# ---- block 1 ----
`config.mk`:
```
export PLATFORM = sky130hd
export DESIGN_NAME = id_ex_stage
export DESIGN_NICKNAME = d
export VERILOG_FILES = /design/src/rtl/rv32i_pkg.sv /design/src/rtl/alu_ctrl_dec.sv /design/src/rtl/id_ex_stage.sv
export SDC_FILE = /design/constraint.sdc
export NUM_CORES = 1
export LEC_CHECK = 0
export ABC_AREA = 1
export CAP_MARGIN = 20
export CORE_MARGIN = 4
export CORE_UTILIZATION = 51
export DETAILED_ROUTE_END_ITERATION = 8
export PLACE_DENSITY = 0.85
export SLEW_MARGIN = 20
export SYNTH_ARGS = -nofsm -noshare
export SYNTH_HDL_FRONTEND = slang
export SYNTH_SLANG_ARGS = --single-unit
```
`constraint.sdc`:
```
create_clock -name clk -period 1.8 [get_ports clk]
set_input_delay 0.36 -clock clk [delete_from_list [all_inputs] [get_ports clk]]
set_output_delay 0.36 -clock clk [all_outputs]
set_load 0.1 [all_outputs]
```
`src/rtl/rv32i_pkg.sv`:
```
// Shared RV32I definitions: ALU operation codes, opcode constants, the
// decoded instruction bundle carried from decode into execute, and the
// occupancy encoding of the ID/EX buffer.
package rv32i_pkg;

    typedef enum logic [3:0] {
        ALU_ADD  = 4'b0000,
        ALU_SUB  = 4'b0001,
        ALU_SLL  = 4'b0010,
        ALU_SRL  = 4'b0011,
        ALU_SRA  = 4'b0100,
        ALU_XOR  = 4'b0101,
        ALU_OR   = 4'b0110,
        ALU_AND  = 4'b0111,
        ALU_SLT  = 4'b1000,
        ALU_SLLI = 4'b1001,
        ALU_SRLI = 4'b1010,
        ALU_SRAI = 4'b1011,
        ALU_SLTU = 4'b1100,
        ALU_PASS = 4'b1111
    } alu_ctrl_t;

    localparam logic [6:0] OPC_OP     = 7'b0110011;
    localparam logic [6:0] OPC_OP_IMM = 7'b0010011;
    localparam logic [6:0] OPC_LUI    = 7'b0110111;
    localparam logic [6:0] OPC_AUIPC  = 7'b0010111;
    localparam logic [6:0] OPC_LOAD   = 7'b0000011;
    localparam logic [6:0] OPC_STORE  = 7'b0100011;
    localparam logic [6:0] OPC_JAL    = 7'b1101111;
    localparam logic [6:0] OPC_JALR   = 7'b1100111;
    localparam logic [6:0] OPC_BRANCH = 7'b1100011;

    localparam logic [6:0] F7_BASE = 7'b0000000;
    localparam logic [6:0] F7_ALT  = 7'b0100000;

    // Everything the ALU and writeback need for one instruction.
    typedef struct packed {
        logic [31:0] src1;
        logic [31:0] src2;
        alu_ctrl_t   alu_ctrl;
        logic [4:0]  rd;
        logic        reg_we;
        logic        illegal;
        logic [31:0] pc;
    } dec_bundle_t;

    // Number of entries held in the ID/EX buffer.
    typedef enum logic [1:0] {
        BUF_EMPTY = 2'd0,
        BUF_ONE   = 2'd1,
        BUF_FULL  = 2'd2
    } buf_state_t;

    function automatic logic [31:0] sext12(input logic [11:0] imm);
        return {{20{imm[11]}}, imm};
    endfunction

endpackage

```
`src/rtl/alu_ctrl_dec.sv`:
```
// Combinational RV32I decoder: instruction + PC + register read data in,
// ALU operands / operation / writeback info out.
// Optional feature: ID_ILLEGAL_DETECT_EN flags unrecognised encodings;
// without it they still decode as a harmless NOP (ADD, no writeback).
module alu_ctrl_dec
    import rv32i_pkg::*;
(
    input  logic [31:0] instr,
    input  logic [31:0] pc,
    input  logic [31:0] rs1_data,
    input  logic [31:0] rs2_data,
    output dec_bundle_t dec
);

    logic [6:0]  opcode;
    logic [2:0]  funct3;
    logic [6:0]  funct7;
    logic [4:0]  rd;
    logic [31:0] imm_i;
    logic [31:0] imm_s;
    logic [31:0] imm_u;
    logic [31:0] shamt;
    logic        legal;
    logic        we;
    alu_ctrl_t   ctrl;
    logic [31:0] src1;
    logic [31:0] src2;
    logic        unused_rs1_field;

    assign opcode = instr[6:0];
    assign funct3 = instr[14:12];
    assign funct7 = instr[31:25];
    assign rd     = instr[11:7];
    assign imm_i  = sext12(instr[31:20]);
    assign imm_s  = sext12({instr[31:25], instr[11:7]});
    assign imm_u  = {instr[31:12], 12'b0};
    assign shamt  = {27'b0, instr[24:20]};
    // The rs1 index is consumed by the register file, not here.
    assign unused_rs1_field = ^instr[19:15];

    // Opcode/funct decode; any unrecognised encoding collapses to a NOP.
    always_comb begin
        legal = 1'b1;
        we    = 1'b0;
        ctrl  = ALU_ADD;
        src1  = rs1_data;
        src2  = 32'b0;
        case (opcode)
            OPC_OP: begin
                we   = 1'b1;
                src2 = rs2_data;
                if (funct7 == F7_BASE) begin
                    case (funct3)
                        3'b000:  ctrl = ALU_ADD;
                        3'b001:  ctrl = ALU_SLL;
                        3'b010:  ctrl = ALU_SLT;
                        3'b011:  ctrl = ALU_SLTU;
                        3'b100:  ctrl = ALU_XOR;
                        3'b101:  ctrl = ALU_SRL;
                        3'b110:  ctrl = ALU_OR;
                        default: ctrl = ALU_AND;
                    endcase
                end else if (funct7 == F7_ALT && funct3 == 3'b000) begin
                    ctrl = ALU_SUB;
                end else if (funct7 == F7_ALT && funct3 == 3'b101) begin
                    ctrl = ALU_SRA;
                end else begin
                    legal = 1'b0;
                end
            end
            OPC_OP_IMM: begin
                we   = 1'b1;
                src2 = imm_i;
                case (funct3)
                    3'b000: ctrl = ALU_ADD;
                    3'b010: ctrl = ALU_SLT;
                    3'b011: ctrl = ALU_SLTU;
                    3'b100: ctrl = ALU_XOR;
                    3'b110: ctrl = ALU_OR;
                    3'b111: ctrl = ALU_AND;
                    3'b001: begin
                        src2 = shamt;
                        if (funct7 == F7_BASE) ctrl = ALU_SLLI;
                        else                   legal = 1'b0;
                    end
                    default: begin
                        src2 = shamt;
                        if (funct7 == F7_BASE)     ctrl = ALU_SRLI;
                        else if (funct7 == F7_ALT) ctrl = ALU_SRAI;
                        else                       legal = 1'b0;
                    end
                endcase
            end
            OPC_LUI: begin
                we   = 1'b1;
                ctrl = ALU_PASS;
                src1 = 32'b0;
                src2 = imm_u;
            end
            OPC_AUIPC: begin
                we   = 1'b1;
                src1 = pc;
                src2 = imm_u;
            end
            OPC_LOAD: begin
                we   = 1'b1;
                src2 = imm_i;
                if (funct3 == 3'b011 || funct3 == 3'b110 || funct3 == 3'b111) legal = 1'b0;
            end
            OPC_STORE: begin
                src2 = imm_s;
                if (funct3 > 3'b010) legal = 1'b0;
            end
            OPC_JAL: begin
                we   = 1'b1;
                src1 = pc;
                src2 = 32'd4;
            end
            OPC_JALR: begin
                we   = 1'b1;
                src1 = pc;
                src2 = 32'd4;
                if (funct3 != 3'b000) legal = 1'b0;
            end
            OPC_BRANCH: begin
                ctrl = ALU_SUB;
                src2 = rs2_data;
                if (funct3 == 3'b010 || funct3 == 3'b011) legal = 1'b0;
            end
            default: legal = 1'b0;
        endcase
        if (!legal) begin
            ctrl = ALU_ADD;
            src1 = rs1_data;
            src2 = 32'b0;
            we   = 1'b0;
        end
    end

    // Pack the bundle; writes to x0 never reach the register file.
    always_comb begin
        dec          = '0;
        dec.src1     = src1;
        dec.src2     = src2;
        dec.alu_ctrl = ctrl;
        dec.rd       = rd;
        dec.reg_we   = we && (rd != 5'd0);
        dec.pc       = pc;
`ifdef ID_ILLEGAL_DETECT_EN
        dec.illegal  = !legal;
`else
        dec.illegal  = 1'b0;
`endif
    end

endmodule

```
`src/rtl/id_ex_stage.sv`:
```
// ID/EX pipeline stage: decodes the incoming instruction and holds the
// result in a two-entry (main + skid) buffer between valid/ready handshakes.
// Handshake: a beat moves on a port in every cycle where its valid and ready
// are both high at the rising edge; valid never depends on ready, in_ready is
// a register, and a held output does not change until it is taken.
// Optional feature: ID_ILLEGAL_DETECT_EN adds the out_illegal port.
module id_ex_stage
    import rv32i_pkg::*;
(
    input  logic        clk,
    input  logic        rst_n,
    input  logic        in_valid,
    output logic        in_ready,
    input  logic [31:0] in_instr,
    input  logic [31:0] in_pc,
    input  logic [31:0] rs1_data,
    input  logic [31:0] rs2_data,
    input  logic        flush,
    output logic        out_valid,
    input  logic        out_ready,
    output logic [31:0] out_src1,
    output logic [31:0] out_src2,
    output logic [3:0]  out_alu_ctrl,
    output logic [4:0]  out_rd,
    output logic        out_reg_we,
    output logic [31:0] out_pc,
`ifdef ID_ILLEGAL_DETECT_EN
    output logic        out_illegal,
`endif
    output logic [1:0]  dbg_state
);

    buf_state_t  state;
    buf_state_t  next_state;
    dec_bundle_t dec;
    dec_bundle_t main_q;
    dec_bundle_t skid_q;
    logic        accept;
    logic        drain;
    logic        load_main_new;
    logic        load_skid_new;
    logic        move_skid;

    alu_ctrl_dec u_dec (
        .instr    (in_instr),
        .pc       (in_pc),
        .rs1_data (rs1_data),
        .rs2_data (rs2_data),
        .dec      (dec)
    );

    assign out_valid = (state != BUF_EMPTY);
    assign accept    = in_valid && in_ready && !flush;
    assign drain     = out_valid && out_ready;
    assign dbg_state = state;

    // Buffer occupancy register.
    always_ff @(posedge clk or negedge rst_n) begin
        if (!rst_n) state <= BUF_EMPTY;
        else        state <= next_state;
    end

    // Occupancy transitions and the data moves each one implies; flush wins.
    always_comb begin
        next_state    = state;
        load_main_new = 1'b0;
        load_skid_new = 1'b0;
        move_skid     = 1'b0;
        if (flush) begin
            next_state = BUF_EMPTY;
        end else begin
            case (state)
                BUF_EMPTY: begin
                    if (accept) begin
                        next_state    = BUF_ONE;
                        load_main_new = 1'b1;
                    end
                end
                BUF_ONE: begin
                    if (accept && drain) begin
                        load_main_new = 1'b1;
                    end else if (accept) begin
                        next_state    = BUF_FULL;
                        load_skid_new = 1'b1;
                    end else if (drain) begin
                        next_state = BUF_EMPTY;
                    end
                end
                BUF_FULL: begin
                    if (drain) begin
                        next_state = BUF_ONE;
                        move_skid  = 1'b1;
                    end
                end
                default: next_state = BUF_EMPTY;
            endcase
        end
    end

    // in_ready is registered from the next occupancy; low throughout reset.
    always_ff @(posedge clk or negedge rst_n) begin
        if (!rst_n) in_ready <= 1'b0;
        else        in_ready <= (next_state != BUF_FULL);
    end

    // Main (head) and skid entries; the skid only ever refills the main slot.
    always_ff @(posedge clk or negedge rst_n) begin
        if (!rst_n) begin
            main_q <= '0;
            skid_q <= '0;
        end else begin
            if (load_main_new)  main_q <= dec;
            else if (move_skid) main_q <= skid_q;
            if (load_skid_new)  skid_q <= dec;
        end
    end

    assign out_src1     = main_q.src1;
    assign out_src2     = main_q.src2;
    assign out_alu_ctrl = main_q.alu_ctrl;
    assign out_rd       = main_q.rd;
    assign out_reg_we   = main_q.reg_we;
    assign out_pc       = main_q.pc;

`ifdef ID_ILLEGAL_DETECT_EN
    assign out_illegal = main_q.illegal;
`else
    logic unused_illegal;
    assign unused_illegal = main_q.illegal;
`endif

endmodule

```
**Block 1: met4 routing**

Supply wires on this layer in grey.
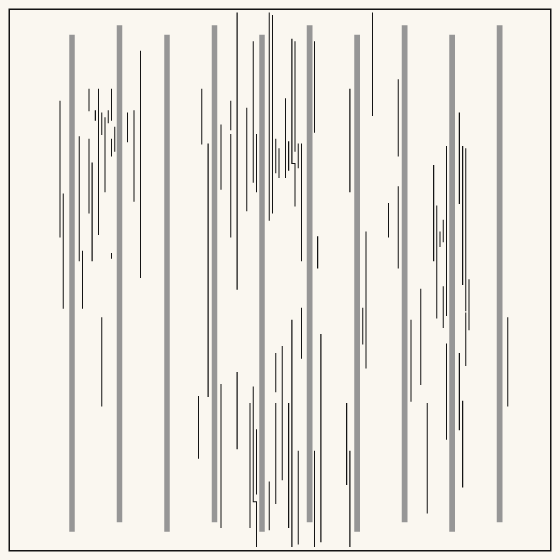
73 nets have wire on it. The longest straight run is 78.9 µm. The layer carries 2,190 µm of wire.
final wirelength: 40,540 µm
vias: 11,690

**Block 1: the metal 1 layer**

The bar under the picture is 50 µm long. Supply wires on this layer in grey.
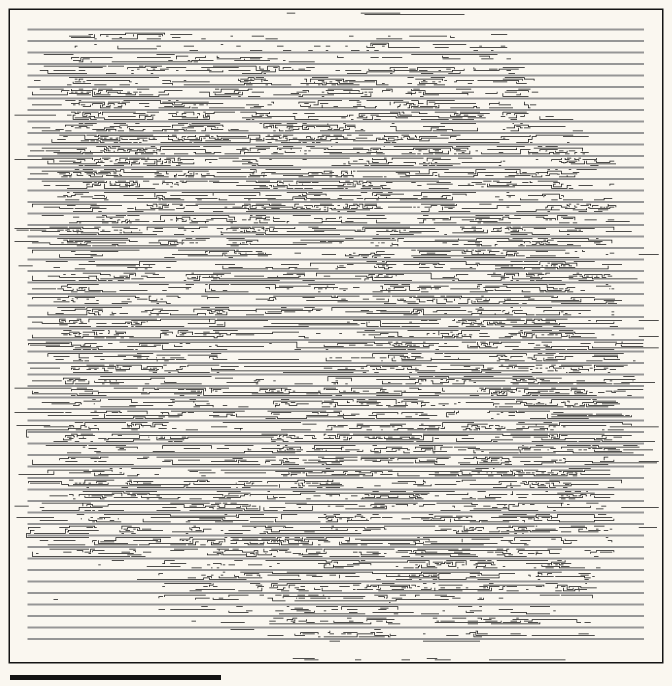
1,671 nets have wire on it. The layer carries 14,800 µm of wire. The layer holds 37% of the routed length.

==> reports/metrics.cfg <==
[layout]
num_antenna_cells=4
final-nonclk-buf-share_pct=29.67
largest_reg_flops=106
clkCellAreaFrac_pct=4.692
finish.utilization_pct=80.67

[cts]
cts_inserted_buffers=23
cts_sinks=215

[setup_path]
worstPathCellList=dlygate4sd2_1, nor2_2, buf_4, nand4_1, nand3_4, a21oi_4, nand3_4, clkbuf_16, o21ai_1, nand2_1, nand2_1
crit_slowest_cell=clkbuf_16

[sta]
finalSetupViolations=1
min_period_ns=1.802
setup_ws_ns=-0.002049
slew_viol_final=0

[outcome]
failed_checks=negative setup slack
status=finished, violations left

[power_and_ir_drop]
p_switching_w=0.006216

**Block 1: M2 wires**

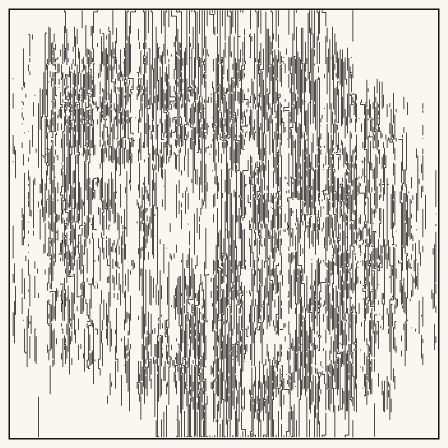
The wires run mostly vertical. The layer holds 47% of the routed length. The longest straight run is 54.1 µm.

cell usage in the layout (no fill, tap or decap), types with 3 or more instances in the layout:
master,n
clkbuf_16,29
a21oi_1,6
nand3_2,4
nor3_1,3
nand2_1,478
dfrtp_4,3
nand4_1,27
dfrtp_1,212
o211ai_1,26
inv_2,11
nand3_1,74
nor2_1,12
o21bai_1,21
nand3_4,7
nand2_2,11
inv_4,3
o21ai_0,162
nor2_2,8
diode_2,4
o221ai_1,19
clkinv_2,4
o21ai_2,14
o22ai_1,12
buf_12,138
buf_6,4
o21ai_1,25
a22o_1,6
inv_1,163
nor2_4,10
clkdlybuf4s50_1,114
buf_4,88
clkbuf_1,6
dlymetal6s2s_1,15
clkbuf_8,3
bufinv_16,4
power groups by stage:
stage	sequential, W	combinational, W	clock [W]
detailed placement	0.00620	0.00555	0
floorplan	0.00811	0.00113	0
global placement	0.00618	0.00542	0
global route	0.00623	0.00599	0.00528
CTS	0.00614	0.00562	0.00507
finish	0.00617	0.00571	0.00506
per-layer routing:
layer  share of wire (%)  up-vias  wire length [µm]
li1                    -     5216                 -
met2                  47      760             19140
met4                 5.4        2              2186
met5               0.030        -                12
met1                  37     5535             14850
met3                  11      178              4358

# ---- block 2 ----
**Block 2: met3 routing**

The bar under the picture is 50 µm long. Cells faint in the background.
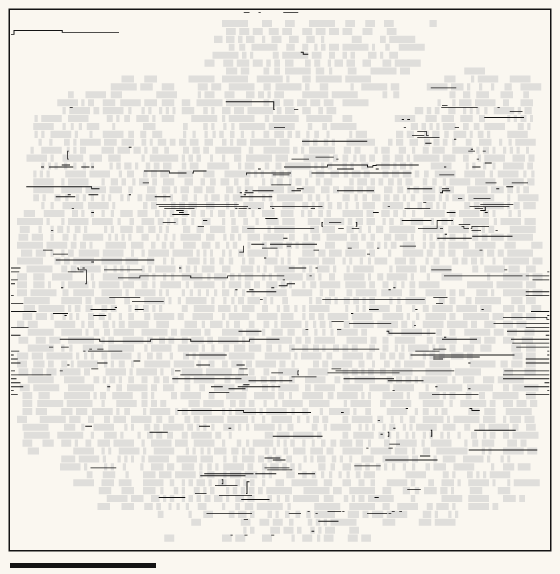
[src/rtl/gray_to_rgb.sv]
// Two-stage gray-to-RGB expander with valid/ready flow control.
// Replicates gray into all channels, or tints each channel with a saturating Q8.8 gain.
module gray_to_rgb #(
    parameter int GAIN_W = 16,
    parameter int CNT_W  = 20
) (
    input  logic              clk,
    input  logic              rst,
    input  logic [7:0]        gray_in,
    input  logic              valid_in,
    output logic              ready_out,
    input  logic              mode,
    input  logic [GAIN_W-1:0] gain_r,
    input  logic [GAIN_W-1:0] gain_g,
    input  logic [GAIN_W-1:0] gain_b,
    output logic [7:0]        red_out,
    output logic [7:0]        green_out,
    output logic [7:0]        blue_out,
    output logic              sat_out,
    output logic              valid_out,
    input  logic              ready_in,
    output logic [CNT_W-1:0]  pix_count
);

    // Returns {clipped, channel}: gray * gain in Q8.8, fraction truncated, clipped to 8 bits.
    function automatic logic [8:0] tint_chan(input logic [7:0] gray, input logic [GAIN_W-1:0] gain);
        logic [GAIN_W+7:0] prod;
        logic [GAIN_W-1:0] quot;
        prod = {{GAIN_W{1'b0}}, gray} * {8'd0, gain};
        quot = GAIN_W'(prod >> 8);
        if (quot > GAIN_W'(8'hFF)) begin
            return {1'b1, 8'hFF};
        end else begin
            return {1'b0, quot[7:0]};
        end
    endfunction

    logic              s1_valid_r;
    logic [7:0]        s1_gray_r;
    logic              s1_mode_r;
    logic [GAIN_W-1:0] s1_gain_r_r;
    logic [GAIN_W-1:0] s1_gain_g_r;
    logic [GAIN_W-1:0] s1_gain_b_r;

    logic              en1_s;
    logic              en2_s;
    logic              out_xfer_s;
    logic [8:0]        tint_r_s;
    logic [8:0]        tint_g_s;
    logic [8:0]        tint_b_s;
    logic [7:0]        red_s;
    logic [7:0]        green_s;
    logic [7:0]        blue_s;
    logic              sat_s;

    // Pipeline enables: a stage advances when it is empty or the stage after it is moving.
    always_comb begin
        en2_s      = !valid_out || ready_in;
        en1_s      = !s1_valid_r || en2_s;
        out_xfer_s = valid_out && ready_in;
    end

    assign ready_out = en1_s;

    // Channel arithmetic on the pixel held in stage 1.
    always_comb begin
        tint_r_s = tint_chan(s1_gray_r, s1_gain_r_r);
        tint_g_s = tint_chan(s1_gray_r, s1_gain_g_r);
        tint_b_s = tint_chan(s1_gray_r, s1_gain_b_r);
        red_s    = s1_gray_r;
        green_s  = s1_gray_r;
        blue_s   = s1_gray_r;
        sat_s    = 1'b0;
        if (s1_mode_r) begin
            red_s   = tint_r_s[7:0];
            green_s = tint_g_s[7:0];
            blue_s  = tint_b_s[7:0];
            sat_s   = tint_r_s[8] | tint_g_s[8] | tint_b_s[8];
        end else begin
            sat_s   = 1'b0;
        end
    end

    // Stage 1: latch the accepted pixel together with its mode and gains.
    always_ff @(posedge clk or negedge rst) begin
        if (!rst) begin
            s1_valid_r  <= 1'b0;
            s1_gray_r   <= 8'd0;
            s1_mode_r   <= 1'b0;
            s1_gain_r_r <= {GAIN_W{1'b0}};
            s1_gain_g_r <= {GAIN_W{1'b0}};
            s1_gain_b_r <= {GAIN_W{1'b0}};
        end else if (en1_s) begin
            s1_valid_r <= valid_in;
            if (valid_in) begin
                s1_gray_r   <= gray_in;
                s1_mode_r   <= mode;
                s1_gain_r_r <= gain_r;
                s1_gain_g_r <= gain_g;
                s1_gain_b_r <= gain_b;
            end
        end
    end

    // Stage 2: output registers; data only loads with a real pixel so bubbles keep the last value.
    always_ff @(posedge clk or negedge rst) begin
        if (!rst) begin
            valid_out <= 1'b0;
            sat_out   <= 1'b0;
            red_out   <= 8'd0;
            green_out <= 8'd0;
            blue_out  <= 8'd0;
        end else if (en2_s) begin
            valid_out <= s1_valid_r;
            if (s1_valid_r) begin
                red_out   <= red_s;
                green_out <= green_s;
                blue_out  <= blue_s;
                sat_out   <= sat_s;
            end
        end
    end

    // Completed-transfer counter, free-running with natural wrap.
    always_ff @(posedge clk or negedge rst) begin
        if (!rst) begin
            pix_count <= {CNT_W{1'b0}};
        end else if (out_xfer_s) begin
            pix_count <= pix_count + CNT_W'(1);
        end
    end

endmodule

[config.mk]
export PLATFORM = sky130hd
export DESIGN_NAME = gray_to_rgb
export DESIGN_NICKNAME = d
export VERILOG_FILES = /design/src/rtl/gray_to_rgb.sv
export SDC_FILE = /design/constraint.sdc
export NUM_CORES = 1
export LEC_CHECK = 0
export CELL_PAD_IN_SITES_DETAIL_PLACEMENT = 1
export CELL_PAD_IN_SITES_GLOBAL_PLACEMENT = 1
export CORE_MARGIN = 2
export CORE_UTILIZATION = 50
export CTS_CLUSTER_SIZE = 20
export DETAILED_ROUTE_END_ITERATION = 8
export PLACE_DENSITY = 0.93
export SYNTH_ARGS = -nofsm -noshare
export SYNTH_HDL_FRONTEND = slang
export SYNTH_SLANG_ARGS = --single-unit
[constraint.sdc]
create_clock -name clk -period 11.1 [get_ports clk]
set_clock_uncertainty 0.2 [all_clocks]
set_input_delay 1.11 -clock clk [delete_from_list [all_inputs] [get_ports clk]]
set_output_delay 1.11 -clock clk [all_outputs]
set_load 0.1 [all_outputs]
==> reports/metrics.cfg <==
[placement]
dpl.hpwl_um=40330
numPortBuffers=107

[floorplan]
die_w_um=185.5

[layout]
flops=104
nFillCells=3711
clkCellAreaFrac_pct=1.730
seq_area_share_pct=14.28
n_clock_buffer=10

[outcome]
status=complete, no violations

[cts]
cts_inserted_buffers=9

[grt]
grt_overflow=0

[sta]
relSlewSlack_pct=7.970
hold_viol=0

[worst_hold_path]
hp-start=blue_out[0]$_DFFE_PN0P_
min_path_cells=2

[setup_path]
r2r_slack_ns=4.37
worst-setup-path-type=register to register

[yosys]
synthCells=1815
ys_ff=104
ys_sh_adder_pct=39.67

[route]
firstDrtPassIters=5

Notes on 'met3 routing' of block 2 above:
The longest straight run is 40.5 µm. 193 nets have wire on it. The layer holds 4.1% of the routed length.
final wirelength: 52,070 µm
met3 GRT Util: 4.559%
vias: 13,420

## cells in the mapped netlist, drive strengths merged (4+ instances only)
library cell  count
o211ai            7
o21bai            6
buf              16
xor2             17
a41oi             4
nand4            21
ha              124
a211oi            4
a221oi            6
nor2b             6
nor2             44
nand2           176
o31ai             6
and2            282
dfrtp           104
o21ai            68
and3              7
a21oi            63
inv             335
a31oi            10
o21a              7
or3               7
fa              249
nand3            14
xnor2            39
nand2b            9
a2111oi           6
a21o             13
clkbuf           55
mux2             59
nor3             18
## registers in the layout, summed over array words and instances (netlist names)
register / flops
pix_count: 20
s1_gain_b_r: 16
s1_gain_g_r: 16
s1_gain_r_r: 16
blue_out: 8
green_out: 8
red_out: 8
s1_gray_r: 8
s1_mode_r: 1
s1_valid_r: 1
sat_out: 1
valid_out: 1
## metal layers
layer / up-vias / track usage, % / share of wire (%)
met3: 196 / 4.559 / 4.1
li1: 5803 / - / -
met2: 462 / 58.84 / 53
met5: - / 0 / 0
met4: 0 / 20.54 / 6.6
met1: 6957 / 34.24 / 36

# ---- block 3 ----
**Block 3: clock routing**

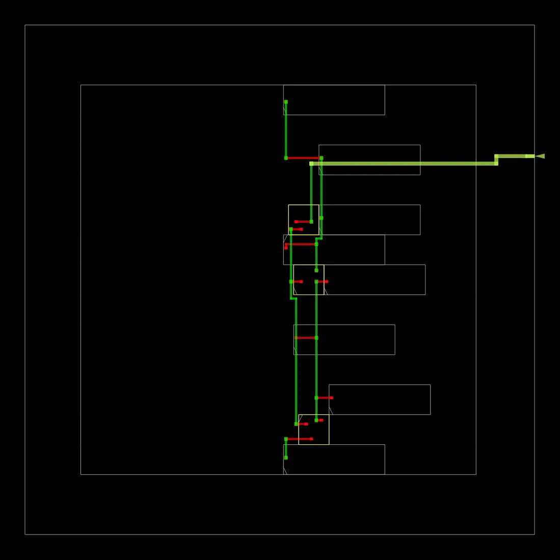
**Block 3: M2 wires**

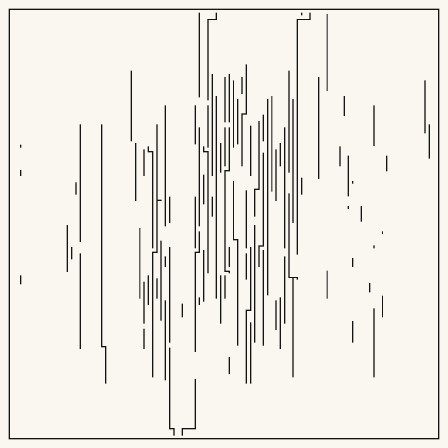
### config.mk
export PLATFORM = sky130hd
export DESIGN_NAME = barrel_shift
export DESIGN_NICKNAME = d
export VERILOG_FILES = /design/src/rtl/barrel_shift.sv
export SDC_FILE = /design/constraint.sdc
export NUM_CORES = 1
export LEC_CHECK = 0
export CORE_MARGIN = 5
export CORE_UTILIZATION = 34
export DETAILED_ROUTE_END_ITERATION = 16
export GPL_ROUTABILITY_DRIVEN = 1
export PLACE_DENSITY = 0.83
export RECOVER_POWER = 100
export SLEW_MARGIN = 20
export SYNTH_ARGS = -nofsm -noshare
export SYNTH_HDL_FRONTEND = slang
export SYNTH_SLANG_ARGS = --single-unit
export TNS_END_PERCENT = 20
### constraint.sdc
create_clock -name clk -period 1.4 [get_ports clk]
set_input_delay 0.21 -clock clk [delete_from_list [all_inputs] [get_ports clk]]
set_output_delay 0.21 -clock clk [all_outputs]
set_load 0.005 [all_outputs]
### src/rtl/barrel_shift.sv
// Logarithmic barrel shifter with a combinational result and a registered copy.
// Built from cascaded fixed-distance 2:1 mux stages, one stage per shift-amount bit.
module barrel_shift #(
  parameter  int LENGTH = 8,
  parameter  bit LEFT   = 1'b1,
  localparam int SAW    = $clog2(LENGTH)
) (
  input  logic              clk,
  input  logic              reset,
  input  logic [LENGTH-1:0] data_in,
  input  logic [SAW-1:0]    shamt,
  output logic [LENGTH-1:0] data_out,
  output logic [LENGTH-1:0] data_out_q
);

  // stage[k] is the operand after the first k mux stages have been applied
  logic [SAW:0][LENGTH-1:0] stage;
  logic [LENGTH-1:0]        data_out_d;

  assign stage[0] = data_in;

  for (genvar k = 0; k < SAW; k++) begin : g_stage
    localparam int STEP = 2 ** k;
    logic [LENGTH-1:0] moved;

    if (LEFT) begin : g_left
      assign moved = {stage[k][LENGTH-1-STEP:0], {STEP{1'b0}}};
    end else begin : g_right
      assign moved = {{STEP{1'b0}}, stage[k][LENGTH-1:STEP]};
    end

    // The conditional operator merges both candidates on an unknown select,
    // so X/Z on shamt[k] shows up as X exactly on the bits that would differ.
    assign stage[k+1] = shamt[k] ? moved : stage[k];
  end

  // Amounts of LENGTH or more clear the word naturally: the cumulative
  // stage distances push every bit out.
  assign data_out = stage[SAW];

  always_comb begin
    data_out_d = data_out;
  end

  // NOTE: sequential state uses non-blocking assignments so every flop samples
  // pre-edge values regardless of process ordering.
  always_ff @(posedge clk or negedge reset) begin
    if (!reset) begin
      data_out_q <= '0;
    end else begin
      data_out_q <= data_out_d;
    end
  end

endmodule

==> reports/metrics.cfg <==
[sta]
max_freq_mhz=710.9
finalSetupViolations=1
rsz0062_at_grt=true
relSlewSlack_pct=76.97
setup_ws_ns=-0.006763

[setup_path]
required_ns=1.19
cp-end-kind=output pin
worstSetupStartpointType=input pin

[route]
wl_met1_um=464
drtIter0Drc=2
drcViolationCount=0

[grt]
grt-busiest-layer=met2
grt_max_degree=9

[layout]
final_nets=89
reg_top3=data_out_q x8
final_area_um2=863.3
largest-register=data_out_q

[floorplan]
die-area_um2=2139
die_h_um=46.25

[outcome]
status=finished, violations left
failed_checks=negative setup slack

[cts]
cts_tree=yes
cts.clk_slew.worst_paths_ns=0.05

[placement]
numPortBuffers=28

[yosys]
async_flop_share_pct=100.0

[job]
tool_warnings=28

Notes on 'clock routing' of block 3 above:
registers: 8
Clock buffer cells: 3

Notes on 'M2 wires' of block 3 above:
The longest straight run is 25.3 µm. 79 nets have wire on it. The wires run mostly vertical. The layer holds 53% of the routed length.

## power by group
group	switching (W)	leakage [nW]	internal, W	total, W
clock	0.0000676	0.0138	0.0000974	0.000165
combinational	0.0000982	0.276	0.000144	0.000242
sequential	0.00000377	0.101	0.000250	0.000253
total	0.000170	0.391	0.000491	0.000660
## cells by family after synthesis
| family | after synthesis | share of synthesized area [%] |
|---|---|---|
| AND/OR/NAND/NOR | 8 | 10.09 |
| multiplexers | 11 | 29.41 |
| flip-flops | 8 | 44.82 |
| buffers and inverters | 3 | 6.161 |
| AND-OR/OR-AND | 6 | 9.526 |
## critical path: stages
cell     delay, ns
buf_12        0.11
mux2i_4       0.19
buf_6         0.12
mux2_4        0.27
o21ai_2       0.16
buf_2         0.14
## area by class of cell
class	instances	area, µm²
Fill cell	108	405.4
Timing Repair Buffer	38	325.3
Multi-Input combinational cell	25	296.5
Sequential cell	8	200.2
Clock buffer	3	22.52
Tap cell	15	18.77
## what timing repair did
action	CTS	global route
resized	60	28
buffers inserted	6	0
pin swaps	6	4
endpoints found under the setup margin	8	6

# ---- block 4 ----
**Block 4: the metal 1 layer**

The bar under the picture is 20 µm long. Supply wires on this layer in grey.
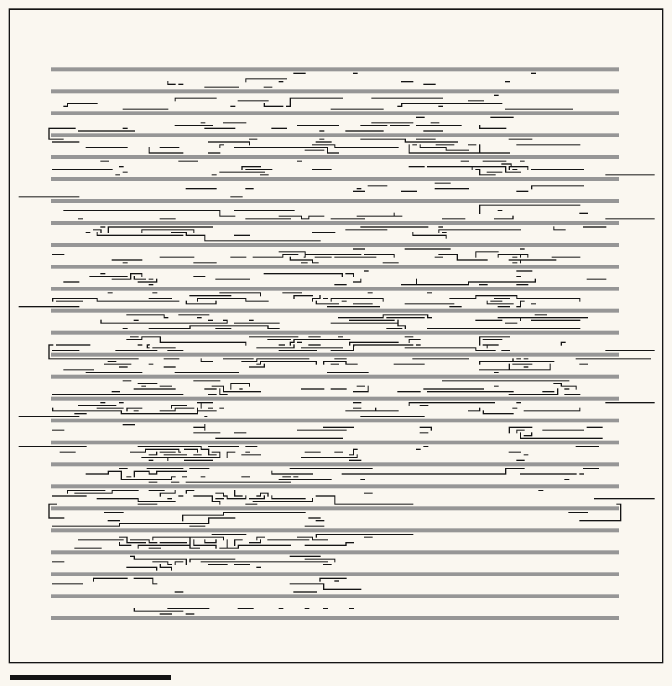
**Block 4: M2 wires**

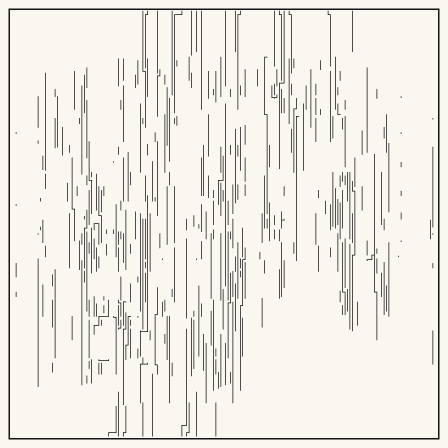
**Block 4: met3 routing**

The bar under the picture is 20 µm long. Cells faint in the background.
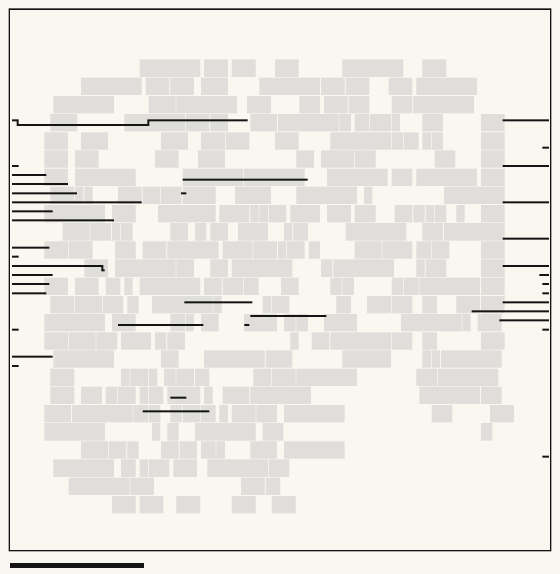
==> config.mk <==
export PLATFORM = sky130hd
export DESIGN_NAME = cpu_sequencer
export DESIGN_NICKNAME = d
export VERILOG_FILES = /design/src/rtl/nic8_pkg.sv /design/src/rtl/pc_reg.sv /design/src/rtl/cpu_sequencer.sv
export SDC_FILE = /design/constraint.sdc
export NUM_CORES = 1
export LEC_CHECK = 0
export CAP_MARGIN = 20
export CORE_MARGIN = 5
export CORE_UTILIZATION = 43
export CTS_CLUSTER_SIZE = 20
export DETAILED_ROUTE_END_ITERATION = 8
export PLACE_DENSITY = 0.75
export SYNTH_ARGS = -nofsm -noshare
export SYNTH_HDL_FRONTEND = slang
export SYNTH_SLANG_ARGS = --single-unit
==> constraint.sdc <==
create_clock -name clk -period 2.2 [get_ports clk]
set_clock_uncertainty 0.2 [all_clocks]
set_input_delay 0.44 -clock clk [delete_from_list [all_inputs] [get_ports clk]]
set_output_delay 0.44 -clock clk [all_outputs]
set_load 0.01 [all_outputs]
==> src/rtl/nic8_pkg.sv <==
//==============================================================================
// Module   : nic8_pkg
// Purpose  : Shared phase encodings and instruction-register field layout for nic8.
// Revision : 1.0
//==============================================================================
`default_nettype none

package nic8_pkg;

   typedef enum logic [1:0] {
      PH_IDLE  = 2'd0,
      PH_FETCH = 2'd1,
      PH_EXEC  = 2'd2,
      PH_DONE  = 2'd3
   } phase_e;

   localparam int IR_BIT7    = 7;
   localparam int IR_BIT6    = 6;
   localparam int IR_SRC_MSB = 5;
   localparam int IR_SRC_LSB = 3;
   localparam int IR_DST_MSB = 2;
   localparam int IR_DST_LSB = 0;

   // Source code 0 means the operand is the ROM byte following the opcode
   localparam logic [2:0] SRC_ROM = 3'd0;

   function automatic logic [2:0] ir_source(input logic [7:0] ir_val);
      return ir_val[IR_SRC_MSB:IR_SRC_LSB];
   endfunction

endpackage

`default_nettype wire

==> src/rtl/pc_reg.sv <==
//==============================================================================
// Module   : pc_reg
// Purpose  : 8-bit program counter with async clear; load beats increment beats hold.
// Revision : 1.0
//==============================================================================
`default_nettype none

module pc_reg (
   input  logic       clk,
   input  logic       resetBar,
   input  logic       load,
   input  logic       inc,
   input  logic [7:0] load_val,
   output logic [7:0] pc
);

   logic [7:0] pc_d;
   logic [7:0] pc_q;

   always_comb begin
      pc_d = pc_q;
      if (load) begin
         pc_d = load_val;
      end else if (inc) begin
         pc_d = pc_q + 8'd1;
      end
   end

   always_ff @(posedge clk or negedge resetBar) begin
      if (!resetBar) begin
         pc_q <= 8'h00;
      end else begin
         pc_q <= pc_d;
      end
   end

   assign pc = pc_q;

endmodule

`default_nettype wire

==> src/rtl/cpu_sequencer.sv <==
//==============================================================================
// Module   : cpu_sequencer
// Purpose  : Two-phase fetch/execute sequencer with free-run and single-step control.
// Revision : 1.0
//==============================================================================
`default_nettype none

module cpu_sequencer
   import nic8_pkg::*;
#(
   parameter int COUNT_W = 16
) (
   input  logic               clk,
   input  logic               resetBar,
   input  logic               run,
   input  logic               stepReq,
   output logic               stepAck,
   input  logic [7:0]         romData,
   input  logic               doJump,
   input  logic [7:0]         dbus,
   output logic [7:0]         pc,
   output logic [7:0]         ir,
   output logic [1:0]         phase,
   output logic               halted,
   output logic [COUNT_W-1:0] retired
);

   localparam logic [COUNT_W-1:0] RETIRE_ONE = {{(COUNT_W-1){1'b0}}, 1'b1};

   phase_e             phase_q,    phase_d;
   logic               stepping_q, stepping_d;
   logic               step_ack_q, step_ack_d;
   logic               halted_q,   halted_d;
   logic [7:0]         ir_q,       ir_d;
   logic [7:0]         fetch_pc_q, fetch_pc_d;
   logic [COUNT_W-1:0] retired_q,  retired_d;

   logic pc_load;
   logic pc_inc;
   logic halt_now;

   pc_reg u_pc_reg (
      .clk      (clk),
      .resetBar (resetBar),
      .load     (pc_load),
      .inc      (pc_inc),
      .load_val (dbus),
      .pc       (pc)
   );

   // Jump-to-self: target equals the address the current instruction came from
   assign halt_now = doJump && (dbus == fetch_pc_q);

   always_comb begin
      phase_d    = phase_q;
      stepping_d = stepping_q;
      step_ack_d = step_ack_q;
      halted_d   = halted_q;
      ir_d       = ir_q;
      fetch_pc_d = fetch_pc_q;
      retired_d  = retired_q;
      pc_load    = 1'b0;
      pc_inc     = 1'b0;

      case (phase_q)
         PH_IDLE: begin
            if (!halted_q) begin
               if (run) begin
                  phase_d = PH_FETCH;
               end else if (stepReq) begin
                  phase_d    = PH_FETCH;
                  stepping_d = 1'b1;
               end
            end
         end

         PH_FETCH: begin
            ir_d       = romData;
            fetch_pc_d = pc;
            pc_inc     = 1'b1;
            phase_d    = PH_EXEC;
         end

         PH_EXEC: begin
            if (doJump) begin
               pc_load = 1'b1;
            end else if (ir_source(ir_q) == SRC_ROM) begin
               pc_inc = 1'b1;
            end
            retired_d = retired_q + RETIRE_ONE;
            if (halt_now) begin
               halted_d = 1'b1;
            end
            // A halting step still hands back its acknowledge before settling in IDLE
            if (stepping_q) begin
               phase_d    = PH_DONE;
               step_ack_d = 1'b1;
            end else if (run && !halt_now) begin
               phase_d = PH_FETCH;
            end else begin
               phase_d = PH_IDLE;
            end
         end

         PH_DONE: begin
            if (!stepReq) begin
               step_ack_d = 1'b0;
               stepping_d = 1'b0;
               phase_d    = PH_IDLE;
            end
         end

         default: begin
            phase_d = PH_IDLE;
         end
      endcase
   end

   always_ff @(posedge clk or negedge resetBar) begin
      if (!resetBar) begin
         phase_q    <= PH_IDLE;
         stepping_q <= 1'b0;
         step_ack_q <= 1'b0;
         halted_q   <= 1'b0;
         ir_q       <= 8'h00;
         fetch_pc_q <= 8'h00;
         retired_q  <= '0;
      end else begin
         phase_q    <= phase_d;
         stepping_q <= stepping_d;
         step_ack_q <= step_ack_d;
         halted_q   <= halted_d;
         ir_q       <= ir_d;
         fetch_pc_q <= fetch_pc_d;
         retired_q  <= retired_d;
      end
   end

   assign phase   = phase_q;
   assign stepAck = step_ack_q;
   assign halted  = halted_q;
   assign ir      = ir_q;
   assign retired = retired_q;

endmodule

`default_nettype wire

==> reports/metrics.cfg <==
[power_and_ir_drop]
ir_drop_v=0.0006610

[cts]
cts.clk_slew.worst_paths_ns=0.08

[route]
vias_per_cell=4.991
top_layer=met4

[setup_path]
cp.depth=5
worst-setup-path-type=input pin to register
worstPathCellList=clkdlybuf4s50_1, nor4b_4, o211ai_4, or4_1, a31oi_1

[sta]
finalSetupViolations=0
max_freq_mhz=472.6

[yosys]
ys_types=36
edf_count=0
fp_nets=213

[floorplan]
die_w_um=80.79
fp_util_pct=45.02

[grt]
grt_pass1_vias=1656

[worst_hold_path]
min_path_cells=1

[layout]
regArea_um2=1126
num_antenna_cells=0

[outcome]
status=complete, no violations

About 'the metal 1 layer' of block 4:
The wires run mostly horizontal. The layer holds 43% of the routed length. The layer carries 1,950 µm of wire. 249 nets have wire on it.

About 'M2 wires' of block 4:
The layer carries 2,260 µm of wire. The wires run mostly vertical. 243 nets have wire on it. The layer holds 50% of the routed length. The longest straight run is 34.3 µm.
vias: 1,627
final wirelength: 4539 µm
M2 GR Usage: 25.75%

About 'met3 routing' of block 4:
The longest straight run is 19.5 µm. 34 nets have wire on it. The layer carries 269 µm of wire. The layer holds 5.9% of the routed length.

-- per-stage QoR --
| step | instance area [µm²] | total power (W) | hold slack [ns] | instances |
|---|---|---|---|---|
| 2_1_floorplan | 2155 | 0.002404 | -0.05559 | 185 |
| 3_3_place_gp | 2875 | 0.003168 | 0.2594 | 317 |
| 3_5_place_dp | 2875 | 0.003210 | 0.2566 | 317 |
| 4_1_cts | 2972 | 0.003726 | 0.2804 | 326 |
| 5_1_grt | 2983 | 0.003993 | 0.3065 | 326 |
| 6_report | 2983 | 0.003703 | 0.2715 | 326 |
-- repair_timing --
item	CTS	global route
hold endpoints to repair	22	0
hold buffers	1	0
setup endpoints to repair	0	3
resized	0	2
setup buffers	0	0
-- cells in the mapped netlist, types with 2 or more instances --
library cell   n
a21oi_1        2
a31oi_1        8
and3_1         2
clkbuf_1       2
dfrtp_1       45
ha_1           7
inv_1          4
mux2_2        16
nand2_1       16
nand3_1        7
nand4_1        5
nor2_1         9
nor3_1         2
nor4_1         2
o21ai_0        9
o31ai_1        3
or3_2          3
or4_1          3
xnor2_1       13
xor2_1        11

# ---- block 5 ----
**Block 5: the metal 1 layer**

The bar under the picture is 100 µm long. Supply wires on this layer in grey.
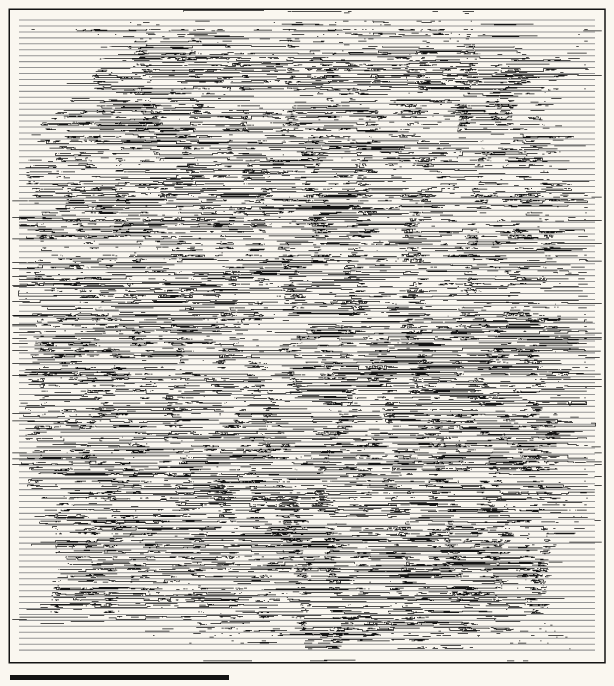
`config.mk`:
```
export PLATFORM = sky130hd
export DESIGN_NAME = decode_buffer
export DESIGN_NICKNAME = d
export VERILOG_FILES = /design/src/rtl/decode_buffer.sv
export SDC_FILE = /design/constraint.sdc
export NUM_CORES = 1
export LEC_CHECK = 0
export CAP_MARGIN = 10
export CELL_PAD_IN_SITES_DETAIL_PLACEMENT = 0
export CELL_PAD_IN_SITES_GLOBAL_PLACEMENT = 1
export CORE_ASPECT_RATIO = 1.1
export CORE_MARGIN = 4
export CORE_UTILIZATION = 42
export CTS_CLUSTER_SIZE = 25
export DETAILED_ROUTE_END_ITERATION = 10
export PLACE_DENSITY_LB_ADDON = 0.1
export SLEW_MARGIN = 5
export SYNTH_ARGS = -nofsm -noshare
export SYNTH_HDL_FRONTEND = slang
export SYNTH_SLANG_ARGS = --single-unit
```
`constraint.sdc`:
```
create_clock -name clk -period 7.2 [get_ports clk]
set_input_delay 1.44 -clock clk [delete_from_list [all_inputs] [get_ports clk]]
set_output_delay 1.44 -clock clk [all_outputs]
set_load 0.005 [all_outputs]
```
`src/rtl/decode_buffer.sv`:
```
// Decode buffer: circular queue of fetched instructions feeding up to DEC_W
// decode slots per cycle, with group termination on control flow and traps.
package decode_buffer_pkg;

  typedef struct packed {
    logic [5:0]  opcode;
    logic [4:0]  rs;
    logic [4:0]  rt;
    logic [4:0]  rd;
    logic [4:0]  shamt;
    logic [5:0]  funct;
    logic [15:0] imm;
    logic [25:0] target;
    logic        illegal;
    logic        is_term;
    logic        is_serial;
  } instr_info_t;

  localparam logic [5:0] OP_SPECIAL = 6'h00;
  localparam logic [5:0] OP_J       = 6'h02;
  localparam logic [5:0] OP_JAL     = 6'h03;
  localparam logic [5:0] OP_BEQ     = 6'h04;
  localparam logic [5:0] OP_BNE     = 6'h05;
  localparam logic [5:0] OP_ADDIU   = 6'h09;
  localparam logic [5:0] OP_SLTI    = 6'h0A;
  localparam logic [5:0] OP_ANDI    = 6'h0C;
  localparam logic [5:0] OP_ORI     = 6'h0D;
  localparam logic [5:0] OP_XORI    = 6'h0E;
  localparam logic [5:0] OP_LUI     = 6'h0F;
  localparam logic [5:0] OP_LW      = 6'h23;
  localparam logic [5:0] OP_SW      = 6'h2B;

  localparam logic [5:0] F_SLL      = 6'h00;
  localparam logic [5:0] F_SRL      = 6'h02;
  localparam logic [5:0] F_JR       = 6'h08;
  localparam logic [5:0] F_SYSCALL  = 6'h0C;
  localparam logic [5:0] F_ADDU     = 6'h21;
  localparam logic [5:0] F_SUBU     = 6'h23;
  localparam logic [5:0] F_OR       = 6'h25;
  localparam logic [5:0] F_XOR      = 6'h26;

  // Field split plus legality and group-boundary classification.
  function automatic instr_info_t decode(logic [31:0] ins);
    instr_info_t d;
    logic legal;
    logic term;
    logic serial;
    d.opcode = ins[31:26];
    d.rs     = ins[25:21];
    d.rt     = ins[20:16];
    d.rd     = ins[15:11];
    d.shamt  = ins[10:6];
    d.funct  = ins[5:0];
    d.imm    = ins[15:0];
    d.target = ins[25:0];
    legal    = 1'b0;
    term     = 1'b0;
    serial   = 1'b0;
    if (ins[31:26] == OP_SPECIAL) begin
      case (ins[5:0])
        F_ADDU, F_SUBU, F_OR, F_XOR, F_SLL, F_SRL: legal = 1'b1;
        F_JR: begin
          legal = 1'b1;
          term  = 1'b1;
        end
        F_SYSCALL: begin
          legal  = 1'b1;
          term   = 1'b1;
          serial = 1'b1;
        end
        default: legal = 1'b0;
      endcase
    end else begin
      case (ins[31:26])
        OP_J, OP_JAL, OP_BEQ, OP_BNE: begin
          legal = 1'b1;
          term  = 1'b1;
        end
        OP_ADDIU, OP_SLTI, OP_ANDI, OP_ORI, OP_XORI, OP_LUI, OP_LW, OP_SW:
          legal = 1'b1;
        default: legal = 1'b0;
      endcase
    end
    d.illegal   = !legal;
    d.is_term   = term | !legal;
    d.is_serial = serial | !legal;
    return d;
  endfunction

endpackage

module decode_buffer
  import decode_buffer_pkg::*;
#(
  parameter int unsigned FETCH_W = 2,
  parameter int unsigned DEC_W   = 2,
  parameter int unsigned DEPTH   = 8
) (
  input  logic                           clk,
  input  logic                           rst_n,
  input  logic                           flush,
  input  logic                           in_valid,
  output logic                           in_ready,
  input  logic [31:0]                    in_pc,
  input  logic [FETCH_W-1:0][31:0]       in_instr,
  input  logic [FETCH_W-1:0]             in_mask,
  output logic [DEC_W-1:0]               out_valid,
  output logic [DEC_W-1:0][31:0]         out_pc,
  output instr_info_t [DEC_W-1:0]        out_info,
  output logic [DEC_W-1:0]               out_illegal,
  input  logic [$clog2(DEC_W+1)-1:0]     deq_cnt,
  output logic [$clog2(DEPTH+1)-1:0]     count
);

  localparam int unsigned PTR_W = $clog2(DEPTH);
  localparam int unsigned CNT_W = $clog2(DEPTH + 1);
  localparam int unsigned DQ_W  = $clog2(DEC_W + 1);
  localparam int unsigned ENQ_W = $clog2(FETCH_W + 1);

  logic [31:0]      pc_mem  [DEPTH];
  logic [31:0]      ins_mem [DEPTH];
  logic [PTR_W-1:0] head_q, head_d;
  logic [PTR_W-1:0] tail_q, tail_d;
  logic [CNT_W-1:0] count_q, count_d;
  logic [DQ_W-1:0]  n_valid;
  logic [DQ_W-1:0]  deq_n;
  logic [ENQ_W-1:0] enq_n;
  logic             do_enq;

  // Slot i shows entry head+i; validity stops after the first group terminator.
  always_comb begin
    logic             term_seen;
    logic             v;
    logic [PTR_W-1:0] idx;
    instr_info_t      info;
    term_seen   = 1'b0;
    v           = 1'b0;
    idx         = '0;
    info        = '0;
    out_valid   = '0;
    out_pc      = '0;
    out_info    = '0;
    out_illegal = '0;
    n_valid     = '0;
    for (int unsigned i = 0; i < DEC_W; i++) begin
      idx            = head_q + PTR_W'(i);
      info           = decode(ins_mem[idx]);
      v              = (i < 32'(count_q)) && !term_seen && !((i != 0) && info.is_serial);
      out_pc[i]      = pc_mem[idx];
      out_info[i]    = info;
      out_valid[i]   = v;
      out_illegal[i] = v && info.illegal;
      term_seen      = term_seen | info.is_term;
      n_valid        = n_valid + DQ_W'(v);
    end
  end

  // Pointer and occupancy update; flush overrides enqueue and dequeue.
  always_comb begin
    enq_n = '0;
    for (int unsigned i = 0; i < FETCH_W; i++) begin
      enq_n = enq_n + ENQ_W'(in_mask[i]);
    end
    in_ready = (32'(DEPTH) - 32'(count_q)) >= 32'(FETCH_W);
    do_enq   = in_valid && in_ready && (enq_n != '0);
    deq_n    = (deq_cnt < n_valid) ? deq_cnt : n_valid;
    head_d   = head_q + PTR_W'(deq_n);
    tail_d   = do_enq ? tail_q + PTR_W'(enq_n) : tail_q;
    count_d  = count_q + (do_enq ? CNT_W'(enq_n) : CNT_W'(0)) - CNT_W'(deq_n);
    if (flush) begin
      head_d  = '0;
      tail_d  = '0;
      count_d = '0;
    end
  end

  always_ff @(posedge clk) begin
    if (!rst_n) begin
      head_q  <= '0;
      tail_q  <= '0;
      count_q <= '0;
    end else begin
      head_q  <= head_d;
      tail_q  <= tail_d;
      count_q <= count_d;
    end
  end

  // Entry storage is not reset; only the pointers define what is live.
  always_ff @(posedge clk) begin
    if (rst_n && !flush && in_valid && in_ready) begin
      for (int unsigned i = 0; i < FETCH_W; i++) begin
        if (in_mask[i]) begin
          pc_mem[tail_q + PTR_W'(i)]  <= in_pc + 32'(4 * i);
          ins_mem[tail_q + PTR_W'(i)] <= in_instr[i];
        end
      end
    end
  end

  assign count = count_q;

endmodule
```
==> reports/metrics.cfg <==
[placement]
numPortBuffers=329
routabilityCongestion=0.8188

[yosys]
edf_count=512
synth-main-ff-cell=edfxtp_1
syn_area_per_cell_um2=11.30

[grt]
grt_pass1_wl_um=155200
use_met2_pct=44.85
grt_pass1_vias=23210

[setup_path]
crit_path_start=head_q[0]$_SDFF_PP0_

[cts]
clock_latency_ns=0.64
cts_sinks=522

[power_and_ir_drop]
finalPower_w=0.009136
p_leak_nw=13.15

[worst_hold_path]
hp-start=tail_q[2]$_SDFFE_PP0P_

[outcome]
status=complete, no violations

[route]
top_layer=met5

[layout]
final_nets=3060

Notes on 'the metal 1 layer' of block 5 above:
2,816 nets have wire on it. The longest straight run is 75.9 µm. The layer holds 40% of the routed length. The layer carries 42.0 mm of wire. The wires run mostly horizontal.
GR Util met1: 33.35%
vias: 22,660
final wirelength: 105,900 µm

## power by group
part	switching [W]	internal, W
clock network	0.00127	0.00169
registers	0.0000615	0.00341
logic	0.00125	0.00146
total	0.00258	0.00656
## worst reg2reg max path: cells and delay by family (launching register included)
| family | cells | cell delay (ns) |
|---|---|---|
| and+or+nand+nor | 5 | 1.20 |
| AOI/OAI and AO/OA | 4 | 1.21 |
| DFF | 1 | 0.73 |
| xor gates and xnor gates | 1 | 0.17 |
| adders and majority gates | 5 | 1.29 |
| buffers and inverters | 4 | 0.91 |
## state kept, by name, indices dropped and copies added, names as in the netlist
name / flops
count: 4
head_q: 3
pc_mem: 256
ins_mem: 256
tail_q: 3
## Yosys cell counts (all sizes together), types with 4 or more instances
cell,instances
a21oi,4
mux2,87
and2,7
nand4,7
o21ai,43
a22oi,5
nand2,991
ha,18
clkbuf,140
dfxtp,10
xnor2,87
xor2,127
nor3,12
or3,7
nor2,167
nand3,25
and3,9
or2,5
edfxtp,512
inv,33
mux2i,53
nor2b,4
mux4,238
fa,4
buf,209
## stage by stage
stage                     utilization [%]  std cells
after floorplan                         -       2848
after global placement              46.70       3899
after detailed placement            46.70       3899
after CTS                           49.16       4009
after global routing                49.18       4014
final                               49.18       4015

# ---- block 6 ----
**Block 6: met4 routing**

Supply wires on this layer in grey.
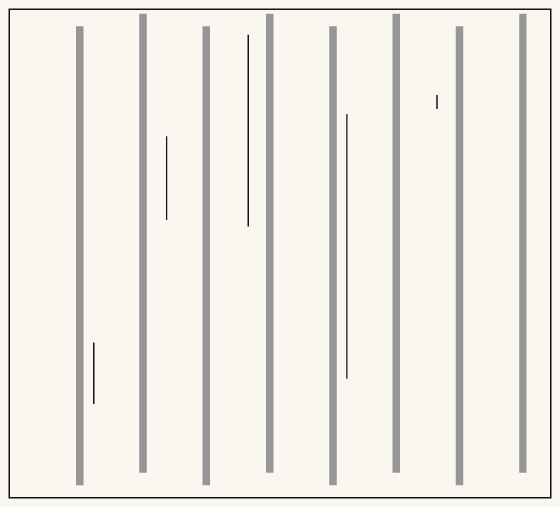
**Block 6: clock routing**

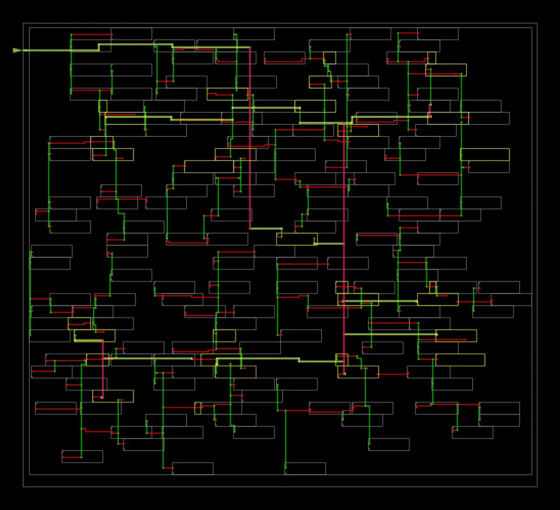
<file path="src/rtl/cache_coh_pkg.sv">
// ============================================================================
// Module : cache_coh_pkg
// Brief  : Types and widths shared by the coherenter and invalidate queue.
// Rev    : 1.0  initial release
// ============================================================================
`default_nettype none

package cache_coh_pkg;

    localparam int ADDR_W   = 16;
    // change word: {valid, 8-bit data, 16-bit addr}
    localparam int CHANGE_W = 25;

    typedef enum logic [0:0] {
        INVQ_NORMAL = 1'b0,
        INVQ_FLUSH  = 1'b1
    } invq_state_t;

    function automatic logic [7:0] sat_inc8(input logic [7:0] value);
        return (value == 8'hFF) ? value : value + 8'd1;
    endfunction

endpackage

`default_nettype wire

</file>
<file path="src/rtl/inv_fifo.sv">
// ============================================================================
// Module : inv_fifo
// Brief  : Synchronous FIFO with wrap pointers, occupancy and a clear input.
//          With INV_QUEUE_DEDUP_EN defined it also exposes its storage.
// Rev    : 1.0  initial release
// ============================================================================
`default_nettype none

module inv_fifo #(
    parameter int ADDR_W = 16,
    parameter int DEPTH  = 8
) (
    input  logic                       clock,
    input  logic                       reset,
    input  logic                       clear,
    input  logic                       wr_en,
    input  logic [ADDR_W-1:0]          wr_data,
    input  logic                       rd_en,
    output logic [ADDR_W-1:0]          head,
    output logic [$clog2(DEPTH):0]     level,
    output logic                       full,
    output logic                       empty,
`ifdef INV_QUEUE_DEDUP_EN
    output logic [DEPTH-1:0][ADDR_W-1:0] entries,
    output logic [DEPTH-1:0]           occupied,
`endif
    output logic [$clog2(DEPTH)-1:0]   rd_ptr
);

    localparam int PTR_W = $clog2(DEPTH);

    logic [ADDR_W-1:0] mem [DEPTH];
    logic [PTR_W-1:0]  wr_ptr;
    logic [PTR_W:0]    count;

    // Clear takes priority; a write in the clear cycle becomes the sole entry.
    always_ff @(posedge clock or negedge reset) begin
        if (!reset) begin
            for (int i = 0; i < DEPTH; i++) mem[i] <= '0;
            wr_ptr <= '0;
            rd_ptr <= '0;
            count  <= '0;
        end else if (clear) begin
            rd_ptr <= '0;
            if (wr_en) begin
                mem[0] <= wr_data;
                wr_ptr <= PTR_W'(1);
                count  <= (PTR_W+1)'(1);
            end else begin
                wr_ptr <= '0;
                count  <= '0;
            end
        end else begin
            if (wr_en) begin
                mem[wr_ptr] <= wr_data;
                wr_ptr      <= wr_ptr + PTR_W'(1);
            end
            if (rd_en) rd_ptr <= rd_ptr + PTR_W'(1);
            case ({wr_en, rd_en})
                2'b10:   count <= count + (PTR_W+1)'(1);
                2'b01:   count <= count - (PTR_W+1)'(1);
                default: count <= count;
            endcase
        end
    end

    assign head  = mem[rd_ptr];
    assign level = count;
    assign full  = (count == (PTR_W+1)'(DEPTH));
    assign empty = (count == '0);

`ifdef INV_QUEUE_DEDUP_EN
    // Slot i is live when its distance from the read pointer is below the count.
    always_comb begin
        for (int i = 0; i < DEPTH; i++) begin
            entries[i]  = mem[i];
            occupied[i] = ({1'b0, PTR_W'(i) - rd_ptr} < count);
        end
    end
`endif

endmodule

`default_nettype wire

</file>
<file path="src/rtl/cache_invalidate_queue.sv">
// ============================================================================
// Module : cache_invalidate_queue
// Brief  : Per-core invalidate buffer with overflow-to-flush escalation.
//          Optional macro INV_QUEUE_DEDUP_EN drops arrivals matching a live entry.
// Rev    : 1.0  initial release
// ============================================================================
`default_nettype none

module cache_invalidate_queue
    import cache_coh_pkg::*;
#(
    parameter int ADDR_W = cache_coh_pkg::ADDR_W,
    parameter int DEPTH  = 8
) (
    input  logic                     clock,
    input  logic                     reset,
    input  logic [ADDR_W-1:0]        inv_in,
    output logic                     inv_valid,
    output logic [ADDR_W-1:0]        inv_addr,
    input  logic                     inv_ready,
    output logic                     flush_req,
    input  logic                     flush_ack,
    output logic [$clog2(DEPTH):0]   level,
    output logic [7:0]               drop_count
);

    localparam int PTR_W = $clog2(DEPTH);

    invq_state_t      state;
    invq_state_t      state_next;
    logic             arrival;
    logic             deq;
    logic             dup;
    logic             wr_en;
    logic             clear;
    logic             drop;
    logic             fifo_full;
    logic             fifo_empty;
    logic [ADDR_W-1:0] fifo_head;
    logic [PTR_W-1:0] fifo_rd_ptr;

`ifdef INV_QUEUE_DEDUP_EN
    logic [DEPTH-1:0][ADDR_W-1:0] fifo_entries;
    logic [DEPTH-1:0]             fifo_occupied;
`endif

    inv_fifo #(
        .ADDR_W (ADDR_W),
        .DEPTH  (DEPTH)
    ) u_fifo (
        .clock    (clock),
        .reset    (reset),
        .clear    (clear),
        .wr_en    (wr_en),
        .wr_data  (inv_in),
        .rd_en    (deq),
        .head     (fifo_head),
        .level    (level),
        .full     (fifo_full),
        .empty    (fifo_empty),
`ifdef INV_QUEUE_DEDUP_EN
        .entries  (fifo_entries),
        .occupied (fifo_occupied),
`endif
        .rd_ptr   (fifo_rd_ptr)
    );

    assign arrival   = (inv_in != '0);
    assign inv_valid = (state == INVQ_NORMAL) && !fifo_empty;
    assign inv_addr  = fifo_head;
    assign flush_req = (state == INVQ_FLUSH);
    assign deq       = inv_valid && inv_ready;

`ifdef INV_QUEUE_DEDUP_EN
    // The head counts as live even when it leaves this same cycle.
    always_comb begin
        dup = 1'b0;
        for (int i = 0; i < DEPTH; i++) begin
            if (fifo_occupied[i] && (fifo_entries[i] == inv_in)) dup = 1'b1;
        end
    end
`else
    assign dup = 1'b0;
`endif

    always_comb begin
        wr_en      = 1'b0;
        clear      = 1'b0;
        drop       = 1'b0;
        state_next = state;
        case (state)
            INVQ_NORMAL: begin
                if (arrival) begin
                    if (dup) begin
                        drop = 1'b1;
                    end else if (fifo_full && !deq) begin
                        drop       = 1'b1;
                        state_next = INVQ_FLUSH;
                    end else begin
                        wr_en = 1'b1;
                    end
                end
            end
            INVQ_FLUSH: begin
                // The flush covers anything that arrives before the ack.
                if (flush_ack) begin
                    clear      = 1'b1;
                    wr_en      = arrival;
                    state_next = INVQ_NORMAL;
                end else if (arrival) begin
                    drop = 1'b1;
                end
            end
            default: state_next = INVQ_NORMAL;
        endcase
    end

    always_ff @(posedge clock or negedge reset) begin
        if (!reset) begin
            state      <= INVQ_NORMAL;
            drop_count <= '0;
        end else begin
            state <= state_next;
            if (drop) drop_count <= sat_inc8(drop_count);
        end
    end

    // Read pointer is only needed by the dedup window inside the FIFO.
    logic unused_rd_ptr;
    assign unused_rd_ptr = ^fifo_rd_ptr;

endmodule

`default_nettype wire

</file>
<file path="config.mk">
export PLATFORM = sky130hd
export DESIGN_NAME = cache_invalidate_queue
export DESIGN_NICKNAME = d
export VERILOG_FILES = /design/src/rtl/cache_coh_pkg.sv /design/src/rtl/inv_fifo.sv /design/src/rtl/cache_invalidate_queue.sv
export SDC_FILE = /design/constraint.sdc
export NUM_CORES = 1
export LEC_CHECK = 0
export CORE_ASPECT_RATIO = 0.9
export CORE_MARGIN = 1
export CORE_UTILIZATION = 60
export CTS_CLUSTER_SIZE = 14
export DETAILED_ROUTE_END_ITERATION = 7
export GPL_TIMING_DRIVEN = 1
export PLACE_DENSITY_LB_ADDON = 0.25
export SKIP_CTS_REPAIR_TIMING = 1
export SLEW_MARGIN = 20
export SYNTH_ARGS = -nofsm -noshare
export SYNTH_HDL_FRONTEND = slang
export SYNTH_SLANG_ARGS = --single-unit
</file>
<file path="constraint.sdc">
create_clock -name clock -period 6.85 [get_ports clock]
set_clock_uncertainty 0.15 [all_clocks]
set_input_delay 1.37 -clock clock [delete_from_list [all_inputs] [get_ports clock]]
set_output_delay 1.37 -clock clock [all_outputs]
set_load 0.02 [all_outputs]
</file>
==> reports/metrics.cfg <==
[cts]
cts.clk_slew.worst_paths_ns=0.06
cts_htree_levels=4
cts-root-buf=clkbuf_16

[layout]
nFillCells=775
seq_area_share_pct=45.09
layout-drive-gt1-share_pct=45.11
final_nets=514
layout_top_cells=dfrtp_1 (145), mux2_2 (122), clkdlybuf4s50_1 (48)
logic_gate_count=265
final_cells=657

[setup_path]
worstReg2RegStart=u_fifo.level[3]$_DFFE_PN0P_
arrival_ns=4.48
slowest_delay_ns=0.84
critPathCapture=u_fifo.mem[65]$_DFFE_PN0P_
worst_path_dominant_cell_family=simple AND/OR/NAND/NOR gates
worstSetupStartpointType=input pin

[power_and_ir_drop]
power_density_nw_per_um2=577.0

[grt]
grt_overflow=0

[floorplan]
row_count=37
fp_util_pct=61.36
tap_cells=156

[yosys]
ys_types=45
synth_chip_area_um2=6988

[placement]
routabilityCongestion=0.7522

[sta]
max_freq_mhz=230.8
relSlewSlack_pct=29.15
worstMarginPinSlew_ns=1.063

[worst_hold_path]
hold_end=u_fifo.mem[102]$_DFFE_PN0P_

[outcome]
status=complete, no violations

Notes on 'met4 routing' of block 6 above:
The wires run mostly vertical. The layer carries 131 µm of wire.
final wirelength: 14,230 µm
vias: 3,994

Notes on 'clock routing' of block 6 above:
TritonCTS buffer count: 17
clock-net power: 0.000963 W
registers: 147
Clock Latency Late Sink: 0.41 ns
Clock buffer cells: 24

per-layer routing:
layer,routed length (µm),GRT usage (%)
met1,6141,36.08
met2,7317,42.47
met3,640,6.177
met4,130,6.777
met5,0,0
power by group:
group	internal [W]	leakage [nW]	switching (W)	total [W]
logic	0.00126	1.41	0.000832	0.00209
clock network	0.000620	0.298	0.000343	0.000963
registers	0.00131	1.73	0.000344	0.00165
through the flow:
step	utilization [%]	setup WS (ns)	power (W)
floorplan	-	3.267	0.003134
global placement	66.21	2.237	0.003652
detailed placement	66.21	2.146	0.003744
CTS	71.69	2.515	0.004742
global route	71.69	2.390	0.004944
finish	71.69	2.516	0.004711
Yosys cell counts, types with 6 or more instances:
library cell	instances	area, µm²
clkbuf_1	7	26.28
nor4_1	6	37.54
buf_6	8	90.09
nand3_1	6	30.03
nand2_1	9	33.78
mux2_2	122	1374
mux4_2	32	720.7
nor2_1	9	33.78
mux2_4	20	300.3
xnor2_1	7	61.31
dfrtp_1	147	3679
registers in the layout, indices dropped and copies added (netlist names):
register       cells
u_fifo.mem       128
drop_count         8
u_fifo.level       4
u_fifo.rd_ptr      3
u_fifo.wr_ptr      3
flush_req          1

# ---- block 7 ----
## src/rtl/button_event_decoder_pkg.sv

```systemverilog
// button_event_decoder_pkg: shared FSM state encodings and default gesture thresholds
package button_event_decoder_pkg;
  localparam logic [2:0] ST_IDLE   = 3'd0;
  localparam logic [2:0] ST_PRESS1 = 3'd1;
  localparam logic [2:0] ST_GAP    = 3'd2;
  localparam logic [2:0] ST_PRESS2 = 3'd3;
  localparam logic [2:0] ST_LONG   = 3'd4;
  localparam int DEF_CNT_W         = 16;
  localparam int DEF_LONG_CYCLES   = 100;
  localparam int DEF_GAP_CYCLES    = 30;
  localparam int DEF_REPEAT_CYCLES = 50;
endpackage

```

## src/rtl/button_edge_detect.sv

```systemverilog
// button_edge_detect: registers a level and flags its rising/falling edges
// Ports: clk, rst (async, active-low), d (level in), q (registered d), rise/fall (combinational edges)
module button_edge_detect (
  input  logic clk,
  input  logic rst,
  input  logic d,
  output logic q,
  output logic rise,
  output logic fall
);
  always_ff @(posedge clk or negedge rst)
    if (!rst) q <= 1'b0;
    else q <= d;
  assign rise = d & ~q;
  assign fall = ~d & q;
endmodule

```

## src/rtl/button_event_decoder.sv

```systemverilog
// button_event_decoder: decodes a clean button level into press/release/click/dclick/long/repeat strobes
// Ports: clk, rst (async, active-low), btn_sync (1 = pressed); outputs press_pulse, release_pulse,
//   click_pulse, dclick_pulse, long_pulse, repeat_pulse (1-cycle strobes) and held (registered level).
// Build option: define BTN_REPEAT_EN to enable auto-repeat strobes while long-held.
module button_event_decoder
  import button_event_decoder_pkg::*;
#(
  parameter int CNT_W         = DEF_CNT_W,
  parameter int LONG_CYCLES   = DEF_LONG_CYCLES,
  parameter int GAP_CYCLES    = DEF_GAP_CYCLES,
  parameter int REPEAT_CYCLES = DEF_REPEAT_CYCLES
) (
  input  logic clk,
  input  logic rst,
  input  logic btn_sync,
  output logic press_pulse,
  output logic release_pulse,
  output logic click_pulse,
  output logic dclick_pulse,
  output logic long_pulse,
  output logic held,
  output logic repeat_pulse
);
  logic rise, fall, long_n, click_n, dclick_n;
  logic [2:0] st, st_n;
  logic [CNT_W-1:0] cnt, cnt_n, cnt_inc;
  button_edge_detect u_edge (
    .clk (clk),
    .rst (rst),
    .d   (btn_sync),
    .q   (held),
    .rise(rise),
    .fall(fall)
  );
  assign cnt_inc = &cnt ? cnt : cnt + 1'b1;
  // Edges are tested before thresholds, so an edge on the threshold cycle wins.
  always_comb begin
    st_n = st;
    long_n = 1'b0;
    click_n = 1'b0;
    dclick_n = 1'b0;
    case (st)
      ST_IDLE:   st_n = rise ? ST_PRESS1 : ST_IDLE;
      ST_PRESS1: begin
        long_n = ~fall & (cnt_inc == CNT_W'(LONG_CYCLES));
        st_n = fall ? ST_GAP : long_n ? ST_LONG : ST_PRESS1;
      end
      ST_GAP: begin
        click_n = ~rise & (cnt_inc == CNT_W'(GAP_CYCLES));
        st_n = rise ? ST_PRESS2 : click_n ? ST_IDLE : ST_GAP;
      end
      ST_PRESS2: begin
        dclick_n = fall;
        st_n = fall ? ST_IDLE : ST_PRESS2;
      end
      ST_LONG:   st_n = fall ? ST_IDLE : ST_LONG;
      default:   st_n = ST_IDLE;
    endcase
  end
  // The edge that enters PRESS1/GAP is itself the first counted sample.
  assign cnt_n = (st_n != st) ? ((st_n == ST_PRESS1 || st_n == ST_GAP) ? CNT_W'(1) : '0)
               : (st == ST_IDLE) ? '0 : cnt_inc;
  always_ff @(posedge clk or negedge rst)
    if (!rst) begin
      st <= ST_IDLE;
      cnt <= '0;
      press_pulse <= 1'b0;
      release_pulse <= 1'b0;
      click_pulse <= 1'b0;
      dclick_pulse <= 1'b0;
      long_pulse <= 1'b0;
    end else begin
      st <= st_n;
      cnt <= cnt_n;
      press_pulse <= rise;
      release_pulse <= fall;
      click_pulse <= click_n;
      dclick_pulse <= dclick_n;
      long_pulse <= long_n;
    end
`ifdef BTN_REPEAT_EN
  logic [CNT_W-1:0] rcnt;
  logic rep_hit, rep_run;
  // rcnt is zero on entry to LONG, so the first repeat lands REPEAT_CYCLES after long_pulse.
  assign rep_run = (st == ST_LONG) & ~fall;
  assign rep_hit = rep_run & (rcnt == CNT_W'(REPEAT_CYCLES - 1));
  always_ff @(posedge clk or negedge rst)
    if (!rst) begin
      rcnt <= '0;
      repeat_pulse <= 1'b0;
    end else begin
      rcnt <= (rep_run & ~rep_hit) ? rcnt + 1'b1 : '0;
      repeat_pulse <= rep_hit;
    end
`else
  logic unused_repeat;
  assign unused_repeat = |REPEAT_CYCLES;
  assign repeat_pulse = 1'b0;
`endif
endmodule
```

## config.mk

```make
export PLATFORM = sky130hd
export DESIGN_NAME = button_event_decoder
export DESIGN_NICKNAME = d
export VERILOG_FILES = /design/src/rtl/button_event_decoder_pkg.sv /design/src/rtl/button_edge_detect.sv /design/src/rtl/button_event_decoder.sv
export SDC_FILE = /design/constraint.sdc
export NUM_CORES = 1
export LEC_CHECK = 0
export CAP_MARGIN = 20
export CORE_MARGIN = 3
export CORE_UTILIZATION = 30
export DETAILED_ROUTE_END_ITERATION = 10
export PLACE_DENSITY = 0.46
export RECOVER_POWER = 100
export SYNTH_ARGS = -nofsm -noshare
export SYNTH_HDL_FRONTEND = slang
export SYNTH_SLANG_ARGS = --single-unit
```

## constraint.sdc

```tcl
create_clock -name clk -period 2.5 [get_ports clk]
set_clock_uncertainty 0.15 [all_clocks]
set_input_delay 0.375 -clock clk [delete_from_list [all_inputs] [get_ports clk]]
set_output_delay 0.375 -clock clk [all_outputs]
set_load 0.1 [all_outputs]
```

**Block 7: the metal 1 layer**

The bar under the picture is 20 µm long. Supply wires on this layer in grey.
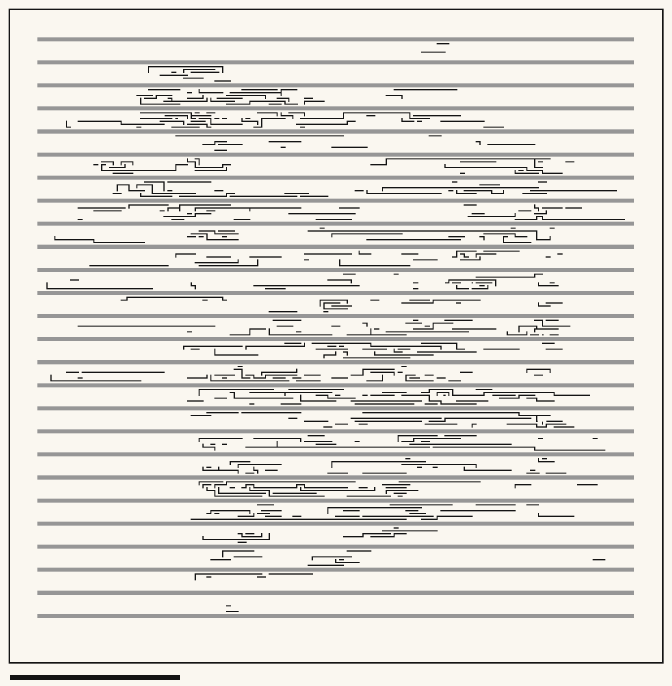
196 nets have wire on it. The longest straight run is 26.9 µm. The layer holds 44% of the routed length. The wires run mostly horizontal.
GR Util met1: 15.85%
vias: 1,392
final wirelength: 3828 µm

**Block 7: M2 wires**

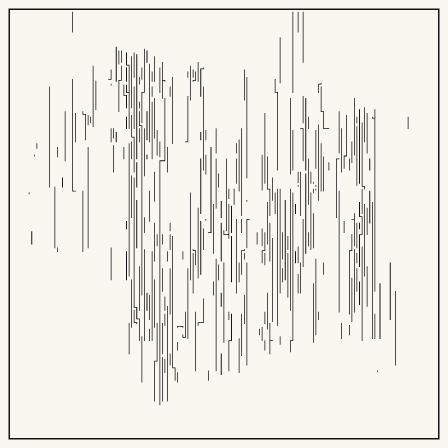
The longest straight run is 43.9 µm. The layer holds 52% of the routed length.

[routing by layer]
layer / track usage [%] / up-vias / wire, µm
li1: - / 700 / -
met1: 15.85 / 668 / 1700
met2: 25.78 / 20 / 1982
met3: 3.052 / 4 / 109
met4: 3.080 / 0 / 36
met5: 0 / - / 0
[placed cells by master, fill, tap and decap left out, types with 2 or more instances in the layout]
master | netlist | layout
a21oi_1 | 2 | 2
dfrtp_1 | 25 | 25
xor2_1 | 3 | 3
clkbuf_8 | 0 | 3
clkbuf_1 | 1 | 9
o21ai_1 | 2 | 2
nand2_1 | 12 | 10
a31oi_1 | 4 | 3
inv_1 | 3 | 3
nor2_1 | 23 | 21
mux2i_1 | 3 | 2
nor4_4 | 1 | 2
buf_4 | 5 | 41
nand4_1 | 7 | 7
a211oi_1 | 3 | 3
o21ai_2 | 1 | 2
nor3_1 | 6 | 5
and4_4 | 1 | 2
nand3_1 | 9 | 9
xnor2_1 | 4 | 4
nor2_2 | 0 | 2
o21ai_0 | 12 | 11
nand3b_1 | 2 | 2
nand2_2 | 0 | 2
dlygate4sd3_1 | 0 | 2
and3_1 | 5 | 5
nor2b_1 | 3 | 3
==> reports/metrics.cfg <==
[sta]
hold_ws_ns=0.4415
hold_viol=0
finalSetupViolations=3
setup_ws_ns=-0.08342
rsz0062_at_grt=true

[yosys]
synth.top_cells.by_count=dfrtp_1 (25), nor2_1 (23), nand2_1 (12), o21ai_0 (12), nand3_1 (9)
top_area_cell=dfrtp_1
synth-main-ff-cell=dfrtp_1

[power_and_ir_drop]
p_switching_w=0.0003875
clk-power_w=0.000244

[worst_hold_path]
hold_end=press_pulse$_DFF_PN0_
min_path_cells=1

[grt]
grt_overflow=0
grt_max_degree=26

[cts]
cts_sinks=25
ctsHoldBuffers=0

[setup_path]
crit_path_start=cnt[1]$_DFF_PN0_

[layout]
largest_reg_flops=16
final_area_um2=2024
clkCellAreaFrac_pct=2.225
syn_to_final_growth_pct=34.27
layout-drive-gt1-share_pct=33.18

[floorplan]
die_w_um=76.89

[outcome]
status=finished, violations left
failed_checks=negative setup slack


# ---- block 8 ----
**Block 8: the metal 1 layer**

The bar under the picture is 20 µm long. Supply wires on this layer in grey.
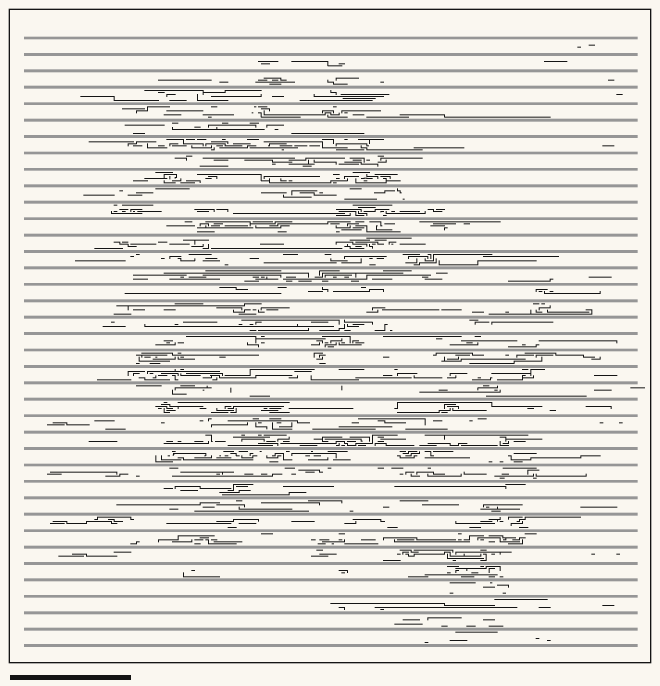
**Block 8: M2 wires**

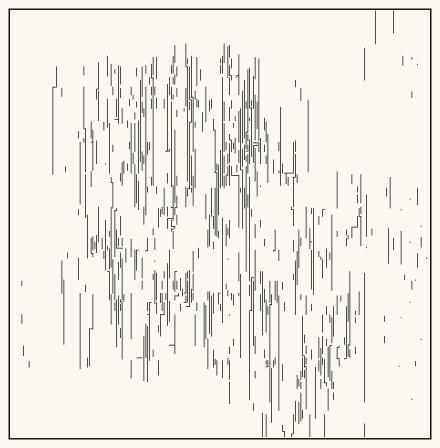
### src/rtl/lab_pkg.sv
// Shared types and key code constants for the lab key/display path.
// Latency: n/a (declarations only).
// Backpressure: n/a.
package lab_pkg;

    typedef enum logic [1:0] {
        IDLE     = 2'd0,
        DEBOUNCE = 2'd1,
        HELD     = 2'd2,
        RELEASE  = 2'd3
    } state_e;

    // Same code space as the seven-segment letter decoder: KEYn -> code n.
    localparam logic [3:0] CODE_A = 4'd0;
    localparam logic [3:0] CODE_P = 4'd1;
    localparam logic [3:0] CODE_E = 4'd2;
    localparam logic [3:0] CODE_1 = 4'd3;

    function automatic logic [2:0] popcnt4(input logic [3:0] v);
        return 3'(v[0]) + 3'(v[1]) + 3'(v[2]) + 3'(v[3]);
    endfunction

    // Only meaningful for a one-hot vector; other patterns fall back to CODE_A.
    function automatic logic [3:0] onehot_to_code(input logic [3:0] v);
        logic [3:0] code;
        case (v)
            4'b0001: code = CODE_A;
            4'b0010: code = CODE_P;
            4'b0100: code = CODE_E;
            4'b1000: code = CODE_1;
            default: code = CODE_A;
        endcase
        return code;
    endfunction

endpackage

### src/rtl/key_code_encoder_if.sv
// Button inputs and key code outputs of the key code encoder.
// Latency: n/a (wiring only).
// Backpressure: none; outputs are pulses/levels with no ready.
interface key_code_encoder_if;
    logic [3:0]  KEY;
    logic [3:0]  Code;
    logic        Code_valid;
    logic        Multi;
    logic [15:0] Hist;
    logic [7:0]  Count;

    // Stimulus side: drives buttons, observes codes.
    modport master (
        output KEY,
        input  Code, Code_valid, Multi, Hist, Count
    );

    // Encoder side.
    modport slave (
        input  KEY,
        output Code, Code_valid, Multi, Hist, Count
    );
endinterface

### src/rtl/key_sync.sv
// Two-flop synchroniser for an asynchronous bus, reset to all ones (released).
// Latency: 2 cycles.
// Backpressure: none.
module key_sync #(
    parameter int WIDTH = 4
) (
    input  logic             i_clk,
    input  logic             i_rst_n,
    input  logic [WIDTH-1:0] i_d,
    output logic [WIDTH-1:0] o_q
);

    logic [WIDTH-1:0] r_meta;
    logic [WIDTH-1:0] r_sync;

    // Two-stage capture of the asynchronous inputs.
    always_ff @(posedge i_clk or negedge i_rst_n) begin
        if (!i_rst_n) begin
            r_meta <= '1;
            r_sync <= '1;
        end else begin
            r_meta <= i_d;
            r_sync <= r_meta;
        end
    end

    assign o_q = r_sync;

endmodule

### src/rtl/key_code_encoder.sv
// Debounces four active-low buttons and emits one key code per press-release cycle.
// Latency: DEBOUNCE_CYCLES+2 cycles from first low sample of KEY to Code_valid.
// Backpressure: none; presses arriving while a press is held are ignored.
module key_code_encoder
    import lab_pkg::*;
#(
    parameter int DEBOUNCE_CYCLES = 500000
) (
    input  logic                 CLOCK_50,
    input  logic                 RST_N,
    key_code_encoder_if.slave    bus
);

    localparam int CW = $clog2(DEBOUNCE_CYCLES);
    // The state change happens on the edge where the counter would reach
    // DEBOUNCE_CYCLES-1, so compare against the value one below it.
    localparam logic [CW-1:0] CNT_LAST = CW'(DEBOUNCE_CYCLES - 2);

    logic [3:0]    w_ks;
    logic [3:0]    w_down;
    logic          w_any_down;

    state_e        r_state;
    state_e        w_state_nxt;
    logic [CW-1:0] r_cnt;
    logic [CW-1:0] w_cnt_nxt;
    logic [3:0]    r_pv;
    logic [3:0]    w_pv_nxt;
    logic          w_accept;
    logic          w_multi;
    logic [3:0]    w_code;

    logic [3:0]    r_code;
    logic          r_code_vld;
    logic          r_multi;
    logic [15:0]   r_hist;
    logic [7:0]    r_count;

    key_sync #(.WIDTH(4)) u_key_sync (
        .i_clk   (CLOCK_50),
        .i_rst_n (RST_N),
        .i_d     (bus.KEY),
        .o_q     (w_ks)
    );

    assign w_down     = ~w_ks;
    assign w_any_down = |w_down;
    assign w_code     = onehot_to_code(r_pv);

    // FSM state, debounce counter and latched press vector.
    always_ff @(posedge CLOCK_50 or negedge RST_N) begin
        if (!RST_N) begin
            r_state <= IDLE;
            r_cnt   <= '0;
            r_pv    <= '0;
        end else begin
            r_state <= w_state_nxt;
            r_cnt   <= w_cnt_nxt;
            r_pv    <= w_pv_nxt;
        end
    end

    // Next state, counter update and press accept/multi decisions.
    always_comb begin
        w_state_nxt = r_state;
        w_cnt_nxt   = r_cnt;
        w_pv_nxt    = r_pv;
        w_accept    = 1'b0;
        w_multi     = 1'b0;
        case (r_state)
            IDLE: begin
                if (w_any_down) begin
                    w_pv_nxt    = w_down;
                    w_cnt_nxt   = '0;
                    w_state_nxt = DEBOUNCE;
                end
            end
            DEBOUNCE: begin
                if (w_down != r_pv) begin
                    w_cnt_nxt   = '0;
                    w_state_nxt = IDLE;
                end else if (r_cnt == CNT_LAST) begin
                    w_cnt_nxt   = '0;
                    w_state_nxt = HELD;
                    if (popcnt4(r_pv) == 3'd1) begin
                        w_accept = 1'b1;
                    end else if (popcnt4(r_pv) > 3'd1) begin
                        w_multi = 1'b1;
                    end
                end else begin
                    w_cnt_nxt = r_cnt + CW'(1);
                end
            end
            HELD: begin
                if (!w_any_down) begin
                    w_cnt_nxt   = '0;
                    w_state_nxt = RELEASE;
                end
            end
            RELEASE: begin
                if (w_any_down) begin
                    w_state_nxt = HELD;
                end else if (r_cnt == CNT_LAST) begin
                    w_cnt_nxt   = '0;
                    w_state_nxt = IDLE;
                end else begin
                    w_cnt_nxt = r_cnt + CW'(1);
                end
            end
            default: begin
                w_cnt_nxt   = '0;
                w_state_nxt = IDLE;
            end
        endcase
    end

    // Registered outputs: pulses every cycle, code/history/count only on accept.
    always_ff @(posedge CLOCK_50 or negedge RST_N) begin
        if (!RST_N) begin
            r_code     <= CODE_A;
            r_code_vld <= 1'b0;
            r_multi    <= 1'b0;
            r_hist     <= 16'h0000;
            r_count    <= 8'h00;
        end else begin
            r_code_vld <= w_accept;
            r_multi    <= w_multi;
            if (w_accept) begin
                r_code  <= w_code;
                r_hist  <= {r_hist[11:0], w_code};
                r_count <= r_count + 8'd1;
            end
        end
    end

    assign bus.Code       = r_code;
    assign bus.Code_valid = r_code_vld;
    assign bus.Multi      = r_multi;
    assign bus.Hist       = r_hist;
    assign bus.Count      = r_count;

endmodule

### src/flat_wrapper.sv
// flat-port wrapper written by rule: the top's interface ports become plain ports
module key_code_encoder_flat import lab_pkg::*;
#(
    parameter int DEBOUNCE_CYCLES = 500000
)
  (CLOCK_50, RST_N, bus_KEY, bus_Code, bus_Code_valid, bus_Multi, bus_Hist, bus_Count);
  key_code_encoder_if bus_i ();
  input  logic CLOCK_50;
  input  logic RST_N;
  input wire logic [$bits(bus_i.KEY)-1:0] bus_KEY;
  output wire logic [$bits(bus_i.Code)-1:0] bus_Code;
  output wire logic [$bits(bus_i.Code_valid)-1:0] bus_Code_valid;
  output wire logic [$bits(bus_i.Multi)-1:0] bus_Multi;
  output wire logic [$bits(bus_i.Hist)-1:0] bus_Hist;
  output wire logic [$bits(bus_i.Count)-1:0] bus_Count;
  assign bus_i.KEY = bus_KEY;
  assign bus_Code = bus_i.Code;
  assign bus_Code_valid = bus_i.Code_valid;
  assign bus_Multi = bus_i.Multi;
  assign bus_Hist = bus_i.Hist;
  assign bus_Count = bus_i.Count;
  key_code_encoder #(.DEBOUNCE_CYCLES(DEBOUNCE_CYCLES)) u_core (.CLOCK_50(CLOCK_50), .RST_N(RST_N), .bus(bus_i));
endmodule
### config.mk
export PLATFORM = sky130hd
export DESIGN_NAME = key_code_encoder_flat
export DESIGN_NICKNAME = d
export VERILOG_FILES = /design/src/rtl/lab_pkg.sv /design/src/rtl/key_code_encoder_if.sv /design/src/rtl/key_sync.sv /design/src/rtl/key_code_encoder.sv /design/src/flat_wrapper.sv
export SDC_FILE = /design/constraint.sdc
export NUM_CORES = 1
export LEC_CHECK = 0
export ABC_AREA = 1
export CAP_MARGIN = 20
export CORE_AREA = 2 2 104 106
export CTS_BUF_LIST = sky130_fd_sc_hd__clkbuf_16
export CTS_CLUSTER_SIZE = 10
export DETAILED_ROUTE_END_ITERATION = 16
export DIE_AREA = 0 0 106 108
export GPL_ROUTABILITY_DRIVEN = 1
export GPL_TIMING_DRIVEN = 0
export HOLD_SLACK_MARGIN = 0.05
export PLACE_DENSITY = 0.5
export SKIP_LAST_GASP = 1
export SYNTH_ARGS = -nofsm -noshare
export SYNTH_HDL_FRONTEND = slang
export SYNTH_SLANG_ARGS = --single-unit
### constraint.sdc
create_clock -name CLOCK_50 -period 3.06 [get_ports CLOCK_50]
set_input_delay 0.459 -clock CLOCK_50 [delete_from_list [all_inputs] [get_ports CLOCK_50]]
set_output_delay 0.459 -clock CLOCK_50 [all_outputs]
set_load 0.01 [all_outputs]
==> reports/metrics.cfg <==
[outcome]
status=complete, no violations

[layout]
largest-register=u_core.r_cnt
final_cells=567
num_antenna_cells=0

[job]
tool_warnings=30
cap_viol_max_count=0

[power_and_ir_drop]
p_leak_nw=1.715
pg_seq_w=0.000810

[cts]
cts_buffer_depth=2
post-cts-setup-buffers=0

[yosys]
synth.top_cells.by_count=nand2_1 (115), dfrtp_1 (43), inv_1 (41)
aoi_share_pct=3.140
topCellsByArea=dfrtp_1 (36%), nand2_1 (14%), dfstp_2 (6.9%), inv_1 (5.1%), nor2_1 (4.7%)
top_area_cell=dfrtp_1
async_flop_share_pct=100.0
ys_top_logic_family=simple AND/OR/NAND/NOR gates

[placement]
place_area_um2=3497

[floorplan]
io-pin-count=36

[setup_path]
r2r-end=u_core.bus.Hist[13]$_DFFE_PN0P_
path_common_cell=nand2_1
cp_max_fo=10

[grt]
antenna_found_initial=0

Notes on 'the metal 1 layer' of block 8 above:
The layer carries 3,100 µm of wire. The layer holds 49% of the routed length. The longest straight run is 31.3 µm. The wires run mostly horizontal.

Notes on 'M2 wires' of block 8 above:
The layer carries 2,880 µm of wire. The layer holds 46% of the routed length. The wires run mostly vertical. 333 nets have wire on it.

-- worst max path at each step --
| stage | depth (start not counted) | endpoint |
|---|---|---|
| 6_report | 11 | u_core.bus.Hist[13]$_DFFE_PN0P_ |
| 5_1_grt | 11 | u_core.bus.Hist[8]$_DFFE_PN0P_ |
| 4_1_cts | 11 | u_core.bus.Hist[13]$_DFFE_PN0P_ |
| 3_5_place_dp | 11 | u_core.bus.Count[6]$_DFFE_PN0P_ |
| 3_3_place_gp | 1 | u_core.r_pv[1]$_DFFE_PN0P_ |
| 2_1_floorplan | 11 | u_core.bus.Count[6]$_DFFE_PN0P_ |
-- routing by layer --
layer	up-vias	wire length [µm]	share of wire [%]	global-route usage (%)
met2	45	2876	46	19.08
met3	5	250	4.0	2.351
met5	-	0	0	0
li1	1283	-	-	-
met1	1142	3104	49	15.98
met4	0	83	1.3	3.947
-- placed cells by master (no fill, tap or decap), types with 13 or more instances in the layout --
master / count
nand3_1: 26
nor2_1: 38
buf_4: 14
o21ai_0: 13
nand4_1: 19
dfrtp_1: 43
nand2_1: 115
nor2_2: 14
inv_1: 44
clkdlybuf4s50_1: 24

# ---- block 9 ----
`src/rtl/axi4lite_regbank_slave_if.sv`:
```
// AXI4-Lite bus bundle for the register-bank slave: master drives requests, slave drives responses.
interface axi4lite_regbank_slave_if #(
    parameter int ADDR_WIDTH = 5,
    parameter int DATA_WIDTH = 32
);
    logic [ADDR_WIDTH-1:0]   awaddr;
    logic                    awvalid;
    logic                    awready;
    logic [DATA_WIDTH-1:0]   wdata;
    logic [DATA_WIDTH/8-1:0] wstrb;
    logic                    wvalid;
    logic                    wready;
    logic [1:0]              bresp;
    logic                    bvalid;
    logic                    bready;
    logic [ADDR_WIDTH-1:0]   araddr;
    logic                    arvalid;
    logic                    arready;
    logic [DATA_WIDTH-1:0]   rdata;
    logic [1:0]              rresp;
    logic                    rvalid;
    logic                    rready;

    modport master (
        output awaddr, awvalid, wdata, wstrb, wvalid, bready, araddr, arvalid, rready,
        input  awready, wready, bresp, bvalid, arready, rdata, rresp, rvalid
    );

    modport slave (
        input  awaddr, awvalid, wdata, wstrb, wvalid, bready, araddr, arvalid, rready,
        output awready, wready, bresp, bvalid, arready, rdata, rresp, rvalid
    );
endinterface

```
`src/rtl/axi4lite_regbank_slave.sv`:
```
// AXI4-Lite slave register bank: NUM_REGS words with byte strobes, independent AW/W buffering,
// single outstanding read, SLVERR on out-of-range words, and flat export of all words.
module axi4lite_regbank_slave #(
    parameter int ADDR_WIDTH = 5,
    parameter int DATA_WIDTH = 32,
    parameter int NUM_REGS   = 6
) (
    input  logic                           clk,
    input  logic                           rst_n,
    axi4lite_regbank_slave_if.slave        s_axi,
    output logic [NUM_REGS*DATA_WIDTH-1:0] regs_o
);
    localparam int STRB_W  = DATA_WIDTH / 8;
    localparam int IDX_LSB = $clog2(STRB_W);
    localparam int IDX_W   = ADDR_WIDTH - IDX_LSB;
    localparam logic [IDX_W:0] NUM_REGS_W = (IDX_W + 1)'(NUM_REGS);
    localparam logic [1:0] RESP_OKAY   = 2'b00;
    localparam logic [1:0] RESP_SLVERR = 2'b10;

    logic                  aw_full_q, aw_full_d;
    logic [IDX_W-1:0]      aw_idx_q, aw_idx_d;
    logic                  w_full_q, w_full_d;
    logic [DATA_WIDTH-1:0] w_data_q, w_data_d;
    logic [STRB_W-1:0]     w_strb_q, w_strb_d;
    logic                  awready_q, awready_d;
    logic                  wready_q, wready_d;
    logic                  bvalid_q, bvalid_d;
    logic [1:0]            bresp_q, bresp_d;
    logic                  arready_q, arready_d;
    logic                  rvalid_q, rvalid_d;
    logic [DATA_WIDTH-1:0] rdata_q, rdata_d;
    logic [1:0]            rresp_q, rresp_d;

    logic                  aw_hs, w_hs, ar_hs, commit;
    logic                  aw_ok, ar_ok;
    logic [IDX_W-1:0]      ar_idx;
    logic [DATA_WIDTH-1:0] rd_word;
    logic                  unused_addr_lsbs;

    // Byte-offset bits never reach the decode; fold them here so they count as consumed.
    assign unused_addr_lsbs = ^{s_axi.awaddr, s_axi.araddr};

    assign ar_idx = s_axi.araddr[ADDR_WIDTH-1:IDX_LSB];
    assign ar_ok  = {1'b0, ar_idx} < NUM_REGS_W;
    assign aw_ok  = {1'b0, aw_idx_q} < NUM_REGS_W;

    assign s_axi.awready = awready_q;
    assign s_axi.wready  = wready_q;
    assign s_axi.bvalid  = bvalid_q;
    assign s_axi.bresp   = bresp_q;
    assign s_axi.arready = arready_q;
    assign s_axi.rvalid  = rvalid_q;
    assign s_axi.rdata   = rdata_q;
    assign s_axi.rresp   = rresp_q;

    // Each word is its own flop group; it only changes on a commit that decodes to it.
    genvar gi;
    generate
        for (gi = 0; gi < NUM_REGS; gi++) begin : g_reg
            logic [DATA_WIDTH-1:0] word_q, word_d;

            always_comb begin
                word_d = word_q;
                if (commit && aw_ok && (aw_idx_q == IDX_W'(gi))) begin
                    for (int b = 0; b < STRB_W; b++) begin
                        if (w_strb_q[b]) begin
                            word_d[b*8 +: 8] = w_data_q[b*8 +: 8];
                        end
                    end
                end
            end

            always_ff @(posedge clk) begin
                if (!rst_n) begin
                    word_q <= '0;
                end else begin
                    word_q <= word_d;
                end
            end

            assign regs_o[gi*DATA_WIDTH +: DATA_WIDTH] = word_q;
        end
    endgenerate

    // Read mux sees pre-commit contents, so a read racing a write gets the old word.
    always_comb begin
        rd_word = '0;
        for (int i = 0; i < NUM_REGS; i++) begin
            if (ar_idx == IDX_W'(i)) begin
                rd_word = regs_o[i*DATA_WIDTH +: DATA_WIDTH];
            end
        end
    end

    always_comb begin
        aw_hs  = s_axi.awvalid && awready_q;
        w_hs   = s_axi.wvalid && wready_q;
        ar_hs  = s_axi.arvalid && arready_q;
        commit = aw_full_q && w_full_q && !bvalid_q;

        aw_full_d = aw_full_q;
        aw_idx_d  = aw_idx_q;
        w_full_d  = w_full_q;
        w_data_d  = w_data_q;
        w_strb_d  = w_strb_q;
        bvalid_d  = bvalid_q;
        bresp_d   = bresp_q;
        rvalid_d  = rvalid_q;
        rdata_d   = rdata_q;
        rresp_d   = rresp_q;

        if (commit) begin
            aw_full_d = 1'b0;
            w_full_d  = 1'b0;
            bvalid_d  = 1'b1;
            bresp_d   = aw_ok ? RESP_OKAY : RESP_SLVERR;
        end else if (bvalid_q && s_axi.bready) begin
            bvalid_d = 1'b0;
        end

        if (aw_hs) begin
            aw_full_d = 1'b1;
            aw_idx_d  = s_axi.awaddr[ADDR_WIDTH-1:IDX_LSB];
        end
        if (w_hs) begin
            w_full_d = 1'b1;
            w_data_d = s_axi.wdata;
            w_strb_d = s_axi.wstrb;
        end

        if (ar_hs) begin
            rvalid_d = 1'b1;
            rdata_d  = ar_ok ? rd_word : '0;
            rresp_d  = ar_ok ? RESP_OKAY : RESP_SLVERR;
        end else if (rvalid_q && s_axi.rready) begin
            rvalid_d = 1'b0;
        end

        awready_d = !aw_full_d;
        wready_d  = !w_full_d;
        arready_d = !rvalid_d;
    end

    always_ff @(posedge clk) begin
        if (!rst_n) begin
            aw_full_q <= 1'b0;
            aw_idx_q  <= '0;
            w_full_q  <= 1'b0;
            w_data_q  <= '0;
            w_strb_q  <= '0;
            awready_q <= 1'b0;
            wready_q  <= 1'b0;
            bvalid_q  <= 1'b0;
            bresp_q   <= '0;
            arready_q <= 1'b0;
            rvalid_q  <= 1'b0;
            rdata_q   <= '0;
            rresp_q   <= '0;
        end else begin
            aw_full_q <= aw_full_d;
            aw_idx_q  <= aw_idx_d;
            w_full_q  <= w_full_d;
            w_data_q  <= w_data_d;
            w_strb_q  <= w_strb_d;
            awready_q <= awready_d;
            wready_q  <= wready_d;
            bvalid_q  <= bvalid_d;
            bresp_q   <= bresp_d;
            arready_q <= arready_d;
            rvalid_q  <= rvalid_d;
            rdata_q   <= rdata_d;
            rresp_q   <= rresp_d;
        end
    end
endmodule

```
`src/flat_wrapper.sv`:
```
// flat-port wrapper written by rule: the top's interface ports become plain ports
module axi4lite_regbank_slave_flat 
#(
    parameter int ADDR_WIDTH = 5,
    parameter int DATA_WIDTH = 32,
    parameter int NUM_REGS   = 6
)
  (clk, rst_n, regs_o, s_axi_awaddr, s_axi_awvalid, s_axi_wdata, s_axi_wstrb, s_axi_wvalid, s_axi_bready, s_axi_araddr, s_axi_arvalid, s_axi_rready, s_axi_awready, s_axi_wready, s_axi_bresp, s_axi_bvalid, s_axi_arready, s_axi_rdata, s_axi_rresp, s_axi_rvalid);
  axi4lite_regbank_slave_if #(.ADDR_WIDTH(ADDR_WIDTH), .DATA_WIDTH(DATA_WIDTH)) s_axi_i ();
  input  logic clk;
  input  logic rst_n;
  output logic [NUM_REGS*DATA_WIDTH-1:0] regs_o;
  input wire logic [$bits(s_axi_i.awaddr)-1:0] s_axi_awaddr;
  input wire logic [$bits(s_axi_i.awvalid)-1:0] s_axi_awvalid;
  input wire logic [$bits(s_axi_i.wdata)-1:0] s_axi_wdata;
  input wire logic [$bits(s_axi_i.wstrb)-1:0] s_axi_wstrb;
  input wire logic [$bits(s_axi_i.wvalid)-1:0] s_axi_wvalid;
  input wire logic [$bits(s_axi_i.bready)-1:0] s_axi_bready;
  input wire logic [$bits(s_axi_i.araddr)-1:0] s_axi_araddr;
  input wire logic [$bits(s_axi_i.arvalid)-1:0] s_axi_arvalid;
  input wire logic [$bits(s_axi_i.rready)-1:0] s_axi_rready;
  output wire logic [$bits(s_axi_i.awready)-1:0] s_axi_awready;
  output wire logic [$bits(s_axi_i.wready)-1:0] s_axi_wready;
  output wire logic [$bits(s_axi_i.bresp)-1:0] s_axi_bresp;
  output wire logic [$bits(s_axi_i.bvalid)-1:0] s_axi_bvalid;
  output wire logic [$bits(s_axi_i.arready)-1:0] s_axi_arready;
  output wire logic [$bits(s_axi_i.rdata)-1:0] s_axi_rdata;
  output wire logic [$bits(s_axi_i.rresp)-1:0] s_axi_rresp;
  output wire logic [$bits(s_axi_i.rvalid)-1:0] s_axi_rvalid;
  assign s_axi_i.awaddr = s_axi_awaddr;
  assign s_axi_i.awvalid = s_axi_awvalid;
  assign s_axi_i.wdata = s_axi_wdata;
  assign s_axi_i.wstrb = s_axi_wstrb;
  assign s_axi_i.wvalid = s_axi_wvalid;
  assign s_axi_i.bready = s_axi_bready;
  assign s_axi_i.araddr = s_axi_araddr;
  assign s_axi_i.arvalid = s_axi_arvalid;
  assign s_axi_i.rready = s_axi_rready;
  assign s_axi_awready = s_axi_i.awready;
  assign s_axi_wready = s_axi_i.wready;
  assign s_axi_bresp = s_axi_i.bresp;
  assign s_axi_bvalid = s_axi_i.bvalid;
  assign s_axi_arready = s_axi_i.arready;
  assign s_axi_rdata = s_axi_i.rdata;
  assign s_axi_rresp = s_axi_i.rresp;
  assign s_axi_rvalid = s_axi_i.rvalid;
  axi4lite_regbank_slave #(.ADDR_WIDTH(ADDR_WIDTH), .DATA_WIDTH(DATA_WIDTH), .NUM_REGS(NUM_REGS)) u_core (.clk(clk), .rst_n(rst_n), .s_axi(s_axi_i), .regs_o(regs_o));
endmodule
```
`config.mk`:
```
export PLATFORM = sky130hd
export DESIGN_NAME = axi4lite_regbank_slave_flat
export DESIGN_NICKNAME = d
export VERILOG_FILES = /design/src/rtl/axi4lite_regbank_slave_if.sv /design/src/rtl/axi4lite_regbank_slave.sv /design/src/flat_wrapper.sv
export SDC_FILE = /design/constraint.sdc
export NUM_CORES = 1
export LEC_CHECK = 0
export ABC_CLOCK_PERIOD_IN_PS = 2200
export CAP_MARGIN = 10
export CORE_MARGIN = 4
export CORE_UTILIZATION = 45
export DETAILED_ROUTE_END_ITERATION = 8
export GPL_TIMING_DRIVEN = 0
export HOLD_SLACK_MARGIN = 0.05
export PLACE_DENSITY = 0.79
export SLEW_MARGIN = 25
export SYNTH_ARGS = -nofsm -noshare
export SYNTH_HDL_FRONTEND = slang
export SYNTH_SLANG_ARGS = --single-unit
```
`constraint.sdc`:
```
create_clock -name clk -period 2.2 [get_ports clk]
set_clock_uncertainty 0.1 [all_clocks]
set_input_delay 0.22 -clock clk [delete_from_list [all_inputs] [get_ports clk]]
set_output_delay 0.22 -clock clk [all_outputs]
set_load 0.05 [all_outputs]
```
**Block 9: the metal 1 layer**

The bar under the picture is 50 µm long. Supply wires on this layer in grey.
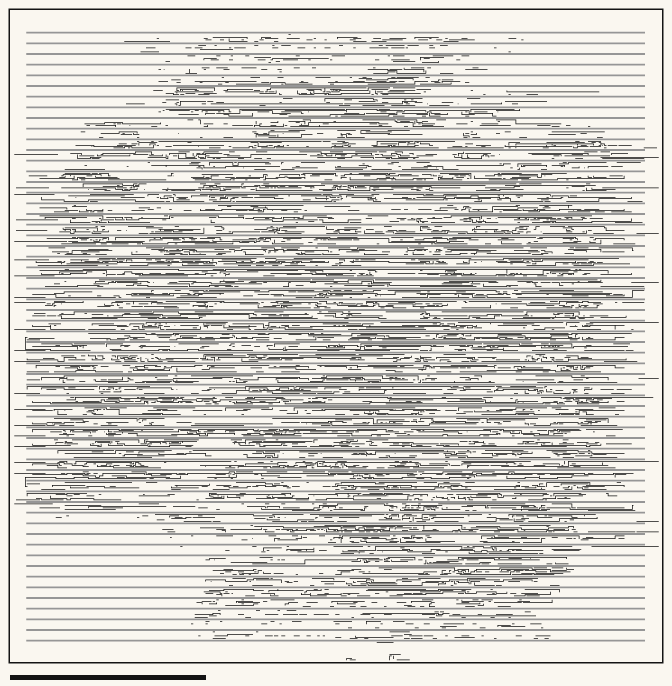
The wires run mostly horizontal. 1,447 nets have wire on it.
vias: 11,020
GR Util met1: 37.70%
final wirelength: 44,550 µm

**Block 9: M2 wires**

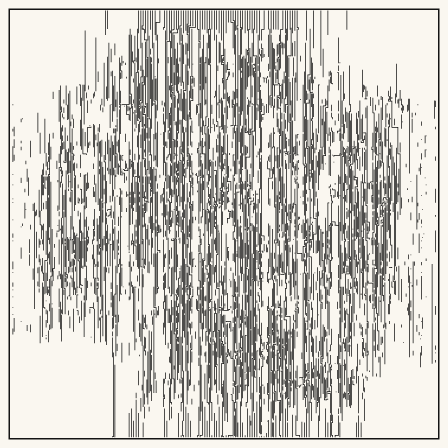
The layer carries 20.1 mm of wire. 1,361 nets have wire on it. The longest straight run is 69.7 µm. The wires run mostly vertical.

==> reports/metrics.cfg <==
[outcome]
status=complete, no violations

[layout]
final_common_cell=clkdlybuf4s50_1
final_cells=1865
layout-drive-gt1-share_pct=7.268
layout_top_cells=clkdlybuf4s50_1 (276), dfxtp_1 (272), nand2_1 (235)

[yosys]
ys_types=37

[setup_path]
critPathCapture=regs_o[162]
crit_path_start=u_core.g_reg[5].word_q[2]$_SDFFE_PN0P_
required_ns=1.88
r2r_cells=5
worstSetupStartpointType=register

[grt]
grt_overflow=0

[power_and_ir_drop]
swShare_pct=24.56
p_switching_w=0.002722
finalPower_w=0.01108

[route]
vias_per_cell=5.910

[cts]
cts_sinks=272
cts-root-buf=clkbuf_16

[worst_hold_path]
hp-start=s_axi_wdata[20]

[placement]
place_area_um2=14450
dp_slack_ns=-0.5860
numPortBuffers=277
dp.cells=1815

[sta]
hold_ws_ns=0.1402

[job]
cap_viol_max_count=0

-- cell type report --
cell class / count / area (µm²)
sequential: 272 / 5445
timing repair buffer: 279 / 2799
clock inverter: 10 / 127.6
fill: 2049 / 8995
buffer: 97 / 406.6
clock buffer: 38 / 849.6
multi-input combinational: 845 / 5434
tap: 324 / 405.4
-- synthesized netlist by cell type (8+ instances only) --
master,instances,share of area [%]
o32a_1,15,1.3
o221a_2,17,1.7
buf_2,17,0.75
nand3_1,90,4.0
mux2i_1,178,16
a21oi_1,16,0.71
o21ai_0,105,4.7
nor2b_1,33,1.8
o211ai_1,15,1.0
clkbuf_1,69,2.3
dfxtp_1,272,48
a21boi_0,43,2.9
o22ai_1,17,0.94
nor3b_1,15,1.0
a211oi_1,15,1.0
o21ai_1,8,0.36
nand2_1,235,7.8
-- per-layer routing --
metal | vias up | wire length, µm | global-route usage (%)
met1 | 5218 | 16810 | 37.70
met3 | 153 | 5314 | 8.617
met2 | 739 | 20120 | 49.13
met4 | 0 | 2296 | 13.87
met5 | - | 0 | 0
li1 | 4912 | - | -

# ---- block 10 ----
$ cat src/rtl/vga_timing_gen.sv
`default_nettype none
// ============================================================================
//  Module      : vga_timing_gen
//  Description : Parametrised VGA raster timing generator. Produces pixel
//                coordinates, registered sync with selectable polarity,
//                blanking flags, line/frame strobes and a frame counter.
//                A pixel enable lets the raster run slower than clk.
//  Revision    : 1.0 - initial release
// ============================================================================
module vga_timing_gen #(
    parameter int H_DISPLAY  = 800,
    parameter int H_FRONT    = 56,
    parameter int H_SYNC     = 120,
    parameter int H_BACK     = 64,
    parameter int V_DISPLAY  = 600,
    parameter int V_FRONT    = 37,
    parameter int V_SYNC     = 6,
    parameter int V_BACK     = 23,
    parameter int H_SYNC_POL = 1,
    parameter int V_SYNC_POL = 1,
    parameter int CNT_W      = 12,
    parameter int FRAME_W    = 16
) (
    input  logic               clk,
    input  logic               rst,
    input  logic               ce,
    output logic [CNT_W-1:0]   pixel_x,
    output logic [CNT_W-1:0]   pixel_y,
    output logic               video_on,
    output logic               hblank,
    output logic               vblank,
    output logic               hsync,
    output logic               vsync,
    output logic               line_start,
    output logic               frame_start,
    output logic [FRAME_W-1:0] frame_count
);

    // Totals are plain integers; every boundary used in a compare is then
    // narrowed to the counter width so all comparisons are CNT_W unsigned.
    localparam int c_h_total = H_DISPLAY + H_FRONT + H_SYNC + H_BACK;
    localparam int c_v_total = V_DISPLAY + V_FRONT + V_SYNC + V_BACK;

    localparam logic [CNT_W-1:0] c_h_last     = CNT_W'(c_h_total - 1);
    localparam logic [CNT_W-1:0] c_v_last     = CNT_W'(c_v_total - 1);
    localparam logic [CNT_W-1:0] c_h_disp     = CNT_W'(H_DISPLAY);
    localparam logic [CNT_W-1:0] c_v_disp     = CNT_W'(V_DISPLAY);
    localparam logic [CNT_W-1:0] c_hs_start   = CNT_W'(H_DISPLAY + H_FRONT);
    localparam logic [CNT_W-1:0] c_hs_end     = CNT_W'(H_DISPLAY + H_FRONT + H_SYNC - 1);
    localparam logic [CNT_W-1:0] c_vs_start   = CNT_W'(V_DISPLAY + V_FRONT);
    localparam logic [CNT_W-1:0] c_vs_end     = CNT_W'(V_DISPLAY + V_FRONT + V_SYNC - 1);
    localparam logic             c_hs_active  = (H_SYNC_POL != 0);
    localparam logic             c_vs_active  = (V_SYNC_POL != 0);

    logic [CNT_W-1:0]   r_hctr;
    logic [CNT_W-1:0]   r_vctr;
    logic               r_hsync;
    logic               r_vsync;
    logic [FRAME_W-1:0] r_frame_count;

    logic [CNT_W-1:0]   w_h_next;
    logic [CNT_W-1:0]   w_v_next;
    logic               w_hsync_next;
    logic               w_vsync_next;
    logic               w_frame_wrap;

    // Next raster position; the line counter only moves at the end of a line.
    always_comb begin
        w_h_next = r_hctr + CNT_W'(1);
        w_v_next = r_vctr;
        if (r_hctr == c_h_last) begin
            w_h_next = '0;
            if (r_vctr == c_v_last) begin
                w_v_next = '0;
            end else begin
                w_v_next = r_vctr + CNT_W'(1);
            end
        end
    end

    // Sync decoded from the next position so the registered value lines up
    // with the counters it describes.
    always_comb begin
        w_hsync_next = ((w_h_next >= c_hs_start) && (w_h_next <= c_hs_end)) ? c_hs_active : ~c_hs_active;
        w_vsync_next = ((w_v_next >= c_vs_start) && (w_v_next <= c_vs_end)) ? c_vs_active : ~c_vs_active;
        w_frame_wrap = (w_h_next == '0) && (w_v_next == '0);
    end

    // Raster state: reset parks on the last pixel of the frame so the first
    // enabled edge lands exactly on (0,0).
    always_ff @(posedge clk) begin
        if (rst) begin
            r_hctr        <= c_h_last;
            r_vctr        <= c_v_last;
            r_hsync       <= ~c_hs_active;
            r_vsync       <= ~c_vs_active;
            r_frame_count <= '1;
        end else if (ce) begin
            r_hctr  <= w_h_next;
            r_vctr  <= w_v_next;
            r_hsync <= w_hsync_next;
            r_vsync <= w_vsync_next;
            if (w_frame_wrap) begin
                r_frame_count <= r_frame_count + FRAME_W'(1);
            end
        end
    end

    // Remaining outputs are pure decodes of the counter flops.
    always_comb begin
        pixel_x     = r_hctr;
        pixel_y     = r_vctr;
        hblank      = (r_hctr >= c_h_disp);
        vblank      = (r_vctr >= c_v_disp);
        video_on    = ~hblank & ~vblank;
        hsync       = r_hsync;
        vsync       = r_vsync;
        line_start  = (r_hctr == '0);
        frame_start = (r_hctr == '0) && (r_vctr == '0);
        frame_count = r_frame_count;
    end

endmodule
`default_nettype wire

$ cat config.mk
export PLATFORM = sky130hd
export DESIGN_NAME = vga_timing_gen
export DESIGN_NICKNAME = d
export VERILOG_FILES = /design/src/rtl/vga_timing_gen.sv
export SDC_FILE = /design/constraint.sdc
export NUM_CORES = 1
export LEC_CHECK = 0
export CAP_MARGIN = 10
export CORE_MARGIN = 2
export CORE_UTILIZATION = 37
export CTS_BUF_LIST = sky130_fd_sc_hd__clkbuf_2
export DETAILED_ROUTE_END_ITERATION = 10
export PLACE_DENSITY = 0.6
export SLEW_MARGIN = 20
export SYNTH_ARGS = -nofsm -noshare
export SYNTH_HDL_FRONTEND = slang
export SYNTH_SLANG_ARGS = --single-unit
export TNS_END_PERCENT = 50
$ cat constraint.sdc
create_clock -name clk -period 3.7 [get_ports clk]
set_input_delay 0.74 -clock clk [delete_from_list [all_inputs] [get_ports clk]]
set_output_delay 0.74 -clock clk [all_outputs]
set_load 0.05 [all_outputs]
**Block 10: the metal 1 layer**

The bar under the picture is 20 µm long. Supply wires on this layer in grey.
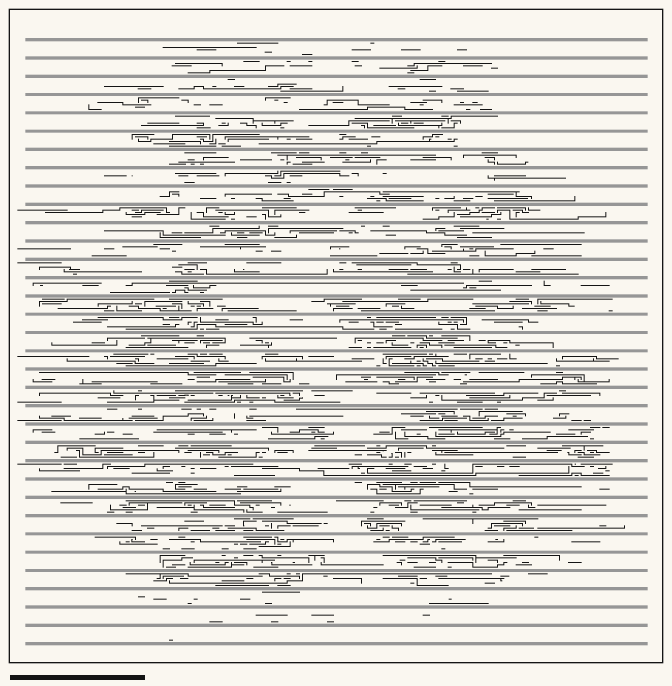
The layer holds 49% of the routed length. The layer carries 4,350 µm of wire.

**Block 10: M2 wires**

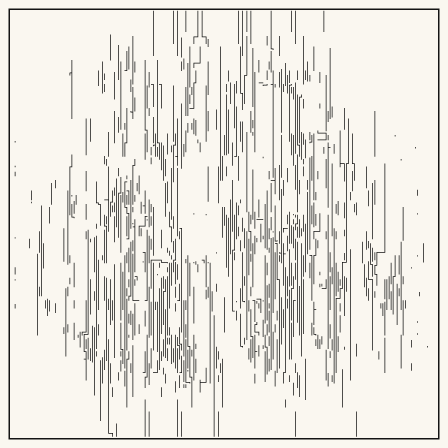
The layer carries 3,980 µm of wire. 366 nets have wire on it. The longest straight run is 35.0 µm. The wires run mostly vertical. The layer holds 45% of the routed length.

==> reports/metrics.cfg <==
[outcome]
status=complete, no violations

[setup_path]
r2r_slack_ns=0.48
worstPathCellList=or3_1, nor3_1, and3_1, clkdlybuf4s50_1
crit_path_start=pixel_x[8]$_SDFFE_PP0P_
slowest_delay_ns=0.79

[route]
firstDrtPassIters=4
routed_wl_um=8862

[yosys]
syn_area_per_cell_um2=7.691
top_area_share_pct=26.34
synth-main-ff-cell=dfxtp_1
fp_nets=425
synthMuxAreaShare_pct=4.390
ys_cells=415
ys_seq_share_pct=26.34

[grt]
track_usage_pct=18.45

[sta]
hold_viol=0
slew_viol_final=0

[floorplan]
die_w_um=96.88

[worst_hold_path]
hp-start=hsync$_SDFFE_PP0P_

[layout]
final_nets=465

[cts]
cts_inserted_buffers=5

**Block 10: met3 routing**

The bar under the picture is 20 µm long. Cells faint in the background.
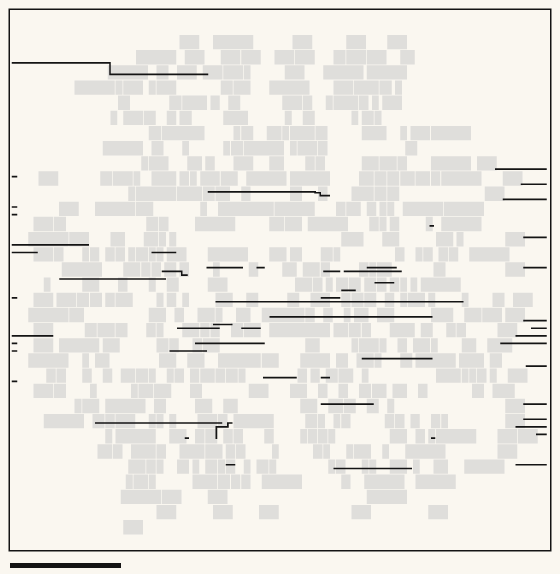
The wires run mostly horizontal. 48 nets have wire on it. The layer holds 4.5% of the routed length. The longest straight run is 44.2 µm. The layer carries 402 µm of wire.

==> registers in the layout (all words and copies together) (netlist names) <==
name and cells:
pixel_y 12, pixel_x 12, vsync 1, frame_count 16, hsync 1
==> area by class of cell <==
type	count	area, µm²
Clock buffer	6	30.03
Clock inverter	2	37.54
Fill cell	844	4454
Inverter	11	41.29
Multi-Input combinational cell	329	2146
Sequential cell	42	840.8
Tap cell	105	131.4
Timing Repair Buffer	66	618.1
==> through the flow <==
step                      util, %  hold WS, ns
after floorplan                 -       0.6950
after global placement      45.51       0.4691
after detailed placement    45.51       0.4712
after CTS                   46.33       0.5026
after global routing        46.33       0.5385
final                       46.33       0.4970
==> routing by layer <==
metal	vias up	wire length (µm)	GRT usage, %
met4	0	135	5.309
met1	1512	4347	27.08
met5	-	0	0
met3	10	401	3.829
met2	83	3978	27.14
li1	1602	-	-
==> power breakdown <==
group	total, W	internal, W	switching, W
clock	0.000284	0.000117	0.000168
sequential	0.000518	0.000471	0.0000470
combinational	0.000494	0.000176	0.000318
==> worst max-delay path: cells and delay by family (launching register included) <==
kind / cells / cell delay [ns]
buf+inv: 1 / 0.79
simple gates: 3 / 1.13
flops: 1 / 0.49

# ---- block 11 ----
File: config.mk
export PLATFORM = sky130hd
export DESIGN_NAME = bpsk_symbol_mapper_flat
export DESIGN_NICKNAME = d
export VERILOG_FILES = /design/src/rtl/bpsk_symbol_mapper_if.sv /design/src/rtl/bpsk_symbol_mapper.sv /design/src/flat_wrapper.sv
export SDC_FILE = /design/constraint.sdc
export NUM_CORES = 1
export LEC_CHECK = 0
export CORE_AREA = 2 2 39 41
export DETAILED_ROUTE_END_ITERATION = 6
export DIE_AREA = 0 0 41 43
export GPL_TIMING_DRIVEN = 0
export PLACE_DENSITY = 0.85
export SETUP_SLACK_MARGIN = 0.4
export SYNTH_ARGS = -nofsm -noshare
export SYNTH_HDL_FRONTEND = slang
export SYNTH_SLANG_ARGS = --single-unit
export TNS_END_PERCENT = 5
File: constraint.sdc
create_clock -name clk -period 3.25 [get_ports clk]
set_input_delay 0.325 -clock clk [delete_from_list [all_inputs] [get_ports clk]]
set_output_delay 0.325 -clock clk [all_outputs]
set_load 0.02 [all_outputs]
File: src/rtl/bpsk_symbol_mapper_if.sv
// Bit-in / sample-out handshake bundle for the BPSK symbol mapper.
// The master modport is the environment side (bit source and sample sink);
// the slave modport is the mapper itself.
interface bpsk_symbol_mapper_if #(
    parameter int DATA_WIDTH = 18
);
    logic                         bit_valid;
    logic                         bit_in;
    logic                         bit_ready;
    logic                         sample_valid;
    logic                         sample_ready;
    logic signed [DATA_WIDTH-1:0] sample_out;
    logic                         symbol_start;

    modport master (
        output bit_valid,
        output bit_in,
        output sample_ready,
        input  bit_ready,
        input  sample_valid,
        input  sample_out,
        input  symbol_start
    );

    modport slave (
        input  bit_valid,
        input  bit_in,
        input  sample_ready,
        output bit_ready,
        output sample_valid,
        output sample_out,
        output symbol_start
    );
endinterface

File: src/rtl/bpsk_symbol_mapper.sv
// BPSK symbol mapper: each accepted bit becomes SAMPLES_PER_SYMBOL signed
// samples of +AMPLITUDE (bit 1) or -AMPLITUDE (bit 0). Within a continuous
// back-to-back stream, the first sample of a symbol whose polarity differs
// from the previous symbol is replaced by zero to soften the transition.
module bpsk_symbol_mapper #(
    parameter int SAMPLES_PER_SYMBOL = 8,
    parameter int DATA_WIDTH         = 18,
    parameter int AMPLITUDE          = 65536
) (
    input  logic                  clk,
    input  logic                  rst,
    bpsk_symbol_mapper_if.slave   bus,
    output logic                  busy
);

    localparam int IDX_W = (SAMPLES_PER_SYMBOL > 1) ? $clog2(SAMPLES_PER_SYMBOL) : 1;
    localparam logic [IDX_W-1:0]             IDX_LAST = IDX_W'(SAMPLES_PER_SYMBOL - 1);
    localparam logic signed [DATA_WIDTH-1:0] POS_AMP  = DATA_WIDTH'(AMPLITUDE);
    localparam logic signed [DATA_WIDTH-1:0] NEG_AMP  = -POS_AMP;

    // Reject parameter sets that would overflow the sample width or
    // leave no room for a transition sample.
    if (SAMPLES_PER_SYMBOL < 2 || AMPLITUDE <= 0 ||
        AMPLITUDE >= (1 << (DATA_WIDTH - 1))) begin : g_bad_params
        $error("bpsk_symbol_mapper: illegal SAMPLES_PER_SYMBOL/AMPLITUDE/DATA_WIDTH");
    end

    typedef enum logic [0:0] {
        ST_IDLE = 1'b0,
        ST_EMIT = 1'b1
    } state_t;

    state_t                       state_q, state_d;
    logic [IDX_W-1:0]             idx_q, idx_d;
    logic                         cur_bit_q, cur_bit_d;
    logic                         prev_bit_q, prev_bit_d;
    logic                         b2b_q, b2b_d;
    logic signed [DATA_WIDTH-1:0] sample_q, sample_d;

    logic bit_ready_s;
    logic bit_hs_s;
    logic smp_hs_s;
    logic last_s;

    // Full-scale level for a data bit.
    function automatic logic signed [DATA_WIDTH-1:0] level_f(input logic b);
        return b ? POS_AMP : NEG_AMP;
    endfunction

    assign last_s      = (idx_q == IDX_LAST);
    assign bit_ready_s = !rst && ((state_q == ST_IDLE) || (last_s && bus.sample_ready));
    assign bit_hs_s    = bus.bit_valid && bit_ready_s;
    assign smp_hs_s    = (state_q == ST_EMIT) && bus.sample_ready;

    // Next-state logic: sequence samples, chain the next bit on the last sample.
    always_comb begin
        state_d    = state_q;
        idx_d      = idx_q;
        cur_bit_d  = cur_bit_q;
        prev_bit_d = prev_bit_q;
        b2b_d      = b2b_q;
        sample_d   = sample_q;
        case (state_q)
            ST_IDLE: begin
                if (bit_hs_s) begin
                    cur_bit_d = bus.bit_in;
                    idx_d     = '0;
                    b2b_d     = 1'b0;
                    state_d   = ST_EMIT;
                    // A symbol that starts from idle never gets a zero.
                    sample_d  = level_f(bus.bit_in);
                end else begin
                    state_d = ST_IDLE;
                end
            end
            ST_EMIT: begin
                if (!smp_hs_s) begin
                    state_d = ST_EMIT;
                end else if (!last_s) begin
                    idx_d    = idx_q + IDX_W'(1);
                    sample_d = level_f(cur_bit_q);
                end else begin
                    prev_bit_d = cur_bit_q;
                    if (bit_hs_s) begin
                        cur_bit_d = bus.bit_in;
                        idx_d     = '0;
                        b2b_d     = 1'b1;
                        state_d   = ST_EMIT;
                        sample_d  = (bus.bit_in != cur_bit_q) ? '0 : level_f(bus.bit_in);
                    end else begin
                        idx_d    = '0;
                        b2b_d    = 1'b0;
                        state_d  = ST_IDLE;
                        sample_d = '0;
                    end
                end
            end
            default: begin
                state_d  = ST_IDLE;
                idx_d    = '0;
                b2b_d    = 1'b0;
                sample_d = '0;
            end
        endcase
    end

    // State and sample registers with synchronous reset.
    always_ff @(posedge clk) begin
        if (rst) begin
            state_q    <= ST_IDLE;
            idx_q      <= '0;
            cur_bit_q  <= 1'b0;
            prev_bit_q <= 1'b0;
            b2b_q      <= 1'b0;
            sample_q   <= '0;
        end else begin
            state_q    <= state_d;
            idx_q      <= idx_d;
            cur_bit_q  <= cur_bit_d;
            prev_bit_q <= prev_bit_d;
            b2b_q      <= b2b_d;
            sample_q   <= sample_d;
        end
    end

    assign bus.bit_ready    = bit_ready_s;
    assign bus.sample_valid = (state_q == ST_EMIT);
    assign bus.sample_out   = sample_q;
    assign bus.symbol_start = (state_q == ST_EMIT) && (idx_q == '0);
    assign busy             = (state_q == ST_EMIT);

endmodule

File: src/flat_wrapper.sv
// flat-port wrapper written by rule: the top's interface ports become plain ports
module bpsk_symbol_mapper_flat 
#(
    parameter int SAMPLES_PER_SYMBOL = 8,
    parameter int DATA_WIDTH         = 18,
    parameter int AMPLITUDE          = 65536
)
  (clk, rst, busy, bus_bit_valid, bus_bit_in, bus_sample_ready, bus_bit_ready, bus_sample_valid, bus_sample_out, bus_symbol_start);
  bpsk_symbol_mapper_if #(.DATA_WIDTH(DATA_WIDTH)) bus_i ();
  input  logic clk;
  input  logic rst;
  output logic busy;
  input wire logic [$bits(bus_i.bit_valid)-1:0] bus_bit_valid;
  input wire logic [$bits(bus_i.bit_in)-1:0] bus_bit_in;
  input wire logic [$bits(bus_i.sample_ready)-1:0] bus_sample_ready;
  output wire logic [$bits(bus_i.bit_ready)-1:0] bus_bit_ready;
  output wire logic [$bits(bus_i.sample_valid)-1:0] bus_sample_valid;
  output wire logic [$bits(bus_i.sample_out)-1:0] bus_sample_out;
  output wire logic [$bits(bus_i.symbol_start)-1:0] bus_symbol_start;
  assign bus_i.bit_valid = bus_bit_valid;
  assign bus_i.bit_in = bus_bit_in;
  assign bus_i.sample_ready = bus_sample_ready;
  assign bus_bit_ready = bus_i.bit_ready;
  assign bus_sample_valid = bus_i.sample_valid;
  assign bus_sample_out = bus_i.sample_out;
  assign bus_symbol_start = bus_i.symbol_start;
  bpsk_symbol_mapper #(.SAMPLES_PER_SYMBOL(SAMPLES_PER_SYMBOL), .DATA_WIDTH(DATA_WIDTH), .AMPLITUDE(AMPLITUDE)) u_core (.clk(clk), .rst(rst), .bus(bus_i), .busy(busy));
endmodule
**Block 11: the metal 1 layer**

The bar under the picture is 10 µm long. Supply wires on this layer in grey.
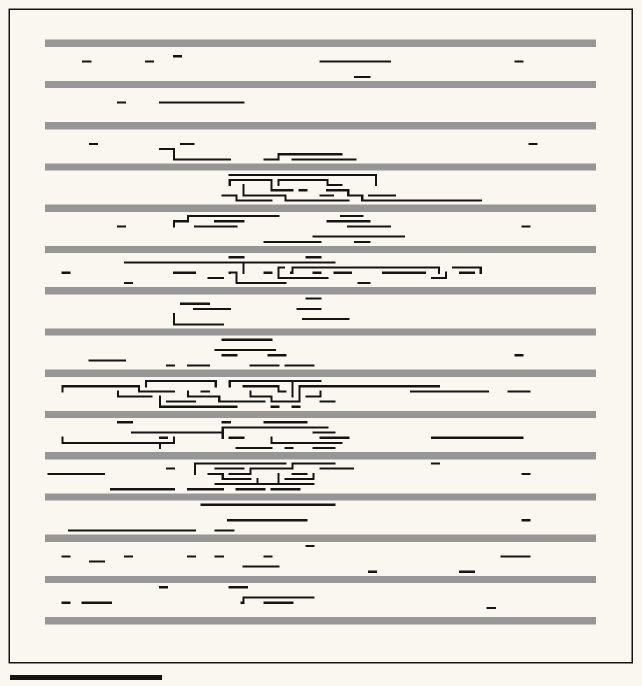
The layer holds 41% of the routed length. The wires run mostly horizontal. 79 nets have wire on it. The layer carries 386 µm of wire.
final wirelength: 942 µm
vias: 444
GR Util met1: 13.68%

==> reports/metrics.cfg <==
[job]
tool_warnings=27

[layout]
final_nets=101
clkCellAreaFrac_pct=3.737
layout_top_cells=buf_4 (17), conb_1 (16), nor2_1 (10)
flops=7

[outcome]
status=complete, no violations

[grt]
grt_overflow=0

[cts]
cts_buffer_depth=2
cts.clk_slew.worst_paths_ns=0.06
ctsHoldBuffers=0

[floorplan]
io-pin-count=27
design.core.area_um2=1384

[power_and_ir_drop]
swShare_pct=31.98
clk-power_w=0.0000828

[sta]
min_period_ns=2.226

[placement]
numPortBuffers=9
place_area_um2=676.9

[worst_hold_path]
hp-start=rst

[yosys]
ys_cells=63

**Block 11: M2 wires**

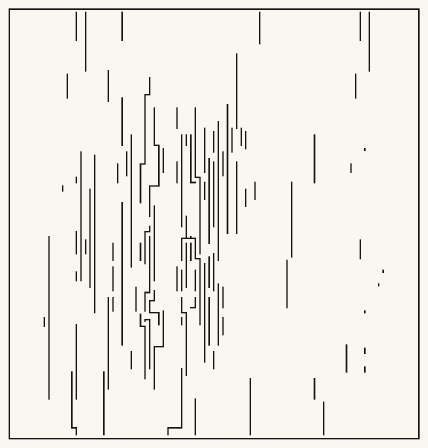
The wires run mostly vertical. The layer carries 472 µm of wire. 74 nets have wire on it. The layer holds 50% of the routed length.
M2 GR Usage: 20.63%

==> registers in the layout, indices dropped and copies added, names as in the netlist <==
register,count
u_core.idx_q,3
u_core.bus.sample_out,2
u_core.bus.sample_valid,1
u_core.cur_bit_q,1
==> logic make-up after synthesis <==
| group | count (synthesis) | share of synthesized area, % |
|---|---|---|
| adders and majority gates | 4 | 9.804 |
| muxes | 2 | 4.167 |
| AOI/OAI and AO/OA | 9 | 12.50 |
| other | 1 | 0.7346 |
| DFF | 7 | 27.45 |
| and+or+nand+nor | 16 | 13.73 |
| buffers and inverters | 24 | 31.62 |
==> cells in the mapped netlist <==
library cell,instances,share of area (%)
nand2_1,1,0.73
nand3_1,1,0.98
nor4_1,1,1.2
o211ai_1,1,1.5
ha_1,4,9.8
inv_1,5,3.7
a21oi_1,1,0.98
o21ai_0,1,0.98
nor2_1,10,7.4
mux2_1,1,2.2
nor2b_1,1,1.2
buf_4,17,25
dfxtp_1,7,27
mux2i_1,1,2.0
buf_6,1,2.2
or3_1,1,1.2
a21boi_1,1,1.5
a31oi_1,1,1.2
nor3_1,1,0.98
a32oi_1,3,5.1
conb_1,1,0.73
buf_1,1,0.73
o22ai_1,1,1.2

# ---- block 12 ----
[config.mk]
export PLATFORM = sky130hd
export DESIGN_NAME = bus_frame_collector_flat
export DESIGN_NICKNAME = d
export VERILOG_FILES = /design/src/rtl/bus_pkg.sv /design/src/rtl/bus_frame_collector_if.sv /design/src/rtl/bus_frame_fifo.sv /design/src/rtl/bus_frame_collector.sv /design/src/flat_wrapper.sv
export SDC_FILE = /design/constraint.sdc
export NUM_CORES = 1
export LEC_CHECK = 0
export CAP_MARGIN = 20
export CORE_MARGIN = 2
export CORE_UTILIZATION = 32
export DETAILED_ROUTE_END_ITERATION = 16
export PLACE_DENSITY = 0.5
export SLEW_MARGIN = 0
export SYNTH_ARGS = -nofsm -noshare
export SYNTH_HDL_FRONTEND = slang
export SYNTH_SLANG_ARGS = --single-unit
[constraint.sdc]
create_clock -name clk -period 7.6 [get_ports clk]
set_clock_uncertainty 0.1 [all_clocks]
set_input_delay 1.9 -clock clk [delete_from_list [all_inputs] [get_ports clk]]
set_output_delay 1.9 -clock clk [all_outputs]
set_load 0.02 [all_outputs]
[src/rtl/bus_pkg.sv]
// Constants shared between the bus arbiter and the frame collector.
package bus_pkg;

  localparam logic SRC_AES   = 1'b0;
  localparam logic SRC_SHA   = 1'b1;
  localparam int   BUS_ADDRW = 24;

endpackage

[src/rtl/bus_frame_collector_if.sv]
// Byte-in / frame-out signal bundle of the frame collector; slave = collector side.
interface bus_frame_collector_if #(
  parameter int ADDRW = bus_pkg::BUS_ADDRW
);

  logic [7:0]       byte_in;
  logic             byte_valid;
  logic             src_in;
  logic             out_valid;
  logic             out_ready;
  logic [ADDRW-1:0] out_addr;
  logic [7:0]       out_op;
  logic             out_src;
  logic             err_overflow;
  logic             err_frame;

  modport master (
    output byte_in, byte_valid, src_in, out_ready,
    input  out_valid, out_addr, out_op, out_src, err_overflow, err_frame
  );

  modport slave (
    input  byte_in, byte_valid, src_in, out_ready,
    output out_valid, out_addr, out_op, out_src, err_overflow, err_frame
  );

endinterface

[src/rtl/bus_frame_fifo.sv]
// Frame FIFO: one-cycle push-to-valid latency; a push into a full FIFO is taken only with a same-cycle pop.
// Head data reads as zero while empty so the outputs are defined from reset.
module bus_frame_fifo #(
  parameter int W     = 33,
  parameter int DEPTH = 2
) (
  input  logic         clk,
  input  logic         rst_n,
  input  logic         i_push,
  input  logic [W-1:0] i_push_dat,
  input  logic         i_pop,
  output logic [W-1:0] o_pop_dat,
  output logic         o_full,
  output logic         o_empty
);

  localparam int AW = $clog2(DEPTH);
  localparam int CW = AW + 1;

  logic [W-1:0]  r_mem [DEPTH];
  logic [AW-1:0] r_wr_ptr;
  logic [AW-1:0] r_rd_ptr;
  logic [CW-1:0] r_cnt;

  logic w_do_push;
  logic w_do_pop;

  assign o_empty   = (r_cnt == '0);
  assign o_full    = (r_cnt == CW'(DEPTH));
  assign w_do_pop  = i_pop && !o_empty;
  assign w_do_push = i_push && (!o_full || w_do_pop);
  assign o_pop_dat = o_empty ? '0 : r_mem[r_rd_ptr];

  always_ff @(posedge clk) begin
    if (w_do_push) r_mem[r_wr_ptr] <= i_push_dat;
  end

  // Pointers wrap naturally since DEPTH is a power of two.
  always_ff @(posedge clk or negedge rst_n) begin
    if (!rst_n) begin
      r_wr_ptr <= '0;
      r_rd_ptr <= '0;
      r_cnt    <= '0;
    end else begin
      if (w_do_push) r_wr_ptr <= r_wr_ptr + AW'(1);
      if (w_do_pop)  r_rd_ptr <= r_rd_ptr + AW'(1);
      case ({w_do_push, w_do_pop})
        2'b10:   r_cnt <= r_cnt + CW'(1);
        2'b01:   r_cnt <= r_cnt - CW'(1);
        default: r_cnt <= r_cnt;
      endcase
    end
  end

endmodule

[src/rtl/bus_frame_collector.sv]
// Assembles LSB-first bytes into tagged frames and queues them; last byte to out_valid is 1 cycle, full FIFO drops (sticky err_overflow).
// Optional BFC_TIMEOUT_EN discards partial frames after TIMEOUT_CYCLES idle cycles.
module bus_frame_collector
  import bus_pkg::*;
#(
  parameter int ADDRW          = BUS_ADDRW,
  parameter int DEPTH          = 2,
  parameter int TIMEOUT_CYCLES = 15
) (
  input  logic                  clk,
  input  logic                  rst_n,
  bus_frame_collector_if.slave  bus
);

  localparam int FW   = ADDRW + 8;
  localparam int NB   = FW / 8;
  localparam int IDXW = $clog2(NB);
  localparam logic [IDXW-1:0] LAST = IDXW'(NB - 1);

  // Illegal parameter sets surface as g_invalid_params in the elaborated hierarchy.
  if ((ADDRW % 8) != 0 || DEPTH < 2 || (DEPTH & (DEPTH - 1)) != 0 || TIMEOUT_CYCLES < 1) begin : g_invalid_params
  end

  logic [IDXW-1:0] r_idx;
  logic [FW-1:0]   r_asm;
  logic            r_src;
  logic            r_err_frame;
  logic            r_err_ovf;

  logic            w_src_mismatch;
  logic [IDXW-1:0] w_idx_eff;
  logic [FW-1:0]   w_asm_next;
  logic            w_frame_done;
  logic            w_push;
  logic            w_pop;
  logic            w_drop;
  logic            w_full;
  logic            w_empty;
  logic [FW:0]     w_pop_dat;
  logic            w_timeout;

  // A source change mid-frame restarts assembly with this byte as byte 0.
  assign w_src_mismatch = bus.byte_valid && (r_idx != '0) && (bus.src_in != r_src);
  assign w_idx_eff      = w_src_mismatch ? '0 : r_idx;
  assign w_frame_done   = bus.byte_valid && (w_idx_eff == LAST);

  always_comb begin
    w_asm_next = (w_idx_eff == '0) ? '0 : r_asm;
    w_asm_next[8*w_idx_eff +: 8] = bus.byte_in;
  end

  assign w_pop  = bus.out_valid && bus.out_ready;
  assign w_push = w_frame_done && (!w_full || w_pop);
  assign w_drop = w_frame_done && w_full && !w_pop;

`ifdef BFC_TIMEOUT_EN
  localparam int TW = $clog2(TIMEOUT_CYCLES + 1);
  logic [TW-1:0] r_tmo;

  assign w_timeout = !bus.byte_valid && (r_idx != '0) && (r_tmo == TW'(TIMEOUT_CYCLES - 1));

  always_ff @(posedge clk or negedge rst_n) begin
    if (!rst_n) begin
      r_tmo <= '0;
    end else if (bus.byte_valid || (r_idx == '0) || w_timeout) begin
      r_tmo <= '0;
    end else begin
      r_tmo <= r_tmo + TW'(1);
    end
  end
`else
  assign w_timeout = 1'b0;
`endif

  always_ff @(posedge clk or negedge rst_n) begin
    if (!rst_n) begin
      r_idx       <= '0;
      r_asm       <= '0;
      r_src       <= SRC_AES;
      r_err_frame <= 1'b0;
      r_err_ovf   <= 1'b0;
    end else begin
      if (bus.byte_valid) begin
        r_asm <= w_asm_next;
        r_idx <= (w_idx_eff == LAST) ? '0 : w_idx_eff + IDXW'(1);
        if (w_idx_eff == '0) r_src <= bus.src_in;
      end else if (w_timeout) begin
        r_idx <= '0;
        r_asm <= '0;
      end
      r_err_frame <= w_src_mismatch || w_timeout;
      if (w_drop) r_err_ovf <= 1'b1;
    end
  end

  bus_frame_fifo #(
    .W     (FW + 1),
    .DEPTH (DEPTH)
  ) u_fifo (
    .clk        (clk),
    .rst_n      (rst_n),
    .i_push     (w_push),
    .i_push_dat ({r_src, w_asm_next}),
    .i_pop      (w_pop),
    .o_pop_dat  (w_pop_dat),
    .o_full     (w_full),
    .o_empty    (w_empty)
  );

  assign bus.out_valid    = !w_empty;
  assign bus.out_addr     = w_pop_dat[ADDRW-1:0];
  assign bus.out_op       = w_pop_dat[FW-1:ADDRW];
  assign bus.out_src      = w_pop_dat[FW];
  assign bus.err_overflow = r_err_ovf;
  assign bus.err_frame    = r_err_frame;

endmodule

[src/flat_wrapper.sv]
// flat-port wrapper written by rule: the top's interface ports become plain ports
module bus_frame_collector_flat import bus_pkg::*;
#(
  parameter int ADDRW          = BUS_ADDRW,
  parameter int DEPTH          = 2,
  parameter int TIMEOUT_CYCLES = 15
)
  (clk, rst_n, bus_byte_in, bus_byte_valid, bus_src_in, bus_out_ready, bus_out_valid, bus_out_addr, bus_out_op, bus_out_src, bus_err_overflow, bus_err_frame);
  bus_frame_collector_if #(.ADDRW(ADDRW)) bus_i ();
  input  logic clk;
  input  logic rst_n;
  input wire logic [$bits(bus_i.byte_in)-1:0] bus_byte_in;
  input wire logic [$bits(bus_i.byte_valid)-1:0] bus_byte_valid;
  input wire logic [$bits(bus_i.src_in)-1:0] bus_src_in;
  input wire logic [$bits(bus_i.out_ready)-1:0] bus_out_ready;
  output wire logic [$bits(bus_i.out_valid)-1:0] bus_out_valid;
  output wire logic [$bits(bus_i.out_addr)-1:0] bus_out_addr;
  output wire logic [$bits(bus_i.out_op)-1:0] bus_out_op;
  output wire logic [$bits(bus_i.out_src)-1:0] bus_out_src;
  output wire logic [$bits(bus_i.err_overflow)-1:0] bus_err_overflow;
  output wire logic [$bits(bus_i.err_frame)-1:0] bus_err_frame;
  assign bus_i.byte_in = bus_byte_in;
  assign bus_i.byte_valid = bus_byte_valid;
  assign bus_i.src_in = bus_src_in;
  assign bus_i.out_ready = bus_out_ready;
  assign bus_out_valid = bus_i.out_valid;
  assign bus_out_addr = bus_i.out_addr;
  assign bus_out_op = bus_i.out_op;
  assign bus_out_src = bus_i.out_src;
  assign bus_err_overflow = bus_i.err_overflow;
  assign bus_err_frame = bus_i.err_frame;
  bus_frame_collector #(.ADDRW(ADDRW), .DEPTH(DEPTH), .TIMEOUT_CYCLES(TIMEOUT_CYCLES)) u_core (.clk(clk), .rst_n(rst_n), .bus(bus_i));
endmodule
**Block 12: the metal 1 layer**

The bar under the picture is 20 µm long. Supply wires on this layer in grey.
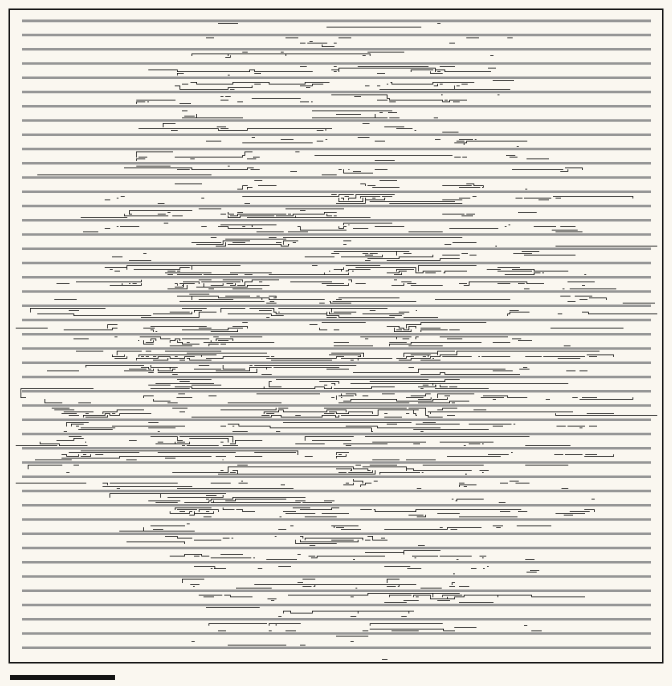
The wires run mostly horizontal. The longest straight run is 41.4 µm. The layer carries 4,710 µm of wire. The layer holds 48% of the routed length. 345 nets have wire on it.

**Block 12: M2 wires**

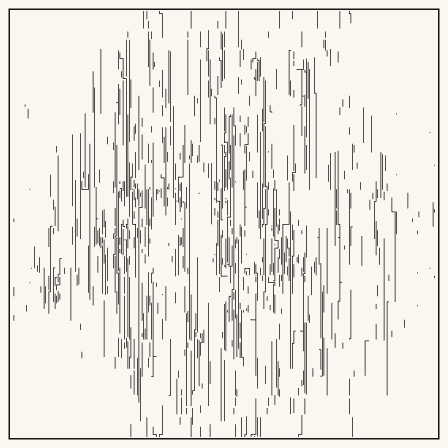
The layer holds 47% of the routed length. 322 nets have wire on it.
vias: 2,791
final wirelength: 9859 µm
M2 GR Usage: 20.09%

==> metrics by stage <==
stage	worst slack (ns)	std cells	total power, W	hold WS (ns)
2_1_floorplan	2.495	317	0.001535	0.3560
3_3_place_gp	2.171	531	0.001893	0.3760
3_5_place_dp	2.080	531	0.001898	0.3648
4_1_cts	2.436	547	0.002324	0.3949
5_1_grt	2.219	547	0.002438	0.4148
6_report	2.522	547	0.002299	0.3932
==> how the worst max path moves through the flow <==
| stage | to | slack [ns] | start | cells past startpoint |
|---|---|---|---|---|
| floorplan | u_core.u_fifo.r_mem[0][0]$_DFFE_PP_ | 2.50 | bus_src_in | 9 |
| detailed placement | u_core.u_fifo.r_mem[0][25]$_DFFE_PP_ | 2.08 | bus_src_in | 9 |
| global placement | u_core.u_fifo.r_mem[0][29]$_DFFE_PP_ | 2.17 | bus_src_in | 9 |
| CTS | u_core.u_fifo.r_mem[0][29]$_DFFE_PP_ | 2.44 | bus_src_in | 9 |
| global route | u_core.u_fifo.r_mem[0][29]$_DFFE_PP_ | 2.22 | bus_src_in | 9 |
| finish | u_core.u_fifo.r_mem[0][29]$_DFFE_PP_ | 2.52 | bus_src_in | 9 |
==> reports/metrics.cfg <==
[outcome]
status=complete, no violations

[layout]
layout-drive-gt1-share_pct=11.29
mi_logic_area_um2=1483
seq_area_share_pct=54.57
largest-register=u_core.u_fifo.r_mem

[grt]
grt_pass1_wl_um=15840
grt_max_degree=42

[yosys]
edf_count=66
yosys.area_share.xor_xnor_pct=1.724
syn_area_per_cell_um2=14.65
ys_types=36

[cts]
cts.clk_slew.worst_paths_ns=0.06
cts_tree=yes
post-cts-setup-buffers=0

[floorplan]
tap_cells=184

[placement]
routabilityCongestion=0.7103

[sta]
max_freq_mhz=196.9

[route]
wl_met1_um=4706

[setup_path]
worst_path_dominant_cell_family=simple AND/OR/NAND/NOR gates


# ---- block 13 ----
==> src/rtl/control_sequencer.sv <==
// control_sequencer
//   Control-step sequencer for the datapath. It runs the fetch phase (T0..T2)
//   and the execute steps of br, jr and jal, plus nop and halt. It also
//   provides run/idle gating, memory wait states with a timeout, a halt
//   state and a counter of retired instructions.
//
// Ports
//   clk        system clock; all state changes on the rising edge
//   clr        asynchronous active-high reset
//   run        level; permits starting a new fetch
//   ir         instruction register (opcode is valid from T3)
//   con_ff     branch condition, sampled in T6
//   mem_ready  memory read data is valid this cycle
//   step       0 = idle, 1..7 = T0..T6 (HALT reports 7)
//   pc_out .. link_in   one-cycle datapath strobes
//   halted     high while in HALT
//   bus_fault  sticky; set on a T1 timeout
//   illegal    one-cycle pulse in T3 on an unsupported opcode
//   retired    count of completed instructions, wraps mod 2^CNT_W
module control_sequencer #(
  parameter int unsigned        OPC_W   = 5,
  parameter int unsigned        OPC_LSB = 27,
  parameter int unsigned        IR_W    = 32,
  parameter int unsigned        TIMEOUT = 16,
  parameter int unsigned        CNT_W   = 16,
  parameter logic [OPC_W-1:0]   OP_BR   = 5'b10010,
  parameter logic [OPC_W-1:0]   OP_JR   = 5'b10011,
  parameter logic [OPC_W-1:0]   OP_JAL  = 5'b10100,
  parameter logic [OPC_W-1:0]   OP_NOP  = 5'b11010,
  parameter logic [OPC_W-1:0]   OP_HALT = 5'b11011
) (
  input  logic             clk,
  input  logic             clr,
  input  logic             run,
  input  logic [IR_W-1:0]  ir,
  input  logic             con_ff,
  input  logic             mem_ready,
  output logic [2:0]       step,
  output logic             pc_out,
  output logic             mar_in,
  output logic             inc_pc,
  output logic             z_in,
  output logic             zlow_out,
  output logic             pc_in,
  output logic             read,
  output logic             mdr_in,
  output logic             mdr_out,
  output logic             ir_in,
  output logic             gra,
  output logic             r_out,
  output logic             con_in,
  output logic             y_in,
  output logic             c_out,
  output logic             add,
  output logic             link_in,
  output logic             halted,
  output logic             bus_fault,
  output logic             illegal,
  output logic [CNT_W-1:0] retired
);

  localparam int unsigned WAIT_W = $clog2(TIMEOUT + 1);

  typedef enum logic [3:0] {
    S_IDLE, S_T0, S_T1, S_T2, S_T3, S_T4, S_T5, S_T6, S_HALT
  } state_e;

  state_e             state_q, state_d;
  logic [WAIT_W-1:0]  wait_q, wait_d;
  logic [CNT_W-1:0]   retired_q, retired_d;
  logic               fault_q, fault_d;
  logic               jal_q, jal_d;   // T4 belongs to jal (1) or br (0)
  logic               finish;

  logic [OPC_W-1:0]   op;
  logic [IR_W-1:0]    ir_unused;      // only the opcode field is decoded

  assign op        = ir[OPC_LSB +: OPC_W];
  assign ir_unused = ir;

  // Next-state logic
  always_comb begin
    state_d   = state_q;
    wait_d    = wait_q;
    retired_d = retired_q;
    fault_d   = fault_q;
    jal_d     = jal_q;
    finish    = 1'b0;
    case (state_q)
      S_IDLE: if (run) state_d = S_T0;
      S_T0: begin
        state_d = S_T1;
        wait_d  = '0;
      end
      S_T1: begin
        // Ready data wins over a timeout landing in the same cycle.
        if (mem_ready) begin
          state_d = S_T2;
          wait_d  = '0;
        end else if (wait_q == WAIT_W'(TIMEOUT - 1)) begin
          state_d = S_HALT;
          fault_d = 1'b1;
        end else begin
          wait_d = wait_q + WAIT_W'(1);
        end
      end
      S_T2: state_d = S_T3;
      S_T3: begin
        case (op)
          OP_JR:  finish = 1'b1;
          OP_NOP: finish = 1'b1;
          OP_JAL: begin
            state_d = S_T4;
            jal_d   = 1'b1;
          end
          OP_BR: begin
            state_d = S_T4;
            jal_d   = 1'b0;
          end
          OP_HALT: begin
            state_d   = S_HALT;
            retired_d = retired_q + CNT_W'(1);
          end
          // Unsupported opcode ends the instruction without counting it.
          default: state_d = run ? S_T0 : S_IDLE;
        endcase
      end
      S_T4: begin
        if (jal_q) finish  = 1'b1;
        else       state_d = S_T5;
      end
      S_T5: state_d = S_T6;
      S_T6: finish = 1'b1;
      S_HALT: state_d = S_HALT;
      default: state_d = S_IDLE;
    endcase
    if (finish) begin
      retired_d = retired_q + CNT_W'(1);
      state_d   = run ? S_T0 : S_IDLE;
    end
  end

  always_ff @(posedge clk or posedge clr) begin
    if (clr) begin
      state_q   <= S_IDLE;
      wait_q    <= '0;
      retired_q <= '0;
      fault_q   <= 1'b0;
      jal_q     <= 1'b0;
    end else begin
      state_q   <= state_d;
      wait_q    <= wait_d;
      retired_q <= retired_d;
      fault_q   <= fault_d;
      jal_q     <= jal_d;
    end
  end

  // Outputs are decoded from the registered state so that an asynchronous
  // clr drops them immediately; zlow_out/pc_in in T1, pc_in in T6 and
  // illegal in T3 also look at the current inputs.
  always_comb begin
    step     = 3'd0;
    pc_out   = 1'b0;
    mar_in   = 1'b0;
    inc_pc   = 1'b0;
    z_in     = 1'b0;
    zlow_out = 1'b0;
    pc_in    = 1'b0;
    read     = 1'b0;
    mdr_in   = 1'b0;
    mdr_out  = 1'b0;
    ir_in    = 1'b0;
    gra      = 1'b0;
    r_out    = 1'b0;
    con_in   = 1'b0;
    y_in     = 1'b0;
    c_out    = 1'b0;
    add      = 1'b0;
    link_in  = 1'b0;
    halted   = 1'b0;
    illegal  = 1'b0;
    case (state_q)
      S_T0: begin
        step   = 3'd1;
        pc_out = 1'b1;
        mar_in = 1'b1;
        inc_pc = 1'b1;
        z_in   = 1'b1;
      end
      S_T1: begin
        step     = 3'd2;
        read     = 1'b1;
        mdr_in   = 1'b1;
        zlow_out = mem_ready;
        pc_in    = mem_ready;
      end
      S_T2: begin
        step    = 3'd3;
        mdr_out = 1'b1;
        ir_in   = 1'b1;
      end
      S_T3: begin
        step = 3'd4;
        case (op)
          OP_JR: begin
            gra   = 1'b1;
            r_out = 1'b1;
            pc_in = 1'b1;
          end
          OP_JAL: begin
            pc_out  = 1'b1;
            link_in = 1'b1;
          end
          OP_BR: begin
            gra    = 1'b1;
            r_out  = 1'b1;
            con_in = 1'b1;
          end
          OP_NOP:  ;
          OP_HALT: ;
          default: illegal = 1'b1;
        endcase
      end
      S_T4: begin
        step = 3'd5;
        if (jal_q) begin
          gra   = 1'b1;
          r_out = 1'b1;
          pc_in = 1'b1;
        end else begin
          pc_out = 1'b1;
          y_in   = 1'b1;
        end
      end
      S_T5: begin
        step  = 3'd6;
        c_out = 1'b1;
        add   = 1'b1;
        z_in  = 1'b1;
      end
      S_T6: begin
        step     = 3'd7;
        zlow_out = 1'b1;
        pc_in    = con_ff;
      end
      S_HALT: begin
        step   = 3'd7;
        halted = 1'b1;
      end
      default: ;
    endcase
  end

  assign bus_fault = fault_q;
  assign retired   = retired_q;

endmodule

==> config.mk <==
export PLATFORM = sky130hd
export DESIGN_NAME = control_sequencer
export DESIGN_NICKNAME = d
export VERILOG_FILES = /design/src/rtl/control_sequencer.sv
export SDC_FILE = /design/constraint.sdc
export NUM_CORES = 1
export LEC_CHECK = 0
export CAP_MARGIN = 20
export CORE_MARGIN = 4
export CORE_UTILIZATION = 44
export CTS_BUF_LIST = sky130_fd_sc_hd__clkbuf_4
export CTS_CLUSTER_SIZE = 24
export DETAILED_ROUTE_END_ITERATION = 6
export PLACE_DENSITY = 0.79
export SLEW_MARGIN = 20
export SYNTH_ARGS = -nofsm -noshare
export SYNTH_HDL_FRONTEND = slang
export SYNTH_SLANG_ARGS = --single-unit
==> constraint.sdc <==
create_clock -name clk -period 2.5 [get_ports clk]
set_input_delay 0.625 -clock clk [delete_from_list [all_inputs] [get_ports clk]]
set_output_delay 0.625 -clock clk [all_outputs]
set_load 0.005 [all_outputs]
==> reports/metrics.cfg <==
[outcome]
status=finished, violations left
failed_checks=negative setup slack

[sta]
slew_viol_final=0
finalSetupViolations=2
setup_ws_ns=-0.01297
hold_viol=0

[floorplan]
tap_cells=48

[placement]
dp.cells=300
routabilityCongestion=0.8368
place_area_um2=2409

[grt]
grt_pass1_vias=1687

[layout]
regArea_um2=675.6
layout_top_cells=buf_4 (31), dfrtp_1 (27), clkdlybuf4s50_1 (25)
syn_to_final_growth_pct=51.25

[route]
drcViolationCount=0

[power_and_ir_drop]
finalPower_w=0.001942

path summary, 6_finish.rpt:
check                                  startpoint                     end  cells after the start
hold reg to reg             bus_fault$_DFFE_PP0P_   bus_fault$_DFFE_PP0P_                      1
setup / recovery           state_q[1]$_DFFE_PP0P_                  pc_out                      6
min in group asynchronous                     clr   wait_q[0]$_DFFE_PP0P_                      3
hold / removal              bus_fault$_DFFE_PP0P_   bus_fault$_DFFE_PP0P_                      1
setup reg to reg           state_q[1]$_DFFE_PP0P_  retired[1]$_DFFE_PP0P_                      7
max in group asynchronous                     clr  state_q[1]$_DFFE_PP0P_                      3
layer usage:
layer  part of all wire, %  vias to the layer above
li1                      -                      836
met1                    44                      796
met2                    51                       47
met3                   3.9                        4
met4                  0.81                        0
met5                     0                        -
state kept, by name, summed over array words and instances (netlist names):
name and count:
retired 16, wait_q 5, state_q 4, bus_fault 1, jal_q 1
where the power goes:
group          switching [W]  internal [W]  total (W)
combinational       0.000566      0.000610    0.00118
sequential         0.0000707      0.000508   0.000579
clock               0.000127     0.0000599   0.000187
total               0.000764       0.00118    0.00194
**Block 13: the metal 1 layer**

The bar under the picture is 20 µm long. Supply wires on this layer in grey.
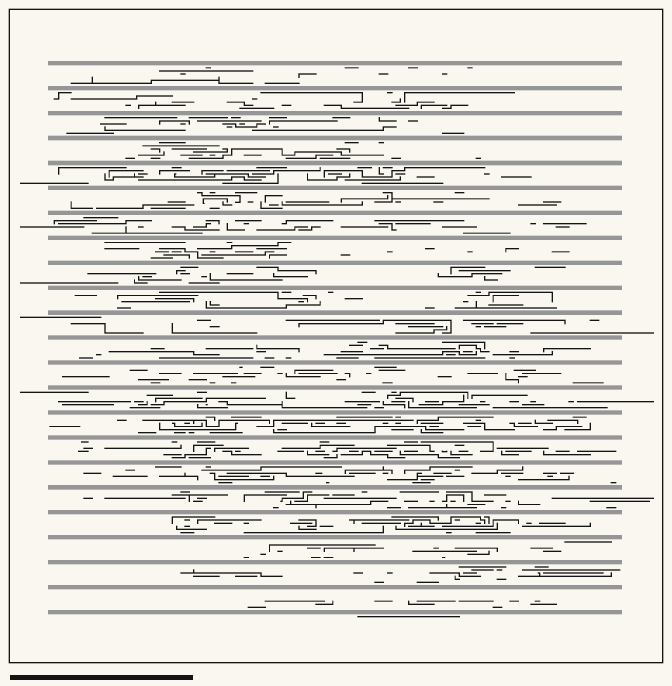
The layer carries 2,010 µm of wire. The longest straight run is 15.2 µm. 252 nets have wire on it. The layer holds 44% of the routed length. The wires run mostly horizontal.
GR Util met1: 24.76%
vias: 1,683

**Block 13: M2 wires**

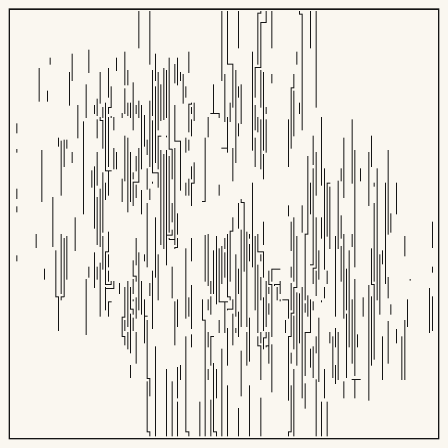
The layer carries 2,370 µm of wire. 244 nets have wire on it. The layer holds 51% of the routed length. The wires run mostly vertical.
final wirelength: 4593 µm
M2 GR Usage: 30.90%


# ---- block 14 ----
### src/rtl/uart_pkg.sv
// Shared types and frame-format constants for the UART boot loader.
// The frame is SYNC, LEN_LO, LEN_HI, then 4*N data bytes (LSB first), then CSUM.
package uart_pkg;

    typedef enum logic [2:0] {
        StIdle,
        StLen0,
        StLen1,
        StData,
        StCsum,
        StDone,
        StError
    } loader_state_t;

    localparam logic [7:0]  DefaultSyncByte = 8'hA5;
    localparam int unsigned BytesPerWord    = 4;
    localparam int unsigned WordCountW      = 16;

    // Byte address of a word index; indices are word-granular, so scale by 4.
    function automatic logic [31:0] word_addr(input logic [31:0] base,
                                              input logic [WordCountW-1:0] idx);
        return base + {14'b0, idx, 2'b00};
    endfunction

endpackage

### src/rtl/uart_boot_loader.sv
// Parses a framed program image arriving as UART bytes and writes it word-by-word
// into memory, holding the core in reset until an image is accepted.
module uart_boot_loader
    import uart_pkg::*;
#(
    parameter logic [31:0] BASE_ADDR      = 32'h0000_0000,
    parameter int unsigned MAX_WORDS      = 1024,
    parameter logic [7:0]  SYNC_BYTE      = DefaultSyncByte,
    parameter int unsigned TIMEOUT_CYCLES = 1_000_000,
    parameter bit          BOOT_HOLD      = 1'b1
) (
    input  logic        clk,
    input  logic        reset,
    input  logic [7:0]  rx_data,
    input  logic        rx_valid,
    output logic [31:0] mem_addr,
    output logic [31:0] mem_wdata,
    output logic        mem_we,
    output logic        cpu_reset,
    output logic        load_busy,
    output logic        load_done,
    output logic        load_error
);

    localparam int unsigned   GapW     = $clog2(TIMEOUT_CYCLES + 1);
    localparam logic [GapW-1:0] GapLimit = GapW'(TIMEOUT_CYCLES - 1);

    loader_state_t         state_q, state_d;
    logic [7:0]            len_lo_q, len_lo_d;
    logic [WordCountW-1:0] len_q, len_d;
    logic [WordCountW-1:0] word_idx_q, word_idx_d;
    logic [1:0]            byte_idx_q, byte_idx_d;
    logic [31:0]           word_q, word_d;
    logic [7:0]            csum_q, csum_d;
    logic [GapW-1:0]       gap_q, gap_d;
    logic [31:0]           mem_addr_q, mem_addr_d;
    logic [31:0]           mem_wdata_q, mem_wdata_d;
    logic                  mem_we_q, mem_we_d;
    logic                  cpu_reset_q, cpu_reset_d;
    logic                  busy_q, busy_d;
    logic                  done_q, done_d;
    logic                  error_q, error_d;

    logic                  in_frame;
    logic                  timeout;
    logic                  is_sync;
    logic                  last_byte;
    logic                  last_word;
    logic [WordCountW-1:0] len_rx;

    assign in_frame  = (state_q == StLen0) || (state_q == StLen1) ||
                       (state_q == StData) || (state_q == StCsum);
    // A byte arriving in the limit cycle takes priority over the timeout.
    assign timeout   = in_frame && !rx_valid && (gap_q == GapLimit);
    assign is_sync   = rx_valid && (rx_data == SYNC_BYTE);
    assign last_byte = (byte_idx_q == 2'd3);
    assign last_word = (word_idx_q == len_q - 16'd1);
    assign len_rx    = {rx_data, len_lo_q};

    always_ff @(posedge clk) begin
        if (reset) begin
            state_q     <= StIdle;
            len_lo_q    <= '0;
            len_q       <= '0;
            word_idx_q  <= '0;
            byte_idx_q  <= '0;
            word_q      <= '0;
            csum_q      <= '0;
            gap_q       <= '0;
            mem_addr_q  <= BASE_ADDR;
            mem_wdata_q <= '0;
            mem_we_q    <= 1'b0;
            cpu_reset_q <= BOOT_HOLD;
            busy_q      <= 1'b0;
            done_q      <= 1'b0;
            error_q     <= 1'b0;
        end else begin
            state_q     <= state_d;
            len_lo_q    <= len_lo_d;
            len_q       <= len_d;
            word_idx_q  <= word_idx_d;
            byte_idx_q  <= byte_idx_d;
            word_q      <= word_d;
            csum_q      <= csum_d;
            gap_q       <= gap_d;
            mem_addr_q  <= mem_addr_d;
            mem_wdata_q <= mem_wdata_d;
            mem_we_q    <= mem_we_d;
            cpu_reset_q <= cpu_reset_d;
            busy_q      <= busy_d;
            done_q      <= done_d;
            error_q     <= error_d;
        end
    end

    always_comb begin
        state_d = state_q;
        unique case (state_q)
            StIdle, StDone, StError: begin
                if (is_sync) state_d = StLen0;
            end
            StLen0: begin
                if (rx_valid) state_d = StLen1;
            end
            StLen1: begin
                if (rx_valid) begin
                    if (32'(len_rx) > MAX_WORDS) state_d = StError;
                    else if (len_rx == '0)       state_d = StCsum;
                    else                         state_d = StData;
                end
            end
            StData: begin
                if (rx_valid && last_byte && last_word) state_d = StCsum;
            end
            StCsum: begin
                if (rx_valid) state_d = (rx_data == csum_q) ? StDone : StError;
            end
            default: state_d = StIdle;
        endcase
        if (timeout) state_d = StError;
    end

    always_comb begin
        len_lo_d    = len_lo_q;
        len_d       = len_q;
        word_idx_d  = word_idx_q;
        byte_idx_d  = byte_idx_q;
        word_d      = word_q;
        csum_d      = csum_q;
        gap_d       = (in_frame && !rx_valid) ? gap_q + 1'b1 : '0;
        mem_addr_d  = mem_addr_q;
        mem_wdata_d = mem_wdata_q;
        mem_we_d    = 1'b0;
        cpu_reset_d = cpu_reset_q;
        busy_d      = busy_q;
        done_d      = done_q;
        error_d     = error_q;

        unique case (state_q)
            StIdle, StDone, StError: begin
                if (is_sync) begin
                    cpu_reset_d = 1'b1;
                    busy_d      = 1'b1;
                    done_d      = 1'b0;
                    error_d     = 1'b0;
                    word_idx_d  = '0;
                    byte_idx_d  = '0;
                    csum_d      = '0;
                end
            end
            StLen0: begin
                if (rx_valid) begin
                    len_lo_d = rx_data;
                    csum_d   = csum_q ^ rx_data;
                end
            end
            StLen1: begin
                if (rx_valid) begin
                    len_d  = len_rx;
                    csum_d = csum_q ^ rx_data;
                end
            end
            StData: begin
                if (rx_valid) begin
                    csum_d                     = csum_q ^ rx_data;
                    word_d[8*byte_idx_q +: 8]  = rx_data;
                    byte_idx_d                 = byte_idx_q + 2'd1;
                    if (last_byte) begin
                        mem_we_d    = 1'b1;
                        mem_addr_d  = word_addr(BASE_ADDR, word_idx_q);
                        mem_wdata_d = word_d;
                        word_idx_d  = word_idx_q + 16'd1;
                    end
                end
            end
            default: ;
        endcase

        if (state_q == StCsum && state_d == StDone) begin
            done_d      = 1'b1;
            cpu_reset_d = 1'b0;
            busy_d      = 1'b0;
        end
        // Already-written words are left in memory; only the flags report the failure.
        if (in_frame && state_d == StError) begin
            error_d     = 1'b1;
            cpu_reset_d = 1'b1;
            busy_d      = 1'b0;
        end
    end

    assign mem_addr   = mem_addr_q;
    assign mem_wdata  = mem_wdata_q;
    assign mem_we     = mem_we_q;
    assign cpu_reset  = cpu_reset_q;
    assign load_busy  = busy_q;
    assign load_done  = done_q;
    assign load_error = error_q;

endmodule

### config.mk
export PLATFORM = sky130hd
export DESIGN_NAME = uart_boot_loader
export DESIGN_NICKNAME = d
export VERILOG_FILES = /design/src/rtl/uart_pkg.sv /design/src/rtl/uart_boot_loader.sv
export SDC_FILE = /design/constraint.sdc
export NUM_CORES = 1
export LEC_CHECK = 0
export ABC_AREA = 1
export CAP_MARGIN = 20
export CELL_PAD_IN_SITES_DETAIL_PLACEMENT = 2
export CELL_PAD_IN_SITES_GLOBAL_PLACEMENT = 2
export CORE_MARGIN = 5
export CORE_UTILIZATION = 29
export DETAILED_ROUTE_END_ITERATION = 10
export PLACE_DENSITY_LB_ADDON = 0.1
export RECOVER_POWER = 25
export SLEW_MARGIN = 30
export SYNTH_ARGS = -nofsm -noshare
export SYNTH_HDL_FRONTEND = slang
export SYNTH_SLANG_ARGS = --single-unit
### constraint.sdc
create_clock -name clk -period 2.1 [get_ports clk]
set_input_delay 0.21 -clock clk [delete_from_list [all_inputs] [get_ports clk]]
set_output_delay 0.21 -clock clk [all_outputs]
set_load 0.05 [all_outputs]
**Block 14: the metal 1 layer**

The bar under the picture is 50 µm long. Supply wires on this layer in grey.
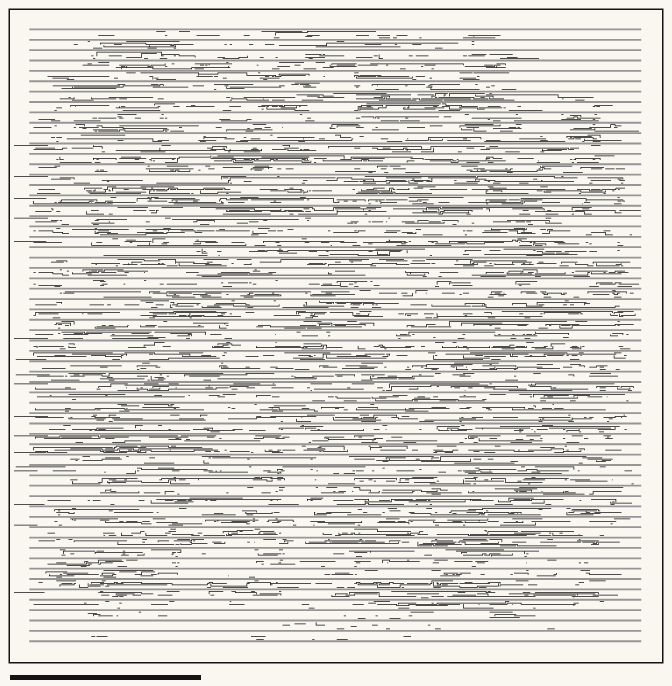
The layer carries 12,200 µm of wire. 1,137 nets have wire on it. The wires run mostly horizontal. The layer holds 46% of the routed length. The longest straight run is 44.2 µm.

==> reports/metrics.cfg <==
[power_and_ir_drop]
combinationalPowerShare_pct=27.8
pg_seq_w=0.00323

[job]
tool_warnings=32

[yosys]
async_flop_share_pct=0
yosys.area_share.xor_xnor_pct=2.796
top_cell=nand2_1
ys_top_logic_family=AND-OR/OR-AND gates
syn_area_um2=7518
synth.top_cells.by_count=nand2_1 (160), dfxtp_1 (158), inv_1 (123)

[setup_path]
worstPathCellList=ha_1, nand2_1, a21oi_1, nand3_2, nor2_2, nand3_1, nor2_1, nand2_1, nor2_2, nand2_1, nand2_1, nand2_1, nand2_2, nand2_2, nor2_4, nor2_1, nor2_1
worst-setup-path-type=register to register
crit_path_start=byte_idx_q[0]$_SDFFE_PP0P_
slowest_delay_ns=0.36

[route]
wl_met2_um=13750
wl_met3_um=456
wl_met1_um=12200

[layout]
inv_count=127
final_cells=1516

[sta]
finalSetupViolations=0
finalCritPeriodShare_pct=99.10
max_freq_mhz=480.5
finalSetupTns_ns=0
hold_viol=0

[grt]
use_met1_pct=23.08
grt_pass1_wl_um=42820

[placement]
dp.cells=1482

[outcome]
status=complete, no violations

[cell usage in the layout, fill, tap and decap left out, types with 9 or more instances in the layout]
cell type and n:
buf_4 90, dfxtp_1 151, clkdlybuf4s50_1 61, nand2_1 152
o22ai_1 16, conb_1 16, xor2_1 16, a211oi_1 33
inv_1 119, nand4_1 17, o21ai_0 115, nor3_1 19
nand3_1 19, a41oi_1 16, nor2_1 98, nor2_2 16
clkbuf_16 17, nand2_2 9, a21oi_1 96
[worst min-delay path, cell delays in order]
cell     delay [ns]
buf_2          0.13
inv_2          0.12
o21ai_0        0.10
a21oi_1        0.04
[worst min path at each step]
| stage | end | slack [ns] |
|---|---|---|
| 2_1_floorplan | len_lo_q[6]$_SDFFE_PP0P_ | 0.38 |
| 3_3_place_gp | gap_q[0]$_SDFF_PP0_ | 0.43 |
| 3_5_place_dp | gap_q[0]$_SDFF_PP0_ | 0.45 |
| 4_1_cts | len_q[15]$_SDFFE_PP0P_ | 0.20 |
| 5_1_grt | len_q[15]$_SDFFE_PP0P_ | 0.23 |
| 6_report | len_q[15]$_SDFFE_PP0P_ | 0.22 |

# ---- block 15 ----
**Block 15: the metal 1 layer**

The bar under the picture is 20 µm long. Supply wires on this layer in grey.
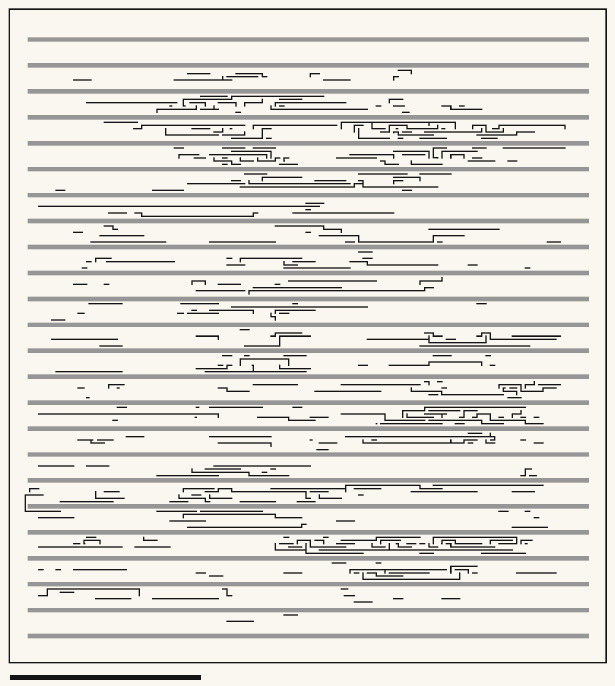
**Block 15: M2 wires**

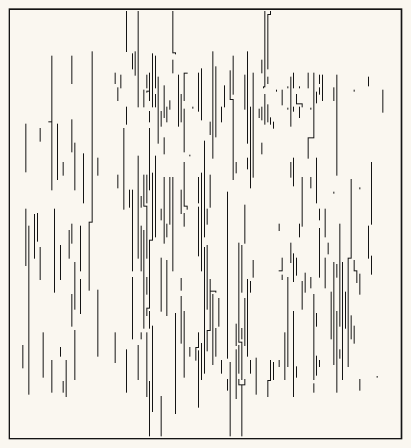
**Block 15: met3 routing**

The bar under the picture is 20 µm long. Cells faint in the background.
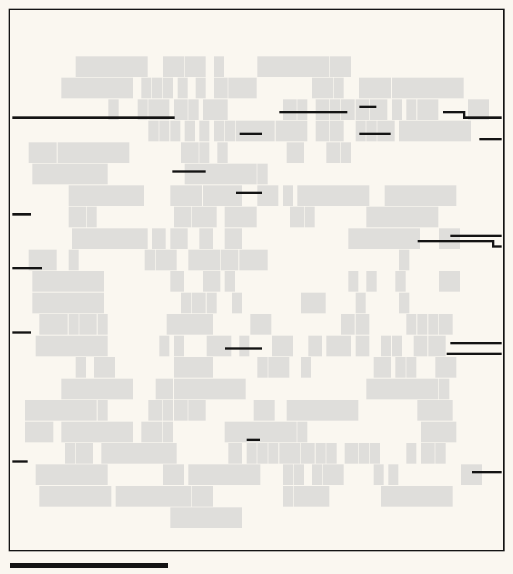
## src/rtl/clock_hhmm.sv

```systemverilog
// Hours:minutes BCD time-of-day counter driven by the minute divider, with a
// mode/increment set-time state machine. All outputs come straight from flops.

module clock_hhmm_sync #(
  parameter int   STAGES  = 2,
  parameter logic RST_VAL = 1'b0
) (
  input  logic clk_i,
  input  logic rst_i,
  input  logic d_i,
  output logic pulse_o
);
  logic [STAGES-1:0] sync_q;
  logic              prev_q;
  logic              pulse_q;

  // Registered rising-edge strobe; the reset value of prev_q matches the
  // chain so reset release never fakes an edge.
  always_ff @(posedge clk_i or posedge rst_i) begin
    if (rst_i) begin
      sync_q  <= {STAGES{RST_VAL}};
      prev_q  <= RST_VAL;
      pulse_q <= 1'b0;
    end else begin
      sync_q  <= {sync_q[STAGES-2:0], d_i};
      prev_q  <= sync_q[STAGES-1];
      pulse_q <= sync_q[STAGES-1] & ~prev_q;
    end
  end

  assign pulse_o = pulse_q;
endmodule

module clock_hhmm #(
  parameter int SYNC_STAGES = 2
) (
  input  logic       clk_i,
  input  logic       rst_i,
  input  logic       clk60s_i,
  input  logic       mode_i,
  input  logic       inc_i,
  output logic [3:0] min_u_o,
  output logic [2:0] min_t_o,
  output logic [3:0] hr_u_o,
  output logic [1:0] hr_t_o,
  output logic [1:0] set_o,
  output logic       day_o
);
  localparam int NUM_IN = 3;

  typedef enum logic [1:0] {
    RUN     = 2'b00,
    SET_HR  = 2'b01,
    SET_MIN = 2'b10
  } state_e;

  typedef struct packed {
    logic [1:0] ht;
    logic [3:0] hu;
    logic [2:0] mt;
    logic [3:0] mu;
  } tod_t;

  logic [NUM_IN-1:0] raw, strb;
  logic              tick, mode_p, inc_p;

  assign raw = {inc_i, mode_i, clk60s_i};

  // Lane 0 (minute divider) idles high, so its chain resets to 1.
  for (genvar g = 0; g < NUM_IN; g++) begin : g_sync
    clock_hhmm_sync #(
      .STAGES (SYNC_STAGES),
      .RST_VAL((g == 0) ? 1'b1 : 1'b0)
    ) u_sync (
      .clk_i  (clk_i),
      .rst_i  (rst_i),
      .d_i    (raw[g]),
      .pulse_o(strb[g])
    );
  end

  assign tick   = strb[0];
  assign mode_p = strb[1];
  assign inc_p  = strb[2];

  function automatic tod_t inc_min(input tod_t t);
    tod_t r;
    r = t;
    if (t.mu == 4'd9) begin
      r.mu = 4'd0;
      r.mt = (t.mt == 3'd5) ? 3'd0 : t.mt + 3'd1;
    end else begin
      r.mu = t.mu + 4'd1;
    end
    return r;
  endfunction

  function automatic tod_t inc_hr(input tod_t t);
    tod_t r;
    r = t;
    if (t.ht == 2'd2 && t.hu == 4'd3) begin
      r.ht = 2'd0;
      r.hu = 4'd0;
    end else if (t.hu == 4'd9) begin
      r.hu = 4'd0;
      r.ht = t.ht + 2'd1;
    end else begin
      r.hu = t.hu + 4'd1;
    end
    return r;
  endfunction

  state_e state_q, state_d;
  tod_t   tod_q, tod_d;
  logic   day_q, day_d;
  logic   min_wrap;

  assign min_wrap = (tod_q.mt == 3'd5) && (tod_q.mu == 4'd9);

  always_ff @(posedge clk_i or posedge rst_i) begin
    if (rst_i) begin
      state_q <= RUN;
      tod_q   <= '0;
      day_q   <= 1'b0;
    end else begin
      state_q <= state_d;
      tod_q   <= tod_d;
      day_q   <= day_d;
    end
  end

  // mode_p has priority: a coincident tick or inc is dropped.
  always_comb begin
    state_d = state_q;
    tod_d   = tod_q;
    day_d   = 1'b0;
    case (state_q)
      RUN: begin
        if (mode_p) begin
          state_d = SET_HR;
        end else if (tick) begin
          tod_d = inc_min(tod_q);
          if (min_wrap) begin
            tod_d = inc_hr(tod_d);
            day_d = (tod_q.ht == 2'd2) && (tod_q.hu == 4'd3);
          end
        end
      end
      SET_HR: begin
        if (mode_p)     state_d = SET_MIN;
        else if (inc_p) tod_d   = inc_hr(tod_q);
      end
      SET_MIN: begin
        if (mode_p)     state_d = RUN;
        else if (inc_p) tod_d   = inc_min(tod_q);
      end
      default: state_d = RUN;
    endcase
  end

  assign min_u_o = tod_q.mu;
  assign min_t_o = tod_q.mt;
  assign hr_u_o  = tod_q.hu;
  assign hr_t_o  = tod_q.ht;
  assign set_o   = state_q;
  assign day_o   = day_q;
endmodule

```

## config.mk

```make
export PLATFORM = sky130hd
export DESIGN_NAME = clock_hhmm
export DESIGN_NICKNAME = d
export VERILOG_FILES = /design/src/rtl/clock_hhmm.sv
export SDC_FILE = /design/constraint.sdc
export NUM_CORES = 1
export LEC_CHECK = 0
export ABC_AREA = 1
export CELL_PAD_IN_SITES_DETAIL_PLACEMENT = 0
export CELL_PAD_IN_SITES_GLOBAL_PLACEMENT = 2
export CORE_ASPECT_RATIO = 1.1
export CORE_MARGIN = 1.5
export CORE_UTILIZATION = 36
export CTS_CLUSTER_SIZE = 8
export DETAILED_ROUTE_END_ITERATION = 10
export DONT_BUFFER_PORTS = 1
export PLACE_DENSITY_LB_ADDON = 0.1
export SYNTH_ARGS = -nofsm -noshare
export SYNTH_HDL_FRONTEND = slang
export SYNTH_HIERARCHICAL = 1
export SYNTH_SLANG_ARGS = --single-unit
```

## constraint.sdc

```tcl
create_clock -name clk_i -period 1.6 [get_ports clk_i]
set_clock_uncertainty 0.05 [all_clocks]
set_input_delay 0.32 -clock clk_i [delete_from_list [all_inputs] [get_ports clk_i]]
set_output_delay 0.32 -clock clk_i [all_outputs]
set_load 0.03 [all_outputs]
```

==> reports/metrics.cfg <==
[floorplan]
fp_util_pct=37.98

[layout]
layout-drive-gt1-share_pct=30.96
layout_top_cells=nand2_1 (45), inv_1 (23), dfrtp_1 (23)

[placement]
dp.cells=238

[grt]
track_usage_pct=14.47
use_met2_pct=27.69

[setup_path]
r2r-end=hr_u_o[2]$_DFFE_PP0P_
worstSetupStartpointType=register

[yosys]
ys_sh_adder_pct=5.367
yosys_warnings=6
ys_types=23

[power_and_ir_drop]
p_leak_nw=0.8956

[route]
wl_per_cell_um=11.85

[cts]
cts_inserted_buffers=3

[worst_hold_path]
min_path_cells=0

[outcome]
status=complete, no violations

About 'the metal 1 layer' of block 15:
The layer holds 45% of the routed length. 185 nets have wire on it. The layer carries 1,310 µm of wire. The longest straight run is 29.4 µm. The wires run mostly horizontal.
vias: 1,131
GR Util met1: 16.98%

About 'M2 wires' of block 15:
The layer holds 50% of the routed length. The wires run mostly vertical.

About 'met3 routing' of block 15:
17 nets have wire on it. The layer holds 3.5% of the routed length.
met3 GRT Util: 2.303%
final wirelength: 2928 µm

-- layer usage --
metal	part of all wire [%]	routed length [µm]
met4	1.2	34
met2	50	1477
met1	45	1314
met3	3.5	102
met5	0	0
-- worst max-delay path: stages (launching register included) --
cell and delay [ns]:
dfrtp_2 0.43, inv_4 0.07, ha_4 0.19, or2_4 0.24
o21ai_2 0.06, nor2_2 0.06, nand2_4 0.13, clkinv_4 0.08
nand2_1 0.07, nand2_1 0.04
-- through the flow --
stage	cell area (µm²)	power (W)	TNS (ns)
finish	1795	0.002984	0
global placement	1609	0.002298	0
detailed placement	1609	0.002315	0
CTS	1677	0.002728	0
global route	1795	0.003237	-0.05066
floorplan	1401	0.001871	0
-- cell type report --
| cell class | count | share of cell area, % |
|---|---|---|
| sequential | 28 | 39.37 |
| multi-input combinational | 112 | 37.35 |
| timing repair buffer | 25 | 11.01 |
| inverter | 28 | 6.272 |
| tap | 50 | 3.484 |
| clock buffer | 4 | 2.509 |
-- power breakdown --
group	total [W]	internal (W)	switching (W)
registers	0.000924	0.000820	0.000105
clock network	0.000385	0.000179	0.000207
logic	0.00167	0.000657	0.00102

# ---- block 16 ----
**Block 16: the metal 1 layer**

The bar under the picture is 20 µm long. Supply wires on this layer in grey.
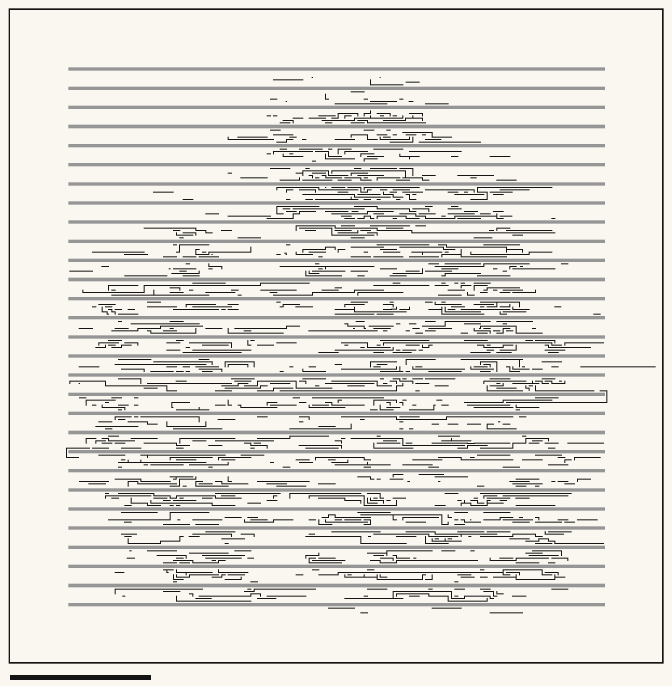
**Block 16: M2 wires**

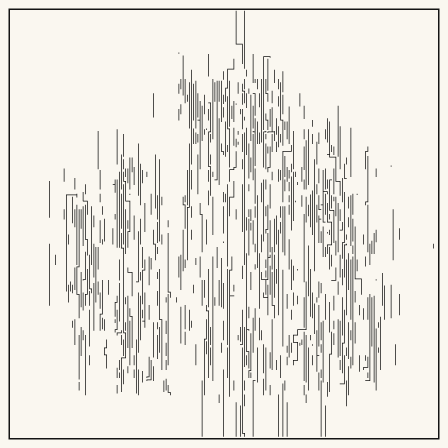
**Block 16: met3 routing**

The bar under the picture is 20 µm long. Cells faint in the background.
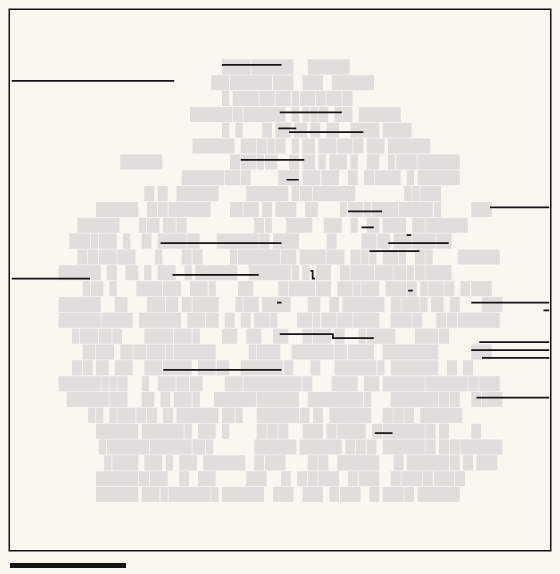
## src/rtl/number_uart_reporter_if.sv

```systemverilog
// Bus between the stopwatch counter and the UART reporter: the digit value
// and trigger flow in, and the serial line plus frame status flow out.
interface number_uart_reporter_if #(
  parameter int NUMBER_OF_DIGITS = 4
);
  logic [NUMBER_OF_DIGITS*4-1:0] number;
  logic                          trigger;
  logic                          usb_tx;
  logic                          busy;
  logic                          frame_done;

  modport master (
    output number, trigger,
    input  usb_tx, busy, frame_done
  );

  modport slave (
    input  number, trigger,
    output usb_tx, busy, frame_done
  );
endinterface

```

## src/rtl/number_uart_reporter.sv

```systemverilog
// Sends the packed hex digits as ASCII followed by CR LF over UART 8N1, on a periodic tick or a trigger.
// Optional macro NUMBER_UART_REPORTER_CHANGE_ONLY_EN: periodic ticks report only a changed value.
module number_uart_reporter #(
  parameter int BOARD_CLOCK_FREQUENCY_IN_HZ = 100_000_000,
  parameter int BAUD_RATE                   = 115_200,
  parameter int REPORT_RATE_IN_HZ           = 10,
  parameter int NUMBER_OF_DIGITS            = 4,
  parameter int NUMBER_OF_BITS_PER_DIGIT    = 4
) (
  input logic                   clk,
  input logic                   rst_n,
  number_uart_reporter_if.slave bus
);

  localparam int CLKS_PER_BIT = BOARD_CLOCK_FREQUENCY_IN_HZ / BAUD_RATE;
  localparam int TICK_PERIOD  = BOARD_CLOCK_FREQUENCY_IN_HZ / REPORT_RATE_IN_HZ;
  localparam int NUM_W        = NUMBER_OF_DIGITS * NUMBER_OF_BITS_PER_DIGIT;
  localparam int NUM_BYTES    = NUMBER_OF_DIGITS + 2;
  localparam int CNT_W        = $clog2(CLKS_PER_BIT);
  localparam int TICK_W       = (TICK_PERIOD > 1) ? $clog2(TICK_PERIOD) : 1;
  localparam int BYTE_W       = $clog2(NUM_BYTES);

  localparam logic [CNT_W-1:0]  BIT_LAST  = CNT_W'(CLKS_PER_BIT - 1);
  localparam logic [TICK_W-1:0] TICK_LAST = TICK_W'(TICK_PERIOD - 1);
  localparam logic [BYTE_W-1:0] BYTE_CR   = BYTE_W'(NUMBER_OF_DIGITS);
  localparam logic [BYTE_W-1:0] BYTE_LF   = BYTE_W'(NUMBER_OF_DIGITS + 1);

  typedef enum logic [1:0] {IDLE, START, DATA, STOP} state_e;

  state_e            state_q,    state_d;
  logic [TICK_W-1:0] tick_cnt_q, tick_cnt_d;
  logic [CNT_W-1:0]  clk_cnt_q,  clk_cnt_d;
  logic [2:0]        bit_idx_q,  bit_idx_d;
  logic [BYTE_W-1:0] byte_idx_q, byte_idx_d;
  logic [NUM_W-1:0]  shadow_q,   shadow_d;
  logic              pending_q,  pending_d;
  logic              tx_q,       tx_d;
  logic              busy_q;
  logic              frame_done_q;

  logic              tick;
  logic              request;
  logic              bit_end;
  logic [BYTE_W-1:0] digit_idx;
  logic [NUM_W-1:0]  shifted;
  logic [7:0]        tx_byte;

  function automatic logic [7:0] hex_ascii(input logic [3:0] d);
    return (d < 4'd10) ? (8'h30 + {4'h0, d}) : (8'h37 + {4'h0, d});
  endfunction

  assign tick    = (tick_cnt_q == TICK_LAST);
  assign bit_end = (clk_cnt_q == BIT_LAST);

`ifdef NUMBER_UART_REPORTER_CHANGE_ONLY_EN
  // shadow_q holds the last value sent (or in flight), so it doubles as the change reference.
  assign request = bus.trigger | (tick & (bus.number != shadow_q));
`else
  assign request = bus.trigger | tick;
`endif

  // Byte k < NUMBER_OF_DIGITS carries digit NUMBER_OF_DIGITS-1-k, most significant first.
  assign digit_idx = BYTE_CR - 1'b1 - byte_idx_q;
  assign shifted   = shadow_q >> (NUMBER_OF_BITS_PER_DIGIT * int'(digit_idx));
  assign tx_byte   = (byte_idx_q == BYTE_CR) ? 8'h0D :
                     (byte_idx_q == BYTE_LF) ? 8'h0A : hex_ascii(shifted[3:0]);

  always_comb begin
    // NOTE: every signal driven here gets a default first so no path can infer a latch.
    state_d    = state_q;
    clk_cnt_d  = clk_cnt_q;
    bit_idx_d  = bit_idx_q;
    byte_idx_d = byte_idx_q;
    shadow_d   = shadow_q;
    pending_d  = pending_q;
    tx_d       = 1'b1;
    tick_cnt_d = tick ? '0 : tick_cnt_q + 1'b1;

    unique case (state_q)
      IDLE: begin
        if (request || pending_q) begin
          shadow_d   = bus.number;
          pending_d  = 1'b0;
          byte_idx_d = '0;
          clk_cnt_d  = '0;
          state_d    = START;
        end
      end
      START: begin
        tx_d = 1'b0;
        if (bit_end) begin
          clk_cnt_d = '0;
          bit_idx_d = '0;
          state_d   = DATA;
        end else begin
          clk_cnt_d = clk_cnt_q + 1'b1;
        end
      end
      DATA: begin
        tx_d = tx_byte[bit_idx_q];
        if (bit_end) begin
          clk_cnt_d = '0;
          if (bit_idx_q == 3'd7) state_d = STOP;
          else                   bit_idx_d = bit_idx_q + 1'b1;
        end else begin
          clk_cnt_d = clk_cnt_q + 1'b1;
        end
      end
      STOP: begin
        if (bit_end) begin
          clk_cnt_d = '0;
          if (byte_idx_q != BYTE_LF) begin
            byte_idx_d = byte_idx_q + 1'b1;
            state_d    = START;
          end else begin
            state_d = IDLE;
          end
        end else begin
          clk_cnt_d = clk_cnt_q + 1'b1;
        end
      end
      default: state_d = IDLE;
    endcase

    if (state_q != IDLE && request) pending_d = 1'b1;
  end

  // Line, busy and frame_done trail the state by one cycle; frame_done marks the
  // first cycle busy drops after a frame.
  always_ff @(posedge clk) begin
    // NOTE: state registers use non-blocking assignments; reset here is synchronous to clk.
    if (!rst_n) begin
      state_q      <= IDLE;
      tick_cnt_q   <= '0;
      clk_cnt_q    <= '0;
      bit_idx_q    <= '0;
      byte_idx_q   <= '0;
      shadow_q     <= '0;
      pending_q    <= 1'b0;
      tx_q         <= 1'b1;
      busy_q       <= 1'b0;
      frame_done_q <= 1'b0;
    end else begin
      state_q      <= state_d;
      tick_cnt_q   <= tick_cnt_d;
      clk_cnt_q    <= clk_cnt_d;
      bit_idx_q    <= bit_idx_d;
      byte_idx_q   <= byte_idx_d;
      shadow_q     <= shadow_d;
      pending_q    <= pending_d;
      tx_q         <= tx_d;
      busy_q       <= (state_q != IDLE);
      frame_done_q <= (state_q == IDLE) && busy_q;
    end
  end

  assign bus.usb_tx     = tx_q;
  assign bus.busy       = busy_q;
  assign bus.frame_done = frame_done_q;

endmodule
```

## src/flat_wrapper.sv

```systemverilog
// flat-port wrapper written by rule: the top's interface ports become plain ports
module number_uart_reporter_flat 
#(
  parameter int BOARD_CLOCK_FREQUENCY_IN_HZ = 100_000_000,
  parameter int BAUD_RATE                   = 115_200,
  parameter int REPORT_RATE_IN_HZ           = 10,
  parameter int NUMBER_OF_DIGITS            = 4,
  parameter int NUMBER_OF_BITS_PER_DIGIT    = 4
)
  (clk, rst_n, bus_number, bus_trigger, bus_usb_tx, bus_busy, bus_frame_done);
  number_uart_reporter_if #(.NUMBER_OF_DIGITS(NUMBER_OF_DIGITS)) bus_i ();
  input logic clk;
  input logic rst_n;
  input wire logic [$bits(bus_i.number)-1:0] bus_number;
  input wire logic [$bits(bus_i.trigger)-1:0] bus_trigger;
  output wire logic [$bits(bus_i.usb_tx)-1:0] bus_usb_tx;
  output wire logic [$bits(bus_i.busy)-1:0] bus_busy;
  output wire logic [$bits(bus_i.frame_done)-1:0] bus_frame_done;
  assign bus_i.number = bus_number;
  assign bus_i.trigger = bus_trigger;
  assign bus_usb_tx = bus_i.usb_tx;
  assign bus_busy = bus_i.busy;
  assign bus_frame_done = bus_i.frame_done;
  number_uart_reporter #(.BOARD_CLOCK_FREQUENCY_IN_HZ(BOARD_CLOCK_FREQUENCY_IN_HZ), .BAUD_RATE(BAUD_RATE), .REPORT_RATE_IN_HZ(REPORT_RATE_IN_HZ), .NUMBER_OF_DIGITS(NUMBER_OF_DIGITS), .NUMBER_OF_BITS_PER_DIGIT(NUMBER_OF_BITS_PER_DIGIT)) u_core (.clk(clk), .rst_n(rst_n), .bus(bus_i));
endmodule
```

## config.mk

```make
export PLATFORM = sky130hd
export DESIGN_NAME = number_uart_reporter_flat
export DESIGN_NICKNAME = d
export VERILOG_FILES = /design/src/rtl/number_uart_reporter_if.sv /design/src/rtl/number_uart_reporter.sv /design/src/flat_wrapper.sv
export SDC_FILE = /design/constraint.sdc
export NUM_CORES = 1
export LEC_CHECK = 0
export ABC_CLOCK_PERIOD_IN_PS = 2900
export CORE_MARGIN = 8
export CORE_UTILIZATION = 55
export DETAILED_ROUTE_END_ITERATION = 6
export HOLD_SLACK_MARGIN = 0.15
export PLACE_DENSITY = 0.85
export SYNTH_ARGS = -nofsm -noshare
export SYNTH_HDL_FRONTEND = slang
export SYNTH_SLANG_ARGS = --single-unit
```

## constraint.sdc

```tcl
create_clock -name clk -period 2.9 [get_ports clk]
set_input_delay 0.29 -clock clk [delete_from_list [all_inputs] [get_ports clk]]
set_output_delay 0.29 -clock clk [all_outputs]
set_load 0.02 [all_outputs]
```

==> reports/metrics.cfg <==
[placement]
dpl.hpwl_um=4723

[yosys]
yosys_warnings=0
top_area_cell=dfxtp_1
edf_count=0
synth-main-ff-cell=dfxtp_1
top_area_share_pct=38.33
topCellsByArea=dfxtp_1 (38%), a21oi_1 (5.3%), o21ai_0 (4.8%), ha_1 (4.6%), nor2_1 (4.6%)
synthMuxAreaShare_pct=4.328

[setup_path]
cp_max_fo=9
cp-end-kind=register
critPathBufInv=0
slowest_delay_ns=0.65
r2r_slack_ns=0.46

[layout]
final_nets=426
num_antenna_cells=0

[cts]
cts_htree_levels=3
ctsHoldBuffers=0

[grt]
antenna_found_initial=0

[worst_hold_path]
hold_end=u_core.shadow_q[11]$_SDFFE_PN0P_
hp-class=register to register

[route]
drtIter0Drc=258
firstDrtPassIters=4
wl_met1_um=3119

[floorplan]
design.core.area_um2=5816
die_w_um=92.73
io-pin-count=22

[outcome]
status=complete, no violations

[power_and_ir_drop]
combinationalPowerShare_pct=33.3

Notes on 'the metal 1 layer' of block 16 above:
The longest straight run is 23.9 µm. The layer holds 46% of the routed length. The layer carries 3,120 µm of wire. 393 nets have wire on it.

Notes on 'M2 wires' of block 16 above:
The layer holds 49% of the routed length. The longest straight run is 28.6 µm.
final wirelength: 6832 µm
vias: 2,827
M2 GR Usage: 27.95%

Notes on 'met3 routing' of block 16 above:
The layer holds 3.9% of the routed length. The layer carries 263 µm of wire. The wires run mostly horizontal. 21 nets have wire on it. The longest straight run is 27.6 µm.
met3 GRT Util: 4.207%

worst reg2reg max path: stages, from the launching register on:
cell and delay [ns]:
dfxtp_1 0.54, mux4_2 0.65, or2b_1 0.19, ha_1 0.23, nor3b_1 0.20, o21ai_1 0.08, and4_4 0.19, o41ai_2 0.27
synth_stat cells, types with 3 or more instances:
cell      instances
dfxtp_1          62
nor2_1           40
a21oi_1          34
o21ai_0          31
nand3_1          27
nand2_1          17
ha_1             12
clkbuf_1         10
inv_1            10
xor2_1           10
and4_1            8
nand4_1           7
nor3_1            7
or3_1             7
and2_1            6
xnor2_1           6
nor4_1            5
and3_1            4
buf_2             4
nand3b_1          4
a211oi_1          3
a31oi_1           3
o21a_1            3
o21ai_1           3
through the flow:
stage,utilization [%],cells,cell area [µm²]
after floorplan,-,375,3238
after global placement,60.15,459,3498
after detailed placement,60.15,459,3498
after CTS,63.19,475,3675
after global routing,63.19,475,3675
final,63.19,475,3675
layout make-up:
class / instances / area [µm²]
Timing Repair Buffer: 27 / 255.2
Fill cell: 504 / 2141
Clock buffer: 9 / 123.9
Tap cell: 75 / 93.84
Clock inverter: 7 / 52.55
Sequential cell: 62 / 1241
Multi-Input combinational cell: 283 / 1863
Inverter: 12 / 45.04

# ---- block 17 ----
**Block 17: the metal 1 layer**

The bar under the picture is 20 µm long. Supply wires on this layer in grey.
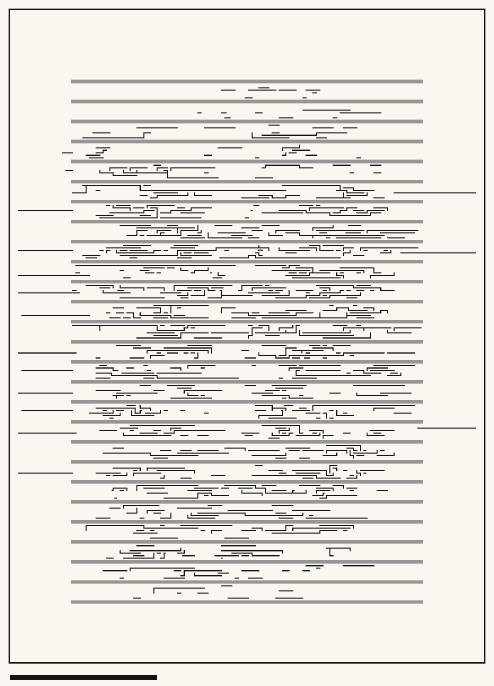
==> config.mk <==
export PLATFORM = sky130hd
export DESIGN_NAME = jk_bank_seq
export DESIGN_NICKNAME = d
export VERILOG_FILES = /design/src/rtl/jk_bank_seq.sv
export SDC_FILE = /design/constraint.sdc
export NUM_CORES = 1
export LEC_CHECK = 0
export CAP_MARGIN = 20
export CORE_ASPECT_RATIO = 1.5
export CORE_MARGIN = 8
export CORE_UTILIZATION = 47
export DETAILED_ROUTE_END_ITERATION = 16
export GPL_ROUTABILITY_DRIVEN = 0
export HOLD_SLACK_MARGIN = 0.1
export PLACE_DENSITY = 0.89
export SKIP_LAST_GASP = 1
export SLEW_MARGIN = 20
export SYNTH_ARGS = -nofsm -noshare
export SYNTH_HDL_FRONTEND = slang
export SYNTH_SLANG_ARGS = --single-unit
==> constraint.sdc <==
create_clock -name clk -period 1.9 [get_ports clk]
set_clock_uncertainty 0.05 [all_clocks]
set_input_delay 0.19 -clock clk [delete_from_list [all_inputs] [get_ports clk]]
set_output_delay 0.19 -clock clk [all_outputs]
set_load 0.02 [all_outputs]
==> src/rtl/jk_bank_seq.sv <==
`default_nettype none
//------------------------------------------------------------------------------
// Module      : jk_bank_seq
// Description : Command-driven sequencer for a bank of WIDTH JK flip-flops.
//               It accepts one command at a time over a valid/ready handshake.
//               It drives the bank j/k pins to load, set, clear, toggle, count
//               or shift the bank, and signals completion with a one-cycle
//               done pulse.
//
// Ports       : clk        - clock; the bank samples j/k on its rising edge
//               rst        - asynchronous active-high reset, shared with bank
//               cmd_valid  - command present
//               cmd_ready  - command can be accepted (IDLE only)
//               cmd_op     - 0 NOP, 1 LOAD, 2 CLEAR, 3 SET, 4 TOGGLE,
//                            5 COUNT, 6 SHIFT, 7 reserved
//               cmd_data   - load value / toggle mask / shift-in bit [0]
//               cmd_count  - repeat count for COUNT/SHIFT
//               q_in       - bank Q outputs
//               j_out      - bank j drives
//               k_out      - bank k drives
//               busy       - high in RUN and DONE
//               done       - one-cycle completion pulse
//               err        - one-cycle pulse with done for unsupported opcode
//
// Build macro : JK_BANK_SEQ_SHIFT_EN - when defined, op 6 shifts the bank
//               left. When it is undefined, op 6 is treated as reserved.
//
// Revision    : 1.0 - initial release
//------------------------------------------------------------------------------
module jk_bank_seq #(
   parameter int WIDTH = 8,
   parameter int CNT_W = 8
) (
   input  logic             clk,
   input  logic             rst,
   input  logic             cmd_valid,
   output logic             cmd_ready,
   input  logic [2:0]       cmd_op,
   input  logic [WIDTH-1:0] cmd_data,
   input  logic [CNT_W-1:0] cmd_count,
   input  logic [WIDTH-1:0] q_in,
   output logic [WIDTH-1:0] j_out,
   output logic [WIDTH-1:0] k_out,
   output logic             busy,
   output logic             done,
   output logic             err
);

   localparam logic [2:0] c_OP_NOP    = 3'd0;
   localparam logic [2:0] c_OP_LOAD   = 3'd1;
   localparam logic [2:0] c_OP_CLEAR  = 3'd2;
   localparam logic [2:0] c_OP_SET    = 3'd3;
   localparam logic [2:0] c_OP_TOGGLE = 3'd4;
   localparam logic [2:0] c_OP_COUNT  = 3'd5;
   localparam logic [2:0] c_OP_SHIFT  = 3'd6;
   localparam logic [2:0] c_OP_RSVD   = 3'd7;

   typedef enum logic [1:0] {
      S_IDLE = 2'd0,
      S_RUN  = 2'd1,
      S_DONE = 2'd2
   } state_t;

   state_t           r_state;
   state_t           w_state_nxt;
   logic [2:0]       r_op;
   logic [WIDTH-1:0] r_data;
   logic [CNT_W-1:0] r_cnt;

   logic             w_accept;
   logic             w_direct;      // accepted command completes without RUN
   logic             w_repeat_op;   // op takes its repeat count from cmd_count
   logic             w_unsup;       // latched op is not supported
   logic [WIDTH-1:0] w_cnt_en;      // per-cell toggle enable of the up-counter

   // Counter cell i toggles when all lower cells are 1. Driven from the
   // registered q_in, so there is no combinational loop through the bank.
   assign w_cnt_en[0] = 1'b1;
   generate
      for (genvar gi = 1; gi < WIDTH; gi++) begin : g_cnt_en
         assign w_cnt_en[gi] = &q_in[gi-1:0];
      end
   endgenerate

`ifdef JK_BANK_SEQ_SHIFT_EN
   logic [WIDTH-1:0] w_shift_val;   // value the bank takes after one shift
   assign w_shift_val = {q_in[WIDTH-2:0], r_data[0]};
   assign w_repeat_op = (cmd_op == c_OP_COUNT) || (cmd_op == c_OP_SHIFT);
   assign w_unsup     = (r_op == c_OP_RSVD);
   assign w_direct    = (cmd_op == c_OP_NOP) || (cmd_op == c_OP_RSVD) ||
                        (w_repeat_op && (cmd_count == '0));
`else
   assign w_repeat_op = (cmd_op == c_OP_COUNT);
   assign w_unsup     = (r_op == c_OP_RSVD) || (r_op == c_OP_SHIFT);
   assign w_direct    = (cmd_op == c_OP_NOP) || (cmd_op == c_OP_RSVD) ||
                        (cmd_op == c_OP_SHIFT) ||
                        (w_repeat_op && (cmd_count == '0));
`endif

   assign w_accept = (r_state == S_IDLE) && cmd_valid;

   // State and command registers
   always_ff @(posedge clk or posedge rst) begin
      if (rst) begin
         r_state <= S_IDLE;
         r_op    <= '0;
         r_data  <= '0;
         r_cnt   <= '0;
      end else begin
         r_state <= w_state_nxt;
         if (w_accept) begin
            r_op   <= cmd_op;
            r_data <= cmd_data;
            r_cnt  <= w_repeat_op ? cmd_count : CNT_W'(1);
         end else if (r_state == S_RUN) begin
            r_cnt  <= r_cnt - CNT_W'(1);
         end
      end
   end

   // Next state and outputs
   always_comb begin
      w_state_nxt = r_state;
      cmd_ready   = 1'b0;
      busy        = 1'b0;
      done        = 1'b0;
      err         = 1'b0;
      j_out       = '0;
      k_out       = '0;

      case (r_state)
         S_IDLE: begin
            cmd_ready = 1'b1;
            if (cmd_valid) begin
               w_state_nxt = w_direct ? S_DONE : S_RUN;
            end
         end

         S_RUN: begin
            busy = 1'b1;
            case (r_op)
               c_OP_LOAD: begin
                  j_out = r_data;
                  k_out = ~r_data;
               end
               c_OP_CLEAR: begin
                  k_out = '1;
               end
               c_OP_SET: begin
                  j_out = '1;
               end
               c_OP_TOGGLE: begin
                  j_out = r_data;
                  k_out = r_data;
               end
               c_OP_COUNT: begin
                  j_out = w_cnt_en;
                  k_out = w_cnt_en;
               end
`ifdef JK_BANK_SEQ_SHIFT_EN
               c_OP_SHIFT: begin
                  j_out = w_shift_val;
                  k_out = ~w_shift_val;
               end
`endif
               default: begin
                  j_out = '0;
                  k_out = '0;
               end
            endcase
            if (r_cnt == CNT_W'(1)) begin
               w_state_nxt = S_DONE;
            end
         end

         S_DONE: begin
            busy        = 1'b1;
            done        = 1'b1;
            err         = w_unsup;
            w_state_nxt = S_IDLE;
         end

         default: begin
            w_state_nxt = S_IDLE;
         end
      endcase
   end

endmodule
`default_nettype wire

==> reports/metrics.cfg <==
[outcome]
status=finished, violations left
failed_checks=negative setup slack

[grt]
grt_pass1_vias=1866

[layout]
layout_top_cells=buf_4 (36), clkdlybuf4s50_1 (26), dfrtp_1 (19)

[sta]
setup_ws_ns=-0.07698
worstMarginPinSlew_ns=0.3885
finalSetupViolations=5

[cts]
cts_tree=yes
cts_inserted_buffers=3
clock_latency_ns=0.27

[power_and_ir_drop]
p_switching_w=0.001659
swShare_pct=45.73

[route]
vias=1850
wl_per_cell_um=16.67
drcViolationCount=0

[floorplan]
row_count=26

[placement]
dp.cells=307

About 'the metal 1 layer' of block 17:
279 nets have wire on it. The longest straight run is 21.6 µm. The wires run mostly horizontal. The layer carries 1,920 µm of wire. The layer holds 37% of the routed length.

through the flow:
step	utilization (%)	setup TNS (ns)	power (W)	instance area (µm²)
final	74.56	-0.2407	0.003627	2522
after detailed placement	69.64	-6.075	0.003085	2356
after CTS	71.08	-0.1859	0.003418	2405
after global routing	74.56	-1.115	0.003903	2522
after global placement	69.64	-5.597	0.003021	2356
after floorplan	-	0	0.002221	1652
final cells by class:
| type | instances | area share (%) |
|---|---|---|
| clock buffer | 3 | 1.637 |
| sequential | 21 | 20.93 |
| inverter | 15 | 2.232 |
| timing repair buffer | 81 | 28.72 |
| multi-input combinational | 151 | 44.20 |
| tap | 42 | 2.083 |
| clock inverter | 1 | 0.1984 |
repair_timing:
action | CTS | global route
pin swaps | 1 | 7
setup buffers | 2 | 1
setup endpoints to repair | 19 | 21
resized | 82 | 32
hold endpoints to repair | 0 | 0
critical path, stage by stage (launching register included):
cell and delay (ns):
dfrtp_1 0.44, buf_6 0.14, or3_4 0.33, or2_0 0.20
a31oi_1 0.19, buf_4 0.17
metal layers:
metal  share of wire, %  track usage, %  up-vias
met5                  0               0        -
met4                2.8           9.163        0
met3                6.7           3.802       15
met2                 54           34.48       86
met1                 37           17.95      875
li1                   -               -      874

# ---- block 18 ----
===== src/rtl/pipe_adder.sv =====
// pipe_adder: pipelined WIDTH-bit adder/subtractor, one S-bit slice per stage.
//
// Ports:
//   clk, rst_n          rising-edge clock, synchronous active-low reset
//   in_valid/in_ready   operation handshake (in_ready = pipeline advances)
//   A, B, Cin, Sub      operands; Sub=1 computes A-B (Cin ignored)
//   out_valid/out_ready result handshake; outputs held while stalled
//   Result              sum/difference modulo 2^WIDTH
//   Cout, Over          carry out of MSB (1 = no borrow on subtract), signed overflow
//   Zero, Neg           Result == 0, Result[WIDTH-1]
//
// Stage k register set holds the operands (upper slices still needed), the
// result with slices 0..k filled in, the slice carry, and the running zero
// term. The last stage's registers are the outputs, so latency is STAGES.
module pipe_adder #(
    parameter int WIDTH  = 32,
    parameter int STAGES = 4
) (
    input  logic             clk,
    input  logic             rst_n,
    input  logic             in_valid,
    output logic             in_ready,
    input  logic [WIDTH-1:0] A,
    input  logic [WIDTH-1:0] B,
    input  logic             Cin,
    input  logic             Sub,
    output logic             out_valid,
    input  logic             out_ready,
    output logic [WIDTH-1:0] Result,
    output logic             Cout,
    output logic             Over,
    output logic             Zero,
    output logic             Neg
);
    localparam int S = WIDTH / STAGES;

    logic adv;

    // stage registers
    logic [STAGES-1:0][WIDTH-1:0] a_q, b_q, r_q;
    logic [STAGES-1:0]            c_q, z_q, vld_pipe;
    logic                         over_q;

    // per-stage sources (previous register, or the input port for stage 0)
    logic [STAGES-1:0][WIDTH-1:0] a_in, b_in, r_in, r_nx;
    logic [STAGES-1:0]            c_in, z_in, v_in, c_nx, z_nx;
    logic                         over_nx;

    // Whole-pipe stall: nothing moves while a result is waiting.
    assign adv      = !vld_pipe[STAGES-1] || out_ready;
    assign in_ready = adv;

    // B is inverted once at capture so later stages only ever add.
    assign a_in[0] = A;
    assign b_in[0] = Sub ? ~B : B;
    assign c_in[0] = Sub | Cin;
    assign r_in[0] = '0;
    assign z_in[0] = 1'b1;
    assign v_in[0] = in_valid;

    genvar k;
    generate
        for (k = 1; k < STAGES; k++) begin : g_link
            assign a_in[k] = a_q[k-1];
            assign b_in[k] = b_q[k-1];
            assign r_in[k] = r_q[k-1];
            assign c_in[k] = c_q[k-1];
            assign z_in[k] = z_q[k-1];
            assign v_in[k] = vld_pipe[k-1];
        end

        for (k = 0; k < STAGES; k++) begin : g_stage
            logic [S-1:0]     as, bs;
            logic [S:0]       sum;
            logic [WIDTH-1:0] rn;

            assign as  = a_in[k][k*S +: S];
            assign bs  = b_in[k][k*S +: S];
            assign sum = {1'b0, as} + {1'b0, bs} + {{S{1'b0}}, c_in[k]};

            always_comb begin
                rn             = r_in[k];
                rn[k*S +: S]   = sum[S-1:0];
            end

            assign r_nx[k] = rn;
            assign c_nx[k] = sum[S];
            assign z_nx[k] = z_in[k] & (sum[S-1:0] == '0);

            if (k == STAGES - 1) begin : g_last
                // carry into the MSB recovered from the MSB sum bit
                assign over_nx = (sum[S-1] ^ as[S-1] ^ bs[S-1]) ^ sum[S];
            end
        end
    endgenerate

    always_ff @(posedge clk) begin
        if (!rst_n) begin
            a_q      <= '0;
            b_q      <= '0;
            r_q      <= '0;
            c_q      <= '0;
            z_q      <= '0;
            vld_pipe <= '0;
            over_q   <= 1'b0;
        end else if (adv) begin
            a_q      <= a_in;
            b_q      <= b_in;
            r_q      <= r_nx;
            c_q      <= c_nx;
            z_q      <= z_nx;
            vld_pipe <= v_in;
            over_q   <= over_nx;
        end
    end

    // Operands in the last stage have been fully consumed.
    logic unused_ops;
    assign unused_ops = ^{a_q[STAGES-1], b_q[STAGES-1]};

    assign out_valid = vld_pipe[STAGES-1];
    assign Result    = r_q[STAGES-1];
    assign Cout      = c_q[STAGES-1];
    assign Over      = over_q;
    assign Zero      = z_q[STAGES-1];
    assign Neg       = r_q[STAGES-1][WIDTH-1];

endmodule


===== config.mk =====
export PLATFORM = sky130hd
export DESIGN_NAME = pipe_adder
export DESIGN_NICKNAME = d
export VERILOG_FILES = /design/src/rtl/pipe_adder.sv
export SDC_FILE = /design/constraint.sdc
export NUM_CORES = 1
export LEC_CHECK = 0
export CORE_ASPECT_RATIO = 1.75
export CORE_MARGIN = 2
export CORE_UTILIZATION = 24
export CTS_CLUSTER_SIZE = 16
export DETAILED_ROUTE_END_ITERATION = 12
export GPL_ROUTABILITY_DRIVEN = 0
export SLEW_MARGIN = 20
export SYNTH_ARGS = -nofsm -noshare
export SYNTH_HDL_FRONTEND = slang
export SYNTH_SLANG_ARGS = --single-unit

===== constraint.sdc =====
create_clock -name clk -period 4.75 [get_ports clk]
set_clock_uncertainty 0.2 [all_clocks]
set_input_delay 0.95 -clock clk [delete_from_list [all_inputs] [get_ports clk]]
set_output_delay 0.95 -clock clk [all_outputs]
set_load 0.01 [all_outputs]

**Block 18: the metal 1 layer**

The bar under the picture is 50 µm long. Supply wires on this layer in grey.
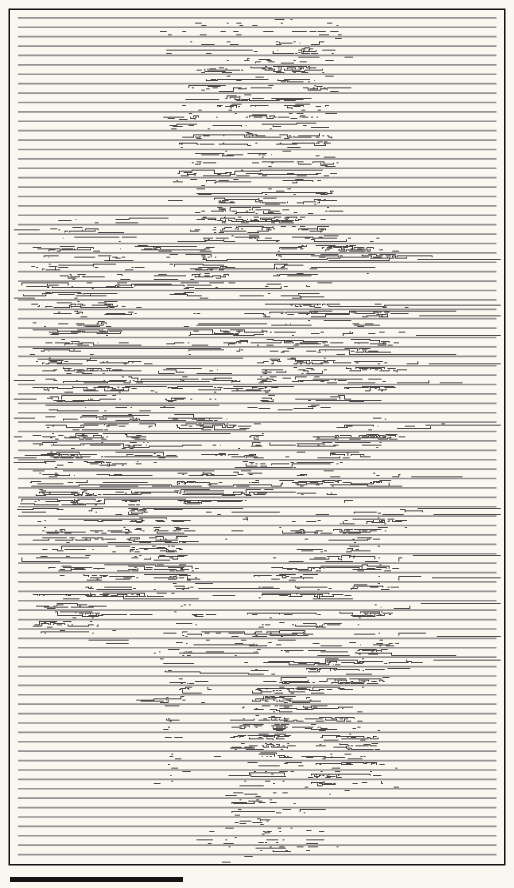
The layer carries 8,470 µm of wire. The layer holds 43% of the routed length. The wires run mostly horizontal.

==> reports/metrics.cfg <==
[route]
wl_met2_um=9813
wl_per_cell_um=12.82

[grt]
grt_overflow=0
grt_pass1_vias=6280

[setup_path]
worstReg2RegStart=a_in[80]$_SDFFE_PN0P_
worst_path_dominant_cell_family=buffers and inverters

[yosys]
synth-main-ff-cell=dfxtp_1
ys_seq_share_pct=46.70
top_area_share_pct=46.70
ys_sh_simple_pct=19.55
syn_area_per_cell_um2=8.079
fp_nets=1109
ys_types=47

[cts]
post-cts-setup-buffers=0
cts_sinks=189

[sta]
finalCritPeriodShare_pct=72.42
setup_ws_ns=1.310

[power_and_ir_drop]
power_density_nw_per_um2=364.6
p_leak_nw=3.820

[worst_hold_path]
hold_end=Result[29]$_SDFFE_PN0P_

[outcome]
status=complete, no violations

**Block 18: M2 wires**

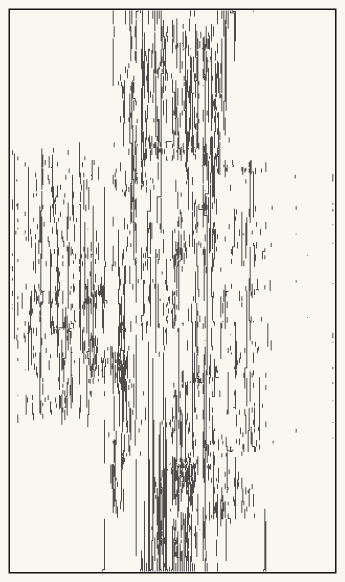
The layer holds 50% of the routed length. 906 nets have wire on it. The longest straight run is 101 µm. The layer carries 9,810 µm of wire.
M2 GR Usage: 19.60%
final wirelength: 19,700 µm
vias: 6,652

[cell usage after synthesis (2+ instances only)]
cell type	count
or3_1	3
a211o_1	2
nand2_1	286
fa_1	8
and2_1	3
nor3_1	8
dfxtp_1	189
nand3_1	10
xnor2_1	37
nor4_1	2
o21ai_1	2
a21oi_1	159
o21bai_1	3
inv_1	13
buf_2	4
mux2i_1	2
a21o_1	5
or4_1	3
nor2_1	66
o31ai_1	2
buf_1	8
o311a_1	2
clkbuf_1	53
nand4_1	3
xor2_1	16
ha_1	28
o211ai_1	3
a211oi_1	33
nor2b_1	7
inv_2	2
o21ai_0	20
o21a_1	6
[through the flow]
step	hold slack, ns	total power (W)	std cells
after floorplan	0.2321	0.002070	1003
after global placement	0.2384	0.002239	1504
after detailed placement	0.2444	0.002248	1504
after CTS	0.2525	0.003772	1536
after global routing	0.2628	0.003889	1537
final	0.2495	0.003713	1537
[layout make-up]
cell class | instances | area (µm²)
flip-flops and latches | 189 | 3784
clock inverters | 14 | 178.9
clock buffers | 18 | 439.2
multi-input cells | 733 | 4014
diodes | 1 | 2.502
repair buffers | 112 | 1129
inverters | 15 | 66.31
fillers | 3581 | 23340
well taps | 455 | 569.3

# ---- block 19 ----
**Block 19: the metal 1 layer**

The bar under the picture is 20 µm long. Supply wires on this layer in grey.
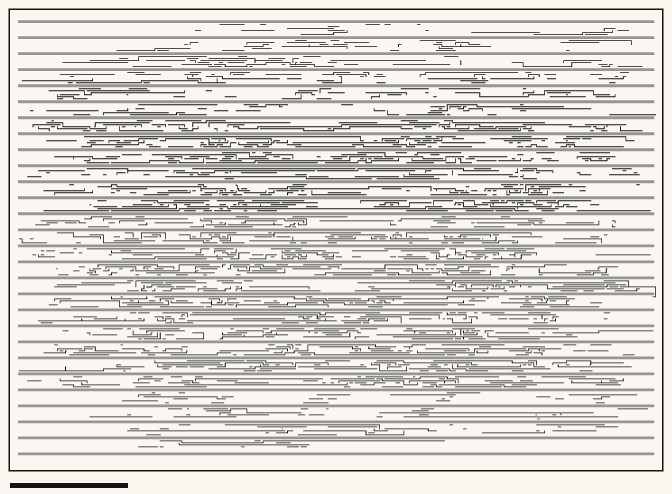
**Block 19: M2 wires**

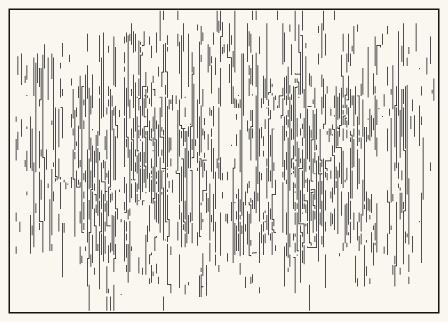
**Block 19: met3 routing**

The bar under the picture is 20 µm long. Cells faint in the background.
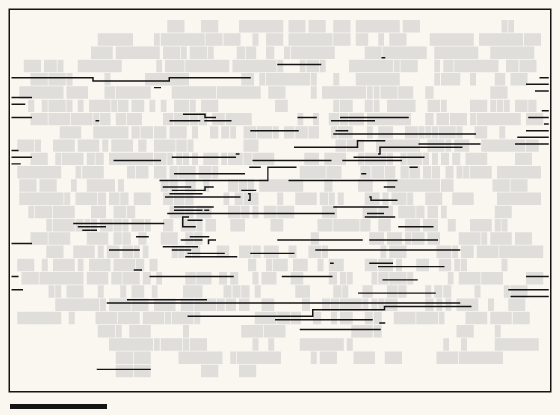
**src/rtl/sm_diff_chain_if.sv**
```systemverilog
// Sample/result bundle for the sign-magnitude differentiator chain.
// The master drives samples and clear; the slave returns differences and status.
interface sm_diff_chain_if #(
    parameter int WIDTH = 16
);
    logic             clear;
    logic             in_valid;
    logic [WIDTH-1:0] in_mag;
    logic             in_sign;
    logic             out_valid;
    logic [WIDTH-1:0] out_mag;
    logic             out_sign;
    logic             out_primed;
    logic             ovf;

    modport master (
        output clear, in_valid, in_mag, in_sign,
        input  out_valid, out_mag, out_sign, out_primed, ovf
    );
    modport slave (
        input  clear, in_valid, in_mag, in_sign,
        output out_valid, out_mag, out_sign, out_primed, ovf
    );
endinterface

```
**src/rtl/sm_diff_chain.sv**
```systemverilog
// ORDER cascaded sign-magnitude delayed-subtraction stages, y[n] = x[n] - x[n-1],
// with valid pipeline, sync clear, saturate/wrap on overflow and a sticky overflow flag.
module sm_diff_chain #(
    parameter int WIDTH    = 16,
    parameter int ORDER    = 1,
    parameter int SATURATE = 1
) (
    input  logic               clk,
    input  logic               rst,
    sm_diff_chain_if.slave     bus
);
    localparam int CW = 3;

    // x_*[k] is the input of stage k: index 0 is the port, k>0 is stage k-1's output
    logic [ORDER-1:0][WIDTH-1:0] x_mag;
    logic [ORDER-1:0]            x_sign, x_vld, x_pt;

    logic [ORDER-1:0][WIDTH-1:0] h_mag_q, d_mag_q, r_mag;
    logic [ORDER-1:0]            h_sign_q, d_sign_q, d_vld_q, d_pt_q;
    logic [ORDER-1:0]            r_sign, r_ovf;

    logic [CW-1:0] cnt_q, cnt_d;
    logic          primed_q, primed_d;
    logic          ovf_q, ovf_d;

    // Input -0 folds to +0 so history never holds a negative zero
    assign x_mag[0]  = bus.in_mag;
    assign x_sign[0] = bus.in_sign & (|bus.in_mag);
    assign x_vld[0]  = bus.in_valid;
    assign x_pt[0]   = (cnt_q >= CW'(ORDER - 1));

    for (genvar k = 0; k < ORDER; k++) begin : g_stage
        if (k > 0) begin : g_link
            assign x_mag[k]  = d_mag_q[k-1];
            assign x_sign[k] = d_sign_q[k-1];
            assign x_vld[k]  = d_vld_q[k-1];
            assign x_pt[k]   = d_pt_q[k-1];
        end

        logic [WIDTH:0]   sum;
        logic [WIDTH-1:0] mag_w;
        logic             sign_w, ovf_w;

        always_comb begin
            sum    = {1'b0, x_mag[k]} + {1'b0, h_mag_q[k]};
            ovf_w  = 1'b0;
            sign_w = x_sign[k];
            mag_w  = '0;
            if (x_sign[k] == h_sign_q[k]) begin
                if (x_mag[k] >= h_mag_q[k]) begin
                    mag_w = x_mag[k] - h_mag_q[k];
                end else begin
                    mag_w  = h_mag_q[k] - x_mag[k];
                    sign_w = ~x_sign[k];
                end
            end else begin
                ovf_w = sum[WIDTH];
                mag_w = (sum[WIDTH] && SATURATE != 0) ? '1 : sum[WIDTH-1:0];
            end
            if (mag_w == '0) sign_w = 1'b0;
        end

        assign r_mag[k]  = mag_w;
        assign r_sign[k] = sign_w;
        assign r_ovf[k]  = ovf_w & x_vld[k];
    end

    always_comb begin
        cnt_d = cnt_q;
        if (bus.in_valid && cnt_q != CW'(ORDER)) cnt_d = cnt_q + 1'b1;
        ovf_d    = ovf_q | (|r_ovf);
        primed_d = primed_q | (d_vld_q[ORDER-1] & d_pt_q[ORDER-1]);
    end

    always_ff @(posedge clk or posedge rst) begin
        if (rst) begin
            h_mag_q  <= '0;
            h_sign_q <= '0;
            d_mag_q  <= '0;
            d_sign_q <= '0;
            d_vld_q  <= '0;
            d_pt_q   <= '0;
            cnt_q    <= '0;
            primed_q <= 1'b0;
            ovf_q    <= 1'b0;
        end else if (bus.clear) begin
            h_mag_q  <= '0;
            h_sign_q <= '0;
            d_mag_q  <= '0;
            d_sign_q <= '0;
            d_vld_q  <= '0;
            d_pt_q   <= '0;
            cnt_q    <= '0;
            primed_q <= 1'b0;
            ovf_q    <= 1'b0;
        end else begin
            cnt_q    <= cnt_d;
            primed_q <= primed_d;
            ovf_q    <= ovf_d;
            d_vld_q  <= x_vld;
            for (int k = 0; k < ORDER; k++) begin
                // Bubbles leave history and data untouched
                if (x_vld[k]) begin
                    h_mag_q[k]  <= x_mag[k];
                    h_sign_q[k] <= x_sign[k];
                    d_mag_q[k]  <= r_mag[k];
                    d_sign_q[k] <= r_sign[k];
                    d_pt_q[k]   <= x_pt[k];
                end
            end
        end
    end

    // primed shows up together with the first fully-primed output and then sticks
    assign bus.out_valid  = d_vld_q[ORDER-1];
    assign bus.out_mag    = d_mag_q[ORDER-1];
    assign bus.out_sign   = d_sign_q[ORDER-1];
    assign bus.out_primed = primed_q | (d_vld_q[ORDER-1] & d_pt_q[ORDER-1]);
    assign bus.ovf        = ovf_q;
endmodule

```
**src/flat_wrapper.sv**
```systemverilog
// flat-port wrapper written by rule: the top's interface ports become plain ports
module sm_diff_chain_flat 
#(
    parameter int WIDTH    = 16,
    parameter int ORDER    = 1,
    parameter int SATURATE = 1
)
  (clk, rst, bus_clear, bus_in_valid, bus_in_mag, bus_in_sign, bus_out_valid, bus_out_mag, bus_out_sign, bus_out_primed, bus_ovf);
  sm_diff_chain_if #(.WIDTH(WIDTH)) bus_i ();
  input  logic clk;
  input  logic rst;
  input wire logic [$bits(bus_i.clear)-1:0] bus_clear;
  input wire logic [$bits(bus_i.in_valid)-1:0] bus_in_valid;
  input wire logic [$bits(bus_i.in_mag)-1:0] bus_in_mag;
  input wire logic [$bits(bus_i.in_sign)-1:0] bus_in_sign;
  output wire logic [$bits(bus_i.out_valid)-1:0] bus_out_valid;
  output wire logic [$bits(bus_i.out_mag)-1:0] bus_out_mag;
  output wire logic [$bits(bus_i.out_sign)-1:0] bus_out_sign;
  output wire logic [$bits(bus_i.out_primed)-1:0] bus_out_primed;
  output wire logic [$bits(bus_i.ovf)-1:0] bus_ovf;
  assign bus_i.clear = bus_clear;
  assign bus_i.in_valid = bus_in_valid;
  assign bus_i.in_mag = bus_in_mag;
  assign bus_i.in_sign = bus_in_sign;
  assign bus_out_valid = bus_i.out_valid;
  assign bus_out_mag = bus_i.out_mag;
  assign bus_out_sign = bus_i.out_sign;
  assign bus_out_primed = bus_i.out_primed;
  assign bus_ovf = bus_i.ovf;
  sm_diff_chain #(.WIDTH(WIDTH), .ORDER(ORDER), .SATURATE(SATURATE)) u_core (.clk(clk), .rst(rst), .bus(bus_i));
endmodule
```
**config.mk**
```make
export PLATFORM = sky130hd
export DESIGN_NAME = sm_diff_chain_flat
export DESIGN_NICKNAME = d
export VERILOG_FILES = /design/src/rtl/sm_diff_chain_if.sv /design/src/rtl/sm_diff_chain.sv /design/src/flat_wrapper.sv
export SDC_FILE = /design/constraint.sdc
export NUM_CORES = 1
export LEC_CHECK = 0
export CAP_MARGIN = 10
export CORE_ASPECT_RATIO = 0.7
export CORE_MARGIN = 1
export CORE_UTILIZATION = 50
export DETAILED_ROUTE_END_ITERATION = 6
export GPL_TIMING_DRIVEN = 1
export MAX_ROUTING_LAYER = met4
export PLACE_DENSITY = 0.79
export SYNTH_ARGS = -nofsm -noshare
export SYNTH_HDL_FRONTEND = slang
export SYNTH_SLANG_ARGS = --single-unit
export TNS_END_PERCENT = 5
```
**constraint.sdc**
```tcl
create_clock -name clk -period 8.7 [get_ports clk]
set_clock_uncertainty 0.05 [all_clocks]
set_input_delay 1.305 -clock clk [delete_from_list [all_inputs] [get_ports clk]]
set_output_delay 1.305 -clock clk [all_outputs]
set_load 0.03 [all_outputs]
```
==> reports/metrics.cfg <==
[layout]
layout_top_cells=nor2_1 (80), inv_1 (51), ha_1 (47)
n_all_buffers=44
n_clock_buffer=5
seq_area_share_pct=20.13

[placement]
numPortBuffers=40
routabilityCongestion=0.9725

[grt]
grt-busiest-layer=met2
grt_max_degree=49

[route]
wl_met1_um=5658
wl_met3_um=948
drcViolationCount=0
routed_wl_um=11870

[cts]
cts_buffer_depth=2
cts-root-buf=clkbuf_16
cts_inserted_buffers=5

[floorplan]
die_w_um=110.8

[sta]
slew_viol_final=0

[setup_path]
worst_path_dominant_cell_family=simple AND/OR/NAND/NOR gates
cp.depth=14
crit_slowest_cell=clkdlybuf4s50_1
worst-setup-path-type=input pin to register
critPathBufInv=1

[power_and_ir_drop]
swShare_pct=38.69

[yosys]
syn_area_um2=4141
top_area_share_pct=22.96
ys_cells=511
top_cell=nor2_1
synth_chip_area_um2=4141

[outcome]
status=complete, no violations

## Picture notes: 'the metal 1 layer' of block 19
521 nets have wire on it. The layer carries 5,660 µm of wire. The longest straight run is 46.9 µm.

## Picture notes: 'M2 wires' of block 19
The layer holds 43% of the routed length. The wires run mostly vertical. The layer carries 5,050 µm of wire. The longest straight run is 41.8 µm.

## Picture notes: 'met3 routing' of block 19
The longest straight run is 72.2 µm. The layer carries 948 µm of wire.

-- sequential cells by signal, indices dropped and copies added, names as in the netlist --
name / count
u_core.bus.ovf: 1
u_core.h_mag_q: 16
u_core.primed_q: 1
u_core.bus.out_sign: 1
u_core.bus.out_valid: 1
u_core.d_pt_q: 1
u_core.bus.out_mag: 16
u_core.h_sign_q: 1
-- worst register-to-register path, cell delays in order (launching register included) --
cell	delay (ns)
dfrtp_1	0.41
ha_1	0.23
fa_1	0.42
nor2b_1	0.17
o311a_1	0.33
nor3_1	0.24
and3b_1	0.25
o31ai_2	0.26
and2_1	0.44
a22o_1	0.22
o21ai_0	0.19
nor4b_2	0.30
nand4_1	0.12
o31a_1	0.26
-- power by group through the flow --
stage	clock network, W	registers [W]	logic [W]
3_5_place_dp	0	0.000205	0.000292
5_1_grt	0.000230	0.000204	0.000323
2_1_floorplan	0	0.000221	0.000190
6_report	0.000218	0.000202	0.000298
4_1_cts	0.000222	0.000202	0.000294
3_3_place_gp	0	0.000204	0.000289

# ---- block 20 ----
<file path="src/rtl/traffic_phase_scheduler_if.sv">
// Request/preemption inputs and lamp/status outputs of the traffic phase scheduler.
// The scheduler takes the slave side; the request/lamp-driver side takes the master side.
interface traffic_phase_scheduler_if;
  logic [3:0] req;
  logic       preempt_valid;
  logic [1:0] preempt_dir;
  logic [3:0] lamp_red;
  logic [3:0] lamp_yellow;
  logic [3:0] lamp_green;
  logic [1:0] cur_dir;
  logic [1:0] phase;
  logic [3:0] pending;

  modport master (
    output req,
    output preempt_valid,
    output preempt_dir,
    input  lamp_red,
    input  lamp_yellow,
    input  lamp_green,
    input  cur_dir,
    input  phase,
    input  pending
  );

  modport slave (
    input  req,
    input  preempt_valid,
    input  preempt_dir,
    output lamp_red,
    output lamp_yellow,
    output lamp_green,
    output cur_dir,
    output phase,
    output pending
  );
endinterface

</file>
<file path="src/rtl/traffic_phase_scheduler.sv">
// Four-way intersection sequencer: GREEN -> YELLOW -> ALLRED with latched requests,
// round-robin service, min/max green timing and emergency preemption.
module traffic_phase_scheduler #(
  parameter int unsigned TICK_DIV    = 10_000_000,
  parameter int unsigned GREEN_MIN   = 30,
  parameter int unsigned GREEN_MAX   = 300,
  parameter int unsigned YELLOW_TIME = 30,
  parameter int unsigned ALLRED_TIME = 10
) (
  input  logic                        clk,
  input  logic                        reset,
  traffic_phase_scheduler_if.slave    bus
);

  localparam int unsigned PrescW = (TICK_DIV > 1) ? $clog2(TICK_DIV) : 1;
  localparam int unsigned TimerW = $clog2(GREEN_MAX + 1);

  typedef enum logic [1:0] {
    StAllRed = 2'b00,
    StGreen  = 2'b01,
    StYellow = 2'b10
  } phase_e;

  phase_e            phase_q, phase_d;
  logic [1:0]        cur_dir_q, cur_dir_d;
  logic [3:0]        pending_q, pending_d;
  logic [PrescW-1:0] presc_q, presc_d;
  logic [TimerW-1:0] timer_q, timer_d;
  logic [3:0]        lamp_red_q, lamp_red_d;
  logic [3:0]        lamp_yellow_q, lamp_yellow_d;
  logic [3:0]        lamp_green_q, lamp_green_d;

  logic              tick;
  logic [31:0]       t;
  logic [3:0]        cur_oh;
  logic [3:0]        others;
  logic              rr_found;
  logic [1:0]        rr_dir;
  logic [1:0]        rr_idx;
  logic              phase_entry;
  logic [3:0]        set_mask;
  logic [3:0]        clr_mask;
  logic [3:0]        next_oh;

  // Round-robin pick: first pending approach after the last served one, wrapping to itself.
  always_comb begin
    rr_found = 1'b0;
    rr_dir   = cur_dir_q;
    rr_idx   = cur_dir_q;
    for (int i = 1; i <= 4; i++) begin
      rr_idx = cur_dir_q + 2'(i);
      if (!rr_found && pending_q[rr_idx]) begin
        rr_found = 1'b1;
        rr_dir   = rr_idx;
      end
    end
  end

  always_comb begin
    tick      = (presc_q == PrescW'(TICK_DIV - 1));
    t         = 32'(timer_q) + 32'd1;
    cur_oh    = 4'b0001 << cur_dir_q;
    others    = pending_q & ~cur_oh;
    phase_d   = phase_q;
    cur_dir_d = cur_dir_q;

    case (phase_q)
      StGreen: begin
        // A preempt for the current approach pins green; one for another forces yellow now.
        if (bus.preempt_valid) begin
          if (bus.preempt_dir != cur_dir_q) begin
            phase_d = StYellow;
          end
        end else if (tick && (others != 4'b0000) && (t >= GREEN_MIN) &&
                     (!bus.req[cur_dir_q] || (t >= GREEN_MAX))) begin
          phase_d = StYellow;
        end
      end
      StYellow: begin
        if (tick && (t >= YELLOW_TIME)) begin
          phase_d = StAllRed;
        end
      end
      StAllRed: begin
        if (tick && (t >= ALLRED_TIME)) begin
          if (bus.preempt_valid) begin
            phase_d   = StGreen;
            cur_dir_d = bus.preempt_dir;
          end else if (rr_found) begin
            phase_d   = StGreen;
            cur_dir_d = rr_dir;
          end
        end
      end
      default: begin
        phase_d = StAllRed;
      end
    endcase
  end

  // Timing base restarts on every phase entry so an N-tick phase is exactly N*TICK_DIV cycles.
  always_comb begin
    phase_entry = (phase_d != phase_q);
    if (phase_entry || tick) begin
      presc_d = '0;
    end else begin
      presc_d = presc_q + PrescW'(1);
    end
    if (phase_entry) begin
      timer_d = '0;
    end else if (tick && (timer_q != TimerW'(GREEN_MAX))) begin
      timer_d = timer_q + TimerW'(1);
    end else begin
      timer_d = timer_q;
    end
  end

  // Clear on green entry takes priority over a simultaneous request.
  always_comb begin
    next_oh  = 4'b0001 << cur_dir_d;
    set_mask = bus.req & ~((phase_q == StGreen) ? cur_oh : 4'b0000);
    clr_mask = ((phase_d == StGreen) && (phase_q != StGreen)) ? next_oh : 4'b0000;
    pending_d = (pending_q | set_mask) & ~clr_mask;
  end

  always_comb begin
    lamp_red_d    = 4'hF;
    lamp_yellow_d = 4'h0;
    lamp_green_d  = 4'h0;
    case (phase_d)
      StGreen: begin
        lamp_green_d = next_oh;
        lamp_red_d   = ~next_oh;
      end
      StYellow: begin
        lamp_yellow_d = next_oh;
        lamp_red_d    = ~next_oh;
      end
      default: begin
        lamp_red_d = 4'hF;
      end
    endcase
  end

  always_ff @(posedge clk or posedge reset) begin
    if (reset) begin
      phase_q       <= StAllRed;
      cur_dir_q     <= 2'd3;
      pending_q     <= 4'h0;
      presc_q       <= '0;
      timer_q       <= '0;
      lamp_red_q    <= 4'hF;
      lamp_yellow_q <= 4'h0;
      lamp_green_q  <= 4'h0;
    end else begin
      phase_q       <= phase_d;
      cur_dir_q     <= cur_dir_d;
      pending_q     <= pending_d;
      presc_q       <= presc_d;
      timer_q       <= timer_d;
      lamp_red_q    <= lamp_red_d;
      lamp_yellow_q <= lamp_yellow_d;
      lamp_green_q  <= lamp_green_d;
    end
  end

  assign bus.phase       = phase_q;
  assign bus.cur_dir     = cur_dir_q;
  assign bus.pending     = pending_q;
  assign bus.lamp_red    = lamp_red_q;
  assign bus.lamp_yellow = lamp_yellow_q;
  assign bus.lamp_green  = lamp_green_q;

  // Exactly one lamp lit per approach.
  a_one_lamp: assert property (@(posedge clk) disable iff (reset)
    ((lamp_red_q | lamp_yellow_q | lamp_green_q) == 4'hF) &&
    ((lamp_red_q & lamp_yellow_q) == 4'h0) &&
    ((lamp_red_q & lamp_green_q) == 4'h0) &&
    ((lamp_yellow_q & lamp_green_q) == 4'h0));

endmodule

</file>
<file path="src/flat_wrapper.sv">
// flat-port wrapper written by rule: the top's interface ports become plain ports
module traffic_phase_scheduler_flat 
#(
  parameter int unsigned TICK_DIV    = 10_000_000,
  parameter int unsigned GREEN_MIN   = 30,
  parameter int unsigned GREEN_MAX   = 300,
  parameter int unsigned YELLOW_TIME = 30,
  parameter int unsigned ALLRED_TIME = 10
)
  (clk, reset, bus_req, bus_preempt_valid, bus_preempt_dir, bus_lamp_red, bus_lamp_yellow, bus_lamp_green, bus_cur_dir, bus_phase, bus_pending);
  traffic_phase_scheduler_if bus_i ();
  input  logic clk;
  input  logic reset;
  input wire logic [$bits(bus_i.req)-1:0] bus_req;
  input wire logic [$bits(bus_i.preempt_valid)-1:0] bus_preempt_valid;
  input wire logic [$bits(bus_i.preempt_dir)-1:0] bus_preempt_dir;
  output wire logic [$bits(bus_i.lamp_red)-1:0] bus_lamp_red;
  output wire logic [$bits(bus_i.lamp_yellow)-1:0] bus_lamp_yellow;
  output wire logic [$bits(bus_i.lamp_green)-1:0] bus_lamp_green;
  output wire logic [$bits(bus_i.cur_dir)-1:0] bus_cur_dir;
  output wire logic [$bits(bus_i.phase)-1:0] bus_phase;
  output wire logic [$bits(bus_i.pending)-1:0] bus_pending;
  assign bus_i.req = bus_req;
  assign bus_i.preempt_valid = bus_preempt_valid;
  assign bus_i.preempt_dir = bus_preempt_dir;
  assign bus_lamp_red = bus_i.lamp_red;
  assign bus_lamp_yellow = bus_i.lamp_yellow;
  assign bus_lamp_green = bus_i.lamp_green;
  assign bus_cur_dir = bus_i.cur_dir;
  assign bus_phase = bus_i.phase;
  assign bus_pending = bus_i.pending;
  traffic_phase_scheduler #(.TICK_DIV(TICK_DIV), .GREEN_MIN(GREEN_MIN), .GREEN_MAX(GREEN_MAX), .YELLOW_TIME(YELLOW_TIME), .ALLRED_TIME(ALLRED_TIME)) u_core (.clk(clk), .reset(reset), .bus(bus_i));
endmodule
</file>
<file path="config.mk">
export PLATFORM = sky130hd
export DESIGN_NAME = traffic_phase_scheduler_flat
export DESIGN_NICKNAME = d
export VERILOG_FILES = /design/src/rtl/traffic_phase_scheduler_if.sv /design/src/rtl/traffic_phase_scheduler.sv /design/src/flat_wrapper.sv
export SDC_FILE = /design/constraint.sdc
export NUM_CORES = 1
export LEC_CHECK = 0
export ABC_AREA = 1
export CAP_MARGIN = 25
export CELL_PAD_IN_SITES_DETAIL_PLACEMENT = 1
export CELL_PAD_IN_SITES_GLOBAL_PLACEMENT = 1
export CORE_ASPECT_RATIO = 0.7
export CORE_MARGIN = 8
export CORE_UTILIZATION = 45
export CTS_BUF_LIST = sky130_fd_sc_hd__clkbuf_4 sky130_fd_sc_hd__clkbuf_8
export DETAILED_ROUTE_END_ITERATION = 16
export DONT_BUFFER_PORTS = 1
export GPL_TIMING_DRIVEN = 0
export HOLD_SLACK_MARGIN = 0.02
export PLACE_DENSITY = 0.73
export REMOVE_ABC_BUFFERS = 1
export SLEW_MARGIN = 15
export SYNTH_ARGS = -nofsm -noshare
export SYNTH_HDL_FRONTEND = slang
export SYNTH_SLANG_ARGS = --single-unit
</file>
<file path="constraint.sdc">
create_clock -name clk -period 3.1 [get_ports clk]
set_clock_uncertainty 0.2 [all_clocks]
set_input_delay 0.775 -clock clk [delete_from_list [all_inputs] [get_ports clk]]
set_output_delay 0.775 -clock clk [all_outputs]
set_load 0.005 [all_outputs]
</file>
**Block 20: the metal 1 layer**

The bar under the picture is 20 µm long. Supply wires on this layer in grey.
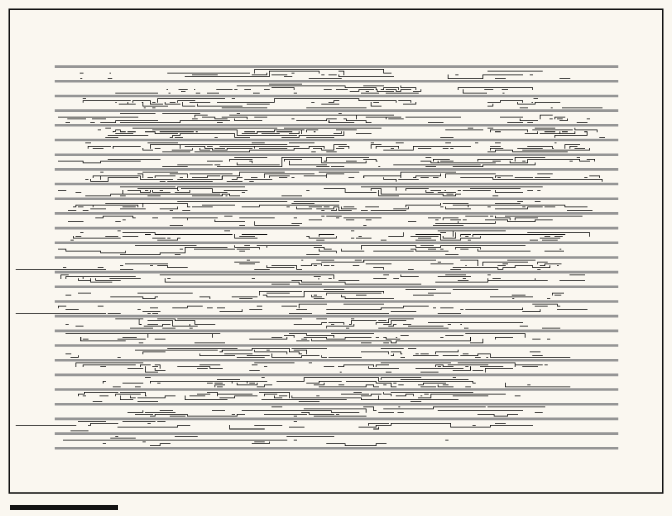
The wires run mostly horizontal. The longest straight run is 41.4 µm. The layer carries 4,290 µm of wire. The layer holds 49% of the routed length. 431 nets have wire on it.

==> reports/metrics.cfg <==
[sta]
relSlewSlack_pct=53.40
hold_viol=0
finalSetupViolations=0

[cts]
post-cts-setup-buffers=3
cts_inserted_buffers=5
cts_tree=yes

[layout]
n_all_buffers=13
final-nonclk-buf-share_pct=3.166
syn_to_final_growth_pct=11.89
reg_top3=u_core.presc_q x24, u_core.timer_q x9
n_clock_buffer=5

[floorplan]
tap_cells=98
io-pin-count=29

[setup_path]
r2r_cells=20
r2r_slack_ns=0.17

[yosys]
ys_types=39

[placement]
dp_slack_ns=-0.1659
numPortBuffers=0
place_area_um2=3551

[outcome]
status=complete, no violations

[power_and_ir_drop]
ir_drop_v=0.0002744

**Block 20: M2 wires**

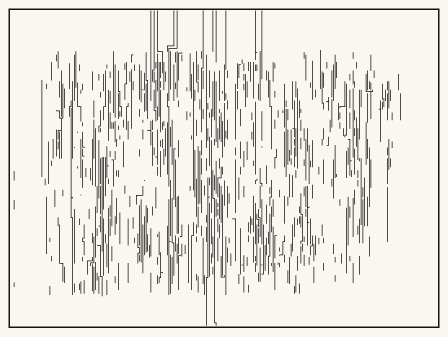
The longest straight run is 36.0 µm. The layer carries 3,970 µm of wire. The layer holds 45% of the routed length.

-- worst max-delay path, delay by kind of cell, from the launching register on --
family / cells / cell delay, ns
simple gates: 13 / 1.45
flops: 1 / 0.44
fa+ha+maj: 2 / 0.42
buf+inv: 4 / 0.25
compound gates: 1 / 0.07
-- kinds of logic (layout without fill, tap and decap cells) --
group	Yosys count	count (layout)
buffers and inverters	63	80
DFF	53	53
adders and majority gates	10	10
AOI/OAI and AO/OA	30	30
and+or+nand+nor	248	249
muxes	4	4
xor gates and xnor gates	22	22
-- metal layers --
metal  GRT usage (%)  up-vias  part of all wire, %  wire length, µm
li1                -     1396                    -                -
met1           22.75     1374                   49             4288
met2           28.41       40                   45             3974
met3           5.110        5                  5.4              476
met4           3.273        0                 0.52               46
met5               0        -                    0                0
-- where the power goes --
| part | internal, W | switching [W] | total, W |
|---|---|---|---|
| Sequential | 0.000711 | 0.0000196 | 0.000730 |
| Clock | 0.000246 | 0.000246 | 0.000493 |
| Combinational | 0.0000418 | 0.0000736 | 0.000115 |
| Total | 0.000999 | 0.000339 | 0.00134 |

# ---- block 21 ----
**Block 21: the metal 1 layer**

The bar under the picture is 20 µm long. Supply wires on this layer in grey.
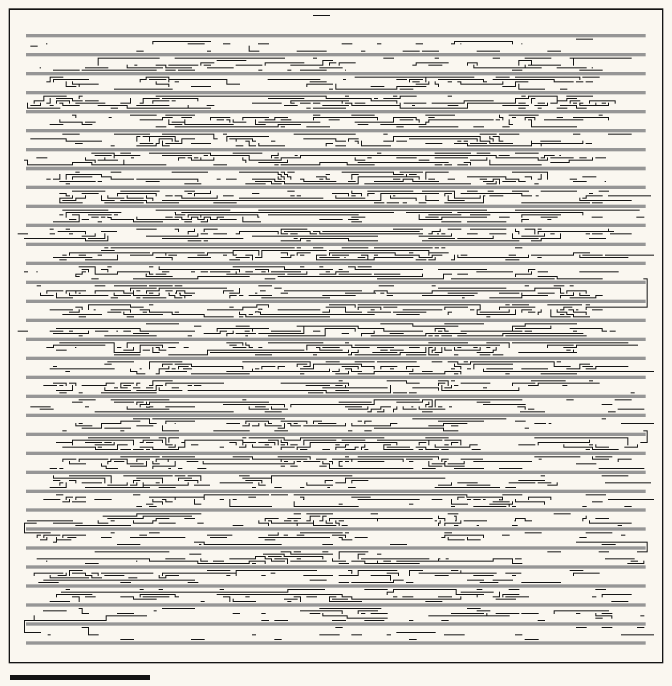
**Block 21: M2 wires**

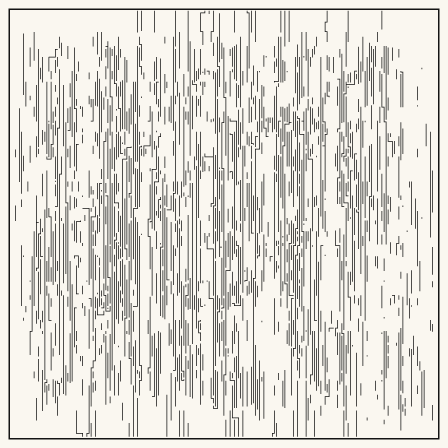
**Block 21: met3 routing**

The bar under the picture is 20 µm long. Cells faint in the background.
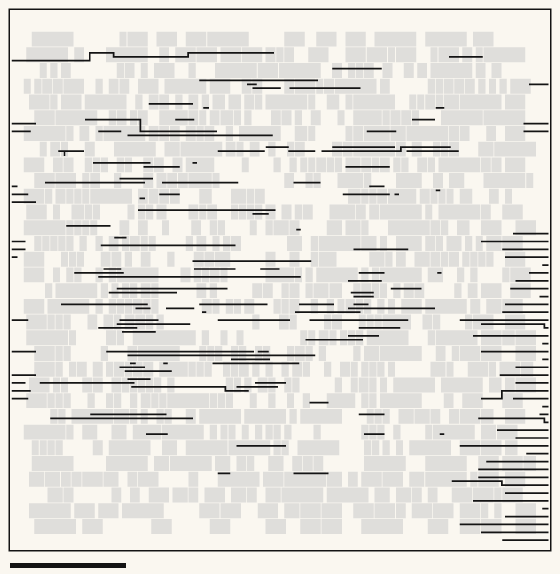
$ cat src/rtl/_32_bit_seq_shift_left_pkg.sv
// Shared constants and FSM state encoding for the multi-cycle shift-left unit.
package _32_bit_seq_shift_left_pkg;

  localparam int WIDTH = 32;
  localparam int LOG2W = 5;
  localparam int CNT_W = 3;
  localparam logic [CNT_W-1:0] CNT_LAST = CNT_W'(LOG2W - 1);

  typedef enum logic [1:0] {
    ST_IDLE  = 2'b00,
    ST_SHIFT = 2'b01,
    ST_DONE  = 2'b10
  } state_e;

endpackage

$ cat src/rtl/_32_bit_shl_step.sv
// One power-of-two shift-left stage: res = acc << 2^k when en, else acc;
// lost flags any set bit pushed out of the top.
module _32_bit_shl_step
  import _32_bit_seq_shift_left_pkg::*;
(
  input  logic [WIDTH-1:0] acc,
  input  logic [2:0]       k,
  input  logic             en,
  output logic [WIDTH-1:0] res,
  output logic             lost
);

  logic [WIDTH-1:0] shifted;
  logic             dropped;

  always_comb begin
    shifted = '0;
    dropped = 1'b0;
    case (k)
      3'd0: begin shifted = acc << 1;  dropped = |acc[WIDTH-1 -: 1];  end
      3'd1: begin shifted = acc << 2;  dropped = |acc[WIDTH-1 -: 2];  end
      3'd2: begin shifted = acc << 4;  dropped = |acc[WIDTH-1 -: 4];  end
      3'd3: begin shifted = acc << 8;  dropped = |acc[WIDTH-1 -: 8];  end
      3'd4: begin shifted = acc << 16; dropped = |acc[WIDTH-1 -: 16]; end
      default: begin shifted = '0; dropped = |acc; end
    endcase
  end

  // Per-bit 2:1 mux between the untouched and the shifted word.
  assign res  = en ? shifted : acc;
  assign lost = en & dropped;

endmodule

$ cat src/rtl/_32_bit_seq_shift_left.sv
// Multi-cycle 32-bit logical shift-left: start/done handshake, five registered
// power-of-two stages. Optional overflow flag enabled by SHL_OVF_FLAG_EN.
module _32_bit_seq_shift_left
  import _32_bit_seq_shift_left_pkg::*;
(
  input  logic             clk,
  input  logic             reset,
  input  logic             start,
  input  logic [WIDTH-1:0] a,
  input  logic [WIDTH-1:0] b,
  output logic             busy,
  output logic             done,
  output logic [WIDTH-1:0] out
`ifdef SHL_OVF_FLAG_EN
  ,
  output logic             ovf
`endif
);

  state_e           state_q, state_d;
  logic [WIDTH-1:0] acc_q, acc_d;
  logic [LOG2W-1:0] amt_q, amt_d;
  logic             big_q, big_d;
  logic [CNT_W-1:0] cnt_q, cnt_d;
  logic [WIDTH-1:0] out_q, out_d;
  logic             done_q, done_d;

  logic             step_en;
  logic [WIDTH-1:0] step_res;
  logic             step_lost;

  _32_bit_shl_step u_step (
    .acc  (acc_q),
    .k    (cnt_q),
    .en   (step_en),
    .res  (step_res),
    .lost (step_lost)
  );

`ifdef SHL_OVF_FLAG_EN
  logic ovf_acc_q, ovf_acc_d;
  logic a_nz_q, a_nz_d;
  logic ovf_q, ovf_d;
`else
  logic lost_unused;
  assign lost_unused = step_lost;
`endif

  always_comb begin
    // NOTE: every _d gets a default first so no path through the case infers a latch.
    state_d = state_q;
    acc_d   = acc_q;
    amt_d   = amt_q;
    big_d   = big_q;
    cnt_d   = cnt_q;
    out_d   = out_q;
    done_d  = 1'b0;
    step_en = 1'b0;
`ifdef SHL_OVF_FLAG_EN
    ovf_acc_d = ovf_acc_q;
    a_nz_d    = a_nz_q;
    ovf_d     = ovf_q;
`endif
    case (state_q)
      ST_IDLE: begin
        if (start) begin
          state_d = ST_SHIFT;
          acc_d   = a;
          amt_d   = b[LOG2W-1:0];
          big_d   = |b[WIDTH-1:LOG2W];
          cnt_d   = '0;
`ifdef SHL_OVF_FLAG_EN
          ovf_acc_d = 1'b0;
          a_nz_d    = |a;
`endif
        end
      end
      ST_SHIFT: begin
        step_en = amt_q[cnt_q];
        acc_d   = step_res;
        cnt_d   = cnt_q + 1'b1;
        if (cnt_q == CNT_LAST) state_d = ST_DONE;
`ifdef SHL_OVF_FLAG_EN
        ovf_acc_d = ovf_acc_q | step_lost;
`endif
      end
      ST_DONE: begin
        // An out-of-range distance clears the whole word regardless of acc.
        out_d   = big_q ? '0 : acc_q;
        done_d  = 1'b1;
        state_d = ST_IDLE;
`ifdef SHL_OVF_FLAG_EN
        ovf_d = ovf_acc_q | (big_q & a_nz_q);
`endif
      end
      default: state_d = ST_IDLE;
    endcase
  end

  always_ff @(posedge clk) begin
    // NOTE: the datapath registers are reset too, so an aborted operation leaves no residue.
    if (reset) begin
      state_q <= ST_IDLE;
      acc_q   <= '0;
      amt_q   <= '0;
      big_q   <= 1'b0;
      cnt_q   <= '0;
      out_q   <= '0;
      done_q  <= 1'b0;
`ifdef SHL_OVF_FLAG_EN
      ovf_acc_q <= 1'b0;
      a_nz_q    <= 1'b0;
      ovf_q     <= 1'b0;
`endif
    end else begin
      // NOTE: non-blocking so every register samples the pre-edge values.
      state_q <= state_d;
      acc_q   <= acc_d;
      amt_q   <= amt_d;
      big_q   <= big_d;
      cnt_q   <= cnt_d;
      out_q   <= out_d;
      done_q  <= done_d;
`ifdef SHL_OVF_FLAG_EN
      ovf_acc_q <= ovf_acc_d;
      a_nz_q    <= a_nz_d;
      ovf_q     <= ovf_d;
`endif
    end
  end

  assign busy = (state_q != ST_IDLE);
  assign done = done_q;
  assign out  = out_q;
`ifdef SHL_OVF_FLAG_EN
  assign ovf  = ovf_q;
`endif

endmodule

$ cat config.mk
export PLATFORM = sky130hd
export DESIGN_NAME = _32_bit_seq_shift_left
export DESIGN_NICKNAME = d
export VERILOG_FILES = /design/src/rtl/_32_bit_seq_shift_left_pkg.sv /design/src/rtl/_32_bit_shl_step.sv /design/src/rtl/_32_bit_seq_shift_left.sv
export SDC_FILE = /design/constraint.sdc
export NUM_CORES = 1
export LEC_CHECK = 0
export ABC_AREA = 1
export CAP_MARGIN = 20
export CORE_MARGIN = 2
export CORE_UTILIZATION = 54
export DETAILED_ROUTE_END_ITERATION = 16
export HOLD_SLACK_MARGIN = 0.1
export PLACE_DENSITY_LB_ADDON = 0.1
export SYNTH_ARGS = -nofsm -noshare
export SYNTH_HDL_FRONTEND = slang
export SYNTH_SLANG_ARGS = --single-unit
$ cat constraint.sdc
create_clock -name clk -period 2.6 [get_ports clk]
set_input_delay 0.39 -clock clk [delete_from_list [all_inputs] [get_ports clk]]
set_output_delay 0.39 -clock clk [all_outputs]
set_load 0.02 [all_outputs]
==> reports/metrics.cfg <==
[outcome]
status=complete, no violations

[setup_path]
worst-setup-path-type=register to register
worstSetupStartpointType=register
worstPathCellList=inv_1, ha_1, nand2_2, o21ai_0, o21ai_0, nand2_1, nor2_1, nor2_1

[layout]
inv_count=42
num_antenna_cells=0

[yosys]
fp_nets=755
top_area_share_pct=35.23
async_flop_share_pct=0

[placement]
dp_slack_ns=0.5310
dpl.hpwl_um=9668

[power_and_ir_drop]
swShare_pct=35.39
clk-power_w=0.000882

[cts]
clock_latency_ns=0.36

[worst_hold_path]
hp-start=out[23]$_SDFFE_PP0P_

[sta]
slew_viol_final=0
fin_worst_skew_ns=0.01324

[grt]
grt_pass1_vias=4517

Notes on 'the metal 1 layer' of block 21 above:
The wires run mostly horizontal. The layer carries 5,650 µm of wire. The layer holds 41% of the routed length. The longest straight run is 32.7 µm. 745 nets have wire on it.
final wirelength: 13,700 µm
GR Util met1: 41.30%
vias: 4,860

Notes on 'M2 wires' of block 21 above:
The layer carries 6,400 µm of wire. 626 nets have wire on it.
M2 GR Usage: 52.16%

Notes on 'met3 routing' of block 21 above:
114 nets have wire on it. The layer carries 1,230 µm of wire. The layer holds 9.0% of the routed length.

## worst register-to-register path, delay by kind of cell (launching register included)
family / cells / cell delay, ns
adder cells (fa/ha/maj): 1 / 0.64
AND/OR/NAND/NOR: 4 / 0.54
AND-OR/OR-AND: 2 / 0.42
flip-flops: 1 / 0.37
buffers and inverters: 1 / 0.14
## cells by family after synthesis
family          Yosys count  synth area share, %
buf+inv                  87                8.951
fa+ha+maj                 5                1.448
simple gates            410                39.95
mux                       6                1.391
compound gates           99                13.04
flops                    76                35.23
## Yosys cell counts (2+ instances only)
| cell type | number |
|---|---|
| nand2_1 | 175 |
| ha_1 | 5 |
| clkbuf_1 | 21 |
| o21bai_1 | 3 |
| buf_4 | 2 |
| or2_2 | 6 |
| nor2_1 | 109 |
| mux2i_1 | 6 |
| a21oi_1 | 37 |
| inv_2 | 3 |
| o31ai_1 | 21 |
| nand2_2 | 3 |
| dfxtp_1 | 76 |
| inv_1 | 38 |
| o21ai_0 | 34 |
| buf_6 | 4 |
| nor4_1 | 5 |
| nand3_1 | 107 |
| buf_2 | 18 |
## flip-flops by register name (all words and copies together), names as in the netlist
name     cells
big_q        1
out         32
amt_q        5
cnt_q        3
state_q      2
done         1
acc_q       32

# ---- block 22 ----
**Block 22: the metal 1 layer**

The bar under the picture is 20 µm long. Supply wires on this layer in grey.
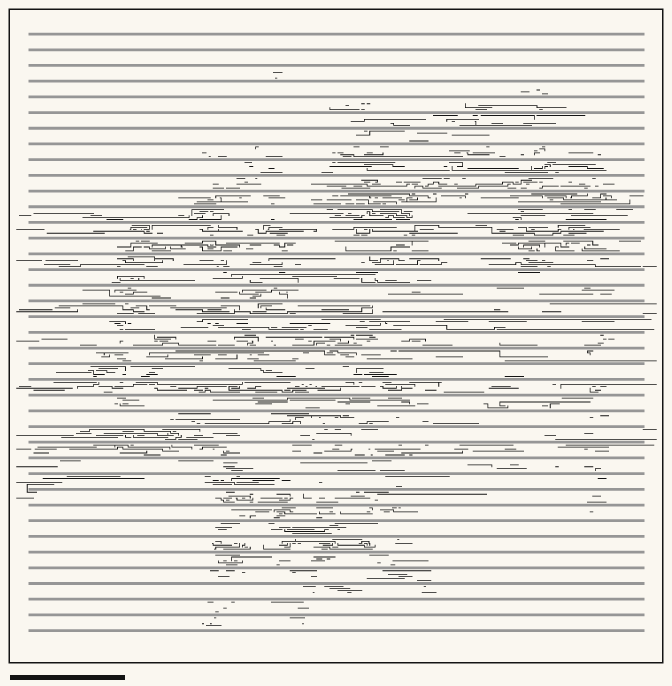
**Block 22: M2 wires**

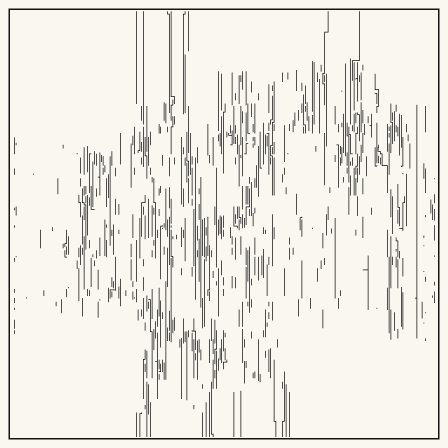
**src/rtl/trap_pkg.sv**
```systemverilog
// trap_pkg: shared trap sprite types, default geometry and the shift-add address helper
package trap_pkg;

  typedef enum logic [1:0] {
    HIDDEN     = 2'd0,
    RISING     = 2'd1,
    EXTENDED   = 2'd2,
    RETRACTING = 2'd3
  } trap_state_e;

  localparam int          SPR_W_DEF     = 21;
  localparam int          SPR_H_DEF     = 21;
  localparam logic [11:0] KEY_COLOR_DEF = 12'h808;
  localparam int          ADDR_W        = 9;

  // Constant multiply built from shifted copies of a; k is a parameter so the
  // unused terms fold away and only adders for the set bits of k remain.
  function automatic logic [ADDR_W-1:0] mul_const(input logic [ADDR_W-1:0] a, input int k);
    logic [ADDR_W-1:0] acc;
    acc = '0;
    for (int i = 0; i < ADDR_W; i++)
      if (k[i]) acc = acc + (a << i);
    return acc;
  endfunction

endpackage

```
**src/rtl/trap_anim_fsm.sv**
```systemverilog
// trap_anim_fsm: frame-driven spike animation (hidden, rising, extended, retracting) with lethal flag
module trap_anim_fsm
  import trap_pkg::*;
#(
  parameter int SPR_H       = SPR_H_DEF,
  parameter int HIDE_FRAMES = 60,
  parameter int EXT_FRAMES  = 30,
  parameter int STEP_FRAMES = 1,
  parameter int LETHAL_OFS  = 10,
  parameter int OW          = $clog2(SPR_H + 1)
) (
  input  logic          Clk,
  input  logic          Reset_n,
  input  logic          enable,
  input  logic          frame_start,
  output logic [OW-1:0] offset,
  output logic          lethal,
  output trap_state_e   state
);

  localparam int MAXA = HIDE_FRAMES > EXT_FRAMES ? HIDE_FRAMES : EXT_FRAMES;
  localparam int MAXF = MAXA > STEP_FRAMES ? MAXA : STEP_FRAMES;
  localparam int CW   = $clog2(MAXF + 1);

  trap_state_e   r_state, w_state;
  logic [OW-1:0] r_offset, w_offset;
  logic [CW-1:0] r_cnt, w_cnt;
  logic          r_lethal;
  logic          w_step;

  assign w_step = r_cnt == CW'(STEP_FRAMES - 1);

  // Next-state: enable low forces the idle pose and outranks frame_start;
  // otherwise the animation only moves on a frame pulse, and every state
  // change clears the per-state frame counter.
  always_comb begin
    w_state  = r_state;
    w_offset = r_offset;
    w_cnt    = r_cnt;
    if (!enable) begin
      w_state  = HIDDEN;
      w_offset = OW'(SPR_H);
      w_cnt    = '0;
    end else if (frame_start) begin
      w_cnt = r_cnt + 1'b1;
      case (r_state)
        HIDDEN: if (r_cnt == CW'(HIDE_FRAMES - 1)) begin
          w_state = RISING;
          w_cnt   = '0;
        end
        RISING: if (w_step) begin
          w_cnt    = '0;
          w_offset = r_offset - 1'b1;
          if (r_offset == OW'(1)) w_state = EXTENDED;
        end
        EXTENDED: if (r_cnt == CW'(EXT_FRAMES - 1)) begin
          w_state = RETRACTING;
          w_cnt   = '0;
        end
        default: if (w_step) begin
          w_cnt    = '0;
          w_offset = r_offset + 1'b1;
          if (r_offset == OW'(SPR_H - 1)) w_state = HIDDEN;
        end
      endcase
    end
  end

  // State registers; lethal samples the offset already committed, so it trails an offset change by one clock.
  always_ff @(posedge Clk or negedge Reset_n) begin
    if (!Reset_n) begin
      r_state  <= HIDDEN;
      r_offset <= OW'(SPR_H);
      r_cnt    <= '0;
      r_lethal <= 1'b0;
    end else begin
      r_state  <= w_state;
      r_offset <= w_offset;
      r_cnt    <= w_cnt;
      r_lethal <= enable && r_offset <= OW'(LETHAL_OFS);
    end
  end

  assign offset = r_offset;
  assign lethal = r_lethal;
  assign state  = r_state;

endmodule

```
**src/rtl/trap_sprite_renderer.sv**
```systemverilog
// trap_sprite_renderer: maps scan position to trap ROM addresses and pipelines the color for the mapper
module trap_sprite_renderer
  import trap_pkg::*;
#(
  parameter int          SPR_W       = SPR_W_DEF,
  parameter int          SPR_H       = SPR_H_DEF,
  parameter int          HIDE_FRAMES = 60,
  parameter int          EXT_FRAMES  = 30,
  parameter int          STEP_FRAMES = 1,
  parameter int          LETHAL_OFS  = 10,
  parameter logic [11:0] KEY_COLOR   = KEY_COLOR_DEF
) (
  input  logic        Clk,
  input  logic        Reset_n,
  input  logic        enable,
  input  logic        frame_start,
  input  logic [9:0]  DrawX,
  input  logic [9:0]  DrawY,
  input  logic [9:0]  trap_x,
  input  logic [9:0]  trap_y,
  output logic [8:0]  read_address,
  input  logic [11:0] rom_color,
  output logic [11:0] pixel_color,
  output logic        pixel_on,
  output logic        lethal,
  output logic [1:0]  state_dbg
);

  localparam int OW = $clog2(SPR_H + 1);

  trap_state_e        w_state;
  logic [OW-1:0]      w_offset;
  logic signed [10:0] w_relx, w_rely, w_srow;
  logic               w_hit;
  logic [8:0]         w_addr;
  logic [8:0]         r_addr;
  logic               r_hit_q;
  logic [11:0]        r_color;
  logic               r_on;

  trap_anim_fsm #(
    .SPR_H      (SPR_H),
    .HIDE_FRAMES(HIDE_FRAMES),
    .EXT_FRAMES (EXT_FRAMES),
    .STEP_FRAMES(STEP_FRAMES),
    .LETHAL_OFS (LETHAL_OFS),
    .OW         (OW)
  ) u_anim (
    .Clk        (Clk),
    .Reset_n    (Reset_n),
    .enable     (enable),
    .frame_start(frame_start),
    .offset     (w_offset),
    .lethal     (lethal),
    .state      (w_state)
  );

  // Positions are zero-extended before subtracting so a sprite hanging off
  // the left/top edge gives a negative delta instead of a wrapped hit.
  assign w_relx = $signed({1'b0, DrawX}) - $signed({1'b0, trap_x});
  assign w_rely = $signed({1'b0, DrawY}) - $signed({1'b0, trap_y});
  assign w_srow = w_rely - $signed({{(11 - OW){1'b0}}, w_offset});
  assign w_hit  = w_relx >= 11'sd0 && w_relx < $signed(11'(SPR_W)) &&
                  w_rely >= 11'sd0 && w_rely < $signed(11'(SPR_H)) &&
                  w_srow >= 11'sd0;
  assign w_addr = w_hit ? mul_const(w_srow[8:0], SPR_W) + w_relx[8:0] : 9'd0;

  // Stage 1: ROM address and hit flag for the current scan position.
  always_ff @(posedge Clk or negedge Reset_n) begin
    if (!Reset_n) begin
      r_addr  <= '0;
      r_hit_q <= 1'b0;
    end else begin
      r_addr  <= w_addr;
      r_hit_q <= w_hit;
    end
  end

  // Stage 2: capture the ROM color every cycle; visibility masks out the key color.
  always_ff @(posedge Clk or negedge Reset_n) begin
    if (!Reset_n) begin
      r_color <= '0;
      r_on    <= 1'b0;
    end else begin
      r_color <= rom_color;
      r_on    <= r_hit_q && rom_color != KEY_COLOR;
    end
  end

  assign read_address = r_addr;
  assign pixel_color  = r_color;
  assign pixel_on     = r_on;
  assign state_dbg    = w_state;

endmodule

```
**config.mk**
```make
export PLATFORM = sky130hd
export DESIGN_NAME = trap_sprite_renderer
export DESIGN_NICKNAME = d
export VERILOG_FILES = /design/src/rtl/trap_pkg.sv /design/src/rtl/trap_anim_fsm.sv /design/src/rtl/trap_sprite_renderer.sv
export SDC_FILE = /design/constraint.sdc
export NUM_CORES = 1
export LEC_CHECK = 0
export CAP_MARGIN = 0
export CORE_MARGIN = 3
export CORE_UTILIZATION = 31
export DETAILED_ROUTE_END_ITERATION = 16
export DONT_BUFFER_PORTS = 1
export SYNTH_ARGS = -nofsm -noshare
export SYNTH_HDL_FRONTEND = slang
export SYNTH_SLANG_ARGS = --single-unit
```
**constraint.sdc**
```tcl
create_clock -name Clk -period 10.7 [get_ports Clk]
set_input_delay 2.14 -clock Clk [delete_from_list [all_inputs] [get_ports Clk]]
set_output_delay 2.14 -clock Clk [all_outputs]
set_load 0.02 [all_outputs]
```
==> reports/metrics.cfg <==
[setup_path]
worstReg2RegStart=u_anim.offset[1]$_DFFE_PN0P_
worstPathCellList=inv_1, ha_1, inv_1, fa_1, ha_1, nor2b_1, o21ai_0, nand2b_1, a21o_1, a21o_1, xor2_1, fa_1, inv_1, fa_1, xnor2_1, xnor2_1, or3_1, and3_1, a211o_1, a211o_1, a21oi_1
critPathBufInv=3
crit_path_start=DrawY[0]
worst_path_dominant_cell_family=adder cells
critPathCapture=read_address[8]$_DFF_PN0_

[cts]
cts_tree=yes
clock_latency_ns=0.28
ctsHoldBuffers=0
cts-resized-gates=0
cts_inserted_buffers=5
cts_buffer_depth=2
post-cts-setup-buffers=0

[outcome]
status=complete, no violations

[yosys]
ys_types=57
ys_ff=37

[sta]
rsz0062_at_grt=false

[floorplan]
design.core.area_um2=11030
die_h_um=113.0

[placement]
routabilityCongestion=0.8405
numPortBuffers=0

[route]
top_layer=met4

[power_and_ir_drop]
p_comb_w=0.000565
power_density_nw_per_um2=223.7

[worst_hold_path]
hp-class=register to register

Notes on 'the metal 1 layer' of block 22 above:
The longest straight run is 35.9 µm. The layer carries 3,440 µm of wire. The layer holds 47% of the routed length. The wires run mostly horizontal.
final wirelength: 7331 µm
GR Util met1: 15.75%
vias: 2,751

Notes on 'M2 wires' of block 22 above:
The wires run mostly vertical. The layer carries 3,380 µm of wire. 438 nets have wire on it. The layer holds 46% of the routed length.

synth_stat cells (all sizes together), types with 6 or more instances:
library cell	number
dfrtp	34
fa	12
mux2i	7
o21a	7
or2	6
xnor2	20
nor2	20
nor3	9
ha	49
xor2	7
nand2	17
nand2b	8
o21ai	18
and2	8
a21o	10
nand3	10
inv	55
nor2b	7
a21oi	21
layer usage:
| metal | vias up | global-route usage, % |
|---|---|---|
| met5 | - | 0 |
| met4 | 0 | 2.083 |
| met3 | 5 | 2.620 |
| met2 | 79 | 18.80 |
| met1 | 1290 | 15.75 |
| li1 | 1377 | - |
kinds of logic after synthesis:
group	share of synthesized area, %
AND-OR/OR-AND	17.74
AND/OR/NAND/NOR	16.19
multiplexers	2.293
flip-flops	26.21
XOR/XNOR	6.667
buffers and inverters	6.843
adder cells (fa/ha/maj)	24.06
flip-flops by register name, summed over array words and instances, names as in the netlist:
name	count
pixel_color	12
pixel_on	1
r_hit_q	1
read_address	9
u_anim.lethal	1
u_anim.offset	5
u_anim.r_cnt	6
u_anim.state	2
layout make-up:
cell class	instances	area, µm²
well taps	140	175.2
clock buffers	5	125.1
multi-input cells	297	2375
flip-flops and latches	37	929.6
inverters	56	211.5
clock inverters	3	22.52
fillers	1169	7192


==> screenshots <==
M2 wires.
Plate I
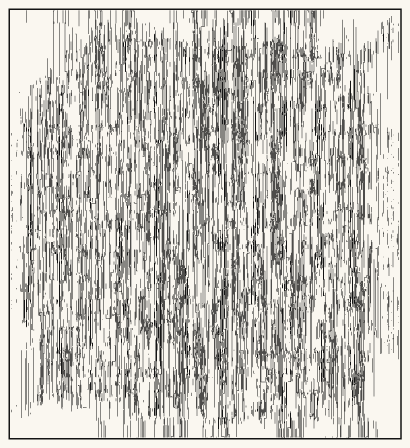
Plate II
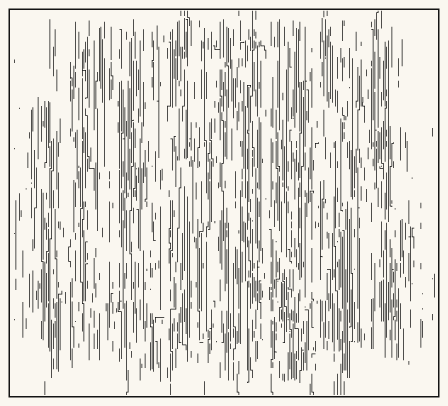
Plate III
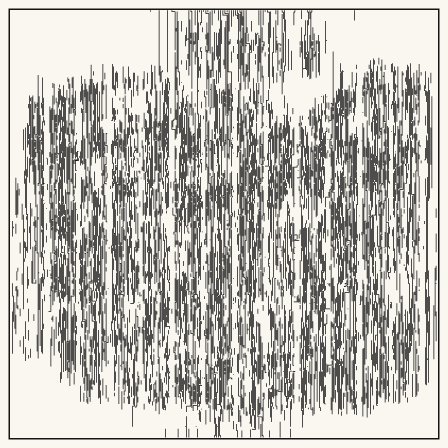
Plate IV
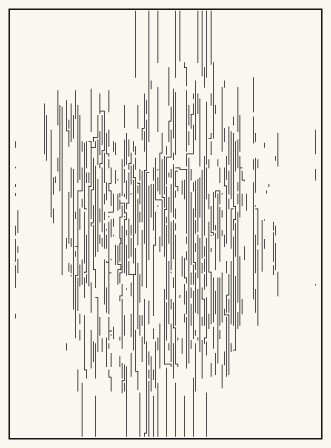
Plate V
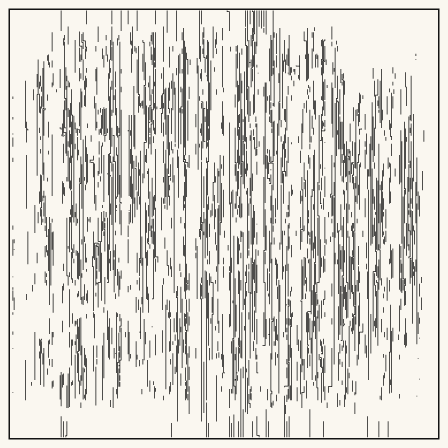
- Plate III = block 2
- Plate IV = block 17
- Plate V = block 14
- Plate I = block 5
- Plate II = block 6

Key to Plate I:
The longest straight run is 105 µm. The layer carries 53.3 mm of wire. The wires run mostly vertical. The layer holds 50% of the routed length.


==> layout pictures side by side <==
Clock routing.
panel A
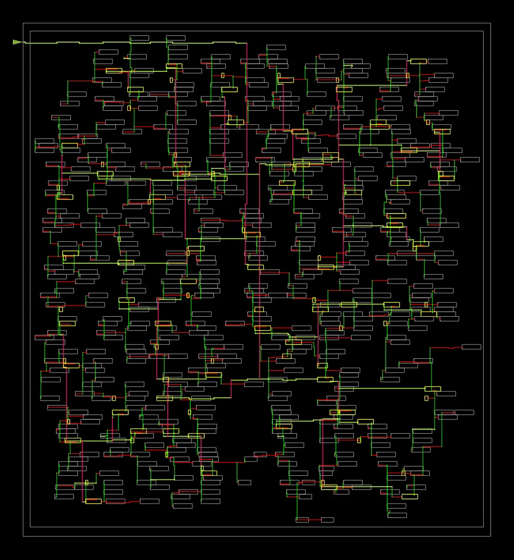
panel B
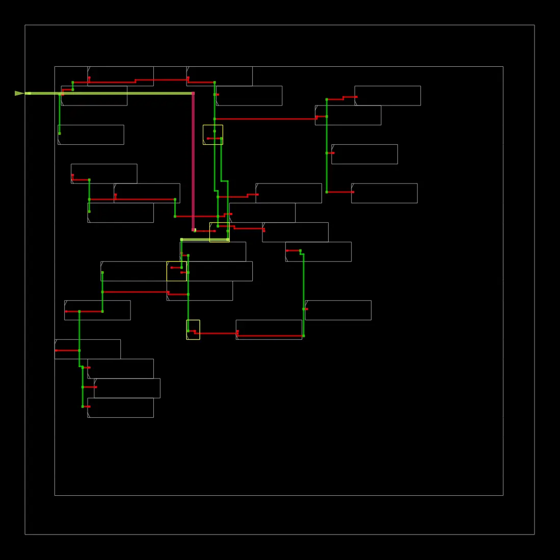
panel C
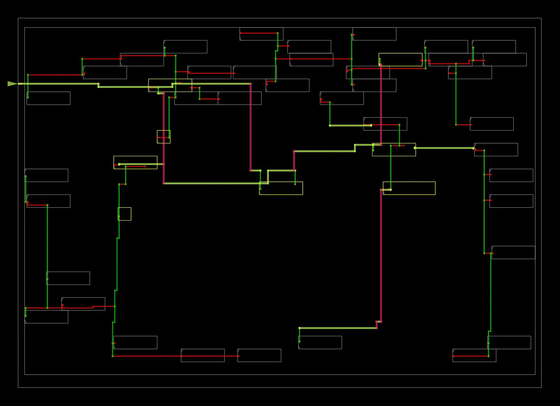
panel D
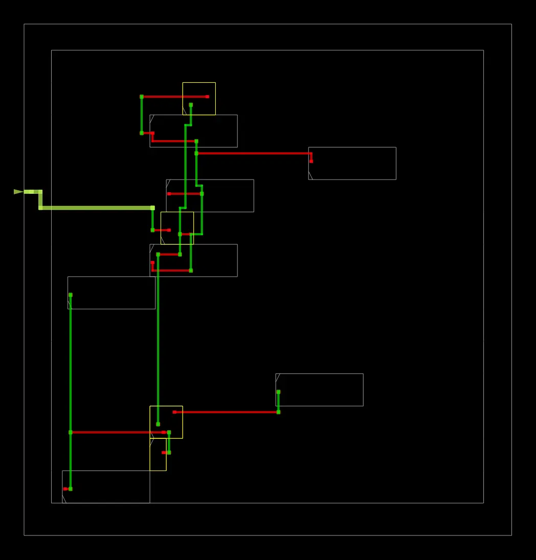
panel E
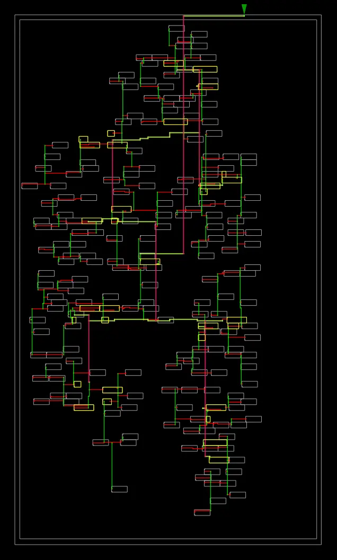
panel F
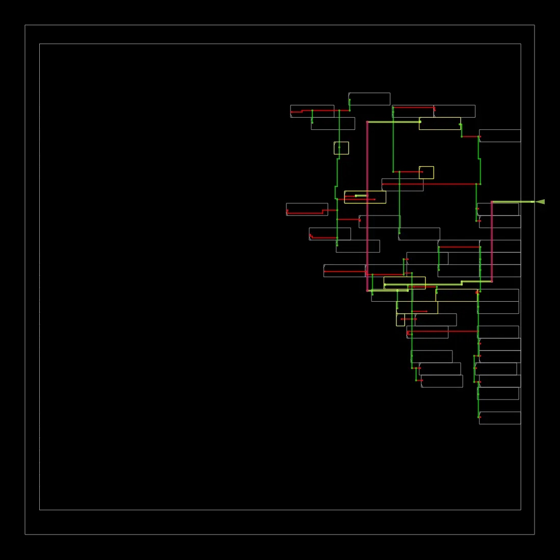
| picture | from |
|---|---|
| panel A | block 5 |
| panel B | block 13 |
| panel D | block 11 |
| panel F | block 22 |
| panel E | block 18 |
| panel C | block 19 |
- most clock buffers: panel A

Power is estimated from default activity; no workload was simulated.
